# design 1

design_1/route_heat.png
The die is cut into 24 by 24 equal tiles; dark purple is low, yellow is high, scaled to the fullest tile. Values are wire area over tile area, all layers added.
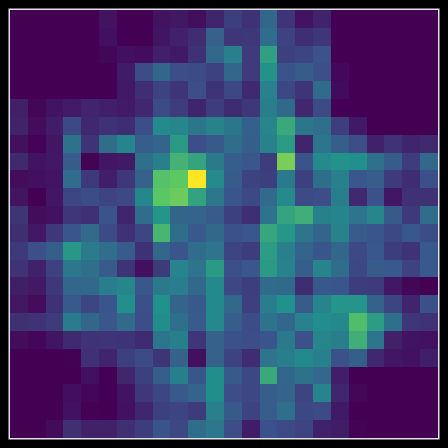

[config.mk]
export PLATFORM = sky130hd
export DESIGN_NAME = ie_branch_unit
export DESIGN_NICKNAME = d
export VERILOG_FILES = /design/src/rtl/ie_branch_unit.sv
export SDC_FILE = /design/constraint.sdc
export NUM_CORES = 1
export LEC_CHECK = 0
export ABC_CLOCK_PERIOD_IN_PS = 6300
export CORE_UTILIZATION = 35
export CTS_CLUSTER_DIAMETER = 30
export DETAILED_ROUTE_END_ITERATION = 12
export PLACE_DENSITY = 0.68
export RECOVER_POWER = 25
export SLEW_MARGIN = 10
export SYNTH_ARGS = -nofsm -noshare
export SYNTH_HDL_FRONTEND = slang
export SYNTH_SLANG_ARGS = --single-unit
export TNS_END_PERCENT = 1
[constraint.sdc]
create_clock -name clk -period 6.3 [get_ports clk]
set_clock_uncertainty 0.05 [all_clocks]
set_input_delay 1.26 -clock clk [delete_from_list [all_inputs] [get_ports clk]]
set_output_delay 1.26 -clock clk [all_outputs]
set_load 0.05 [all_outputs]
[src/rtl/ie_branch_unit.sv]
// Branch / JMP resolution unit: evaluates conditional branches against the P
// flags, computes targets with page-cross penalties, and fetches JMP (ind) vectors.
module ie_branch_unit (
    input  logic        clk,
    input  logic        rst,
    input  logic        start,
    input  logic [7:0]  op,
    input  logic        indirect,
    input  logic [15:0] operand,
    input  logic [15:0] pc_in,
    input  logic [7:0]  status,
    output logic        mem_rd_en,
    output logic [15:0] mem_addr,
    input  logic [7:0]  mem_rd_data,
    input  logic        mem_rd_valid,
    output logic        busy,
    output logic        done,
    output logic        pc_load,
    output logic [15:0] pc_out,
    output logic        taken,
    output logic [1:0]  extra_cycles,
    output logic        illegal
);

    localparam logic [7:0] OP_BCC = 8'h04;
    localparam logic [7:0] OP_BCS = 8'h05;
    localparam logic [7:0] OP_BEQ = 8'h06;
    localparam logic [7:0] OP_BMI = 8'h07;
    localparam logic [7:0] OP_BNE = 8'h08;
    localparam logic [7:0] OP_BPL = 8'h09;
    localparam logic [7:0] OP_BVC = 8'h0A;
    localparam logic [7:0] OP_BVS = 8'h0B;
    localparam logic [7:0] OP_JMP = 8'h1C;

    typedef enum logic [2:0] {
        S_IDLE,
        S_EVAL,
        S_PEN_TAKEN,
        S_PEN_PAGE,
        S_IND_LO,
        S_IND_HI,
        S_DONE
    } state_t;

    state_t      state;
    logic [7:0]  op_reg;
    logic        indirect_reg;
    logic [15:0] operand_reg;
    logic [15:0] pc_reg;
    logic [7:0]  status_reg;
    logic [7:0]  lo_reg;

    logic        is_branch;
    logic        cond_met;
    logic [15:0] target;

    always_comb begin
        is_branch = 1'b1;
        cond_met  = 1'b0;
        case (op_reg)
            OP_BCC:  cond_met = ~status_reg[0];
            OP_BCS:  cond_met =  status_reg[0];
            OP_BEQ:  cond_met =  status_reg[1];
            OP_BNE:  cond_met = ~status_reg[1];
            OP_BMI:  cond_met =  status_reg[7];
            OP_BPL:  cond_met = ~status_reg[7];
            OP_BVC:  cond_met = ~status_reg[6];
            OP_BVS:  cond_met =  status_reg[6];
            default: is_branch = 1'b0;
        endcase
    end

    assign target = pc_reg + {{8{operand_reg[7]}}, operand_reg[7:0]};
    assign busy   = (state != S_IDLE);

    always_ff @(posedge clk or negedge rst) begin
        if (!rst) begin
            state        <= S_IDLE;
            op_reg       <= 8'h00;
            indirect_reg <= 1'b0;
            operand_reg  <= 16'h0000;
            pc_reg       <= 16'h0000;
            status_reg   <= 8'h00;
            lo_reg       <= 8'h00;
            mem_rd_en    <= 1'b0;
            mem_addr     <= 16'h0000;
            done         <= 1'b0;
            pc_load      <= 1'b0;
            pc_out       <= 16'h0000;
            taken        <= 1'b0;
            extra_cycles <= 2'd0;
            illegal      <= 1'b0;
        end else begin
            case (state)
                S_IDLE: begin
                    if (start) begin
                        op_reg       <= op;
                        indirect_reg <= indirect;
                        operand_reg  <= operand;
                        pc_reg       <= pc_in;
                        status_reg   <= status;
                        pc_load      <= 1'b0;
                        taken        <= 1'b0;
                        extra_cycles <= 2'd0;
                        illegal      <= 1'b0;
                        state        <= S_EVAL;
                    end
                end
                S_EVAL: begin
                    if (is_branch) begin
                        if (cond_met) begin
                            // Results are committed now; the penalty states only stretch latency.
                            pc_out       <= target;
                            pc_load      <= 1'b1;
                            taken        <= 1'b1;
                            extra_cycles <= 2'd1;
                            state        <= S_PEN_TAKEN;
                        end else begin
                            done  <= 1'b1;
                            state <= S_DONE;
                        end
                    end else if (op_reg == OP_JMP) begin
                        if (indirect_reg) begin
                            mem_rd_en <= 1'b1;
                            mem_addr  <= operand_reg;
                            state     <= S_IND_LO;
                        end else begin
                            pc_out  <= operand_reg;
                            pc_load <= 1'b1;
                            taken   <= 1'b1;
                            done    <= 1'b1;
                            state   <= S_DONE;
                        end
                    end else begin
                        illegal <= 1'b1;
                        done    <= 1'b1;
                        state   <= S_DONE;
                    end
                end
                S_PEN_TAKEN: begin
                    if (target[15:8] != pc_reg[15:8]) begin
                        extra_cycles <= 2'd2;
                        state        <= S_PEN_PAGE;
                    end else begin
                        done  <= 1'b1;
                        state <= S_DONE;
                    end
                end
                S_PEN_PAGE: begin
                    done  <= 1'b1;
                    state <= S_DONE;
                end
                S_IND_LO: begin
                    if (mem_rd_valid) begin
                        lo_reg <= mem_rd_data;
                        // High byte comes from the same page: the low address byte wraps.
                        mem_addr <= {operand_reg[15:8], operand_reg[7:0] + 8'd1};
                        state    <= S_IND_HI;
                    end
                end
                S_IND_HI: begin
                    if (mem_rd_valid) begin
                        mem_rd_en <= 1'b0;
                        pc_out    <= {mem_rd_data, lo_reg};
                        pc_load   <= 1'b1;
                        taken     <= 1'b1;
                        done      <= 1'b1;
                        state     <= S_DONE;
                    end
                end
                S_DONE: begin
                    done  <= 1'b0;
                    state <= S_IDLE;
                end
                default: state <= S_IDLE;
            endcase
        end
    end

endmodule
# design 2

<file path="config.mk">
export PLATFORM = sky130hd
export DESIGN_NAME = add_share_arb
export DESIGN_NICKNAME = d
export VERILOG_FILES = /design/src/rtl/add_share_pkg.sv /design/src/rtl/add_define.sv /design/src/rtl/add_share_arb_rr_arb_core.sv /design/src/rtl/add_share_arb.sv
export SDC_FILE = /design/constraint.sdc
export NUM_CORES = 1
export LEC_CHECK = 0
export CAP_MARGIN = 20
export CORE_MARGIN = 4
export CORE_UTILIZATION = 48
export DETAILED_ROUTE_END_ITERATION = 12
export PLACE_DENSITY = 0.86
export SETUP_SLACK_MARGIN = 0.15
export SYNTH_ARGS = -nofsm -noshare
export SYNTH_HDL_FRONTEND = slang
export SYNTH_SLANG_ARGS = --single-unit
</file>
<file path="constraint.sdc">
create_clock -name clk -period 5.6 [get_ports clk]
set_clock_uncertainty 0.15 [all_clocks]
set_input_delay 0.84 -clock clk [delete_from_list [all_inputs] [get_ports clk]]
set_output_delay 0.84 -clock clk [all_outputs]
set_load 0.03 [all_outputs]
</file>
<file path="src/rtl/add_share_pkg.sv">
// Shared types, constants and the round-robin pick helper for add_share_arb.
package add_share_pkg;

  typedef enum logic [1:0] {
    IDLE = 2'd0,
    EXEC = 2'd1,
    RESP = 2'd2
  } state_t;

  localparam int DONE_CNT_W = 16;

  // Widest requester set the pick helper handles.
  localparam int MAX_REQ  = 8;
  localparam int MAX_ID_W = 3;

  typedef struct packed {
    logic                found;
    logic [MAX_ID_W-1:0] idx;
  } pick_t;

  // First valid requester at or after ptr, wrapping modulo n.
  function automatic pick_t rr_pick(input logic [MAX_REQ-1:0]  valid,
                                    input logic [MAX_ID_W-1:0] ptr,
                                    input int unsigned         n);
    pick_t       p;
    int unsigned cand;
    p = '0;
    for (int unsigned k = 0; k < MAX_REQ; k++) begin
      cand = (32'(ptr) + k) % n;
      if (k < n && !p.found && valid[cand[MAX_ID_W-1:0]]) begin
        p.found = 1'b1;
        p.idx   = cand[MAX_ID_W-1:0];
      end
    end
    return p;
  endfunction

endpackage

</file>
<file path="src/rtl/add_define.sv">
// Shared combinational increment datapath: b = a + INCREMENT.
`ifndef INCREMENT
`define INCREMENT 1
`endif

module add_define #(
  parameter int DW = 16
) (
  input  logic [DW-1:0] a,
  output logic [DW-1:0] b
);

  // Carry out of the top bit is discarded, so the result wraps.
  assign b = a + DW'(`INCREMENT);

endmodule

</file>
<file path="src/rtl/add_share_arb_rr_arb_core.sv">
// Combinational round-robin pick: one-hot grant and index from req_valid, rr_ptr.
module rr_arb_core
  import add_share_pkg::*;
#(
  parameter int NUM_REQ = 4,
  parameter int ID_W    = $clog2(NUM_REQ)
) (
  input  logic [NUM_REQ-1:0] req_valid,
  input  logic [ID_W-1:0]    rr_ptr,
  output logic [NUM_REQ-1:0] grant,
  output logic [ID_W-1:0]    grant_idx,
  output logic               found
);

  pick_t w_pick;

  // Search starts at rr_ptr so the last winner has lowest priority next time.
  always_comb begin
    w_pick    = rr_pick(MAX_REQ'(req_valid), MAX_ID_W'(rr_ptr), NUM_REQ);
    found     = w_pick.found;
    grant_idx = ID_W'(w_pick.idx);
    grant     = w_pick.found ? ({{(NUM_REQ-1){1'b0}}, 1'b1} << grant_idx) : '0;
  end

endmodule

</file>
<file path="src/rtl/add_share_arb.sv">
// Round-robin sharing of one add_define incrementer between NUM_REQ requesters.
module add_share_arb
  import add_share_pkg::*;
#(
  parameter int NUM_REQ = 4,
  parameter int DW      = 16,
  parameter int ID_W    = $clog2(NUM_REQ)
) (
  input  logic                  clk,
  input  logic                  rst,
  input  logic [NUM_REQ-1:0]    req_valid,
  output logic [NUM_REQ-1:0]    req_ready,
  input  logic [NUM_REQ*DW-1:0] req_data,
  output logic                  rsp_valid,
  input  logic                  rsp_ready,
  output logic [DW-1:0]         rsp_data,
  output logic [ID_W-1:0]       rsp_id,
  output logic                  busy,
  output logic [DONE_CNT_W-1:0] done_count
);

  state_t                r_state;
  state_t                w_next;
  logic [DW-1:0]         r_op;
  logic [DW-1:0]         r_res;
  logic [ID_W-1:0]       r_id;
  logic [ID_W-1:0]       r_rr_ptr;
  logic                  r_rsp_valid;
  logic [DONE_CNT_W-1:0] r_done;

  logic [NUM_REQ-1:0]    w_grant;
  logic [ID_W-1:0]       w_grant_idx;
  logic                  w_found;
  logic                  w_grant_en;
  logic                  w_accept;
  logic                  w_rsp_fire;
  logic [DW-1:0]         w_sum;

  rr_arb_core #(
    .NUM_REQ (NUM_REQ),
    .ID_W    (ID_W)
  ) u_arb (
    .req_valid (req_valid),
    .rr_ptr    (r_rr_ptr),
    .grant     (w_grant),
    .grant_idx (w_grant_idx),
    .found     (w_found)
  );

  add_define #(
    .DW (DW)
  ) u_add (
    .a (r_op),
    .b (w_sum)
  );

  // Grants are possible when idle, or when the pending response drains this cycle.
  always_comb begin
    w_rsp_fire = (r_state == RESP) && rsp_ready;
    w_grant_en = (r_state == IDLE) || w_rsp_fire;
    w_accept   = w_grant_en && w_found;
    req_ready  = w_accept ? w_grant : '0;
  end

  // Next-state logic for IDLE -> EXEC -> RESP.
  always_comb begin
    // NOTE: default first so every path assigns w_next and no latch is inferred.
    w_next = r_state;
    unique case (r_state)
      IDLE:    if (w_found) w_next = EXEC;
      EXEC:    w_next = RESP;
      RESP:    if (rsp_ready) w_next = w_found ? EXEC : IDLE;
      default: w_next = IDLE;
    endcase
  end

  // State, operand/result capture, round-robin pointer and completion counter.
  always_ff @(posedge clk) begin
    // NOTE: non-blocking so every register samples pre-edge values, order-independent.
    if (rst) begin
      r_state     <= IDLE;
      r_op        <= '0;
      r_res       <= '0;
      r_id        <= '0;
      r_rr_ptr    <= '0;
      r_rsp_valid <= 1'b0;
      r_done      <= '0;
    end else begin
      r_state <= w_next;
      if (w_accept) begin
        r_op     <= req_data[w_grant_idx*DW +: DW];
        r_id     <= w_grant_idx;
        r_rr_ptr <= (w_grant_idx == ID_W'(NUM_REQ-1)) ? '0 : w_grant_idx + 1'b1;
      end
      if (r_state == EXEC) begin
        r_res       <= w_sum;
        r_rsp_valid <= 1'b1;
      end
      if (w_rsp_fire) begin
        r_rsp_valid <= 1'b0;
        r_done      <= r_done + 1'b1;
      end
    end
  end

  assign rsp_valid  = r_rsp_valid;
  assign rsp_data   = r_res;
  assign rsp_id     = r_id;
  assign busy       = (r_state != IDLE);
  assign done_count = r_done;

endmodule

</file>
design_2/layers.png
Two of the layers only.
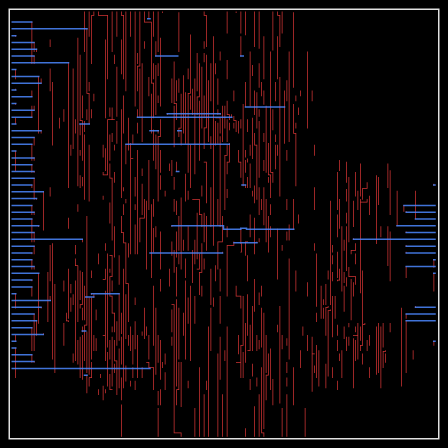
layer	colour	wire length
M2	red	3450 µm
M3	blue	453 µm

==> run notes, design 2 <==
Implementation run completed; key figures follow.

Cells and area:
- The run gives the area growth from synthesis to final layout as 40.9%.
- The run puts the non-clock inverter instance count of the final layout at 6.
- In the layout the commonest cells are sky130_fd_sc_hd__clkdlybuf4s50_1 (110), sky130_fd_sc_hd__dfxtp_1 (55), sky130_fd_sc_hd__nor2_1 (39).
- Cells with a size suffix above 1 make up under 10% of the layout.
- Clock buffers in the final layout number 6.
- The run puts the final instance area at 4090 µm².
- The run puts the register share of the cell area at 27.0%.
- The design has between 50 and 60 sequential cells.

Synth:
- The synthesized netlist occupies a cell area of 2900 µm².
- The run gives the post-synthesis adder-cell area fraction as around 1.3%.
- The run puts the number of cells in the yosys synthesis report at 318.
- Yosys shows that the main logic family after synthesis is simple AND/OR/NAND/NOR gates.
- The run puts the synthesized-area fraction occupied by and/or/nand/nor cells at 22.2%.
- The run gives the number of standard cells after synthesis as around 320.
- Post-synth the commonest register cell is sky130_fd_sc_hd__dfxtp_1.

Critical path:
- The OpenROAD report gives the critical path a required time of 4.61 ns.
- Along the critical path, the tally of buffer and inverter instances is 2.
- The run gives the endpoint of the lowest-slack register-to-register path as r_op[7].
- The cell sequence reported for the critical path is clkdlybuf4s50_1 -> nand2b_1 -> a21oi_1 -> a211oi_1 -> ha_1 -> and2_1 -> clkdlybuf4s50_1.
- Max fanout on the critical path was recorded as 5.
- STA classifies the critical path endpoint as an output port.
- The run puts the number of logic stages on the critical path including buffering at 7.
- Per the timing report, the most critical flop-to-flop path originates at r_rr_ptr[1].

Power:
- Per the power-grid run, VDD falls by no more than between 0.1 and 0.15 mV.
- In this run the static leakage power is 1.47 nW.
- The run puts the clock group share of total power at 21.4%.
- The run puts the switching share of power at 32.5%.

Clock network:
- Clock tree synthesis selected as its root buffer the cell sky130_fd_sc_hd__clkbuf_8.
- For this design, the CTS-stage hold fixing added 0 buffers.

Routing:
- The run puts the length of routed wiring on met1 at about 3.1 mm.
- The run gives the wire length per cell as ~14 µm.
- The run puts the number of search-and-repair iterations in the first detailed-routing pass at 4.
- The run gives the wire length on met2 as approximately 3.5 mm.

STA:
- In the final timing run, aggregate negative setup slack is 0 ns.
- The final timing report counts setup violations totalling 0.
- Setup repair after global routing left no endpoint under its margin.
- The run gives the period utilization as 70.8%.
- The run puts the worst hold slack after final layout at 0.319 ns.

Placement:
- The run gives the post-placement worst setup slack as 1.64 ns.

Global routing:
- After global routing, the most crowded layer is met2.
- Global routing used 3.75% of the available met3 tracks.
- In the global route stage, met1 resource usage came out at 25.8%.
- The run gives the initial antenna violation count as 0.
- The run puts the wire length of the first global-routing pass at 11.7 mm.

Job:
- The run puts the max-cap violation count at 0.

Die:
- The run puts the number of rows created at floorplan at 28.
- The run gives the die span in y as 85.7 µm.

Outcome:
- The flow ran to the end, and the final reports show no timing, DRC or antenna violations.

Min path:
- The report gives the cell count of the worst hold path as 2.
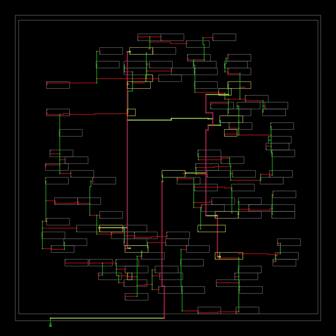
design_1/clock_nets.png
cts bufs inserted: 9
sequential cells: 94
latest clock arrival within the worst-skew pair: 0.35 ns

Notes on design_1/route_heat.png above:
tiles over half the peak	5.6%
emptiest ninth of the die	upper left
nearly empty tiles	21%
mean over tiles	0.13
densest ninth of the die	centre

==> run notes, design 1 <==
Implementation run completed; key figures follow.

Synth:
- The run gives the dominant register cell in the synthesized netlist as sky130_fd_sc_hd__dfrtp_1.
- The run puts the number of standard cells after synthesis at 477.
- The run puts the fraction of post-synthesis cell area in the top cell type by area at 47.0%.
- The run gives the average size of a mapped cell as about 11 µm².
- After synthesis, the cell types taking the most area are sky130_fd_sc_hd__dfrtp_1 (47%), sky130_fd_sc_hd__mux2_2 (13%), sky130_fd_sc_hd__ha_1 (4.0%).

Routing:
- The run gives the total routed wirelength as roughly 12 mm.
- The run gives the number of search-and-repair iterations in the first detailed-routing pass as 6.
- The run puts the met3 routed wirelength at 447 µm.
- The run gives the top routing layer in use as met4.
- The run gives the remaining antenna violation count as 0.
- The run gives the wire length on met2 as 5.48 mm.

Power:
- The final power report lists total power as approximately 4.1 mW.

STA:
- The run gives the final period demand of the worst path as 3.54 ns.
- Setup repair after global routing left no endpoint under its margin.
- Counting pins that exceed their max-slew limit in the final report gives 72.
- The run puts the number of hold violations in the final report at 0.
- From the final report, the count of setup violators was given as 0.

Job:
- The run gives the max-cap violation count as 1.

Min path:
- The run gives the hold path depth as 2.

Critical path:
- The run puts the count of buffering cells on the critical path with inverters included at 2.
- The worst setup path is launched from an input port.
- The run gives the depth of the worst register-to-register path as 10.

Die:
- The run puts the core region area at approximately 14000 µm².

Cells and area:
- The run gives the clock distribution area overhead in the final layout as 4.82%.
- The run gives the count of plain and timing-repair buffers in the layout as roughly 99.
- The post-route utilization of the core is recorded as a little under half.
- The number of antenna diodes in the final layout is 0.
- The final layout report lists a non-clock inverter count of 9.

Outcome:
- The final reports fail on max-capacitance violations, max-slew violations.
- The flow ran to the end, but the final reports show violations.

Global routing:
- The run gives the global routing usage on met1 as 24.0%.
- The first global-routing pass estimated 19.5 mm of wire.
- Global route summary, busiest routing layer listed as met2.

==> notes/layouts.md <==
Pictures saved along the way, in no particular order.

Cell area per tile.
Plate I
The bar under the picture is 20 µm long. The die is cut into 12 by 12 equal tiles; dark purple is low, yellow is high, 0 to 100% covered.
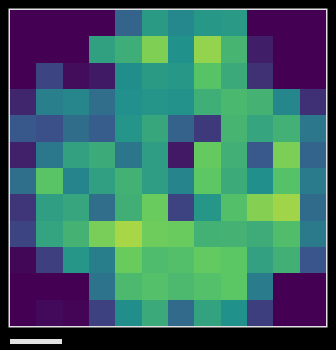
Plate II
The bar under the picture is 20 µm long. The die is cut into 9 by 9 equal tiles; dark purple is low, yellow is high, 0 to 100% covered.
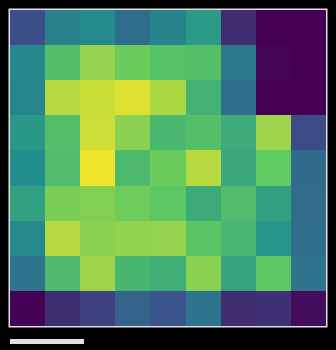
Of these, highest utilization: Plate II
Of these, largest die: Plate I
| picture | from |
|---|---|
| Plate I | design 1 |
| Plate II | design 2 |

Key to Plate II:
nearly empty tiles	8.6%
emptiest ninth of the die	upper right
tiles over 75% full	28%
fullest tile	98%
mean over tiles	54%


# design 3

design_3/util_map.png
The bar under the picture is 20 µm long. The die is cut into 7 by 10 equal tiles; dark purple is low, yellow is high, 0 to 100% covered.
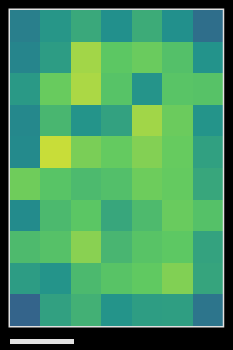

**src/rtl/fetch_unit.sv**
```systemverilog
// Instruction-fetch stage: owns the PC, captures the fetched word into IF/ID,
// and handles stall, redirect-with-flush, HALT detection and a delivered-count.
module fetch_unit #(
    parameter int unsigned          ADDR_W    = 8,
    parameter logic [ADDR_W-1:0]    RESET_PC  = '0,
    parameter logic [31:0]          HALT_WORD = 32'hFFFF_FFFF,
    parameter int unsigned          CNT_W     = 16
) (
    input  logic                clk,
    input  logic                reset,
    input  logic                stall,
    input  logic                redirect_valid,
    input  logic [ADDR_W-1:0]   redirect_addr,
    output logic [ADDR_W-1:0]   read_address,
    input  logic [31:0]         instruction,
    output logic [31:0]         if_instruction,
    output logic [ADDR_W-1:0]   if_pc,
    output logic                if_valid,
    output logic                halted,
    output logic [CNT_W-1:0]    fetch_count
);

    localparam int unsigned INSTR_W = 32;

    typedef enum logic [1:0] {
        ST_BOOT = 2'd0,
        ST_RUN  = 2'd1,
        ST_HALT = 2'd2
    } state_e;

    state_e             state_q;
    state_e             state_d;
    logic [ADDR_W-1:0]  pc_d;
    logic [INSTR_W-1:0] if_instruction_d;
    logic [ADDR_W-1:0]  if_pc_d;
    logic               if_valid_d;
    logic               halted_d;
    logic [CNT_W-1:0]   fetch_count_d;

    logic               is_halt_c;
    logic [CNT_W-1:0]   count_inc_c;

    // HALT detection on the word currently returned by instruction memory
    assign is_halt_c = (instruction == HALT_WORD);

    // Delivered-count increment, saturating at all-ones
    assign count_inc_c = (fetch_count == {CNT_W{1'b1}}) ? fetch_count
                                                        : fetch_count + CNT_W'(1);

    // Next-state and next-register values; every register holds unless a case moves it
    always_comb begin
        state_d          = state_q;
        pc_d             = read_address;
        if_instruction_d = if_instruction;
        if_pc_d          = if_pc;
        if_valid_d       = if_valid;
        halted_d         = halted;
        fetch_count_d    = fetch_count;

        case (state_q)
            ST_BOOT: begin
                // One idle cycle after reset: memory read not yet trusted, nothing captured
                if_valid_d = 1'b0;
                state_d    = ST_RUN;
            end

            ST_RUN: begin
                if (redirect_valid) begin
                    // Redirect wins over stall; flush IF/ID but keep its data registers
                    pc_d       = redirect_addr;
                    if_valid_d = 1'b0;
                end else if (stall) begin
                    // Decode is back-pressuring: everything holds
                    pc_d = read_address;
                end else begin
                    if_instruction_d = instruction;
                    if_pc_d          = read_address;
                    if_valid_d       = 1'b1;
                    fetch_count_d    = count_inc_c;
                    if (is_halt_c) begin
                        // HALT is still delivered downstream; PC parks on its address
                        state_d  = ST_HALT;
                        halted_d = 1'b1;
                    end else begin
                        pc_d = read_address + ADDR_W'(1);
                    end
                end
            end

            ST_HALT: begin
                // Stall is irrelevant here; only a redirect restarts fetch
                if_valid_d = 1'b0;
                if (redirect_valid) begin
                    pc_d     = redirect_addr;
                    halted_d = 1'b0;
                    state_d  = ST_RUN;
                end
            end

            default: begin
                if_valid_d = 1'b0;
                state_d    = ST_BOOT;
            end
        endcase
    end

    // State and output registers with synchronous, highest-priority reset
    always_ff @(posedge clk) begin
        if (reset) begin
            state_q        <= ST_BOOT;
            read_address   <= RESET_PC;
            if_instruction <= '0;
            if_pc          <= '0;
            if_valid       <= 1'b0;
            halted         <= 1'b0;
            fetch_count    <= '0;
        end else begin
            state_q        <= state_d;
            read_address   <= pc_d;
            if_instruction <= if_instruction_d;
            if_pc          <= if_pc_d;
            if_valid       <= if_valid_d;
            halted         <= halted_d;
            fetch_count    <= fetch_count_d;
        end
    end

endmodule

```
**config.mk**
```make
export PLATFORM = sky130hd
export DESIGN_NAME = fetch_unit
export DESIGN_NICKNAME = d
export VERILOG_FILES = /design/src/rtl/fetch_unit.sv
export SDC_FILE = /design/constraint.sdc
export NUM_CORES = 1
export LEC_CHECK = 0
export CAP_MARGIN = 20
export CORE_ASPECT_RATIO = 1.5
export CORE_UTILIZATION = 48
export DETAILED_ROUTE_END_ITERATION = 10
export PLACE_DENSITY_LB_ADDON = 0.08
export RECOVER_POWER = 100
export REMOVE_ABC_BUFFERS = 1
export SLEW_MARGIN = 20
export SYNTH_ARGS = -nofsm -noshare
export SYNTH_HDL_FRONTEND = slang
export SYNTH_SLANG_ARGS = --single-unit
export TNS_END_PERCENT = 1
```
**constraint.sdc**
```tcl
create_clock -name clk -period 5.6 [get_ports clk]
set_input_delay 0.84 -clock clk [delete_from_list [all_inputs] [get_ports clk]]
set_output_delay 0.84 -clock clk [all_outputs]
set_load 0.02 [all_outputs]
```
# design 4

<file path="config.mk">
export PLATFORM = sky130hd
export DESIGN_NAME = dct_mac_datapath
export DESIGN_NICKNAME = d
export VERILOG_FILES = /design/src/rtl/dct_pkg.sv /design/src/rtl/dct_cos_lut.sv /design/src/rtl/dct_mac_datapath.sv
export SDC_FILE = /design/constraint.sdc
export NUM_CORES = 1
export LEC_CHECK = 0
export CAP_MARGIN = 20
export CORE_ASPECT_RATIO = 1.5
export CORE_MARGIN = 5
export CORE_UTILIZATION = 30
export CTS_CLUSTER_DIAMETER = 50
export DETAILED_ROUTE_END_ITERATION = 8
export HOLD_SLACK_MARGIN = 0.08
export PLACE_DENSITY = 0.54
export SETUP_SLACK_MARGIN = 0.5
export SLEW_MARGIN = 20
export SYNTH_ARGS = -nofsm -noshare
export SYNTH_HDL_FRONTEND = slang
export SYNTH_SLANG_ARGS = --single-unit
</file>
<file path="constraint.sdc">
create_clock -name clock -period 17 [get_ports clock]
set_clock_uncertainty 0.15 [all_clocks]
set_input_delay 2.55 -clock clock [delete_from_list [all_inputs] [get_ports clock]]
set_output_delay 2.55 -clock clock [all_outputs]
set_load 0.02 [all_outputs]
</file>
<file path="src/rtl/dct_pkg.sv">
// Shared constants, cosine table and helpers for the 8x8 DCT MAC datapath.
package dct_pkg;

  localparam int unsigned PIX_W   = 8;
  localparam int unsigned COEF_W  = 8;
  localparam int unsigned ACC_W   = 32;
  localparam int unsigned OUT_W   = 12;
  localparam int unsigned FRAC_SH = 14;

  // cu*cv*ps product width: two COEF_W signed factors and a (PIX_W+1)-bit signed pixel
  localparam int unsigned PROD_W = 2 * COEF_W + PIX_W + 1;

  typedef logic signed [COEF_W-1:0] coef_t;

  // C[k][n] = round(64 * ck * cos((2n+1) k pi / 16)), ck = 1/sqrt2 for k = 0
  localparam coef_t COS_TBL [8][8] = '{
    '{ 8'sd45,  8'sd45,  8'sd45,  8'sd45,  8'sd45,  8'sd45,  8'sd45,  8'sd45},
    '{ 8'sd63,  8'sd53,  8'sd36,  8'sd12, -8'sd12, -8'sd36, -8'sd53, -8'sd63},
    '{ 8'sd59,  8'sd24, -8'sd24, -8'sd59, -8'sd59, -8'sd24,  8'sd24,  8'sd59},
    '{ 8'sd53, -8'sd12, -8'sd63, -8'sd36,  8'sd36,  8'sd63,  8'sd12, -8'sd53},
    '{ 8'sd45, -8'sd45, -8'sd45,  8'sd45,  8'sd45, -8'sd45, -8'sd45,  8'sd45},
    '{ 8'sd36, -8'sd63,  8'sd12,  8'sd53, -8'sd53, -8'sd12,  8'sd63, -8'sd36},
    '{ 8'sd24, -8'sd59,  8'sd59, -8'sd24, -8'sd24,  8'sd59, -8'sd59,  8'sd24},
    '{ 8'sd12, -8'sd36,  8'sd53, -8'sd63,  8'sd63, -8'sd53,  8'sd36, -8'sd12}
  };

  // Half an output LSB, added before the arithmetic shift for round-half-up
  localparam logic signed [ACC_W:0] RND_BIAS =
    {{(ACC_W - FRAC_SH + 1){1'b0}}, 1'b1, {(FRAC_SH - 1){1'b0}}};

  function automatic coef_t cos_lookup(input logic [2:0] k, input logic [2:0] n);
    return COS_TBL[k][n];
  endfunction

  function automatic logic signed [OUT_W-1:0] sat_out(input logic signed [ACC_W:0] val);
    logic [ACC_W-OUT_W+1:0] top_bits;
    top_bits = val[ACC_W:OUT_W-1];
    if ((&top_bits) || !(|top_bits)) begin
      return val[OUT_W-1:0];
    end else if (val[ACC_W]) begin
      return {1'b1, {(OUT_W - 1){1'b0}}};
    end else begin
      return {1'b0, {(OUT_W - 1){1'b1}}};
    end
  endfunction

endpackage

</file>
<file path="src/rtl/dct_cos_lut.sv">
// Combinational DCT cosine table lookup: (k, n) -> C[k][n].
module dct_cos_lut
  import dct_pkg::*;
(
  input  logic              [2:0]        i_k,
  input  logic              [2:0]        i_n,
  output logic signed       [COEF_W-1:0] o_coef
);

  always_comb begin
    o_coef = cos_lookup(i_k, i_n);
  end

endmodule

</file>
<file path="src/rtl/dct_mac_datapath.sv">
// Three-stage multiply-accumulate datapath producing one rounded 2-D DCT coefficient per block.
// Optional MAC-count checking is built when DCT_MAC_COUNT_CHECK_EN is defined.
module dct_mac_datapath
  import dct_pkg::*;
(
  input  logic             clock,
  input  logic             reset,
  input  logic [2:0]       u,
  input  logic [2:0]       v,
  input  logic [2:0]       x,
  input  logic [2:0]       y,
  input  logic [PIX_W-1:0] pixel_data,
  input  logic             active_MAC,
  input  logic             reset_MAC,
  input  logic             ready,
  input  logic [5:0]       address,
  output logic [OUT_W-1:0] out_data,
  output logic [5:0]       out_addr,
  output logic             out_write,
  output logic             count_error
);

  logic signed [COEF_W-1:0] w_cu;
  logic signed [COEF_W-1:0] w_cv;

  dct_cos_lut u_lut_ux (
    .i_k    (u),
    .i_n    (x),
    .o_coef (w_cu)
  );

  dct_cos_lut u_lut_vy (
    .i_k    (v),
    .i_n    (y),
    .o_coef (w_cv)
  );

  // S1
  logic                     r_ready_q;
  logic signed [PIX_W:0]    r_ps;
  logic signed [COEF_W-1:0] r_cu;
  logic signed [COEF_W-1:0] r_cv;
  logic                     r_act1;
  logic                     r_rst1;
  logic                     r_rdy1;
  logic [5:0]               r_addr1;

  // S2
  logic signed [ACC_W-1:0]  r_p2;
  logic                     r_act2;
  logic                     r_rst2;
  logic                     r_rdy2;
  logic [5:0]               r_addr2;

  // S3 / output
  logic signed [ACC_W-1:0]  r_acc;
  logic signed [OUT_W-1:0]  r_out_data;
  logic [5:0]               r_out_addr;
  logic                     r_out_write;

  logic signed [PROD_W-1:0] w_cu_ext;
  logic signed [PROD_W-1:0] w_cv_ext;
  logic signed [PROD_W-1:0] w_ps_ext;
  logic signed [PROD_W-1:0] w_prod;
  logic signed [ACC_W-1:0]  w_acc_next;
  logic signed [ACC_W-1:0]  w_acc_d;
  logic signed [ACC_W:0]    w_rnd;
  logic signed [ACC_W:0]    w_shifted;
  logic signed [OUT_W-1:0]  w_sat;

  always_comb begin
    w_cu_ext = {{(PROD_W - COEF_W){r_cu[COEF_W-1]}}, r_cu};
    w_cv_ext = {{(PROD_W - COEF_W){r_cv[COEF_W-1]}}, r_cv};
    w_ps_ext = {{(PROD_W - PIX_W - 1){r_ps[PIX_W]}}, r_ps};
    w_prod   = w_cu_ext * w_cv_ext * w_ps_ext;
  end

  // The written result always comes from the pre-clear sum, so a reset_MAC
  // aligned with ready only affects the next block.
  always_comb begin
    w_acc_next = r_act2 ? (r_acc + r_p2) : r_acc;
    w_acc_d    = r_rst2 ? (r_act2 ? r_p2 : '0) : w_acc_next;
    w_rnd      = {w_acc_next[ACC_W-1], w_acc_next} + RND_BIAS;
    w_shifted  = w_rnd >>> FRAC_SH;
    w_sat      = sat_out(w_shifted);
  end

  always_ff @(posedge clock) begin
    if (!reset) begin
      r_ready_q   <= 1'b0;
      r_ps        <= '0;
      r_cu        <= '0;
      r_cv        <= '0;
      r_act1      <= 1'b0;
      r_rst1      <= 1'b0;
      r_rdy1      <= 1'b0;
      r_addr1     <= '0;
      r_p2        <= '0;
      r_act2      <= 1'b0;
      r_rst2      <= 1'b0;
      r_rdy2      <= 1'b0;
      r_addr2     <= '0;
      r_acc       <= '0;
      r_out_data  <= '0;
      r_out_addr  <= '0;
      r_out_write <= 1'b0;
    end else begin
      r_ready_q <= ready;
      r_ps      <= $signed({1'b0, pixel_data}) - 9'sd128;
      r_cu      <= w_cu;
      r_cv      <= w_cv;
      r_act1    <= active_MAC;
      r_rst1    <= reset_MAC;
      r_rdy1    <= ready & ~r_ready_q;
      r_addr1   <= address;

      r_p2    <= {{(ACC_W - PROD_W){w_prod[PROD_W-1]}}, w_prod};
      r_act2  <= r_act1;
      r_rst2  <= r_rst1;
      r_rdy2  <= r_rdy1;
      r_addr2 <= r_addr1;

      r_acc <= w_acc_d;
      if (r_rdy2) begin
        r_out_data  <= w_sat;
        r_out_addr  <= r_addr2;
        r_out_write <= 1'b1;
      end else begin
        r_out_write <= 1'b0;
      end
    end
  end

  assign out_data  = r_out_data;
  assign out_addr  = r_out_addr;
  assign out_write = r_out_write;

`ifdef DCT_MAC_COUNT_CHECK_EN
  logic [6:0] r_mac_cnt;
  logic [6:0] w_cnt_next;
  logic       r_count_error;

  // Saturate so a runaway block cannot wrap back to a legal-looking 64.
  always_comb begin
    w_cnt_next = (r_act2 && (r_mac_cnt != 7'h7f)) ? (r_mac_cnt + 7'd1) : r_mac_cnt;
  end

  always_ff @(posedge clock) begin
    if (!reset) begin
      r_mac_cnt     <= '0;
      r_count_error <= 1'b0;
    end else begin
      r_mac_cnt <= r_rst2 ? {6'd0, r_act2} : w_cnt_next;
      if (r_rdy2 && (w_cnt_next != 7'd64)) begin
        r_count_error <= 1'b1;
      end
    end
  end

  assign count_error = r_count_error;
`else
  assign count_error = 1'b0;
`endif

endmodule
</file>
design_3/route_heat.png
The die is cut into 13 by 20 equal tiles; dark purple is low, yellow is high, scaled to the fullest tile. Values are wire area over tile area, all layers added.
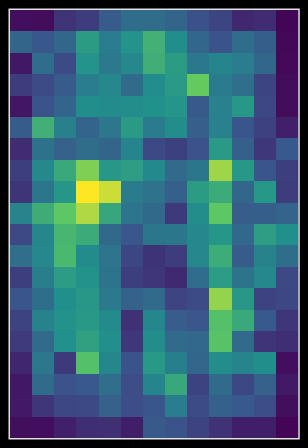
fullest tile	0.56
tiles over half the peak	20%
mean over tiles	0.20
emptiest ninth of the die	upper right

Notes on design_3/util_map.png above:
mean over tiles	65%
tiles over 75% full	26%
fullest tile	92%
Floorplan Core Area: 5870 µm²
share of the core filled with cells: 72.7%
Init Core Util: 50.3%

==> run notes, design 3 <==
Implementation run completed; key figures follow.

Outcome:
- The flow ran to the end, but the final reports show violations.
- The final reports fail on max-capacitance violations, max-slew violations.

Critical path:
- The run gives the endpoint arrival time on the critical path as 4.04 ns.
- The run gives the endpoint of the lowest-slack register-to-register path as fetch_count[1].
- The run gives the worst setup path category as input port to flop.
- The startpoint identified for the worst register-to-register timing path is state_q[1].
- The run gives the type of element capturing the critical path as a flop.
- The critical path goes through dlygate4sd3_1 -> nor4b_4 -> clkbuf_1 -> o21ai_0 -> mux2i_1 -> nor2_1.

Cells and area:
- The run puts the area share of buffers outside the clock network at 25.9%.
- The library cells used most frequently in the layout, excluding fill and tap cells, are sky130_fd_sc_hd__nand2_1 (88), sky130_fd_sc_hd__dfxtp_1 (68), sky130_fd_sc_hd__dlygate4sd3_1 (67).
- The run puts the number of diodes at 0.
- 275 cells are multi-input combinational gates.
- The class occupying the most area after layout is reported as combinational gates.

Power:
- The run gives the part of the total power dissipated in sequential elements as 48.9%.

Synth:
- In this run the mean area of a mapped cell was about 7.9 µm².
- The run puts the total of warnings raised by yosys at 0.

Routing:
- The run puts the DRC violations left at 0.

Die:
- The run gives the die span in y as 98.1 µm.
- The run gives the count of inserted tapcells as around 72.

Clock network:
- Per the post-CTS timing run, clock transition at the registers of the reported paths is 0.07 ns.
- The CTS report gives the tree buffer count as 9.

Global routing:
- The run puts the number of global-route vias before repair at 2799.
- For met1 alone, demand over resource in global routing was 30.8%.

STA:
- In the finished design, the share of the clock period the worst path needs comes to between 60% and 70%.
- The run gives the max-slew violation count as about 44.
- The run gives the sum of negative setup slack as 0 ns.

Job:
- The run gives the max-cap violation count as 1.
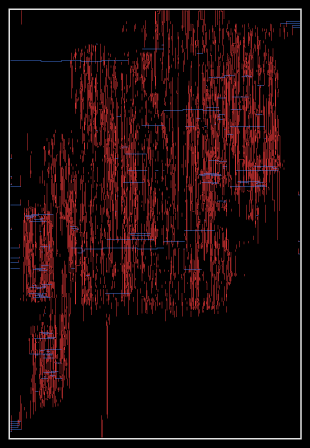
design_4/layers.png
Two of the layers only.
layer	colour	wire length
M2	red	21.5 mm
M3	blue	1040 µm

==> run notes, design 4 <==
Implementation run completed; key figures follow.

Synth:
- In this run, the synthesized area fraction spent on and/or/nand/nor cells is recorded as 20.3%.
- The run gives the number of standard cells after synthesis as between 1.5k and 2k.
- The run gives the proportion of register bits with asynchronous set or reset after synthesis as 0%.
- For reference, the top cells by area after synthesis are sky130_fd_sc_hd__fa_1 (23%), sky130_fd_sc_hd__dfxtp_1 (15%), sky130_fd_sc_hd__ha_1 (11%).
- The run gives the area fraction in mux cells as 1.94%.

STA:
- The run gives the count of final setup violators as 0.
- The run puts the tightest slew margin relative to the limit at approximately 28%.
- The worst path uses 58.0% of the clock period.
- Adding up every negative setup slack in the final design gives 0 ns.
- For reference, the final report shows the hold violation count at 0.
- The run gives the fmax as 0.101 GHz.

Critical path:
- The critical path starts at r_cv[0].
- The run gives the endpoint arrival time on the critical path as approximately 10 ns.
- The run gives the most prevalent standard cell on the critical path as sky130_fd_sc_hd__fa_1.
- The run gives the type of element capturing the critical path as a flop.
- The run puts the critical path required time at 17.16 ns.

Global routing:
- The global routing report lists met3 layer usage as 1.67%.
- The run gives the initial antenna violation count as 0.
- The run puts the largest net degree at the start of global routing at 66.
- The run puts the number of global-route vias before repair at about 13k.
- The run gives the met2 track demand over resource in global routing as approximately 28%.
- The run gives the busiest layer in global routing as met2.
- Global routing used ~14% of the available tracks across all layers.

Die:
- The run gives the die outline area as 55300 µm².
- The run gives the count of inserted tapcells as 669.
- The run gives the top-level I/O count as 51.
- The initialized floorplan defines 101 standard-cell rows.

Cells and area:
- The run puts the net total in the final layout at 2151.
- The run puts the non-clock inverter instance count of the final layout at 198.
- Summing all multi-input logic gate instances after layout gives 11800 µm².
- The run puts the combinational share of cell area at 69.6%.
- The run gives the number of diodes as 0.
- Cells with a size suffix above 1 make up between 4 and 5% of the layout.

Power:
- The run puts the net switching component of the power at around 1.1 mW.
- The leakage power in the latest report is 7.21 nW.

Placement:
- The run gives the post-placement worst setup slack as 7.10 ns.
- The run puts the total half-perimeter wirelength after legalization and detailed placement at between 30 and 40 mm.

Clock network:
- The run gives the number of clock sinks as about 120.
- The run gives the largest buffer count on any clock path as 2.
- The run puts the number of post-CTS setup repair buffers at 0.
- TritonCTS built the clock tree.

Min path:
- In this run the worst hold path is classified as flop to flop.
- Per the hold report, the tightest min-delay path originates at r_ready_q.

Routing:
- The run gives the remaining antenna violation count as 0.
- Detailed routing placed a total of 21.5 mm of wire on met2.
- The run puts the wire length per cell at 15.8 µm.

Outcome:
- The run finished with clean final reports.

# design 5

design_5/clock_nets.png
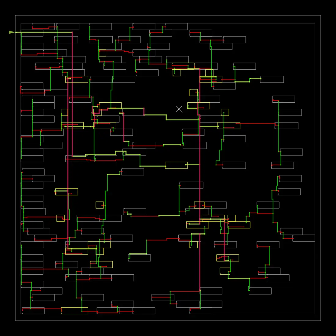

## config.mk

```make
export PLATFORM = sky130hd
export DESIGN_NAME = blink_ctrl
export DESIGN_NICKNAME = d
export VERILOG_FILES = /design/src/rtl/blink_ctrl.sv
export SDC_FILE = /design/constraint.sdc
export NUM_CORES = 1
export LEC_CHECK = 0
export ABC_CLOCK_PERIOD_IN_PS = 3780
export CAP_MARGIN = 20
export CORE_MARGIN = 2
export CORE_UTILIZATION = 59
export CTS_CLUSTER_SIZE = 14
export DETAILED_ROUTE_END_ITERATION = 8
export DONT_BUFFER_PORTS = 1
export GPL_ROUTABILITY_DRIVEN = 0
export GPL_TIMING_DRIVEN = 0
export PLACE_DENSITY = 0.79
export SLEW_MARGIN = 20
export SYNTH_ARGS = -nofsm -noshare
export SYNTH_HDL_FRONTEND = slang
export SYNTH_SLANG_ARGS = --single-unit
```

## constraint.sdc

```tcl
create_clock -name clk_in -period 3.78 [get_ports clk_in]
set_input_delay 1.134 -clock clk_in [delete_from_list [all_inputs] [get_ports clk_in]]
set_output_delay 1.134 -clock clk_in [all_outputs]
set_load 0.03 [all_outputs]
```

## src/rtl/blink_ctrl.sv

```systemverilog
// blink_ctrl: plays a PAT_W-step LED pattern, one step every max(div,1) cycles.
// Latency: led_out/tick registered, first step on the start edge; cfg via valid/ready
// with a 1-deep shadow, cfg_ready low while it is full. Define BLINK_CTRL_ONESHOT_EN for one-shot playback.
module blink_ctrl #(
  parameter int CNT_W   = 32,
  parameter int PAT_W   = 8,
  parameter int RST_DIV = 2
) (
  input  logic             clk_in,
  input  logic             rst_n,
  input  logic             start,
  input  logic             stop,
  input  logic             cfg_valid,
  output logic             cfg_ready,
  input  logic [CNT_W-1:0] cfg_div,
  input  logic [PAT_W-1:0] cfg_pat,
  output logic             led_out,
  output logic             tick,
  output logic             busy
);

  typedef enum logic {IDLE, RUN} state_t;

  localparam int                IDX_W    = $clog2(PAT_W);
  localparam logic [IDX_W-1:0]  IDX_LAST = IDX_W'(PAT_W - 1);
  localparam logic [CNT_W-1:0]  CNT_ONE  = CNT_W'(1);

  state_t             state_q, state_d;
  logic [CNT_W-1:0]   cnt_q, cnt_d;
  logic [IDX_W-1:0]   idx_q, idx_d;
  logic [CNT_W-1:0]   div_q, div_d;
  logic [PAT_W-1:0]   pat_q, pat_d;
  logic [CNT_W-1:0]   pend_div_q, pend_div_d;
  logic [PAT_W-1:0]   pend_pat_q, pend_pat_d;
  logic               pend_vld_q, pend_vld_d;
  logic               led_q, led_d;
  logic               tick_q, tick_d;
  logic               cfg_acc;

  // A divider of 0 behaves as 1 so the step period is never empty.
  function automatic logic [CNT_W-1:0] eff_div(input logic [CNT_W-1:0] d);
    return (d == '0) ? CNT_ONE : d;
  endfunction

  assign cfg_ready = ~pend_vld_q;
  assign cfg_acc   = cfg_valid & ~pend_vld_q;
  assign led_out   = led_q;
  assign tick      = tick_q;
  assign busy      = (state_q == RUN);

  always_comb begin
    state_d    = state_q;
    cnt_d      = cnt_q;
    idx_d      = idx_q;
    div_d      = div_q;
    pat_d      = pat_q;
    pend_div_d = pend_div_q;
    pend_pat_d = pend_pat_q;
    pend_vld_d = pend_vld_q;
    led_d      = led_q;
    tick_d     = 1'b0;

    case (state_q)
      IDLE: begin
        // A shadow left over from a stopped run drains here before new offers.
        if (pend_vld_q) begin
          div_d      = pend_div_q;
          pat_d      = pend_pat_q;
          pend_vld_d = 1'b0;
        end else if (cfg_acc) begin
          div_d = cfg_div;
          pat_d = cfg_pat;
        end
        if (start && !stop) begin
          state_d = RUN;
          cnt_d   = eff_div(div_d) - CNT_ONE;
          idx_d   = '0;
          led_d   = pat_d[0];
        end
      end

      RUN: begin
        if (cfg_acc) begin
          pend_div_d = cfg_div;
          pend_pat_d = cfg_pat;
          pend_vld_d = 1'b1;
        end
        if (stop) begin
          state_d = IDLE;
          led_d   = 1'b0;
          cnt_d   = '0;
          idx_d   = '0;
        end else if (cnt_q == '0) begin
          tick_d = 1'b1;
          if (pend_vld_q) begin
            div_d      = pend_div_q;
            pat_d      = pend_pat_q;
            pend_vld_d = 1'b0;
            idx_d      = '0;
          end else begin
            idx_d = (idx_q == IDX_LAST) ? '0 : idx_q + 1'b1;
          end
          cnt_d = eff_div(div_d) - CNT_ONE;
          led_d = pat_d[idx_d];
`ifdef BLINK_CTRL_ONESHOT_EN
          if (!pend_vld_q && (idx_q == IDX_LAST)) begin
            state_d = IDLE;
            led_d   = 1'b0;
            cnt_d   = '0;
            idx_d   = '0;
          end
`endif
        end else begin
          cnt_d = cnt_q - CNT_ONE;
        end
      end

      default: state_d = IDLE;
    endcase
  end

  always_ff @(posedge clk_in or negedge rst_n) begin
    if (!rst_n) begin
      state_q    <= IDLE;
      cnt_q      <= '0;
      idx_q      <= '0;
      div_q      <= CNT_W'(RST_DIV);
      pat_q      <= '1;
      pend_div_q <= '0;
      pend_pat_q <= '0;
      pend_vld_q <= 1'b0;
      led_q      <= 1'b0;
      tick_q     <= 1'b0;
    end else begin
      state_q    <= state_d;
      cnt_q      <= cnt_d;
      idx_q      <= idx_d;
      div_q      <= div_d;
      pat_q      <= pat_d;
      pend_div_q <= pend_div_d;
      pend_pat_q <= pend_pat_d;
      pend_vld_q <= pend_vld_d;
      led_q      <= led_d;
      tick_q     <= tick_d;
    end
  end

endmodule

```

# design 6

--- src/rtl/multi_btn_led_pkg.sv ---
// Shared defaults and helpers for the multi-channel button/LED controller.
// Long-press support is enabled by defining MULTI_BTN_LONG_PRESS_EN.
package multi_btn_led_pkg;

    localparam int DEBOUNCE_CYCLES_DEF   = 4;
    localparam int LONG_PRESS_CYCLES_DEF = 64;
    localparam int CNT_W_DEF             = 4;

    typedef enum logic {
        BTN_PRESSED  = 1'b0,
        BTN_RELEASED = 1'b1
    } btn_lvl_e;

    function automatic int cnt_width(input int max_val);
        return $clog2(max_val + 1);
    endfunction

endpackage

--- src/rtl/btn_debounce.sv ---
// One button channel: 2-flop synchroniser, debounce counter, debounced
// level and one-cycle press/release edge flags.
module btn_debounce
    import multi_btn_led_pkg::*;
#(
    parameter int DEBOUNCE_CYCLES = DEBOUNCE_CYCLES_DEF
) (
    input  logic clk,
    input  logic rst_n,
    input  logic btn_n_i,
    output logic press_o,
    output logic release_o
);

    localparam int DW = cnt_width(DEBOUNCE_CYCLES);
    localparam logic [DW-1:0] DB_LAST = DW'(DEBOUNCE_CYCLES - 1);

    logic          sync1_q, sync2_q;
    btn_lvl_e      state_q, state_d;
    logic [DW-1:0] cnt_q, cnt_d;
    logic          press_q, press_d;
    logic          rel_q, rel_d;

    // The D-th consecutive mismatching sample commits the new level.
    always_comb begin
        state_d = state_q;
        cnt_d   = cnt_q;
        press_d = 1'b0;
        rel_d   = 1'b0;
        if (sync2_q == state_q) begin
            cnt_d = '0;
        end else if (cnt_q == DB_LAST) begin
            state_d = btn_lvl_e'(sync2_q);
            cnt_d   = '0;
            press_d = (sync2_q == BTN_PRESSED);
            rel_d   = (sync2_q == BTN_RELEASED);
        end else begin
            cnt_d = cnt_q + 1'b1;
        end
    end

    always_ff @(posedge clk or negedge rst_n) begin
        if (!rst_n) begin
            sync1_q <= 1'b1;
            sync2_q <= 1'b1;
            state_q <= BTN_RELEASED;
            cnt_q   <= '0;
            press_q <= 1'b0;
            rel_q   <= 1'b0;
        end else begin
            sync1_q <= btn_n_i;
            sync2_q <= sync1_q;
            state_q <= state_d;
            cnt_q   <= cnt_d;
            press_q <= press_d;
            rel_q   <= rel_d;
        end
    end

    assign press_o   = press_q;
    assign release_o = rel_q;

endmodule

--- src/rtl/multi_btn_led_ctrl.sv ---
// Multi-channel debounced button -> LED toggle and press counter.
// Optional long-press clear when MULTI_BTN_LONG_PRESS_EN is defined.
module multi_btn_led_ctrl
    import multi_btn_led_pkg::*;
#(
    parameter int NUM_CH            = 3,
    parameter int DEBOUNCE_CYCLES   = DEBOUNCE_CYCLES_DEF,
    parameter int CNT_W             = CNT_W_DEF,
    parameter int LONG_PRESS_CYCLES = LONG_PRESS_CYCLES_DEF
) (
    input  logic                    clk,
    input  logic                    rst_n,
    input  logic [NUM_CH-1:0]       btn_n,
    output logic [NUM_CH-1:0]       led_n,
    output logic [NUM_CH*CNT_W-1:0] press_cnt,
    output logic [NUM_CH-1:0]       press_pulse,
    output logic [NUM_CH-1:0]       long_pulse
);

`ifdef MULTI_BTN_LONG_PRESS_EN
    localparam int LW = cnt_width(LONG_PRESS_CYCLES);
    localparam logic [LW-1:0] LP_LAST = LW'(LONG_PRESS_CYCLES - 1);
    localparam logic [LW-1:0] LP_MAX  = LW'(LONG_PRESS_CYCLES);
`else
    localparam int lp_unused = LONG_PRESS_CYCLES;
`endif

    for (genvar i = 0; i < NUM_CH; i++) begin : g_ch
        logic             press_w, rel_w;
        logic             led_q, led_d;
        logic             pulse_q;
        logic [CNT_W-1:0] cnt_q, cnt_d;

        btn_debounce #(
            .DEBOUNCE_CYCLES(DEBOUNCE_CYCLES)
        ) u_db (
            .clk      (clk),
            .rst_n    (rst_n),
            .btn_n_i  (btn_n[i]),
            .press_o  (press_w),
            .release_o(rel_w)
        );

`ifdef MULTI_BTN_LONG_PRESS_EN
        logic          armed_q, armed_d;
        logic          long_q, long_d;
        logic [LW-1:0] lp_q, lp_d;

        // Hold timer runs from the press event until release; it
        // saturates after firing so a single hold fires only once.
        always_comb begin
            led_d   = led_q;
            cnt_d   = cnt_q;
            armed_d = armed_q;
            long_d  = 1'b0;
            lp_d    = lp_q;
            if (press_w) begin
                led_d   = ~led_q;
                cnt_d   = cnt_q + 1'b1;
                lp_d    = '0;
                armed_d = 1'b1;
            end else if (rel_w) begin
                lp_d    = '0;
                armed_d = 1'b0;
            end else if (armed_q) begin
                if (lp_q == LP_LAST) begin
                    lp_d    = LP_MAX;
                    armed_d = 1'b0;
                    long_d  = 1'b1;
                    cnt_d   = '0;
                    led_d   = 1'b1;
                end else begin
                    lp_d = lp_q + 1'b1;
                end
            end
        end

        always_ff @(posedge clk or negedge rst_n) begin
            if (!rst_n) begin
                armed_q <= 1'b0;
                long_q  <= 1'b0;
                lp_q    <= '0;
            end else begin
                armed_q <= armed_d;
                long_q  <= long_d;
                lp_q    <= lp_d;
            end
        end

        assign long_pulse[i] = long_q;
`else
        logic rel_unused;

        always_comb begin
            led_d = led_q;
            cnt_d = cnt_q;
            if (press_w) begin
                led_d = ~led_q;
                cnt_d = cnt_q + 1'b1;
            end
        end

        assign rel_unused    = rel_w;
        assign long_pulse[i] = 1'b0;
`endif

        always_ff @(posedge clk or negedge rst_n) begin
            if (!rst_n) begin
                led_q   <= 1'b1;
                cnt_q   <= '0;
                pulse_q <= 1'b0;
            end else begin
                led_q   <= led_d;
                cnt_q   <= cnt_d;
                pulse_q <= press_w;
            end
        end

        assign led_n[i]                   = led_q;
        assign press_pulse[i]             = pulse_q;
        assign press_cnt[i*CNT_W +: CNT_W] = cnt_q;
    end

endmodule

--- config.mk ---
export PLATFORM = sky130hd
export DESIGN_NAME = multi_btn_led_ctrl
export DESIGN_NICKNAME = d
export VERILOG_FILES = /design/src/rtl/multi_btn_led_pkg.sv /design/src/rtl/btn_debounce.sv /design/src/rtl/multi_btn_led_ctrl.sv
export SDC_FILE = /design/constraint.sdc
export NUM_CORES = 1
export LEC_CHECK = 0
export CAP_MARGIN = 20
export CORE_MARGIN = 4
export CORE_UTILIZATION = 50
export DETAILED_ROUTE_END_ITERATION = 12
export GPL_ROUTABILITY_DRIVEN = 1
export GPL_TIMING_DRIVEN = 1
export PLACE_DENSITY = 0.87
export SETUP_SLACK_MARGIN = 0.4
export SYNTH_ARGS = -nofsm -noshare
export SYNTH_HDL_FRONTEND = slang
export SYNTH_SLANG_ARGS = --single-unit
export TNS_END_PERCENT = 20
--- constraint.sdc ---
create_clock -name clk -period 1.5 [get_ports clk]
set_clock_uncertainty 0.05 [all_clocks]
set_input_delay 0.375 -clock clk [delete_from_list [all_inputs] [get_ports clk]]
set_output_delay 0.375 -clock clk [all_outputs]
set_load 0.1 [all_outputs]
# design 7

## src/rtl/bd_bus_pkg.sv

```systemverilog
// bd_bus_pkg -- shared definitions for the buffered-bus scheduler.
// Holds the scheduler state encoding, the device-select constants and the
// fixed SETUP/HOLD phase lengths, plus a helper that picks the strobe width
// for the addressed device.
// Optional feature macro: BD_TURNAROUND_EN adds the TURN state.
package bd_bus_pkg;

    typedef enum logic [2:0] {
        ST_IDLE   = 3'd0,
        ST_SETUP  = 3'd1,
        ST_STROBE = 3'd2,
`ifdef BD_TURNAROUND_EN
        ST_HOLD   = 3'd3,
        ST_TURN   = 3'd4
`else
        ST_HOLD   = 3'd3
`endif
    } state_t;

    localparam logic DEV_W5300 = 1'b0;
    localparam logic DEV_SL811 = 1'b1;

    // SETUP and HOLD each occupy exactly one clock.
    localparam int SETUP_LEN = 1;
    localparam int HOLD_LEN  = 1;

    // Strobe width (in clocks) for the addressed device.
    function automatic logic [3:0] strobe_len(input logic dev,
                                              input logic [3:0] w_len,
                                              input logic [3:0] s_len);
        logic [3:0] len;
        if (dev == DEV_W5300) begin
            len = w_len;
        end else begin
            len = s_len;
        end
        return len;
    endfunction

endpackage

```

## src/rtl/bd_bus_sched_if.sv

```systemverilog
// bd_bus_sched_if -- requester handshake and buffered-bus signal bundle.
// slave modport: the scheduler (takes requests and bd_in, drives acks,
//   read data and the buffered bus).
// master modport: the environment (requesters plus the bus devices).
interface bd_bus_sched_if;
    logic       r0_req;
    logic       r0_rnw;
    logic       r0_dev;
    logic [9:0] r0_addr;
    logic [7:0] r0_wdata;
    logic       r0_ack;
    logic       r1_req;
    logic       r1_rnw;
    logic       r1_dev;
    logic [9:0] r1_addr;
    logic [7:0] r1_wdata;
    logic       r1_ack;
    logic [7:0] rdata;
    logic [7:0] bd_out;
    logic       bd_oe;
    logic [7:0] bd_in;
    logic       brd_n;
    logic       bwr_n;
    logic       w5300_cs_n;
    logic [9:0] w5300_addr;
    logic       sl811_cs_n;
    logic       sl811_a0;

    modport slave (
        input  r0_req, r0_rnw, r0_dev, r0_addr, r0_wdata,
        input  r1_req, r1_rnw, r1_dev, r1_addr, r1_wdata,
        input  bd_in,
        output r0_ack, r1_ack, rdata, bd_out, bd_oe, brd_n, bwr_n,
        output w5300_cs_n, w5300_addr, sl811_cs_n, sl811_a0
    );

    modport master (
        output r0_req, r0_rnw, r0_dev, r0_addr, r0_wdata,
        output r1_req, r1_rnw, r1_dev, r1_addr, r1_wdata,
        output bd_in,
        input  r0_ack, r1_ack, rdata, bd_out, bd_oe, brd_n, bwr_n,
        input  w5300_cs_n, w5300_addr, sl811_cs_n, sl811_a0
    );
endinterface

```

## src/rtl/bd_bus_arb.sv

```systemverilog
// bd_bus_arb -- two-port arbiter with port-1 starvation guard.
// Port 0 has fixed priority; each port-0 grant made while port 1 is waiting
// bumps a starve counter, and once it reaches STARVE_MAX port 1 takes the
// next grant. Any port-1 grant, or a port-0 grant with port 1 idle, clears it.
// Ports: clk, rst_n (async active-low), r0_req, r1_req, grant_en (a grant is
//   being taken this cycle), gnt1 (1 = port 1 selected, combinational).
module bd_bus_arb #(
    parameter int STARVE_MAX = 4
) (
    input  logic clk,
    input  logic rst_n,
    input  logic r0_req,
    input  logic r1_req,
    input  logic grant_en,
    output logic gnt1
);
    localparam int CW = (STARVE_MAX < 1) ? 1 : $clog2(STARVE_MAX + 1);

    logic [CW-1:0] starve_r;
    logic          starved_s;

    // Grant selection: port 1 wins when alone or when port 0 has starved it.
    always_comb begin
        starved_s = (starve_r >= CW'(STARVE_MAX));
        if (r1_req && (!r0_req || starved_s)) begin
            gnt1 = 1'b1;
        end else begin
            gnt1 = 1'b0;
        end
    end

    // Starve counter, updated only when a grant is actually taken.
    always_ff @(posedge clk or negedge rst_n) begin
        if (!rst_n) begin
            starve_r <= '0;
        end else if (grant_en) begin
            if (gnt1) begin
                starve_r <= '0;
            end else if (r1_req) begin
                starve_r <= starve_r + CW'(1);
            end else begin
                starve_r <= '0;
            end
        end else begin
            starve_r <= starve_r;
        end
    end
endmodule

```

## src/rtl/bd_bus_sched.sv

```systemverilog
// bd_bus_sched -- schedules two requesters onto the shared buffered bus
// serving a W5300 and an SL811.
// Each cycle runs IDLE -> SETUP (1 clk) -> STROBE (W_STB or S_STB clks)
// -> HOLD (1 clk, ack) -> IDLE. All bus outputs are registered.
// Ports: clk, rst_n (async active-low), bus (bd_bus_sched_if.slave: request
//   handshakes for ports 0/1, read data, buffered-bus data/strobes/selects).
// Optional macro BD_TURNAROUND_EN: a write granted straight after a read
//   passes through one idle TURN cycle before SETUP.
module bd_bus_sched
    import bd_bus_pkg::*;
#(
    parameter int W_STB      = 3,
    parameter int S_STB      = 2,
    parameter int STARVE_MAX = 4
) (
    input  logic            clk,
    input  logic            rst_n,
    bd_bus_sched_if.slave   bus
);
    state_t     state_r;
    logic       gnt1_r, rnw_r, dev_r;
    logic [9:0] addr_r;
    logic [7:0] wdata_r;
    logic [3:0] stb_cnt_r;
    logic       r0_ack_r, r1_ack_r, bd_oe_r, brd_n_r, bwr_n_r;
    logic       w5300_cs_n_r, sl811_cs_n_r, sl811_a0_r;
    logic [7:0] rdata_r, bd_out_r;
    logic [9:0] w5300_addr_r;

    logic       any_req_s, grant_en_s, gnt1_s, enter_setup_s;
    logic       sel_rnw_s, sel_dev_s, set_rnw_s, set_dev_s;
    logic [9:0] sel_addr_s, set_addr_s;
    logic [7:0] sel_wdata_s, set_wdata_s;

    assign any_req_s  = bus.r0_req | bus.r1_req;
    assign grant_en_s = (state_r == ST_IDLE) && any_req_s;

    bd_bus_arb #(.STARVE_MAX(STARVE_MAX)) u_arb (
        .clk      (clk),
        .rst_n    (rst_n),
        .r0_req   (bus.r0_req),
        .r1_req   (bus.r1_req),
        .grant_en (grant_en_s),
        .gnt1     (gnt1_s)
    );

    // Request fields of the port the arbiter picked.
    always_comb begin
        sel_rnw_s   = bus.r0_rnw;
        sel_dev_s   = bus.r0_dev;
        sel_addr_s  = bus.r0_addr;
        sel_wdata_s = bus.r0_wdata;
        if (gnt1_s) begin
            sel_rnw_s   = bus.r1_rnw;
            sel_dev_s   = bus.r1_dev;
            sel_addr_s  = bus.r1_addr;
            sel_wdata_s = bus.r1_wdata;
        end else begin
            sel_rnw_s   = bus.r0_rnw;
            sel_dev_s   = bus.r0_dev;
            sel_addr_s  = bus.r0_addr;
            sel_wdata_s = bus.r0_wdata;
        end
    end

`ifdef BD_TURNAROUND_EN
    logic last_rd_r;
    logic need_turn_s;

    // A write granted immediately after a completed read needs a turn cycle.
    assign need_turn_s   = last_rd_r && !sel_rnw_s;
    assign enter_setup_s = (grant_en_s && !need_turn_s) || (state_r == ST_TURN);

    // SETUP is loaded from the live request out of IDLE, or from the
    // already-latched request when leaving TURN.
    always_comb begin
        set_rnw_s   = sel_rnw_s;
        set_dev_s   = sel_dev_s;
        set_addr_s  = sel_addr_s;
        set_wdata_s = sel_wdata_s;
        if (state_r == ST_TURN) begin
            set_rnw_s   = rnw_r;
            set_dev_s   = dev_r;
            set_addr_s  = addr_r;
            set_wdata_s = wdata_r;
        end else begin
            set_rnw_s   = sel_rnw_s;
            set_dev_s   = sel_dev_s;
            set_addr_s  = sel_addr_s;
            set_wdata_s = sel_wdata_s;
        end
    end
`else
    assign enter_setup_s = grant_en_s;

    // SETUP is always loaded from the live request out of IDLE.
    always_comb begin
        set_rnw_s   = sel_rnw_s;
        set_dev_s   = sel_dev_s;
        set_addr_s  = sel_addr_s;
        set_wdata_s = sel_wdata_s;
    end
`endif

    // Bus-cycle FSM with registered bus outputs.
    always_ff @(posedge clk or negedge rst_n) begin
        if (!rst_n) begin
            state_r      <= ST_IDLE;
            gnt1_r       <= 1'b0;
            rnw_r        <= 1'b0;
            dev_r        <= 1'b0;
            addr_r       <= 10'd0;
            wdata_r      <= 8'd0;
            stb_cnt_r    <= 4'd0;
            r0_ack_r     <= 1'b0;
            r1_ack_r     <= 1'b0;
            bd_oe_r      <= 1'b0;
            brd_n_r      <= 1'b1;
            bwr_n_r      <= 1'b1;
            w5300_cs_n_r <= 1'b1;
            sl811_cs_n_r <= 1'b1;
            sl811_a0_r   <= 1'b0;
            rdata_r      <= 8'd0;
            bd_out_r     <= 8'd0;
            w5300_addr_r <= 10'd0;
`ifdef BD_TURNAROUND_EN
            last_rd_r    <= 1'b0;
`endif
        end else begin
            case (state_r)
                ST_IDLE: begin
                    if (any_req_s) begin
                        gnt1_r  <= gnt1_s;
                        rnw_r   <= sel_rnw_s;
                        dev_r   <= sel_dev_s;
                        addr_r  <= sel_addr_s;
                        wdata_r <= sel_wdata_s;
`ifdef BD_TURNAROUND_EN
                        if (need_turn_s) begin
                            state_r <= ST_TURN;
                        end else begin
                            state_r <= ST_SETUP;
                        end
`else
                        state_r <= ST_SETUP;
`endif
                    end else begin
`ifdef BD_TURNAROUND_EN
                        // An idle gap means the next write is no longer back-to-back.
                        last_rd_r <= 1'b0;
`endif
                    end
                end
                ST_SETUP: begin
                    brd_n_r   <= ~rnw_r;
                    bwr_n_r   <= rnw_r;
                    stb_cnt_r <= strobe_len(dev_r, 4'(W_STB), 4'(S_STB)) - 4'd1;
                    state_r   <= ST_STROBE;
                end
                ST_STROBE: begin
                    if (stb_cnt_r == 4'd0) begin
                        brd_n_r  <= 1'b1;
                        bwr_n_r  <= 1'b1;
                        r0_ack_r <= ~gnt1_r;
                        r1_ack_r <= gnt1_r;
                        if (rnw_r) begin
                            rdata_r <= bus.bd_in;
                        end else begin
                            rdata_r <= rdata_r;
                        end
                        state_r  <= ST_HOLD;
                    end else begin
                        stb_cnt_r <= stb_cnt_r - 4'd1;
                    end
                end
                ST_HOLD: begin
                    r0_ack_r     <= 1'b0;
                    r1_ack_r     <= 1'b0;
                    w5300_cs_n_r <= 1'b1;
                    sl811_cs_n_r <= 1'b1;
                    bd_oe_r      <= 1'b0;
`ifdef BD_TURNAROUND_EN
                    last_rd_r    <= rnw_r;
`endif
                    state_r      <= ST_IDLE;
                end
`ifdef BD_TURNAROUND_EN
                ST_TURN: begin
                    state_r <= ST_SETUP;
                end
`endif
                default: begin
                    state_r      <= ST_IDLE;
                    r0_ack_r     <= 1'b0;
                    r1_ack_r     <= 1'b0;
                    brd_n_r      <= 1'b1;
                    bwr_n_r      <= 1'b1;
                    w5300_cs_n_r <= 1'b1;
                    sl811_cs_n_r <= 1'b1;
                    bd_oe_r      <= 1'b0;
                end
            endcase

            // Selects, address and write data go valid on the SETUP cycle.
            if (enter_setup_s) begin
                w5300_cs_n_r <= (set_dev_s != DEV_W5300);
                sl811_cs_n_r <= (set_dev_s != DEV_SL811);
                w5300_addr_r <= set_addr_s;
                sl811_a0_r   <= set_addr_s[0];
                bd_oe_r      <= ~set_rnw_s;
                bd_out_r     <= set_wdata_s;
            end
        end
    end

    assign bus.r0_ack     = r0_ack_r;
    assign bus.r1_ack     = r1_ack_r;
    assign bus.rdata      = rdata_r;
    assign bus.bd_out     = bd_out_r;
    assign bus.bd_oe      = bd_oe_r;
    assign bus.brd_n      = brd_n_r;
    assign bus.bwr_n      = bwr_n_r;
    assign bus.w5300_cs_n = w5300_cs_n_r;
    assign bus.w5300_addr = w5300_addr_r;
    assign bus.sl811_cs_n = sl811_cs_n_r;
    assign bus.sl811_a0   = sl811_a0_r;
endmodule

```

## src/flat_wrapper.sv

```systemverilog
// flat-port wrapper written by rule: the top's interface ports become plain ports
module bd_bus_sched_flat import bd_bus_pkg::*;
#(
    parameter int W_STB      = 3,
    parameter int S_STB      = 2,
    parameter int STARVE_MAX = 4
)
  (clk, rst_n, bus_r0_req, bus_r0_rnw, bus_r0_dev, bus_r0_addr, bus_r0_wdata, bus_r1_req, bus_r1_rnw, bus_r1_dev, bus_r1_addr, bus_r1_wdata, bus_bd_in, bus_r0_ack, bus_r1_ack, bus_rdata, bus_bd_out, bus_bd_oe, bus_brd_n, bus_bwr_n, bus_w5300_cs_n, bus_w5300_addr, bus_sl811_cs_n, bus_sl811_a0);
  bd_bus_sched_if bus_i ();
  input  logic clk;
  input  logic rst_n;
  input wire logic [$bits(bus_i.r0_req)-1:0] bus_r0_req;
  input wire logic [$bits(bus_i.r0_rnw)-1:0] bus_r0_rnw;
  input wire logic [$bits(bus_i.r0_dev)-1:0] bus_r0_dev;
  input wire logic [$bits(bus_i.r0_addr)-1:0] bus_r0_addr;
  input wire logic [$bits(bus_i.r0_wdata)-1:0] bus_r0_wdata;
  input wire logic [$bits(bus_i.r1_req)-1:0] bus_r1_req;
  input wire logic [$bits(bus_i.r1_rnw)-1:0] bus_r1_rnw;
  input wire logic [$bits(bus_i.r1_dev)-1:0] bus_r1_dev;
  input wire logic [$bits(bus_i.r1_addr)-1:0] bus_r1_addr;
  input wire logic [$bits(bus_i.r1_wdata)-1:0] bus_r1_wdata;
  input wire logic [$bits(bus_i.bd_in)-1:0] bus_bd_in;
  output wire logic [$bits(bus_i.r0_ack)-1:0] bus_r0_ack;
  output wire logic [$bits(bus_i.r1_ack)-1:0] bus_r1_ack;
  output wire logic [$bits(bus_i.rdata)-1:0] bus_rdata;
  output wire logic [$bits(bus_i.bd_out)-1:0] bus_bd_out;
  output wire logic [$bits(bus_i.bd_oe)-1:0] bus_bd_oe;
  output wire logic [$bits(bus_i.brd_n)-1:0] bus_brd_n;
  output wire logic [$bits(bus_i.bwr_n)-1:0] bus_bwr_n;
  output wire logic [$bits(bus_i.w5300_cs_n)-1:0] bus_w5300_cs_n;
  output wire logic [$bits(bus_i.w5300_addr)-1:0] bus_w5300_addr;
  output wire logic [$bits(bus_i.sl811_cs_n)-1:0] bus_sl811_cs_n;
  output wire logic [$bits(bus_i.sl811_a0)-1:0] bus_sl811_a0;
  assign bus_i.r0_req = bus_r0_req;
  assign bus_i.r0_rnw = bus_r0_rnw;
  assign bus_i.r0_dev = bus_r0_dev;
  assign bus_i.r0_addr = bus_r0_addr;
  assign bus_i.r0_wdata = bus_r0_wdata;
  assign bus_i.r1_req = bus_r1_req;
  assign bus_i.r1_rnw = bus_r1_rnw;
  assign bus_i.r1_dev = bus_r1_dev;
  assign bus_i.r1_addr = bus_r1_addr;
  assign bus_i.r1_wdata = bus_r1_wdata;
  assign bus_i.bd_in = bus_bd_in;
  assign bus_r0_ack = bus_i.r0_ack;
  assign bus_r1_ack = bus_i.r1_ack;
  assign bus_rdata = bus_i.rdata;
  assign bus_bd_out = bus_i.bd_out;
  assign bus_bd_oe = bus_i.bd_oe;
  assign bus_brd_n = bus_i.brd_n;
  assign bus_bwr_n = bus_i.bwr_n;
  assign bus_w5300_cs_n = bus_i.w5300_cs_n;
  assign bus_w5300_addr = bus_i.w5300_addr;
  assign bus_sl811_cs_n = bus_i.sl811_cs_n;
  assign bus_sl811_a0 = bus_i.sl811_a0;
  bd_bus_sched #(.W_STB(W_STB), .S_STB(S_STB), .STARVE_MAX(STARVE_MAX)) u_core (.clk(clk), .rst_n(rst_n), .bus(bus_i));
endmodule
```

## config.mk

```make
export PLATFORM = sky130hd
export DESIGN_NAME = bd_bus_sched_flat
export DESIGN_NICKNAME = d
export VERILOG_FILES = /design/src/rtl/bd_bus_pkg.sv /design/src/rtl/bd_bus_sched_if.sv /design/src/rtl/bd_bus_arb.sv /design/src/rtl/bd_bus_sched.sv /design/src/flat_wrapper.sv
export SDC_FILE = /design/constraint.sdc
export NUM_CORES = 1
export LEC_CHECK = 0
export ABC_AREA = 1
export CAP_MARGIN = 20
export CORE_MARGIN = 2
export CORE_UTILIZATION = 44
export CTS_CLUSTER_SIZE = 20
export DETAILED_ROUTE_END_ITERATION = 7
export PLACE_DENSITY_LB_ADDON = 0.1
export SETUP_SLACK_MARGIN = 0.3
export SLEW_MARGIN = 20
export SYNTH_ARGS = -nofsm -noshare
export SYNTH_HDL_FRONTEND = slang
export SYNTH_SLANG_ARGS = --single-unit
```

## constraint.sdc

```tcl
create_clock -name clk -period 1.9 [get_ports clk]
set_input_delay 0.475 -clock clk [delete_from_list [all_inputs] [get_ports clk]]
set_output_delay 0.475 -clock clk [all_outputs]
set_load 0.01 [all_outputs]
```

# design 8

**src/rtl/cart_mbc1.sv**
```systemverilog
// MBC1 cartridge bank controller.
// CPU writes to 0000-7FFF program the bank registers. CPU addresses are
// translated into physical ROM and external-RAM byte addresses, and the
// selects that tell the cartridge arrays when to respond are generated.
module cart_mbc1 #(
  parameter int ROM_BANKS = 64,
  parameter int RAM_BANKS = 4,
  localparam int RA = $clog2(ROM_BANKS) + 14,
  localparam int RB = $clog2((RAM_BANKS > 1) ? RAM_BANKS : 1) + 13
) (
  input  logic          clk,
  input  logic          rst_n,
  input  logic [15:0]   addr,
  input  logic [7:0]    data_w,
  input  logic          write_enable,
  output logic [RA-1:0] rom_addr,
  output logic          rom_cs,
  output logic [RB-1:0] ram_addr,
  output logic          ram_cs,
  output logic          ram_we,
  output logic          data_active
);

  localparam int ROM_BW  = RA - 14;
  localparam int RAM_BW  = RB - 13;
  localparam bit HAS_RAM = (RAM_BANKS > 0);

  logic       ram_en;
  logic [4:0] rom_lo;
  logic [1:0] bank_hi;
  logic       mode;
  logic       we_q;

  logic       wr_edge;
  logic       in_rom;
  logic       in_ram;
  logic [6:0] rom_bank;
  logic       unused;

  // we_q resets high, so a strobe that is already asserted when reset is
  // released is treated as "already seen" and never commits.
  assign wr_edge = write_enable & ~we_q;
  assign in_rom  = ~addr[15];
  assign in_ram  = (addr[15:13] == 3'b101);

  // Strobe edge tracking and bank-register commit on the first cycle of a write.
  // NOTE: sequential state uses non-blocking assignments so every register
  // samples the pre-edge values of its neighbours, independent of statement order.
  always_ff @(posedge clk or negedge rst_n) begin
    if (!rst_n) begin
      ram_en  <= 1'b0;
      rom_lo  <= 5'd0;
      bank_hi <= 2'd0;
      mode    <= 1'b0;
      we_q    <= 1'b1;
    end else begin
      we_q <= write_enable;
      if (wr_edge && in_rom) begin
        unique case (addr[14:13])
          2'b00: ram_en  <= (data_w[3:0] == 4'hA);
          2'b01: rom_lo  <= data_w[4:0];
          2'b10: bank_hi <= data_w[1:0];
          2'b11: mode    <= data_w[0];
        endcase
      end
    end
  end

  // ROM bank select: the fixed window follows bank_hi only in mode 1; the
  // switchable window remaps a zero low field to 1 (5-bit field test only).
  // NOTE: default assignment first so no path leaves rom_bank unassigned,
  // which would otherwise infer a latch.
  always_comb begin
    rom_bank = 7'd0;
    if (addr[14]) begin
      rom_bank = {bank_hi, (rom_lo == 5'd0) ? 5'd1 : rom_lo};
    end else if (mode) begin
      rom_bank = {bank_hi, 5'd0};
    end
  end

  // ROM_BANKS is a power of two, so masking the bank is keeping its low bits.
  assign rom_addr = {rom_bank[ROM_BW-1:0], addr[13:0]};

  generate
    if (RAM_BANKS > 1) begin : g_banked_ram
      logic [1:0] ram_bank;
      assign ram_bank = mode ? bank_hi : 2'd0;
      assign ram_addr = {ram_bank[RAM_BW-1:0], addr[12:0]};
    end else begin : g_flat_ram
      assign ram_addr = addr[12:0];
    end
  endgenerate

  // Selects are purely combinational; ram_we sees the pre-commit ram_en,
  // so a disable write only takes effect on the following cycle.
  assign rom_cs      = ~write_enable & in_rom;
  assign ram_cs      = HAS_RAM & ram_en & in_ram;
  assign ram_we      = ram_cs & wr_edge;
  assign data_active = rom_cs | (ram_cs & ~write_enable);

  // Upper data bits and bank bits above the fitted ROM size are ignored.
  assign unused = ^{data_w[7:5], rom_bank};

endmodule

```
**config.mk**
```make
export PLATFORM = sky130hd
export DESIGN_NAME = cart_mbc1
export DESIGN_NICKNAME = d
export VERILOG_FILES = /design/src/rtl/cart_mbc1.sv
export SDC_FILE = /design/constraint.sdc
export NUM_CORES = 1
export LEC_CHECK = 0
export ABC_CLOCK_PERIOD_IN_PS = 1300
export CAP_MARGIN = 20
export CORE_MARGIN = 4
export CORE_UTILIZATION = 30
export CTS_CLUSTER_DIAMETER = 40
export DETAILED_ROUTE_END_ITERATION = 16
export PLACE_DENSITY = 0.84
export SLEW_MARGIN = 15
export SYNTH_ARGS = -nofsm -noshare
export SYNTH_HDL_FRONTEND = slang
export SYNTH_SLANG_ARGS = --single-unit
```
**constraint.sdc**
```tcl
create_clock -name clk -period 1.3 [get_ports clk]
set_input_delay 0.26 -clock clk [delete_from_list [all_inputs] [get_ports clk]]
set_output_delay 0.26 -clock clk [all_outputs]
set_load 0.03 [all_outputs]
```
design_8/layers.png
Two of the layers only.
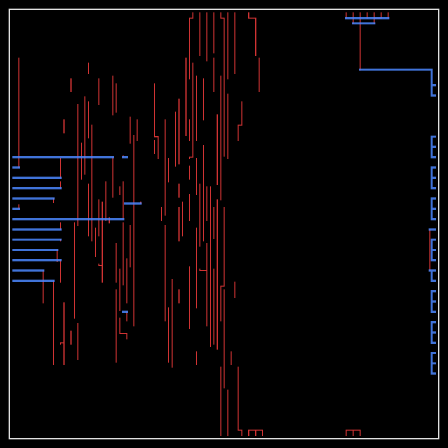
layer	colour	wire length
M2	red	706 µm
M3	blue	136 µm

==> run notes, design 8 <==
Implementation run completed; key figures follow.

Critical path:
- The run gives the slowest cell on the critical path as sky130_fd_sc_hd__dfrtp_1.
- Tracing the worst setup path back leads to its startpoint at rom_lo[4].
- The run gives the endpoint of the lowest-slack register-to-register path as rom_lo[0].

STA:
- The run gives the final period demand of the worst path as 1.47 ns.
- The run gives the count of final setup violators as 3.
- The tightest hold path in the finished design has a slack of 0.301 ns.
- The run puts the worst setup margin at -0.173 ns.
- The final timing report lists a hold violation count of 0.

Cells and area:
- The run gives the combinational share of cell area as 32.4%.
- The final report gives the core utilization as approximately two fifths.
- The run puts the non-filler instance count after layout at 103.
- The run puts the share of cells above drive strength 1 at 54.7%.
- Leaving out fill and tap cells, the most frequent cells in the layout are sky130_fd_sc_hd__buf_4 (15), sky130_fd_sc_hd__mux2_2 (9), sky130_fd_sc_hd__dfrtp_1 (9).

Routing:
- In the per-layer breakdown of the detailed-route log, met1 shows about 440 µm.
- The run puts the number of search-and-repair iterations in the first detailed-routing pass at 3.

Outcome:
- The final reports fail on negative setup slack.
- The flow ran to the end, but the final reports show violations.

Die:
- The run puts the die span in y at 56.5 µm.

Clock network:
- Looking at the worst setup and hold paths, the clock pins of their registers show a slew of 0.07 ns.

Synth:
- The run gives the xor and xnor area share after synthesis as 0%.
- The run gives the dominant register cell in the synthesized netlist as sky130_fd_sc_hd__dfrtp_1.
- In the synthesized netlist, the cells that appear most often are sky130_fd_sc_hd__buf_4 (27), sky130_fd_sc_hd__dfrtp_1 (9), sky130_fd_sc_hd__mux2_2 (9).

Global routing:
- The run puts the global routing usage on met1 at ~8%.
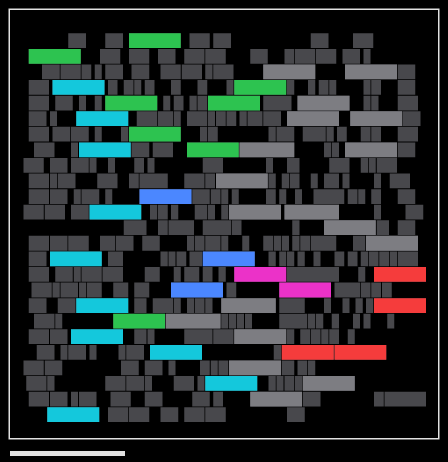
design_7/ff_map.png
The bar under the picture is 20 µm long. Other sequential cells in the stronger grey, the rest of the logic in the fainter grey.
netlist name	colour	placed flops
u_core.stb_cnt_r	red	4
u_core.u_arb.starve_r	blue	3
u_core.state_r	magenta	2
u_core.bus.w5300_addr	cyan	10
u_core.bus.bd_out	green	8
not coloured	18
area taken by flip-flops and latches: 1130 µm²
sequential group power: 1.73 mW
sequential cell area share: 35.2%

==> run notes, design 7 <==
Implementation run completed; key figures follow.

Outcome:
- The run finished with clean final reports.

Clock network:
- The run gives the number of post-CTS setup repair buffers as 0.
- The run gives the number of clock sinks as roughly 45.
- In the CTS report, the clock slew at the register clock pins of the worst setup and hold paths is listed as 0.10 ns.

Synth:
- The run puts the number of standard cells after synthesis at 253.
- Yosys reported that registers with async set or reset make up 100%.
- The number of cells reported by Yosys stat comes to 253.
- For reference, the top cells by count after synthesis are sky130_fd_sc_hd__nand2_1 (72), sky130_fd_sc_hd__dfrtp_1 (41), sky130_fd_sc_hd__nor2_1 (25).
- The run puts the sequential share of the synthesized area at 51.4%.

Routing:
- The run gives the length of routed wiring on met1 as 2.19 mm.
- The run gives the total routed wirelength as approximately 5.1 mm.
- In this run the top signal layer used is met4.

Placement:
- Once detailed placement completed, the half-perimeter wirelength came to 3.77 mm.

Cells and area:
- Among logic cells in the layout, the one with the most instances is sky130_fd_sc_hd__nand2_1.
- The run puts the final standard cell utilization of the core at around two thirds.
- The run gives the number of clock-tree buffers in the layout as 5.

Critical path:
- STA lists the endpoint of the worst register-to-register path as u_core.bus.bd_out[3].
- Per STA, the endpoint of the critical path is bus_brd_n.
- The run puts the worst reg-to-reg setup slack at approximately 0.43 ns.

STA:
- The run gives the fmax as 0.637 GHz.

Global routing:
- The run gives the total overflow reported by the global router as 0.
- Overall routing resource usage recorded by global route was 19.7%.
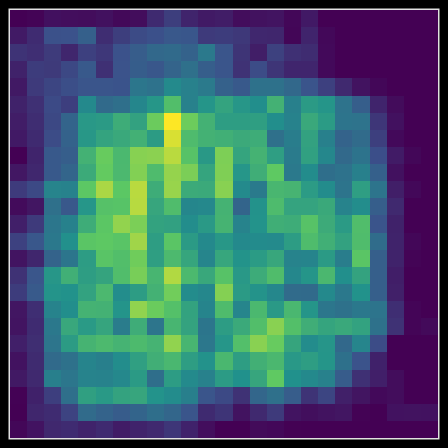
design_5/route_heat.png
The die is cut into 25 by 25 equal tiles; dark purple is low, yellow is high, scaled to the fullest tile. Values are wire area over tile area, all layers added.
tiles over half the peak	35%
fullest tile	1.1
emptiest ninth of the die	upper right
densest ninth of the die	centre
mean over tiles	0.38
nearly empty tiles	14%

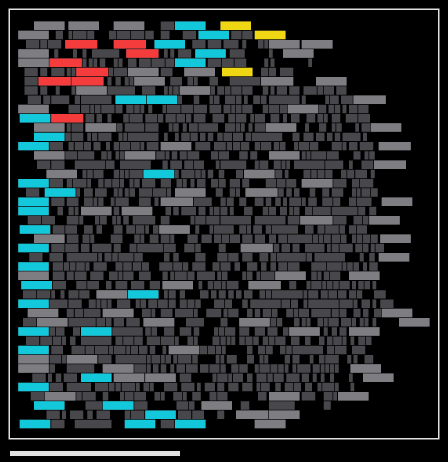
design_5/ff_map.png
The bar under the picture is 50 µm long. Other sequential cells in the stronger grey, the rest of the logic in the fainter grey.
netlist name	colour	placed flops
pat_q	red	8
pend_div_q	cyan	32
idx_q	yellow	3

## Picture notes: design_5/clock_nets.png
clock distribution power: 1.64 mW
CTS sink cnt: 119

==> run notes, design 5 <==
Implementation run completed; key figures follow.

STA:
- The run gives the count of final setup violators as 2.
- The run puts the worst setup skew after layout at 0.00911 ns.
- The final timing report gives a worst setup slack of -0.0891 ns.

Die:
- The run gives the top-level I/O count as 49.

Clock network:
- TritonCTS built the clock tree.

Routing:
- The run puts the total routed wirelength at 32.5 mm.
- For this block, the initial DRC count from the detailed router was 1612.
- For this run, design rule violations remaining after detail routing come to 1.

Outcome:
- The flow ran to the end, but the final reports show violations.
- The checks that failed: design-rule violations, negative setup slack.

Critical path:
- Together, buffers and inverters on the worst path number 2.
- The capture point of the critical path was reported as cnt_q[28].

Cells and area:
- The area growth from synthesis to layout is 13.6%.
- The layout report lists the multi-input gate area as around 5700 µm².
- The run puts the count of sequential standard cells at 119.
- The layout report lists the non-clock buffer share of cell area as 3.91%.
- The run puts the final standard cell utilization of the core at 68.5%.

Synth:
- The run puts the yosys synthesis chip area at 8730 µm².
- The run puts the post-synthesis adder-cell area fraction at 0.573%.

Power:
- The run puts the clock group share of total power at 32.0%.

Global routing:
- Total global-route track usage over all layers is 40.9%.
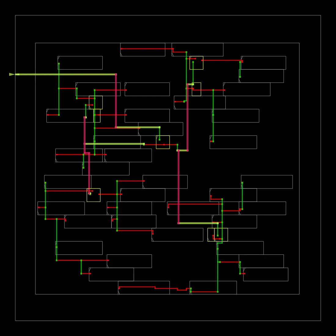
design_6/clock_nets.png
sequential cells: 39
clock distribution power: 496 µW

==> run notes, design 6 <==
Implementation run completed; key figures follow.

Outcome:
- The flow ran to the end, but the final reports show violations.
- The checks that failed: negative setup slack.

Cells and area:
- The post-route utilization of the core is recorded as between 70 and 80%.
- Per the layout report, the design carries 31 non-clock buffers.
- Cells with a size suffix above 1 make up between 50% and 60% of the layout.
- The registers reported with the highest flop counts are g_ch.cnt_q x12, g_ch.u_db.cnt_q x9.
- The run gives the most flop-heavy register as g_ch.cnt_q.
- The run puts the number of filler cells placed in the layout at 165.
- Per the layout area report, the sequential fraction of cell area is 47.7%.

Global routing:
- Global routing put the most usage on met2.
- The number of global-route vias before repair is 838.
- The run puts the aggregate global-route resource usage at 13.2%.

Critical path:
- The cell sequence reported for the critical path is buf_12.
- The run gives the maximum cell stage delay along the critical path as between 0.5 and 0.6 ns.
- The slowest stage of the critical path is the sky130_fd_sc_hd__dfstp_2 cell.
- The most critical setup path has its endpoint at led_n[1].

Min path:
- The type recorded for the worst min-delay path is flop to flop.
- The number of cells on the worst hold path is listed as 0.

Power:
- Per the breakdown, switching nets consume approximately two fifths of all power.
- The run puts the part of the total power dissipated in sequential elements at 40.8%.
- The run puts the design internal power at 2.34 mW.
- The largest part of the power goes to combinational logic.
- The run gives the power per standard cell area as approximately 1800 nW/µm².
- The run gives the part of the power in combinational logic as 46.6%.

Routing:
- Detailed routing placed a total of 1.15 mm of wire on met2.
- The run gives the met3 routed wirelength as 110 µm.
- The run puts the wire length per cell at approximately 14 µm.
- After the first detailed-routing iteration, the DRC count stood at 29.
- The run puts the DRC violations left at 0.
- The run gives the number of search-and-repair iterations in the first detailed-routing pass as 2.

Die:
- The core region is 2810 µm².
- The initial utilization of the core area, before any placement, comes to 53.6%.
- The design received a total of 31 well taps at floorplan.

Synth:
- The biggest area contributor in the post-synthesis netlist is sky130_fd_sc_hd__dfrtp_1.
- The run puts the average size of a mapped cell at 15.5 µm².
- Of the total synthesized cell area, the portion taken by full adders, half adders and majority gates is around 5%.
- In the synthesized netlist the dominant register cell turns out to be sky130_fd_sc_hd__dfrtp_1.
- The run puts the sequential share of the synthesized area at 65.9%.
- The cell count after synthesis came out at 97.
- The run gives the largest family of logic cells by area as simple AND/OR/NAND/NOR gates.
- The run puts the number of register bits inferred by synthesis at 39.
- The run puts the yosys synthesis chip area at 1500 µm².

Placement:
- The run gives the total placed cells including tap cells as 144.
- The run gives the port buffer count as 22.
- The run puts the placed cell area at between 1500 and 2000 µm².

STA:
- The run puts the worst setup margin at -0.0110 ns.
- Setup repair after global routing could not meet its margin everywhere.
- The run gives the worst hold slack after final layout as about 0.31 ns.
- Subtracting the final worst setup slack from the clock period gives 1.51 ns.
- Endpoints with negative setup slack in the final report add up to 1.

Clock network:
- The run puts the largest buffer count on any clock path at 2.

==> gallery <==
Cell area per tile.
shot_01.png
The bar under the picture is 20 µm long. The die is cut into 6 by 6 equal tiles; dark purple is low, yellow is high, 0 to 100% covered.
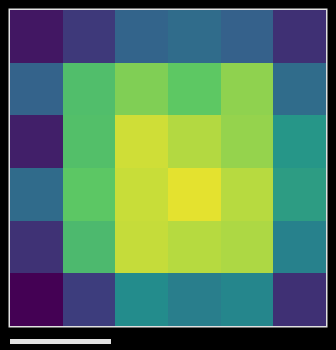
shot_02.png
The bar under the picture is 20 µm long. The die is cut into 7 by 7 equal tiles; dark purple is low, yellow is high, 0 to 100% covered.
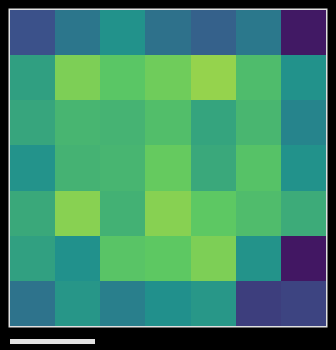
shot_03.png
The bar under the picture is 20 µm long. The die is cut into 11 by 11 equal tiles; dark purple is low, yellow is high, 0 to 100% covered.
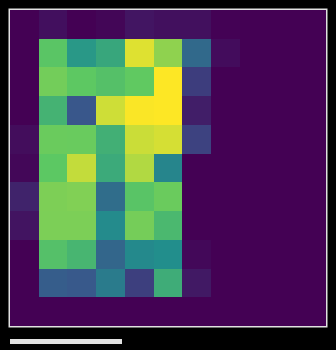
shot_04.png
The bar under the picture is 50 µm long. The die is cut into 13 by 13 equal tiles; dark purple is low, yellow is high, 0 to 100% covered.
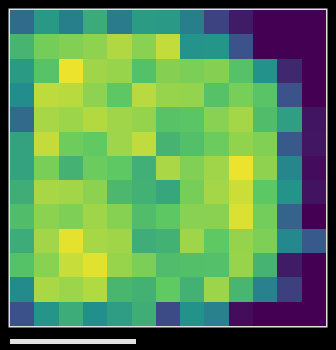
design 7 -> shot_02.png
design 8 -> shot_03.png
design 6 -> shot_01.png
design 5 -> shot_04.png

Key to shot_03.png:
tiles over 75% full	17%
fullest tile	100%
mean over tiles	26%
nearly empty tiles	51%


# design 9

design_9/clock_nets.png
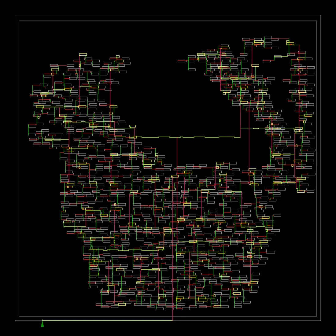

File: config.mk
export PLATFORM = sky130hd
export DESIGN_NAME = fir_filter_mc_flat
export DESIGN_NICKNAME = d
export VERILOG_FILES = /design/src/rtl/fir_filter_mc_if.sv /design/src/rtl/fir_filter_mc.sv /design/src/flat_wrapper.sv
export SDC_FILE = /design/constraint.sdc
export NUM_CORES = 2
export LEC_CHECK = 0
export CORE_MARGIN = 5
export CORE_UTILIZATION = 34
export CTS_CLUSTER_DIAMETER = 60
export DETAILED_ROUTE_END_ITERATION = 6
export HOLD_SLACK_MARGIN = 0.12
export PLACE_DENSITY = 0.55
export SYNTH_ARGS = -nofsm -noshare
export SYNTH_HDL_FRONTEND = slang
export SYNTH_SLANG_ARGS = --single-unit
File: constraint.sdc
create_clock -name clk -period 12.66 [get_ports clk]
set_clock_uncertainty 0.15 [all_clocks]
set_input_delay 2.532 -clock clk [delete_from_list [all_inputs] [get_ports clk]]
set_output_delay 2.532 -clock clk [all_outputs]
set_load 0.02 [all_outputs]
File: src/rtl/fir_filter_mc_if.sv
// Sample, coefficient and result bus of the multi-channel FIR filter.
// The master side offers samples and coefficient writes and consumes results;
// the slave side is the filter itself.
interface fir_filter_mc_if #(
  parameter int WIDTH     = 16,
  parameter int LENGTH    = 8,
  parameter int CHANNELS  = 4,
  parameter int OUT_WIDTH = 2*WIDTH+$clog2(LENGTH)
);
  localparam int CH_W   = (CHANNELS > 1) ? $clog2(CHANNELS) : 1;
  localparam int ADDR_W = $clog2(LENGTH);

  logic signed [WIDTH-1:0]     FIR_input;
  logic        [CH_W-1:0]      in_channel;
  logic                        input_valid;
  logic                        ready_for_input;
  logic                        coef_wr_en;
  logic        [ADDR_W-1:0]    coef_addr;
  logic signed [WIDTH-1:0]     coef_data;
  logic                        coef_wr_ignored;
  logic signed [OUT_WIDTH-1:0] FIR_output;
  logic        [CH_W-1:0]      out_channel;
  logic                        output_valid;

  modport master (
    output FIR_input, in_channel, input_valid,
    output coef_wr_en, coef_addr, coef_data,
    input  ready_for_input, coef_wr_ignored,
    input  FIR_output, out_channel, output_valid
  );

  modport slave (
    input  FIR_input, in_channel, input_valid,
    input  coef_wr_en, coef_addr, coef_data,
    output ready_for_input, coef_wr_ignored,
    output FIR_output, out_channel, output_valid
  );
endinterface

File: src/rtl/fir_filter_mc.sv
// Multi-channel FIR filter: one time-multiplexed MAC serves CHANNELS
// independent delay lines, with runtime-loadable coefficients and a
// MULT_STAGES-deep multiplier pipeline.
// Optional feature macro FIR_SAT_OUT_EN: when defined, the accumulator is
// shifted right by FRAC_BITS and saturated to the signed WIDTH range, at the
// cost of one extra register stage of latency.
module fir_filter_mc #(
  parameter int WIDTH       = 16,
  parameter int LENGTH      = 8,
  parameter int CHANNELS    = 4,
  parameter int MULT_STAGES = 4,
  parameter int OUT_WIDTH   = 2*WIDTH+$clog2(LENGTH),
  parameter int FRAC_BITS   = 15
) (
  input  logic            clk,
  input  logic            reset_n,
  fir_filter_mc_if.slave  bus
);

  localparam int CH_W    = (CHANNELS > 1) ? $clog2(CHANNELS) : 1;
  localparam int ADDR_W  = $clog2(LENGTH);
  localparam int DRAIN_W = (MULT_STAGES > 1) ? $clog2(MULT_STAGES) : 1;
  localparam int PROD_W  = 2*WIDTH;
  localparam int EXT_W   = OUT_WIDTH-PROD_W;

  typedef enum logic [2:0] {
    IDLE,
    LOAD,
    CALC,
    DRAIN,
    OUTPUT
  } state_t;

  state_t state;

  logic signed [WIDTH-1:0]     x_mem [CHANNELS][LENGTH];
  logic signed [WIDTH-1:0]     coef [LENGTH];
  logic signed [PROD_W-1:0]    prod_pipe [MULT_STAGES];
  logic signed [OUT_WIDTH-1:0] acc;
  logic signed [WIDTH-1:0]     sample;
  logic        [CH_W-1:0]      cur_ch;
  logic        [ADDR_W-1:0]    tap;
  logic        [DRAIN_W-1:0]   drain_cnt;
  logic                        counter_co;

  logic signed [WIDTH-1:0]     tap_sample;
  logic signed [WIDTH-1:0]     tap_coef;
  logic signed [PROD_W-1:0]    mul_a;
  logic signed [PROD_W-1:0]    mul_b;
  logic signed [PROD_W-1:0]    mul_p;
  logic signed [PROD_W-1:0]    pipe_tail;
  logic signed [OUT_WIDTH-1:0] pipe_tail_ext;
  logic signed [OUT_WIDTH-1:0] acc_final;

  logic in_channel_ok;
  logic coef_addr_ok;

  // An out-of-range FRAC_BITS leaves this empty marker scope in the hierarchy.
  if (FRAC_BITS < 0 || FRAC_BITS >= OUT_WIDTH) begin : g_frac_bits_out_of_range
  end

  assign counter_co    = (tap == ADDR_W'(LENGTH-1));
  assign in_channel_ok = (int'(bus.in_channel) < CHANNELS);
  assign coef_addr_ok  = (int'(bus.coef_addr) < LENGTH);

  // Current tap product and the accumulator value including the product leaving the pipeline.
  always_comb begin
    tap_sample    = x_mem[cur_ch][tap];
    tap_coef      = coef[tap];
    mul_a         = {{WIDTH{tap_sample[WIDTH-1]}}, tap_sample};
    mul_b         = {{WIDTH{tap_coef[WIDTH-1]}}, tap_coef};
    mul_p         = mul_a * mul_b;
    pipe_tail     = prod_pipe[MULT_STAGES-1];
    pipe_tail_ext = {{EXT_W{pipe_tail[PROD_W-1]}}, pipe_tail};
    acc_final     = acc + pipe_tail_ext;
  end

`ifdef FIR_SAT_OUT_EN
  localparam logic signed [OUT_WIDTH-1:0] SAT_MAX =
    {{(OUT_WIDTH-WIDTH+1){1'b0}}, {(WIDTH-1){1'b1}}};
  localparam logic signed [OUT_WIDTH-1:0] SAT_MIN =
    {{(OUT_WIDTH-WIDTH+1){1'b1}}, {(WIDTH-1){1'b0}}};

  logic signed [OUT_WIDTH-1:0] acc_shifted;
  logic signed [OUT_WIDTH-1:0] sat_result;
  logic signed [OUT_WIDTH-1:0] sat_val;
  logic                        sat_pending;

  // Fixed-point rescale of the finished sum, clamped to the sample range.
  always_comb begin
    acc_shifted = acc_final >>> FRAC_BITS;
    if (acc_shifted > SAT_MAX) begin
      sat_result = SAT_MAX;
    end else if (acc_shifted < SAT_MIN) begin
      sat_result = SAT_MIN;
    end else begin
      sat_result = acc_shifted;
    end
  end
`endif

  // Control FSM, delay lines, coefficient bank, multiplier pipeline and registered outputs.
  always_ff @(posedge clk or negedge reset_n) begin
    if (!reset_n) begin
      state               <= IDLE;
      bus.ready_for_input <= 1'b1;
      bus.output_valid    <= 1'b0;
      bus.coef_wr_ignored <= 1'b0;
      bus.FIR_output      <= '0;
      bus.out_channel     <= '0;
      acc                 <= '0;
      sample              <= '0;
      cur_ch              <= '0;
      tap                 <= '0;
      drain_cnt           <= '0;
      for (int c = 0; c < CHANNELS; c++) begin
        for (int k = 0; k < LENGTH; k++) begin
          x_mem[c][k] <= '0;
        end
      end
      for (int k = 0; k < LENGTH; k++) begin
        coef[k] <= '0;
      end
      for (int i = 0; i < MULT_STAGES; i++) begin
        prod_pipe[i] <= '0;
      end
`ifdef FIR_SAT_OUT_EN
      sat_val     <= '0;
      sat_pending <= 1'b0;
`endif
    end else begin
      bus.output_valid    <= 1'b0;
      bus.coef_wr_ignored <= 1'b0;

      // Zeros are pushed whenever no tap is issued, so the tail is only ever
      // non-zero with a live product and can be summed unconditionally.
      prod_pipe[0] <= (state == CALC) ? mul_p : '0;
      for (int i = 1; i < MULT_STAGES; i++) begin
        prod_pipe[i] <= prod_pipe[i-1];
      end

      if (bus.coef_wr_en) begin
        if (state == IDLE) begin
          if (coef_addr_ok) begin
            coef[bus.coef_addr] <= bus.coef_data;
          end
        end else begin
          bus.coef_wr_ignored <= 1'b1;
        end
      end

      case (state)
        IDLE: begin
          if (bus.input_valid && in_channel_ok) begin
            sample              <= bus.FIR_input;
            cur_ch              <= bus.in_channel;
            bus.ready_for_input <= 1'b0;
            state               <= LOAD;
          end
        end

        LOAD: begin
          x_mem[cur_ch][0] <= sample;
          for (int k = 1; k < LENGTH; k++) begin
            x_mem[cur_ch][k] <= x_mem[cur_ch][k-1];
          end
          acc   <= '0;
          tap   <= '0;
          state <= CALC;
        end

        CALC: begin
          acc <= acc_final;
          tap <= tap + 1'b1;
          if (counter_co) begin
            drain_cnt <= '0;
            state     <= DRAIN;
          end
        end

        DRAIN: begin
          acc       <= acc_final;
          drain_cnt <= drain_cnt + 1'b1;
          if (drain_cnt == DRAIN_W'(MULT_STAGES-1)) begin
            state <= OUTPUT;
`ifdef FIR_SAT_OUT_EN
            sat_val     <= sat_result;
            sat_pending <= 1'b1;
`else
            bus.FIR_output   <= acc_final;
            bus.out_channel  <= cur_ch;
            bus.output_valid <= 1'b1;
`endif
          end
        end

        OUTPUT: begin
`ifdef FIR_SAT_OUT_EN
          if (sat_pending) begin
            bus.FIR_output   <= sat_val;
            bus.out_channel  <= cur_ch;
            bus.output_valid <= 1'b1;
            sat_pending      <= 1'b0;
          end else begin
            bus.ready_for_input <= 1'b1;
            state               <= IDLE;
          end
`else
          bus.ready_for_input <= 1'b1;
          state               <= IDLE;
`endif
        end

        default: begin
          bus.ready_for_input <= 1'b1;
          state               <= IDLE;
        end
      endcase
    end
  end

endmodule

File: src/flat_wrapper.sv
// flat-port wrapper written by rule: the top's interface ports become plain ports
module fir_filter_mc_flat 
#(
  parameter int WIDTH       = 16,
  parameter int LENGTH      = 8,
  parameter int CHANNELS    = 4,
  parameter int MULT_STAGES = 4,
  parameter int OUT_WIDTH   = 2*WIDTH+$clog2(LENGTH),
  parameter int FRAC_BITS   = 15
)
  (clk, reset_n, bus_FIR_input, bus_in_channel, bus_input_valid, bus_coef_wr_en, bus_coef_addr, bus_coef_data, bus_ready_for_input, bus_coef_wr_ignored, bus_FIR_output, bus_out_channel, bus_output_valid);
  fir_filter_mc_if #(.WIDTH(WIDTH), .LENGTH(LENGTH), .CHANNELS(CHANNELS), .OUT_WIDTH(OUT_WIDTH)) bus_i ();
  input  logic clk;
  input  logic reset_n;
  input wire logic [$bits(bus_i.FIR_input)-1:0] bus_FIR_input;
  input wire logic [$bits(bus_i.in_channel)-1:0] bus_in_channel;
  input wire logic [$bits(bus_i.input_valid)-1:0] bus_input_valid;
  input wire logic [$bits(bus_i.coef_wr_en)-1:0] bus_coef_wr_en;
  input wire logic [$bits(bus_i.coef_addr)-1:0] bus_coef_addr;
  input wire logic [$bits(bus_i.coef_data)-1:0] bus_coef_data;
  output wire logic [$bits(bus_i.ready_for_input)-1:0] bus_ready_for_input;
  output wire logic [$bits(bus_i.coef_wr_ignored)-1:0] bus_coef_wr_ignored;
  output wire logic [$bits(bus_i.FIR_output)-1:0] bus_FIR_output;
  output wire logic [$bits(bus_i.out_channel)-1:0] bus_out_channel;
  output wire logic [$bits(bus_i.output_valid)-1:0] bus_output_valid;
  assign bus_i.FIR_input = bus_FIR_input;
  assign bus_i.in_channel = bus_in_channel;
  assign bus_i.input_valid = bus_input_valid;
  assign bus_i.coef_wr_en = bus_coef_wr_en;
  assign bus_i.coef_addr = bus_coef_addr;
  assign bus_i.coef_data = bus_coef_data;
  assign bus_ready_for_input = bus_i.ready_for_input;
  assign bus_coef_wr_ignored = bus_i.coef_wr_ignored;
  assign bus_FIR_output = bus_i.FIR_output;
  assign bus_out_channel = bus_i.out_channel;
  assign bus_output_valid = bus_i.output_valid;
  fir_filter_mc #(.WIDTH(WIDTH), .LENGTH(LENGTH), .CHANNELS(CHANNELS), .MULT_STAGES(MULT_STAGES), .OUT_WIDTH(OUT_WIDTH), .FRAC_BITS(FRAC_BITS)) u_core (.clk(clk), .reset_n(reset_n), .bus(bus_i));
endmodule
# design 10

**config.mk**
```make
export PLATFORM = sky130hd
export DESIGN_NAME = midi_note_transmitter
export DESIGN_NICKNAME = d
export VERILOG_FILES = /design/src/rtl/midi_note_transmitter.sv
export SDC_FILE = /design/constraint.sdc
export NUM_CORES = 1
export LEC_CHECK = 0
export CAP_MARGIN = 20
export CORE_MARGIN = 4
export CORE_UTILIZATION = 30
export CTS_BUF_LIST = sky130_fd_sc_hd__clkbuf_4 sky130_fd_sc_hd__clkbuf_8
export DETAILED_ROUTE_END_ITERATION = 10
export GPL_TIMING_DRIVEN = 0
export SYNTH_ARGS = -nofsm -noshare
export SYNTH_HDL_FRONTEND = slang
export SYNTH_SLANG_ARGS = --single-unit
```
**constraint.sdc**
```tcl
create_clock -name clock_50_000_000 -period 2.5 [get_ports clock_50_000_000]
set_input_delay 0.75 -clock clock_50_000_000 [delete_from_list [all_inputs] [get_ports clock_50_000_000]]
set_output_delay 0.75 -clock clock_50_000_000 [all_outputs]
set_load 0.01 [all_outputs]
```
**src/rtl/midi_note_transmitter.sv**
```systemverilog
// MIDI note transmitter: turns note-change events into a serial MIDI byte
// stream (8N1, LSB first). It sends Note On / Note Off channel messages and
// can optionally drop the status byte when it repeats (running status).

package midi_pkg;
    typedef struct packed {
        logic       status;       // 1 = Note On, 0 = Note Off
        logic [6:0] note_number;
        logic [6:0] velocity;
    } note_change_t;

    localparam logic NOTE_OFF = 1'b0;
    localparam logic NOTE_ON  = 1'b1;
endpackage

module midi_note_transmitter
    import midi_pkg::*;
#(
    parameter int CLOCK_HZ       = 50_000_000,
    parameter int BAUD           = 31250,
    parameter int CHANNEL        = 0,
    parameter int RUNNING_STATUS = 1
) (
    input  logic         clock_50_000_000,
    input  logic         reset_l,
    input  note_change_t note,
    input  logic         note_valid,
    output logic         note_ready,
    output logic         midi_tx,
    output logic         busy
);

    localparam int CLKS_PER_BIT = CLOCK_HZ / BAUD;
    localparam int BAUD_W       = (CLKS_PER_BIT > 1) ? $clog2(CLKS_PER_BIT) : 1;
    localparam logic [BAUD_W-1:0] BAUD_LAST = BAUD_W'(CLKS_PER_BIT - 1);
    localparam logic [3:0]  CHAN_NIB  = 4'(CHANNEL);

    localparam logic [1:0] S_IDLE  = 2'd0;
    localparam logic [1:0] S_START = 2'd1;
    localparam logic [1:0] S_DATA  = 2'd2;
    localparam logic [1:0] S_STOP  = 2'd3;

    // The bit period must be an exact whole number of clocks.
    generate
        if ((CLOCK_HZ % BAUD) != 0 || CLKS_PER_BIT < 1) begin : g_bad_baud
            $error("midi_note_transmitter: CLOCK_HZ must be an integer multiple of BAUD");
        end
        if (CHANNEL < 0 || CHANNEL > 15) begin : g_bad_channel
            $error("midi_note_transmitter: CHANNEL must be 0..15");
        end
    endgenerate

    logic [1:0]        state;
    logic [BAUD_W-1:0] baud_cnt;
    logic [2:0]        bit_cnt;
    logic [1:0]        byte_idx;     // 0 = status, 1 = data1, 2 = data2
    logic [7:0]        last_status;
    logic              last_valid;

    logic [7:0]        msg_status;
    logic [7:0]        msg_data1;
    logic [7:0]        msg_data2;

    logic [7:0]        next_status;
    logic              skip_status;
    logic              accept;
    logic              baud_done;
    logic [7:0]        cur_byte;

    assign note_ready  = (state == S_IDLE);
    assign busy        = ~note_ready;
    assign accept      = note_ready && note_valid;
    assign baud_done   = (baud_cnt == BAUD_LAST);
    assign next_status = {(note.status == NOTE_ON) ? 4'h9 : 4'h8, CHAN_NIB};
    // A status byte identical to the last completed one may be left out.
    assign skip_status = (RUNNING_STATUS != 0) && last_valid && (next_status == last_status);

    // Select the byte currently being shifted out.
    always_comb begin
        cur_byte = msg_data2;
        case (byte_idx)
            2'd0:    cur_byte = msg_status;
            2'd1:    cur_byte = msg_data1;
            default: cur_byte = msg_data2;
        endcase
    end

    // Capture the message bytes at acceptance; later changes on `note` are ignored.
    always_ff @(posedge clock_50_000_000) begin
        if (accept) begin
            msg_status <= next_status;
            msg_data1  <= {1'b0, note.note_number};
            msg_data2  <= {1'b0, note.velocity};
        end
    end

    // Frame sequencer: start bit, 8 data bits LSB first, stop bit, per byte.
    always_ff @(posedge clock_50_000_000 or negedge reset_l) begin
        if (!reset_l) begin
            state       <= S_IDLE;
            baud_cnt    <= '0;
            bit_cnt     <= '0;
            byte_idx    <= '0;
            midi_tx     <= 1'b1;
            last_status <= '0;
            last_valid  <= 1'b0;
        end else begin
            case (state)
                S_IDLE: begin
                    if (accept) begin
                        state    <= S_START;
                        midi_tx  <= 1'b0;
                        baud_cnt <= '0;
                        bit_cnt  <= '0;
                        byte_idx <= skip_status ? 2'd1 : 2'd0;
                    end
                end
                S_START: begin
                    if (baud_done) begin
                        baud_cnt <= '0;
                        bit_cnt  <= '0;
                        state    <= S_DATA;
                        midi_tx  <= cur_byte[0];
                    end else begin
                        baud_cnt <= baud_cnt + BAUD_W'(1);
                    end
                end
                S_DATA: begin
                    if (baud_done) begin
                        baud_cnt <= '0;
                        if (bit_cnt == 3'd7) begin
                            state   <= S_STOP;
                            midi_tx <= 1'b1;
                        end else begin
                            bit_cnt <= bit_cnt + 3'd1;
                            midi_tx <= cur_byte[bit_cnt + 3'd1];
                        end
                    end else begin
                        baud_cnt <= baud_cnt + BAUD_W'(1);
                    end
                end
                S_STOP: begin
                    if (baud_done) begin
                        baud_cnt <= '0;
                        if (byte_idx == 2'd2) begin
                            state       <= S_IDLE;
                            last_status <= msg_status;
                            last_valid  <= 1'b1;
                        end else begin
                            byte_idx <= byte_idx + 2'd1;
                            state    <= S_START;
                            midi_tx  <= 1'b0;
                        end
                    end else begin
                        baud_cnt <= baud_cnt + BAUD_W'(1);
                    end
                end
                default: begin
                    state   <= S_IDLE;
                    midi_tx <= 1'b1;
                end
            endcase
        end
    end

endmodule

```
# design 11

===== config.mk =====
export PLATFORM = sky130hd
export DESIGN_NAME = ppu_reg_file
export DESIGN_NICKNAME = d
export VERILOG_FILES = /design/src/rtl/ppu_reg_file.sv
export SDC_FILE = /design/constraint.sdc
export NUM_CORES = 1
export LEC_CHECK = 0
export CORE_ASPECT_RATIO = 1.25
export CORE_MARGIN = 1
export CORE_UTILIZATION = 42
export CTS_BUF_LIST = sky130_fd_sc_hd__clkbuf_2 sky130_fd_sc_hd__clkbuf_4 sky130_fd_sc_hd__clkbuf_8
export CTS_CLUSTER_DIAMETER = 50
export DETAILED_ROUTE_END_ITERATION = 16
export PLACE_DENSITY = 0.78
export RECOVER_POWER = 50
export SLEW_MARGIN = 20
export SYNTH_ARGS = -nofsm -noshare
export SYNTH_HDL_FRONTEND = slang
export SYNTH_SLANG_ARGS = --single-unit

===== constraint.sdc =====
create_clock -name clk -period 5.13 [get_ports clk]
set_clock_uncertainty 0.05 [all_clocks]
set_input_delay 0.7695 -clock clk [delete_from_list [all_inputs] [get_ports clk]]
set_output_delay 0.7695 -clock clk [all_outputs]
set_load 0.05 [all_outputs]

===== src/rtl/ppu_reg_file.sv =====
// CPU<->PPU register file: $2000-$2007, loopy v/t/x/w, VRAM port with PPUDATA read buffer, VBLANK/NMI.
// Latency: register accesses take effect one cycle after the strobe; $2007 completes the cycle after vram_ack.
// Backpressure: cpu_rdy=0 while a VRAM op is pending; accesses then are dropped, except $2002 reads.
module ppu_reg_file #(
    parameter int VRAM_AW = 14,
    parameter int OAM_AW = 8,
    parameter logic [VRAM_AW-1:0] PAL_BASE = VRAM_AW'(14'h3F00)
) (
    input  logic               clk,
    input  logic               reset,
    input  logic               cpu_stb,
    input  logic               cs_in,
    input  logic               WE,
    input  logic [2:0]         reg_addr,
    input  logic [7:0]         cpu_data_in,
    output logic [7:0]         cpu_data_out,
    output logic               cpu_rdy,
    output logic               vram_req,
    output logic               vram_we,
    output logic [VRAM_AW-1:0] vram_addr,
    output logic [7:0]         vram_wdata,
    input  logic [7:0]         vram_rdata,
    input  logic               vram_ack,
    output logic [OAM_AW-1:0]  oam_addr,
    output logic [7:0]         oam_wdata,
    output logic               oam_we,
    input  logic [7:0]         oam_rdata,
    input  logic               vblank_set,
    input  logic               vblank_clr,
    input  logic               spr0_hit,
    input  logic               spr_overflow,
    output logic [7:0]         ctrl,
    output logic [7:0]         mask,
    output logic [14:0]        scroll_v,
    output logic [14:0]        scroll_t,
    output logic [2:0]         fine_x,
    output logic               nmi
);
    typedef enum logic {S_IDLE, S_WAIT} state_t;

    state_t      state;
    logic [14:0] v;
    logic [14:0] t;
    logic        w;
    logic        vblank_flag;
    logic        req_is_rd;
    logic [7:0]  rd_buf;
    logic [7:0]  io_latch;

    logic        access;
    logic        rd_status;
    logic [7:0]  status_byte;

    assign access      = cpu_stb & ~cs_in;
    assign rd_status   = access & ~WE & (reg_addr == 3'd2);
    assign status_byte = {vblank_flag, spr0_hit, spr_overflow, io_latch[4:0]};
    assign nmi         = ctrl[7] & vblank_flag;
    assign scroll_v    = v;
    assign scroll_t    = t;

    always_ff @(posedge clk or posedge reset) begin
        if (reset) begin
            state        <= S_IDLE;
            v            <= '0;
            t            <= '0;
            w            <= 1'b0;
            fine_x       <= '0;
            vblank_flag  <= 1'b0;
            req_is_rd    <= 1'b0;
            rd_buf       <= '0;
            io_latch     <= '0;
            cpu_data_out <= '0;
            cpu_rdy      <= 1'b1;
            vram_req     <= 1'b0;
            vram_we      <= 1'b0;
            vram_addr    <= '0;
            vram_wdata   <= '0;
            oam_addr     <= '0;
            oam_wdata    <= '0;
            oam_we       <= 1'b0;
            ctrl         <= '0;
            mask         <= '0;
        end else begin
            // OAM write strobes at the current address; the increment lands afterwards.
            oam_we <= 1'b0;
            if (oam_we) oam_addr <= oam_addr + OAM_AW'(1);

            // A status read racing vblank_set suppresses the set, so the frame's flag is lost.
            if (vblank_clr)      vblank_flag <= 1'b0;
            else if (rd_status)  vblank_flag <= 1'b0;
            else if (vblank_set) vblank_flag <= 1'b1;

            if (rd_status) begin
                cpu_data_out <= status_byte;
                io_latch     <= status_byte;
                w            <= 1'b0;
            end

            if (state == S_WAIT) begin
                if (vram_ack) begin
                    state    <= S_IDLE;
                    vram_req <= 1'b0;
                    cpu_rdy  <= 1'b1;
                    v        <= v + (ctrl[2] ? 15'd32 : 15'd1);
                    rd_buf   <= vram_rdata;
                    if (req_is_rd) begin
                        if (vram_addr >= PAL_BASE) begin
                            cpu_data_out <= vram_rdata;
                            io_latch     <= vram_rdata;
                        end else begin
                            cpu_data_out <= rd_buf;
                            io_latch     <= rd_buf;
                        end
                    end
                end
            end else if (access && WE) begin
                io_latch <= cpu_data_in;
                case (reg_addr)
                    3'd0: begin
                        ctrl       <= cpu_data_in;
                        t[11:10]   <= cpu_data_in[1:0];
                    end
                    3'd1: mask <= cpu_data_in;
                    3'd3: oam_addr <= OAM_AW'(cpu_data_in);
                    3'd4: begin
                        oam_wdata <= cpu_data_in;
                        oam_we    <= 1'b1;
                    end
                    3'd5: begin
                        if (!w) begin
                            t[4:0] <= cpu_data_in[7:3];
                            fine_x <= cpu_data_in[2:0];
                        end else begin
                            t[14:12] <= cpu_data_in[2:0];
                            t[9:5]   <= cpu_data_in[7:3];
                        end
                        w <= ~w;
                    end
                    3'd6: begin
                        if (!w) begin
                            t[14]   <= 1'b0;
                            t[13:8] <= cpu_data_in[5:0];
                        end else begin
                            t[7:0]  <= cpu_data_in;
                            v       <= {t[14:8], cpu_data_in};
                        end
                        w <= ~w;
                    end
                    3'd7: begin
                        state      <= S_WAIT;
                        req_is_rd  <= 1'b0;
                        cpu_rdy    <= 1'b0;
                        vram_req   <= 1'b1;
                        vram_we    <= 1'b1;
                        vram_addr  <= v[VRAM_AW-1:0];
                        vram_wdata <= cpu_data_in;
                    end
                    default: ;
                endcase
            end else if (access) begin
                case (reg_addr)
                    3'd2: ;
                    3'd4: begin
                        cpu_data_out <= oam_rdata;
                        io_latch     <= oam_rdata;
                    end
                    3'd7: begin
                        state     <= S_WAIT;
                        req_is_rd <= 1'b1;
                        cpu_rdy   <= 1'b0;
                        vram_req  <= 1'b1;
                        vram_we   <= 1'b0;
                        vram_addr <= v[VRAM_AW-1:0];
                    end
                    default: cpu_data_out <= io_latch;
                endcase
            end
        end
    end
endmodule



==> layout pictures side by side <==
Wiring heat map.
panel A
The die is cut into 17 by 17 equal tiles; dark purple is low, yellow is high, scaled to the fullest tile. Values are wire area over tile area, all layers added.
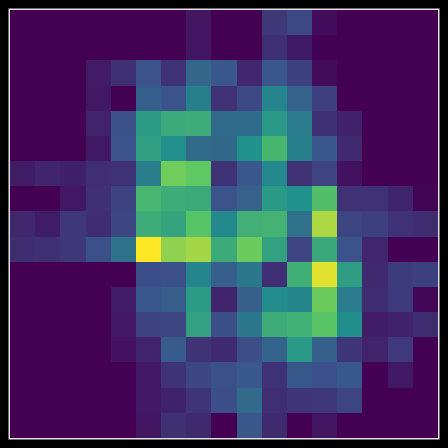
panel B
The die is cut into 22 by 27 equal tiles; dark purple is low, yellow is high, scaled to the fullest tile. Values are wire area over tile area, all layers added.
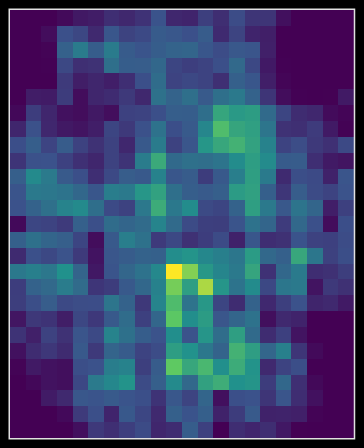
panel C
The die is cut into 38 by 38 equal tiles; dark purple is low, yellow is high, scaled to the fullest tile. Values are wire area over tile area, all layers added.
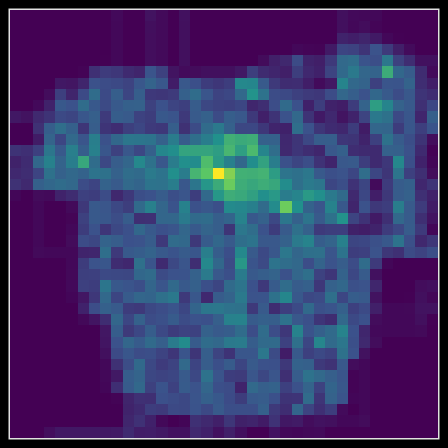
| from | picture |
|---|---|
| design 10 | panel A |
| design 9 | panel C |
| design 11 | panel B |

Key to panel C:
emptiest ninth of the die	lower left
tiles over half the peak	2.8%
nearly empty tiles	26%
densest ninth of the die	centre
mean over tiles	0.11
fullest tile	0.61

design_10/clock_nets.png
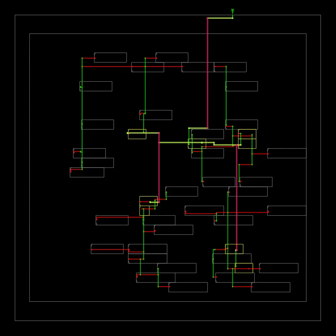
sequential cells: 36
clock distribution power: 464 µW
cts bufs inserted: 5
Worst Clk Skew: 0.00374 ns
latest clock arrival within the worst-skew pair: 0.29 ns

==> run notes, design 10 <==
Implementation run completed; key figures follow.

STA:
- Per the final report, max-transition violations number 0.
- The run puts the slew at the pin closest to its max-slew limit at a little over 0.7 ns.
- The run gives the sum of negative setup slack as 0 ns.
- The end-of-flow timing check tallies setup violations at 0.
- The run gives the worst hold slack after final layout as 0.471 ns.

Critical path:
- STA lists the maximum fanout along the critical path as 8.
- The run gives the endpoint of the lowest-slack register-to-register path as midi_tx.
- The largest individual stage delay along the critical path comes from the cell sky130_fd_sc_hd__clkdlybuf4s50_1.
- The worst-case reg-to-reg setup slack stands at 0.38 ns.
- The critical path runs through a total of 4 cells.
- The run puts the endpoint arrival time on the critical path at 1.66 ns.
- The cell sequence reported for the critical path is inv_1 -> ha_2 -> inv_1 -> clkdlybuf4s50_1.

Min path:
- The run gives the hold path depth as 1.
- The worst hold path belongs to the class flop to flop.

Routing:
- In the per-layer breakdown of the detailed-route log, met1 shows 1.82 mm.

Outcome:
- The flow ran to the end, and the final reports show no timing, DRC or antenna violations.

Synth:
- The run gives the cell type with the highest aggregate area in the netlist as sky130_fd_sc_hd__dfrtp_1.
- Yosys mapped a number of flops with a built-in enable equal to 15.
- Yosys reported that registers with async set or reset make up 58.3%.
- The run puts the fraction of post-synthesis cell area in the top cell type by area at 26.8%.
- In the synthesized netlist the dominant register cell turns out to be sky130_fd_sc_hd__dfrtp_1.
- The run puts the xor and xnor area share after synthesis at 4.22%.
- In the post-synthesis netlist, the biggest area contributors are sky130_fd_sc_hd__dfrtp_1 (27%), sky130_fd_sc_hd__edfxtp_1 (24%), sky130_fd_sc_hd__ha_1 (7.4%).
- The run gives the synthesized-area fraction occupied by and/or/nand/nor cells as 17.3%.
- The run gives the largest family of logic cells by area as simple AND/OR/NAND/NOR gates.
- The run gives the area fraction in mux cells as roughly 1.7%.

Die:
- The run puts the core region area at 5990 µm².
- Per the OpenROAD floorplan log, the width of the die is 86.9 µm.
- The run puts the die outline area at 7550 µm².

Placement:
- Per the detailed placement report, the placed cell area equals 2160 µm².

Cells and area:
- The count of cells in the finished layout, fillers not included, comes to approximately 280.
- The run puts the non-clock inverter instance count of the final layout at 10.

Clock network:
- The run puts the number of hold buffers added after CTS at 0.
- The run puts the largest buffer count on any clock path at 2.

Global routing:
- The run gives the largest net degree at the start of global routing as 22.
- The run puts the number of global-route vias before repair at 1370.
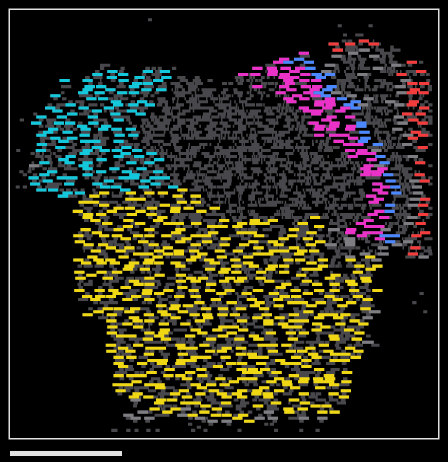
design_9/ff_map.png
The bar under the picture is 100 µm long. Other sequential cells in the stronger grey, the rest of the logic in the fainter grey.
netlist name	colour	placed flops
u_core.coef	cyan	128
u_core.x_mem	yellow	512
u_core.pipe_tail	blue	32
u_core.bus.FIR_output	red	35
u_core.prod_pipe	magenta	96
not coloured	66
share of the core filled with cells: 38.8%
sequential group power: 3.74 mW
sequential cell area share: 40.7%
area taken by flip-flops and latches: 21800 µm²

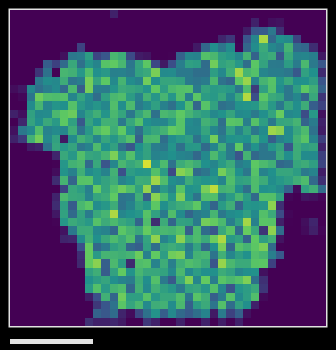
design_9/util_map.png
The bar under the picture is 100 µm long. The die is cut into 38 by 38 equal tiles; dark purple is low, yellow is high, 0 to 100% covered.
emptiest ninth of the die	lower left
mean over tiles	35%
fullest tile	94%
tiles over 75% full	4.3%

Notes on design_9/clock_nets.png above:
latest clock arrival within the worst-skew pair: 0.70 ns
clock tree buffer count of the final layout: 142
sequential cells: 869
CTS sink cnt: 869
cts bufs inserted: 102

==> run notes, design 9 <==
Implementation run completed; key figures follow.

Synth:
- The run gives the post-synthesis net count as slightly below 4k.
- The run gives the number of register bits inferred by synthesis as 869.
- The run gives the average size of a mapped cell as approximately 14 µm².
- The synth_stat.txt file lists the number of cells as 3443.
- The run gives the total of warnings raised by yosys as 0.

Die:
- The run gives the die outline area as 146000 µm².
- The share of the core area taken by cells at floorplan is roughly a third.
- The run puts the count of inserted tapcells at 1794.

STA:
- For the finished layout, the period the worst path requires is 9.28 ns.
- Looking at the max-slew report, the worst-margin pin has a slew of 1.25 ns.
- OpenROAD reports that the post-layout worst path occupies 73.3% of the period.

Power:
- The run puts the static leakage at ~26 nW.
- The run puts the combinational gate power at 4.31 mW.
- Total power for the finished layout comes to 11.0 mW.
- The dominant power group in this design is combinational logic.
- The run gives the net switching component of the power as 4.05 mW.
- The run gives the worst-case vdd ir drop as 0.127 mV.
- The run gives the switching share of power as 36.8%.

Min path:
- The run puts the hold path depth at 0.
- Looking at hold timing, the worst path starts from u_core.prod_pipe[70].

Routing:
- The detailed router used layers up to and including met5.
- The routed wirelength on the met1 layer is recorded as between 40 and 50 mm.

Cells and area:
- The most common logic cells in the final layout are sky130_fd_sc_hd__dfrtp_1 (863), sky130_fd_sc_hd__mux2_2 (690), sky130_fd_sc_hd__inv_1 (319).
- The run puts the number of filler cells placed in the layout at between 10k and 15k.
- The run puts the non-clock inverter instance count of the final layout at 324.
- The run puts the combinational gate area at 23600 µm².
- The run gives the area share of buffers outside the clock network as under 10%.
- Clock cells make up around 6.4% of the layout cell area.
- The run gives the net total in the final layout as 3936.

Global routing:
- The global routing report lists combined usage of all routing layers as 14.5%.
- The run gives the global routing met3 resource utilization as 2.74%.

Critical path:
- STA classifies the critical path endpoint as a flop.
- Counting cells, the worst reg-to-reg path comes to 24.
- The run gives the maximum cell stage delay along the critical path as 1.03 ns.

Outcome:
- The run finished with clean final reports.

Clock network:
- The run gives the largest buffer count on any clock path as 3.
- The run gives the root buffer selected by CTS as sky130_fd_sc_hd__clkbuf_16.
- Post-CTS timing repair inserted 0 buffers for setup.
- The run puts the post-cts gate resize count at 0.

Job:
- The run puts the max-cap violation count at 0.
- The run puts the OpenROAD warning count at 44.

Placement:
- The run puts the total half-perimeter wirelength after legalization and detailed placement at ~66 mm.
- The run puts the port buffer count at 80.
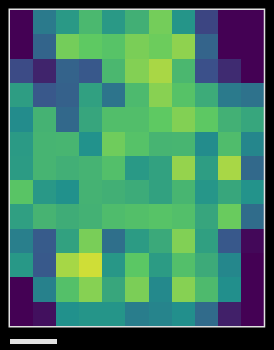
design_11/util_map.png
The bar under the picture is 20 µm long. The die is cut into 11 by 13 equal tiles; dark purple is low, yellow is high, 0 to 100% covered.
mean over tiles	52%
fullest tile	93%
emptiest ninth of the die	upper right
tiles over 75% full	14%
nearly empty tiles	8.4%

==> run notes, design 11 <==
Implementation run completed; key figures follow.

Synth:
- The run puts the total of warnings raised by yosys at 0.
- The run gives the cell area after technology mapping as 5910 µm².

Global routing:
- The global route stage reports its total congestion overflow as 0.
- The run gives the global routing met3 resource utilization as under 10%.
- The run puts the initial antenna violation count at 0.

Placement:
- The run puts the total placed cells including tap cells at approximately 820.

Die:
- The run puts the die span in y at 135 µm.
- The run gives the number of rows created at floorplan as ~48.
- The run gives the die outline area as 14600 µm².

Outcome:
- The run finished, with violations left.
- The final reports fail on max-capacitance violations, max-slew violations.

STA:
- The run puts the max-slew violation count at 55.

Critical path:
- Data on the critical path is required at its endpoint by 5.37 ns.
- The largest individual stage delay along the critical path comes from the cell sky130_fd_sc_hd__dlygate4sd3_1.

Job:
- In this run the maximum-capacitance check reported violations numbering 1.

Power:
- The switching component of the power was reported as around 1.8 mW.
- The combinational power reported by the tool is ~1.8 mW.

Clock network:
- CTS placed an instance of sky130_fd_sc_hd__clkbuf_8 at the clock tree root.

# design 12

design_12/layers.png
Two of the layers only.
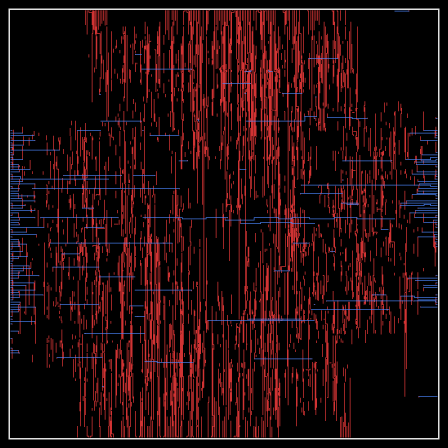

**src/rtl/lcd_snapshot_tx.sv**
```systemverilog
// lcd_snapshot_tx
//   Captures one coherent snapshot of the CPU LCD taps when triggered. It then
//   streams the snapshot as a fixed-length byte frame over a valid/ready link:
//     HEADER, PC bytes, instruction bytes, r0..r(NREGS-1) bytes, checksum
//   Multi-byte fields are sent MSB byte first. The checksum is the 8-bit sum
//   of the payload bytes only; the header is not included.
// Ports:
//   clk_2           system clock, rising edge
//   reset_n         asynchronous active-low reset
//   trigger         capture request; only accepted while idle
//   lcd_pc          program counter tap
//   lcd_instruction current instruction tap
//   lcd_registrador register file tap [0:NREGS-1]
//   tx_data         current frame byte (0 when idle)
//   tx_valid        tx_data holds a byte to transfer
//   tx_ready        sink accepts the byte
//   busy            frame in progress
//   overrun         sticky flag: a trigger arrived while busy
module lcd_snapshot_tx #(
  parameter int unsigned NBITS       = 8,
  parameter int unsigned NREGS       = 32,
  parameter int unsigned NINSTR_BITS = 32,
  parameter logic [7:0]  HEADER      = 8'hA5
) (
  input  logic                   clk_2,
  input  logic                   reset_n,
  input  logic                   trigger,
  input  logic [NBITS-1:0]       lcd_pc,
  input  logic [NINSTR_BITS-1:0] lcd_instruction,
  input  logic [NBITS-1:0]       lcd_registrador [0:NREGS-1],
  output logic [7:0]             tx_data,
  output logic                   tx_valid,
  input  logic                   tx_ready,
  output logic                   busy,
  output logic                   overrun
);

  localparam int unsigned PCB  = NBITS / 8;
  localparam int unsigned IB   = NINSTR_BITS / 8;
  localparam int unsigned RB   = NBITS / 8;
  localparam int unsigned P    = PCB + IB + NREGS * RB;
  localparam int unsigned L    = P + 2;
  localparam int unsigned IDXW = $clog2(L);
  localparam logic [IDXW-1:0] LAST = IDXW'(P - 1);

  typedef enum logic [1:0] {
    S_IDLE,
    S_HEADER,
    S_PAYLOAD,
    S_CHECKSUM
  } state_t;

  state_t                 state_q, state_d;
  logic [IDXW-1:0]        idx_q;
  logic [7:0]             csum_q;
  logic [NBITS-1:0]       pc_sh;
  logic [NINSTR_BITS-1:0] instr_sh;
  logic [NBITS-1:0]       regs_sh [0:NREGS-1];
  logic [7:0]             pbytes  [0:P-1];
  logic [7:0]             cur_byte;
  logic                   capture;

  // Flattened view of the payload as a byte array, in transmit order.
  always_comb begin
    for (int unsigned b = 0; b < PCB; b++)
      pbytes[b] = pc_sh[NBITS-1-8*b -: 8];
    for (int unsigned b = 0; b < IB; b++)
      pbytes[PCB+b] = instr_sh[NINSTR_BITS-1-8*b -: 8];
    for (int unsigned r = 0; r < NREGS; r++)
      for (int unsigned b = 0; b < RB; b++)
        pbytes[PCB+IB+r*RB+b] = regs_sh[r][NBITS-1-8*b -: 8];
  end

  assign cur_byte = pbytes[idx_q];
  assign capture  = (state_q == S_IDLE) && trigger;

  always_comb begin
    state_d  = state_q;
    tx_valid = 1'b0;
    tx_data  = '0;
    busy     = (state_q != S_IDLE);
    unique case (state_q)
      S_IDLE: begin
        if (trigger) state_d = S_HEADER;
      end
      S_HEADER: begin
        tx_valid = 1'b1;
        tx_data  = HEADER;
        if (tx_ready) state_d = S_PAYLOAD;
      end
      S_PAYLOAD: begin
        tx_valid = 1'b1;
        tx_data  = cur_byte;
        if (tx_ready && (idx_q == LAST)) state_d = S_CHECKSUM;
      end
      S_CHECKSUM: begin
        tx_valid = 1'b1;
        tx_data  = csum_q;
        if (tx_ready) state_d = S_IDLE;
      end
      default: state_d = S_IDLE;
    endcase
  end

  always_ff @(posedge clk_2 or negedge reset_n) begin
    if (!reset_n) begin
      state_q  <= S_IDLE;
      idx_q    <= '0;
      csum_q   <= '0;
      overrun  <= 1'b0;
      pc_sh    <= '0;
      instr_sh <= '0;
      for (int unsigned r = 0; r < NREGS; r++) regs_sh[r] <= '0;
    end else begin
      state_q <= state_d;
      if (trigger && (state_q != S_IDLE)) overrun <= 1'b1;
      if (capture) begin
        pc_sh    <= lcd_pc;
        instr_sh <= lcd_instruction;
        for (int unsigned r = 0; r < NREGS; r++) regs_sh[r] <= lcd_registrador[r];
        csum_q   <= '0;
        idx_q    <= '0;
      end
      if ((state_q == S_PAYLOAD) && tx_ready) begin
        csum_q <= csum_q + cur_byte;
        // Index parks on the last payload byte rather than wrapping.
        if (idx_q != LAST) idx_q <= idx_q + 1'b1;
      end
    end
  end

endmodule
```
**config.mk**
```make
export PLATFORM = sky130hd
export DESIGN_NAME = lcd_snapshot_tx
export DESIGN_NICKNAME = d
export VERILOG_FILES = /design/src/rtl/lcd_snapshot_tx.sv
export SDC_FILE = /design/constraint.sdc
export NUM_CORES = 1
export LEC_CHECK = 0
export CAP_MARGIN = 20
export CELL_PAD_IN_SITES_DETAIL_PLACEMENT = 1
export CELL_PAD_IN_SITES_GLOBAL_PLACEMENT = 1
export CORE_MARGIN = 4
export CORE_UTILIZATION = 27
export CTS_BUF_LIST = sky130_fd_sc_hd__clkbuf_8 sky130_fd_sc_hd__clkbuf_16
export CTS_CLUSTER_SIZE = 12
export DETAILED_ROUTE_END_ITERATION = 8
export GPL_ROUTABILITY_DRIVEN = 0
export PLACE_DENSITY = 0.53
export RECOVER_POWER = 50
export SLEW_MARGIN = 20
export SYNTH_ARGS = -nofsm -noshare
export SYNTH_HDL_FRONTEND = slang
export SYNTH_SLANG_ARGS = --single-unit
```
**constraint.sdc**
```tcl
create_clock -name clk_2 -period 7.8 [get_ports clk_2]
set_clock_uncertainty 0.2 [all_clocks]
set_input_delay 1.56 -clock clk_2 [delete_from_list [all_inputs] [get_ports clk_2]]
set_output_delay 1.56 -clock clk_2 [all_outputs]
set_load 0.05 [all_outputs]
```
# design 13

<file path="config.mk">
export PLATFORM = sky130hd
export DESIGN_NAME = pipeline_hazard_ctrl
export DESIGN_NICKNAME = d
export VERILOG_FILES = /design/src/rtl/pipeline_hazard_ctrl.sv
export SDC_FILE = /design/constraint.sdc
export NUM_CORES = 1
export LEC_CHECK = 0
export CAP_MARGIN = 10
export CORE_ASPECT_RATIO = 1.2
export CORE_MARGIN = 2
export CORE_UTILIZATION = 35
export DETAILED_ROUTE_END_ITERATION = 12
export PLACE_DENSITY_LB_ADDON = 0.2
export REMOVE_ABC_BUFFERS = 1
export SYNTH_ARGS = -nofsm -noshare
export SYNTH_HDL_FRONTEND = slang
export SYNTH_SLANG_ARGS = --single-unit
</file>
<file path="constraint.sdc">
create_clock -name clk_i -period 2.25 [get_ports clk_i]
set_input_delay 0.45 -clock clk_i [delete_from_list [all_inputs] [get_ports clk_i]]
set_output_delay 0.45 -clock clk_i [all_outputs]
set_load 0.02 [all_outputs]
</file>
<file path="src/rtl/pipeline_hazard_ctrl.sv">
// Stall/flush sequencer for the 5-stage pipeline: load-use bubbles, branch flushes,
// multi-cycle mul/div freezes and data-memory wait states, plus a stall-cycle counter.
module pipeline_hazard_ctrl #(
  parameter int MULDIV_LAT  = 4,
  parameter int MEM_TIMEOUT = 64,
  parameter int CNT_W       = 16
) (
  input  logic             clk_i,
  input  logic             rst_i,
  input  logic             IDEX_MemRead_i,
  input  logic [4:0]       IDEX_Rt_i,
  input  logic [4:0]       IFID_Rs_i,
  input  logic [4:0]       IFID_Rt_i,
  input  logic             branch_taken_i,
  input  logic             muldiv_start_i,
  input  logic             mem_req_i,
  input  logic             mem_ack_i,
  output logic             PCWrite_o,
  output logic             IFIDWrite_o,
  output logic             IDEX_Bubble_o,
  output logic             IFID_Flush_o,
  output logic             Freeze_o,
  output logic             muldiv_done_o,
  output logic             mem_timeout_o,
  output logic [CNT_W-1:0] stall_cnt_o
);

  localparam int MD_W  = $clog2(MULDIV_LAT);
  localparam int TMO_W = $clog2(MEM_TIMEOUT + 1);
  localparam logic [MD_W-1:0]  MD_LOAD = MD_W'(MULDIV_LAT - 2);
  localparam logic [TMO_W-1:0] TMO_LIM = TMO_W'(MEM_TIMEOUT);

  typedef enum logic [1:0] {RUN, MD_WAIT, MEM_WAIT} state_t;

  state_t           state, state_nxt;
  logic [MD_W-1:0]  md_cnt;
  logic [TMO_W-1:0] tmo_cnt;
  logic             md_served;
  logic             mem_stall, md_trig, load_use;

  function automatic logic [CNT_W-1:0] sat_inc_stall(input logic [CNT_W-1:0] v);
    return (&v) ? v : v + 1'b1;
  endfunction

  function automatic logic [TMO_W-1:0] sat_inc_tmo(input logic [TMO_W-1:0] v);
    return (v >= TMO_LIM) ? v : v + 1'b1;
  endfunction

  // Hazard detection; each term already excludes the higher-priority ones.
  assign mem_stall = (state == RUN) && mem_req_i && !mem_ack_i;
  assign md_trig   = (state == RUN) && muldiv_start_i && !md_served && !mem_stall;
  assign load_use  = (state == RUN) && !mem_stall && !md_trig && IDEX_MemRead_i &&
                     (IDEX_Rt_i != 5'd0) &&
                     ((IDEX_Rt_i == IFID_Rs_i) || (IDEX_Rt_i == IFID_Rt_i));

  always_ff @(posedge clk_i or negedge rst_i) begin
    if (!rst_i) state <= RUN;
    else        state <= state_nxt;
  end

  always_comb begin
    state_nxt = state;
    case (state)
      RUN: begin
        if (mem_stall)    state_nxt = MEM_WAIT;
        else if (md_trig) state_nxt = MD_WAIT;
      end
      MD_WAIT:  if (md_cnt == '0) state_nxt = RUN;
      MEM_WAIT: if (mem_ack_i)    state_nxt = RUN;
      default:  state_nxt = RUN;
    endcase
  end

  always_comb begin
    PCWrite_o     = 1'b0;
    IFIDWrite_o   = 1'b0;
    IDEX_Bubble_o = 1'b0;
    IFID_Flush_o  = 1'b0;
    Freeze_o      = 1'b0;
    muldiv_done_o = 1'b0;
    if (rst_i) begin
      case (state)
        RUN: begin
          if (mem_stall || md_trig) begin
            Freeze_o = 1'b1;
          end else if (load_use) begin
            IDEX_Bubble_o = 1'b1;
          end else begin
            PCWrite_o    = 1'b1;
            IFIDWrite_o  = 1'b1;
            IFID_Flush_o = branch_taken_i;
          end
        end
        MD_WAIT: begin
          Freeze_o      = 1'b1;
          muldiv_done_o = (md_cnt == '0);
        end
        MEM_WAIT: begin
          Freeze_o    = !mem_ack_i;
          PCWrite_o   = mem_ack_i;
          IFIDWrite_o = mem_ack_i;
        end
        default: ;
      endcase
    end
  end

  // md_served keeps a still-asserted start from re-firing while the result leaves EX.
  always_ff @(posedge clk_i or negedge rst_i) begin
    if (!rst_i) begin
      md_cnt    <= '0;
      md_served <= 1'b0;
    end else begin
      if (md_trig)                                md_cnt <= MD_LOAD;
      else if (state == MD_WAIT && md_cnt != '0) md_cnt <= md_cnt - 1'b1;
      if (state == MD_WAIT && md_cnt == '0)       md_served <= 1'b1;
      else if (state == RUN && !Freeze_o)         md_served <= 1'b0;
    end
  end

  always_ff @(posedge clk_i or negedge rst_i) begin
    if (!rst_i) begin
      tmo_cnt       <= '0;
      mem_timeout_o <= 1'b0;
    end else begin
      if (mem_stall) begin
        tmo_cnt <= '0;
      end else if (state == MEM_WAIT && !mem_ack_i) begin
        tmo_cnt <= sat_inc_tmo(tmo_cnt);
        if (sat_inc_tmo(tmo_cnt) >= TMO_LIM) mem_timeout_o <= 1'b1;
      end
    end
  end

  always_ff @(posedge clk_i or negedge rst_i) begin
    if (!rst_i)          stall_cnt_o <= '0;
    else if (!PCWrite_o) stall_cnt_o <= sat_inc_stall(stall_cnt_o);
  end

endmodule

</file>
# design 14

$ cat config.mk
export PLATFORM = sky130hd
export DESIGN_NAME = flash_boot_loader
export DESIGN_NICKNAME = d
export VERILOG_FILES = /design/src/rtl/flash_boot_loader.sv
export SDC_FILE = /design/constraint.sdc
export NUM_CORES = 1
export LEC_CHECK = 0
export CAP_MARGIN = 10
export CORE_MARGIN = 4
export CORE_UTILIZATION = 45
export CTS_CLUSTER_DIAMETER = 60
export DETAILED_ROUTE_END_ITERATION = 6
export PLACE_DENSITY = 0.82
export SETUP_SLACK_MARGIN = 0.15
export SLEW_MARGIN = 5
export SYNTH_ARGS = -nofsm -noshare
export SYNTH_HDL_FRONTEND = slang
export SYNTH_SLANG_ARGS = --single-unit
$ cat constraint.sdc
create_clock -name clk_i -period 1.8 [get_ports clk_i]
set_clock_uncertainty 0.1 [all_clocks]
set_input_delay 0.27 -clock clk_i [delete_from_list [all_inputs] [get_ports clk_i]]
set_output_delay 0.27 -clock clk_i [all_outputs]
set_load 0.02 [all_outputs]
$ cat src/rtl/flash_boot_loader.sv
// Boot-time SPI flash copier. Holds the CPU in reset, issues READ (0x03) with
// a 24-bit address to a mode-0 SPI flash, streams BYTE_COUNT bytes out over a
// valid/ready write port, then releases the CPU. Runs once per reset.
module flash_boot_loader #(
  parameter int unsigned BYTE_COUNT = 256,
  parameter logic [23:0] FLASH_ADDR = 24'h000000,
  parameter logic [18:0] DEST_ADDR  = 19'h7FF00
) (
  input  logic        clk_i,
  input  logic        rst_i,
  input  logic        flash_miso_i,
  output logic        flash_cs_n_o,
  output logic        flash_sck_o,
  output logic        flash_mosi_o,
  output logic        wr_en_o,
  input  logic        wr_ready_i,
  output logic [18:0] wr_addr_o,
  output logic [7:0]  wr_data_o,
  output logic        cpu_reset_o,
  output logic        done_o
);

  localparam int unsigned     IdxW     = $clog2(BYTE_COUNT + 1);
  localparam logic [IdxW-1:0] LastIdx  = IdxW'(BYTE_COUNT - 1);
  // Command and address go out back to back as one 32-bit word.
  localparam logic [31:0]     TxWord   = {8'h03, FLASH_ADDR};
  // Each SPI bit spans two clocks, so these are (bits * 2) - 1.
  localparam logic [5:0]      CmdLast  = 6'd15;
  localparam logic [5:0]      AddrLast = 6'd47;
  localparam logic [5:0]      DataLast = 6'd15;

  typedef enum logic [2:0] {
    StStart,
    StCmd,
    StAddr,
    StData,
    StWrite,
    StDone
  } state_e;

  state_e          state_q, state_d;
  logic [5:0]      tick_q, tick_d;
  logic [31:0]     tx_q, tx_d;
  // Only the first seven bits of a byte are stored; the eighth comes
  // straight from MISO on the edge that moves to WRITE.
  logic [6:0]      rx_q, rx_d;
  logic [IdxW-1:0] idx_q, idx_d;

  logic            cs_n_q, cs_n_d;
  logic            sck_q, sck_d;
  logic            mosi_q, mosi_d;
  logic            wr_en_q, wr_en_d;
  logic [18:0]     wr_addr_q, wr_addr_d;
  logic [7:0]      wr_data_q, wr_data_d;
  logic            cpu_reset_q, cpu_reset_d;
  logic            done_q, done_d;

  // Sequencer next state: tick counts clocks inside a shift state, odd ticks
  // are the SCK-high phase and their closing edge shifts TX / samples RX.
  always_comb begin
    state_d = state_q;
    tick_d  = tick_q;
    tx_d    = tx_q;
    rx_d    = rx_q;
    idx_d   = idx_q;
    case (state_q)
      StStart: begin
        state_d = StCmd;
        tick_d  = '0;
      end
      StCmd: begin
        tick_d = tick_q + 6'd1;
        if (tick_q[0]) begin
          tx_d = {tx_q[30:0], 1'b0};
        end
        if (tick_q == CmdLast) begin
          state_d = StAddr;
          tick_d  = '0;
        end
      end
      StAddr: begin
        tick_d = tick_q + 6'd1;
        if (tick_q[0]) begin
          tx_d = {tx_q[30:0], 1'b0};
        end
        if (tick_q == AddrLast) begin
          state_d = StData;
          tick_d  = '0;
        end
      end
      StData: begin
        tick_d = tick_q + 6'd1;
        if (tick_q[0]) begin
          rx_d = {rx_q[5:0], flash_miso_i};
        end
        if (tick_q == DataLast) begin
          state_d = StWrite;
          tick_d  = '0;
        end
      end
      StWrite: begin
        // SCK stays low here, stretching the SPI transfer until accepted.
        if (wr_ready_i) begin
          idx_d = idx_q + IdxW'(1);
          if (idx_q == LastIdx) begin
            state_d = StDone;
          end else begin
            state_d = StData;
          end
        end
      end
      StDone: begin
        state_d = StDone;
      end
      default: begin
        state_d = StStart;
        tick_d  = '0;
      end
    endcase
  end

  // Output next values are decoded from the next state so every pin is a
  // plain flop and changes exactly on the edge that enters the state.
  always_comb begin
    cs_n_d      = (state_d == StStart) || (state_d == StDone);
    sck_d       = (state_d inside {StCmd, StAddr, StData}) && tick_d[0];
    mosi_d      = (state_d inside {StCmd, StAddr}) && tx_d[31];
    wr_en_d     = (state_d == StWrite);
    cpu_reset_d = (state_d != StDone);
    done_d      = (state_d == StDone);
    wr_addr_d   = wr_addr_q;
    wr_data_d   = wr_data_q;
    if ((state_q == StData) && (state_d == StWrite)) begin
      wr_data_d = {rx_q, flash_miso_i};
      // Natural 19-bit wrap gives the required modulo addressing.
      wr_addr_d = DEST_ADDR + 19'(idx_q);
    end
  end

  // Sequencer state registers.
  always_ff @(posedge clk_i or posedge rst_i) begin
    if (rst_i) begin
      state_q <= StStart;
      tick_q  <= '0;
      tx_q    <= TxWord;
      rx_q    <= '0;
      idx_q   <= '0;
    end else begin
      state_q <= state_d;
      tick_q  <= tick_d;
      tx_q    <= tx_d;
      rx_q    <= rx_d;
      idx_q   <= idx_d;
    end
  end

  // Registered outputs; reset drops the flash select and re-holds the CPU.
  always_ff @(posedge clk_i or posedge rst_i) begin
    if (rst_i) begin
      cs_n_q      <= 1'b1;
      sck_q       <= 1'b0;
      mosi_q      <= 1'b0;
      wr_en_q     <= 1'b0;
      wr_addr_q   <= '0;
      wr_data_q   <= '0;
      cpu_reset_q <= 1'b1;
      done_q      <= 1'b0;
    end else begin
      cs_n_q      <= cs_n_d;
      sck_q       <= sck_d;
      mosi_q      <= mosi_d;
      wr_en_q     <= wr_en_d;
      wr_addr_q   <= wr_addr_d;
      wr_data_q   <= wr_data_d;
      cpu_reset_q <= cpu_reset_d;
      done_q      <= done_d;
    end
  end

  assign flash_cs_n_o = cs_n_q;
  assign flash_sck_o  = sck_q;
  assign flash_mosi_o = mosi_q;
  assign wr_en_o      = wr_en_q;
  assign wr_addr_o    = wr_addr_q;
  assign wr_data_o    = wr_data_q;
  assign cpu_reset_o  = cpu_reset_q;
  assign done_o       = done_q;

endmodule

# design 15

==> src/rtl/shacc_pipe.sv <==
// Shift-accumulator stage: realigns generator control with the returning MAC partial sum
// and folds bit-serial partial sums into a signed saturating accumulator.
module shacc_pipe #(
  parameter int BACC = 32,
  parameter int BDIN = 16,
  parameter int LAT  = 2
) (
  input  logic            clk,
  input  logic            rst_n,
  input  logic            clr,
  input  logic            en,
  input  logic            sh_in,
  input  logic            done_in,
  input  logic [BDIN-1:0] din,
  output logic [BACC-1:0] acc_out,
  output logic            acc_valid,
  output logic            ovf
);

  // Sum width covers the doubled accumulator plus a partial sum that may be wider than it.
  localparam int SW = (BACC + 2 > BDIN + 1) ? BACC + 2 : BDIN + 1;

  logic [LAT-1:0]  en_pipe;
  logic [LAT-1:0]  sh_pipe;
  logic [LAT-1:0]  done_pipe;
  logic            en_d;
  logic            sh_d;
  logic            done_d;

  logic [BACC-1:0] acc;
  logic [BACC:0]   shifted;
  logic [SW-1:0]   shifted_x;
  logic [SW-1:0]   din_x;
  logic [SW-1:0]   sum;
  logic            sat_pos;
  logic            sat_neg;
  logic [BACC-1:0] sat;

  assign en_d   = en_pipe[LAT-1];
  assign sh_d   = sh_pipe[LAT-1];
  assign done_d = done_pipe[LAT-1];

  assign shifted   = sh_d ? {acc, 1'b0} : {acc[BACC-1], acc};
  assign shifted_x = {{(SW-BACC-1){shifted[BACC]}}, shifted};
  assign din_x     = {{(SW-BDIN){din[BDIN-1]}}, din};
  assign sum       = shifted_x + din_x;

  // The value fits in BACC bits only when every bit from BACC-1 upward matches the sign.
  assign sat_pos = ~sum[SW-1] & (|sum[SW-2:BACC-1]);
  assign sat_neg =  sum[SW-1] & ~(&sum[SW-2:BACC-1]);

  always_comb begin
    sat = sum[BACC-1:0];
    if (sat_pos) begin
      sat = {1'b0, {(BACC-1){1'b1}}};
    end else if (sat_neg) begin
      sat = {1'b1, {(BACC-1){1'b0}}};
    end
  end

  always_ff @(posedge clk or negedge rst_n) begin
    if (!rst_n) begin
      en_pipe   <= '0;
      sh_pipe   <= '0;
      done_pipe <= '0;
      acc       <= '0;
      acc_out   <= '0;
      acc_valid <= 1'b0;
      ovf       <= 1'b0;
    end else if (clr) begin
      en_pipe   <= '0;
      sh_pipe   <= '0;
      done_pipe <= '0;
      acc       <= '0;
      acc_out   <= '0;
      acc_valid <= 1'b0;
      ovf       <= 1'b0;
    end else begin
      en_pipe[0]   <= en;
      sh_pipe[0]   <= sh_in & en;
      done_pipe[0] <= done_in & en;
      for (int i = 1; i < LAT; i++) begin
        en_pipe[i]   <= en_pipe[i-1];
        sh_pipe[i]   <= sh_pipe[i-1];
        done_pipe[i] <= done_pipe[i-1];
      end

      acc_valid <= 1'b0;
      if (en_d) begin
        if (sat_pos || sat_neg) begin
          ovf <= 1'b1;
        end
        if (done_d) begin
          acc_out   <= sat;
          acc_valid <= 1'b1;
          acc       <= '0;
        end else begin
          acc <= sat;
        end
      end
    end
  end

endmodule

==> config.mk <==
export PLATFORM = sky130hd
export DESIGN_NAME = shacc_pipe
export DESIGN_NICKNAME = d
export VERILOG_FILES = /design/src/rtl/shacc_pipe.sv
export SDC_FILE = /design/constraint.sdc
export NUM_CORES = 1
export LEC_CHECK = 0
export CORE_MARGIN = 4
export CORE_UTILIZATION = 30
export CTS_CLUSTER_SIZE = 14
export DETAILED_ROUTE_END_ITERATION = 12
export SETUP_SLACK_MARGIN = 0.2
export SLEW_MARGIN = 10
export SYNTH_ARGS = -nofsm -noshare
export SYNTH_HDL_FRONTEND = slang
export SYNTH_SLANG_ARGS = --single-unit
export TNS_END_PERCENT = 50
==> constraint.sdc <==
create_clock -name clk -period 3.7 [get_ports clk]
set_input_delay 0.925 -clock clk [delete_from_list [all_inputs] [get_ports clk]]
set_output_delay 0.925 -clock clk [all_outputs]
set_load 0.03 [all_outputs]
design_13/layers.png
Two of the layers only.
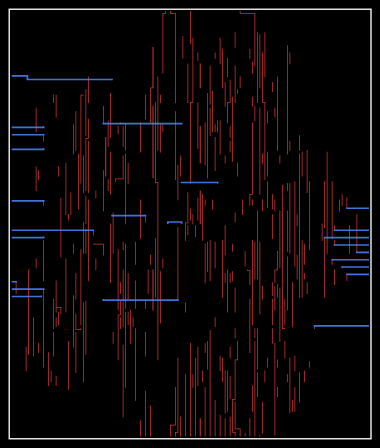
layer	colour	wire length
M2	red	1900 µm
M3	blue	170 µm
WL per Instance: 12.4 µm
Tot GR Track Use: 16.1%

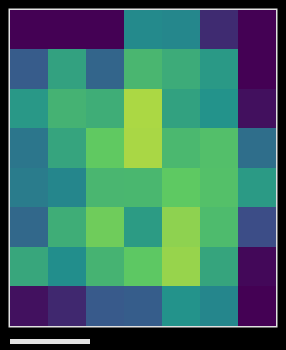
design_13/util_map.png
The bar under the picture is 20 µm long. The die is cut into 7 by 8 equal tiles; dark purple is low, yellow is high, 0 to 100% covered.
densest ninth of the die	centre
tiles over 75% full	13%
mean over tiles	47%

==> run notes, design 13 <==
Implementation run completed; key figures follow.

Outcome:
- The run finished with clean final reports.

Cells and area:
- The run gives the combinational gate count as 133.
- The run gives the number of clock-tree buffers in the layout as 7.
- The run puts the register area at roughly 730 µm².
- Registers represent a cell area share of 28.7%.
- The run puts the final standard cell utilization of the core at 55.5%.
- The run puts the combinational gate area at 943 µm².

Critical path:
- The run gives the most prevalent standard cell on the critical path as sky130_fd_sc_hd__buf_6.
- The critical path is of the input port to output port type.
- In this run the number of cells on the critical path is 7.
- The run gives the depth of the worst register-to-register path as 8.

Global routing:
- The run gives the total overflow reported by the global router as 0.
- Entering global routing, the biggest net connects 20 pins.

Clock network:
- The run gives the clock-pin slew on the worst setup and hold paths as 0.06 ns.
- The run gives the post-cts gate resize count as 60.
- CTS placed an instance of sky130_fd_sc_hd__clkbuf_8 at the clock tree root.
- The run puts the number of buffers created by CTS at 5.

Power:
- The run puts the reported clock group power at 471 µW.
- The script computed a power per unit cell area of 899 nW/µm².
- The run puts the static leakage at ~1.1 nW.
- The run puts the power in sequential cells at 784 µW.
- Of the total power, combinational logic draws 44.8%.
- Of the total power, registers draw 34.5%.

STA:
- The run gives the number of hold violations in the final report as 0.
- The run gives the fmax as 0.456 GHz.
- Across all hold checks on the routed design, the worst slack comes to 0.484 ns.
- The run puts the sum of negative setup slack at 0 ns.
- The run puts the period utilization at 97.4%.
- The run puts the count of final setup violators at 0.

Job:
- The run puts the max-cap violation count at 0.

Routing:
- The run gives the total routed wirelength as between 3 and 4 mm.
- After detailed routing, the met2 layer carries 1.90 mm of wire.
- The run puts the length of routed wiring on met1 at 1.71 mm.

Synth:
- The commonest register cell is sky130_fd_sc_hd__dfrtp_1.
- The share of the Yosys chip area taken by registers is 44.0%.
- The run puts the complex-gate fraction of the synthesized area at 8.12%.
- The run puts the unique cell type count in the Yosys netlist at 38.
- The run puts the total of warnings raised by yosys at 0.
- Before any placement, the netlist area is recorded as 1650 µm².

Die:
- The core region is 4560 µm².
- The floorplan report lists the tap cell count as 58.

Placement:
- The run gives the total half-perimeter wirelength after legalization and detailed placement as 2.84 mm.
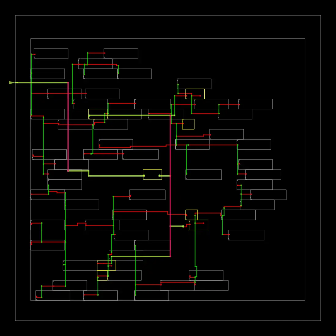
design_14/clock_nets.png
clock distribution power: 724 µW
cts bufs inserted: 5
sequential cells: 56
CTS sink cnt: 56
latest clock arrival within the worst-skew pair: 0.32 ns

==> run notes, design 14 <==
Implementation run completed; key figures follow.

Die:
- The run gives the die span in y as 82.4 µm.
- The run gives the count of inserted tapcells as 70.
- The run gives the number of rows created at floorplan as 26.

Routing:
- The run puts the detailed router's first-iteration violation count at roughly 170.
- The run gives the wire length per cell as about 16 µm.
- The run gives the top routing layer in use as met4.

Global routing:
- The run gives the aggregate global-route resource usage as 15.9%.
- On met1, the global router reports a usage of 20.3%.
- The run gives the total overflow reported by the global router as 0.

Power:
- The run puts the clock group share of total power at 16.3%.
- The run puts the power in sequential cells at 1.83 mW.
- Ranked by power, first place goes to combinational logic.
- The run puts the switching share of power at a little over a third.

Cells and area:
- In the layout the commonest cells are sky130_fd_sc_hd__dfrtp_1 (46), sky130_fd_sc_hd__buf_4 (30), sky130_fd_sc_hd__dlygate4sd2_1 (29).
- The run gives the most frequently placed logic cell in the final layout as sky130_fd_sc_hd__dfrtp_1.
- The largest cell class by area is registers.
- Multi-input logic gates represent a cell area share of 31.7%.
- The run gives the count of plain and timing-repair buffers in the layout as 74.

Synth:
- By area the synthesized netlist is led by sky130_fd_sc_hd__dfrtp_1 (52%), sky130_fd_sc_hd__mux2_2 (15%), sky130_fd_sc_hd__dfstp_2 (4.2%).
- The run puts the number of register bits inferred by synthesis at between 50 and 60.
- The most frequently used library cell after synthesis is sky130_fd_sc_hd__dfrtp_1.
- In the Yosys report the total cell count is 188.

Outcome:
- The run finished with clean final reports.

Clock network:
- The run puts the largest buffer count on any clock path at 2.
- Gates resized during post-CTS repair numbered 42.
- Buffers added to address setup during post-CTS repair amount to 8.
- TritonCTS built the clock tree.

Placement:
- The run gives the placed cell area as around 3000 µm².
- The run puts the total placed cells including tap cells at ~300.

STA:
- The run gives the count of final setup violators as 0.
- The run gives the period utilization as just under 100%.

Min path:
- The path class of the tightest hold or removal check is input port to asynchronous set/reset pin.

Critical path:
- Listed in order, past its start point the critical path passes ha_2 -> nand3_2 -> nor2_4 -> ha_4 -> nor3b_4 -> a22oi_1 -> nand2_1 -> xnor2_1 -> nor3b_1.
- According to the timing report, the critical path is captured at flash_mosi_o.
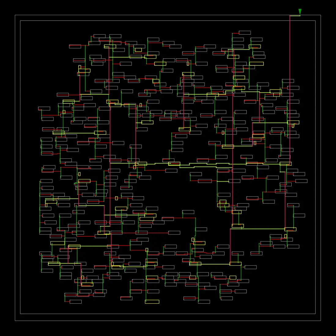
design_12/clock_nets.png
latest clock arrival within the worst-skew pair: 0.55 ns
CTS sink cnt: 313
cts bufs inserted: 39
sequential cells: 313
clock tree buffer count of the final layout: 47

## Picture notes: design_12/layers.png
layer	colour	wire length
M2	red	22.6 mm
M3	blue	2300 µm
WL per Instance: 23.6 µm
total routed wirelength: 46.3 mm
Tot GR Track Use: 15.7%
total via count after detailed routing: 9313

==> run notes, design 12 <==
Implementation run completed; key figures follow.

STA:
- The worst path uses 78.0% of the clock period.
- The run puts the max-slew violation count at 119.

Power:
- The flow reports power dissipated in sequential cells as 3.01 mW.
- The run puts the switching share of power at approximately a third.

Synth:
- The run puts the sequential share of the synthesized area at approximately 53%.
- The run gives the dominant register cell in the synthesized netlist as sky130_fd_sc_hd__dfrtp_1.
- The run gives the cell area after technology mapping as 14700 µm².

Routing:
- The run puts the number of search-and-repair iterations in the first detailed-routing pass at 4.
- The run gives the met3 routed wirelength as 2.30 mm.

Outcome:
- The final reports fail on max-capacitance violations, max-slew violations.
- The flow ran to the end, but the final reports show violations.

Cells and area:
- The run gives the net total in the final layout as between 1.5k and 2k.
- The run puts the non-clock inverter instance count of the final layout at 11.

Clock network:
- Gates resized during post-CTS repair numbered 0.
- The run gives the number of hold buffers added after CTS as 0.

Job:
- The run gives the max-cap violation count as 2.

Global routing:
- met2 is the most crowded layer.

Die:
- The run puts the number of rows created at floorplan at 85.

Critical path:
- The worst register-to-register path ends at csum_q[7].
- The run gives the top fanout value on the critical path as 40.
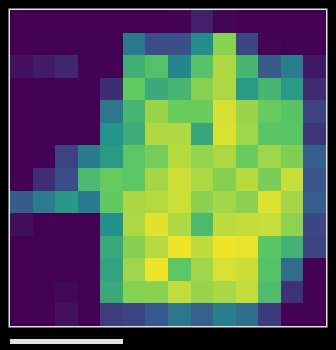
design_15/util_map.png
The bar under the picture is 50 µm long. The die is cut into 14 by 14 equal tiles; dark purple is low, yellow is high, 0 to 100% covered.
densest ninth of the die	centre
fullest tile	98%
emptiest ninth of the die	upper left
nearly empty tiles	30%
mean over tiles	43%
Init Core Util: 30.5%
share of the core filled with cells: 51.3%
Floorplan Core Area: 17200 µm²

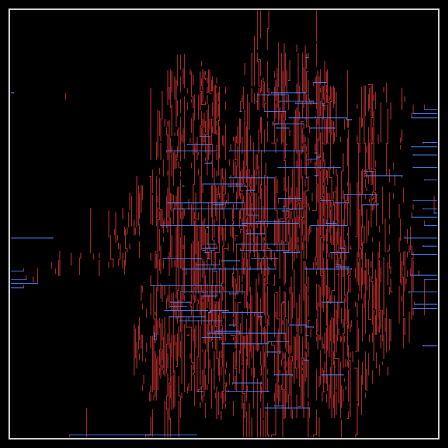
design_15/layers.png
Two of the layers only.
layer	colour	wire length
M2	red	9220 µm
M3	blue	1040 µm
WL per Instance: 19.4 µm
total via count after detailed routing: 5384

==> run notes, design 15 <==
Implementation run completed; key figures follow.

Power:
- The run puts the power per standard cell area at 348 nW/µm².
- The flow reports that combinational logic draws 40.9% of the design power.
- Net switching is 34.3% of the power.
- In this run the static leakage power is 3.94 nW.
- The largest share of the power goes to combinational logic.
- The run gives the clock group share of total power as 31.2%.
- The run puts the design internal power at 2.02 mW.
- The run puts the part of the total power dissipated in sequential elements at about 28%.

Clock network:
- The run gives the post-cts gate resize count as 90.
- The run gives the clock-pin slew on the worst setup and hold paths as 0.06 ns.
- The run gives the number of post-CTS setup repair buffers as 29.
- Buffers inserted during clock tree synthesis total 9.
- Clock latency on the worst-skew pair, taken at its later pin, is 0.35 ns.

Global routing:
- The run gives the number of global-route vias before repair as 5344.
- The run puts the global routing met3 resource utilization at under 10%.
- The run puts the aggregate global-route resource usage at 17.8%.
- The run puts the global routing usage on met1 at about a quarter.
- The global router reports that the layer with the highest usage is met2.

Routing:
- The run puts the detailed router's first-iteration violation count at between 400 and 500.
- The wire length recorded after detailed routing is 19.0 mm.

Critical path:
- The largest single stage delay on the critical path is 0.44 ns.
- The data arrival time reported for the critical path is 3.91 ns.
- The critical path ends at acc_out[8].
- The run gives the depth of the worst register-to-register path as 15.

Cells and area:
- The run gives the number of filler cells placed in the layout as 1375.
- By area, combinational gates come first.
- The run puts the combinational gate count at 436.
- The library cells used most frequently in the layout, excluding fill and tap cells, are sky130_fd_sc_hd__buf_4 (132), sky130_fd_sc_hd__nand2_1 (94), sky130_fd_sc_hd__dfrtp_1 (71).
- The run gives the clock distribution area overhead in the final layout as 3.64%.
- The run puts the number of clock-tree buffers in the layout at 10.

Synth:
- After technology mapping, the gate count stands at 554.
- The run puts the total of warnings raised by yosys at 0.
- The run gives the complex-gate fraction of the synthesized area as 25.3%.
- The main area contributors are sky130_fd_sc_hd__dfrtp_1 (34%), sky130_fd_sc_hd__ha_1 (7.9%), sky130_fd_sc_hd__nand2_1 (6.8%).
- Of the synthesized area, sequential elements account for 34.3%.

STA:
- Setup repair after global routing could not meet its margin everywhere.
- Summed over all failing endpoints, the final setup total negative slack is 0 ns.

Job:
- The run gives the OpenROAD warning count as 28.

Min path:
- The run puts the hold path depth at 1.

Placement:
- The run gives the post-placement worst setup slack as -0.512 ns.

Outcome:
- The flow ran to the end, and the final reports show no timing, DRC or antenna violations.

==> gallery <==
Register map, names as in the netlist.
picture 1
The bar under the picture is 50 µm long. Other sequential cells in the stronger grey, the rest of the logic in the fainter grey.
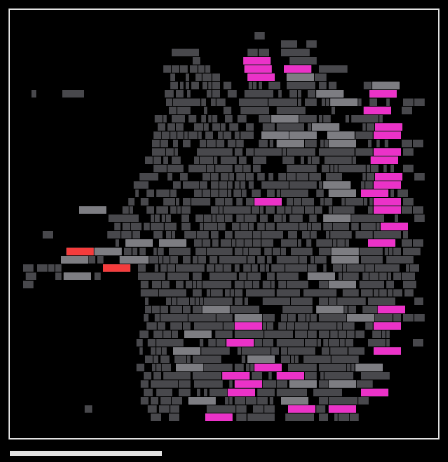
picture 2
The bar under the picture is 20 µm long. Other sequential cells in the stronger grey, the rest of the logic in the fainter grey.
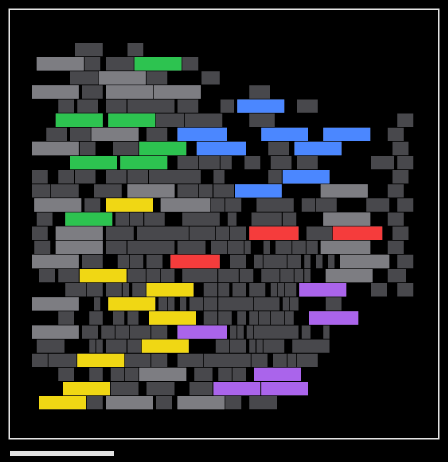
picture 3
The bar under the picture is 20 µm long. Other sequential cells in the stronger grey, the rest of the logic in the fainter grey.
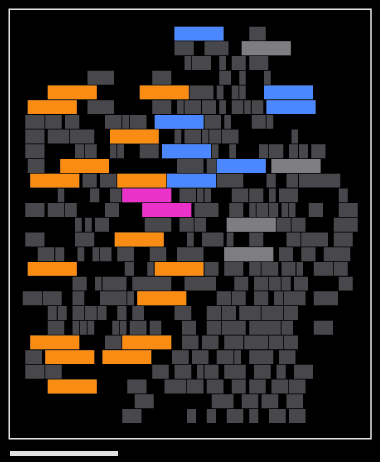
picture 4
The bar under the picture is 50 µm long. Other sequential cells in the stronger grey, the rest of the logic in the fainter grey.
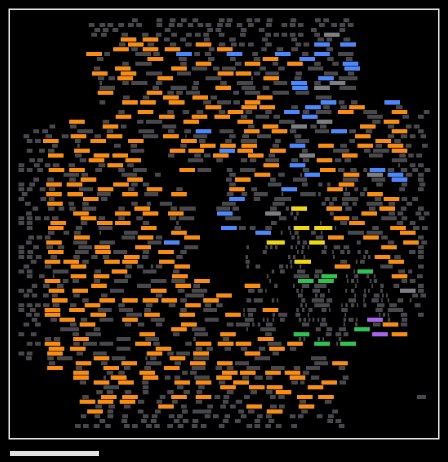
- design 14 = picture 2
- design 15 = picture 1
- design 13 = picture 3
- design 12 = picture 4
- smallest die: picture 3
- most cells: picture 4

Key to picture 1:
netlist name	colour	placed flops
acc_out	magenta	32
done_pipe	red	2



==> notes/layouts.md <==
Pictures saved along the way, in no particular order.

Wiring heat map.
image #1
The die is cut into 24 by 24 equal tiles; dark purple is low, yellow is high, scaled to the fullest tile. Values are wire area over tile area, all layers added.
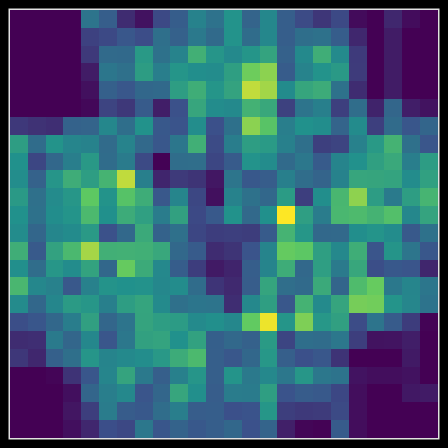
image #2
The die is cut into 19 by 29 equal tiles; dark purple is low, yellow is high, scaled to the fullest tile. Values are wire area over tile area, all layers added.
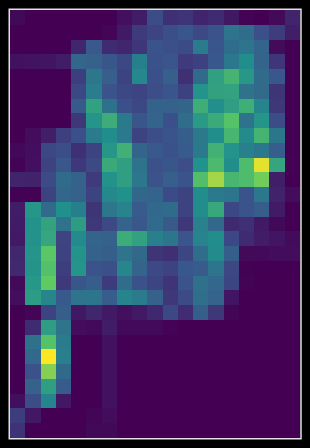
image #3
The die is cut into 13 by 13 equal tiles; dark purple is low, yellow is high, scaled to the fullest tile. Values are wire area over tile area, all layers added.
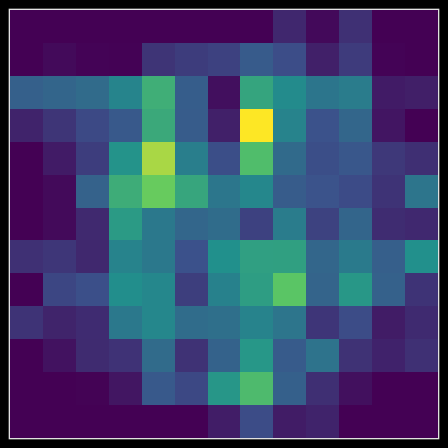
image #4
The die is cut into 13 by 16 equal tiles; dark purple is low, yellow is high, scaled to the fullest tile. Values are wire area over tile area, all layers added.
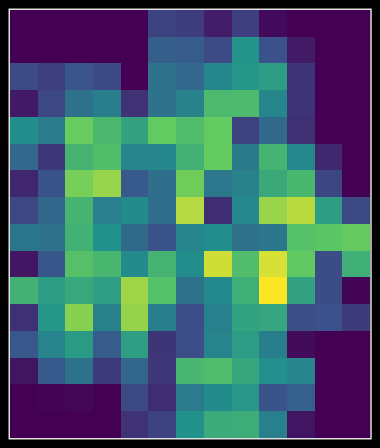
image #5
The die is cut into 17 by 17 equal tiles; dark purple is low, yellow is high, scaled to the fullest tile. Values are wire area over tile area, all layers added.
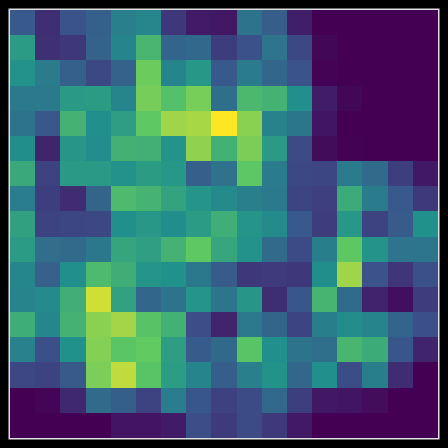
image #6
The die is cut into 15 by 15 equal tiles; dark purple is low, yellow is high, scaled to the fullest tile. Values are wire area over tile area, all layers added.
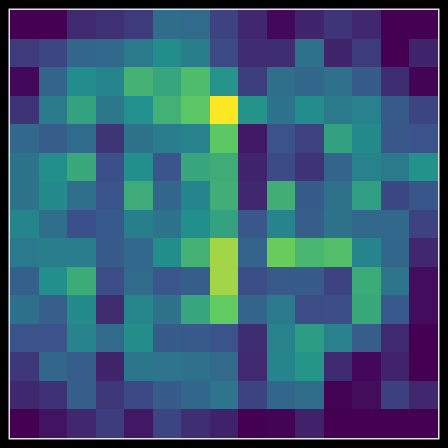
image #3: design 6
image #6: design 7
image #1: design 12
image #5: design 2
image #2: design 4
image #4: design 13


==> gallery <==
Cell area per tile.
(a)
The bar under the picture is 20 µm long. The die is cut into 9 by 9 equal tiles; dark purple is low, yellow is high, 0 to 100% covered.
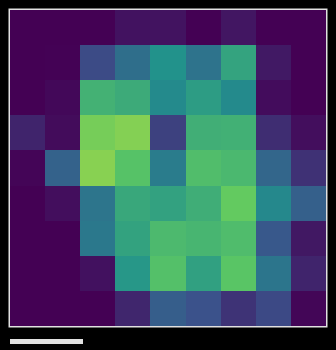
(b)
The bar under the picture is 20 µm long. The die is cut into 8 by 8 equal tiles; dark purple is low, yellow is high, 0 to 100% covered.
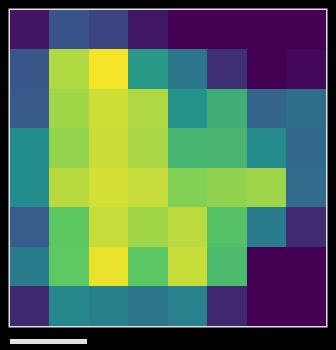
(c)
The bar under the picture is 50 µm long. The die is cut into 24 by 24 equal tiles; dark purple is low, yellow is high, 0 to 100% covered.
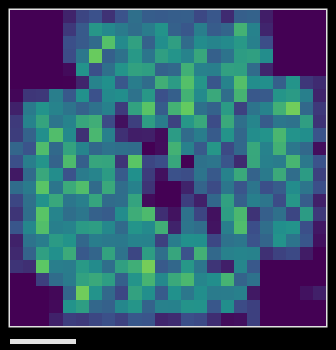
(d)
The bar under the picture is 50 µm long. The die is cut into 19 by 29 equal tiles; dark purple is low, yellow is high, 0 to 100% covered.
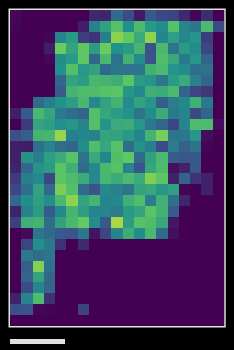
(b) -> design 14
(c) -> design 12
(a) -> design 10
(d) -> design 4
- highest utilization: (b)

No activity file was given, so power comes from the tool's default toggle rates.
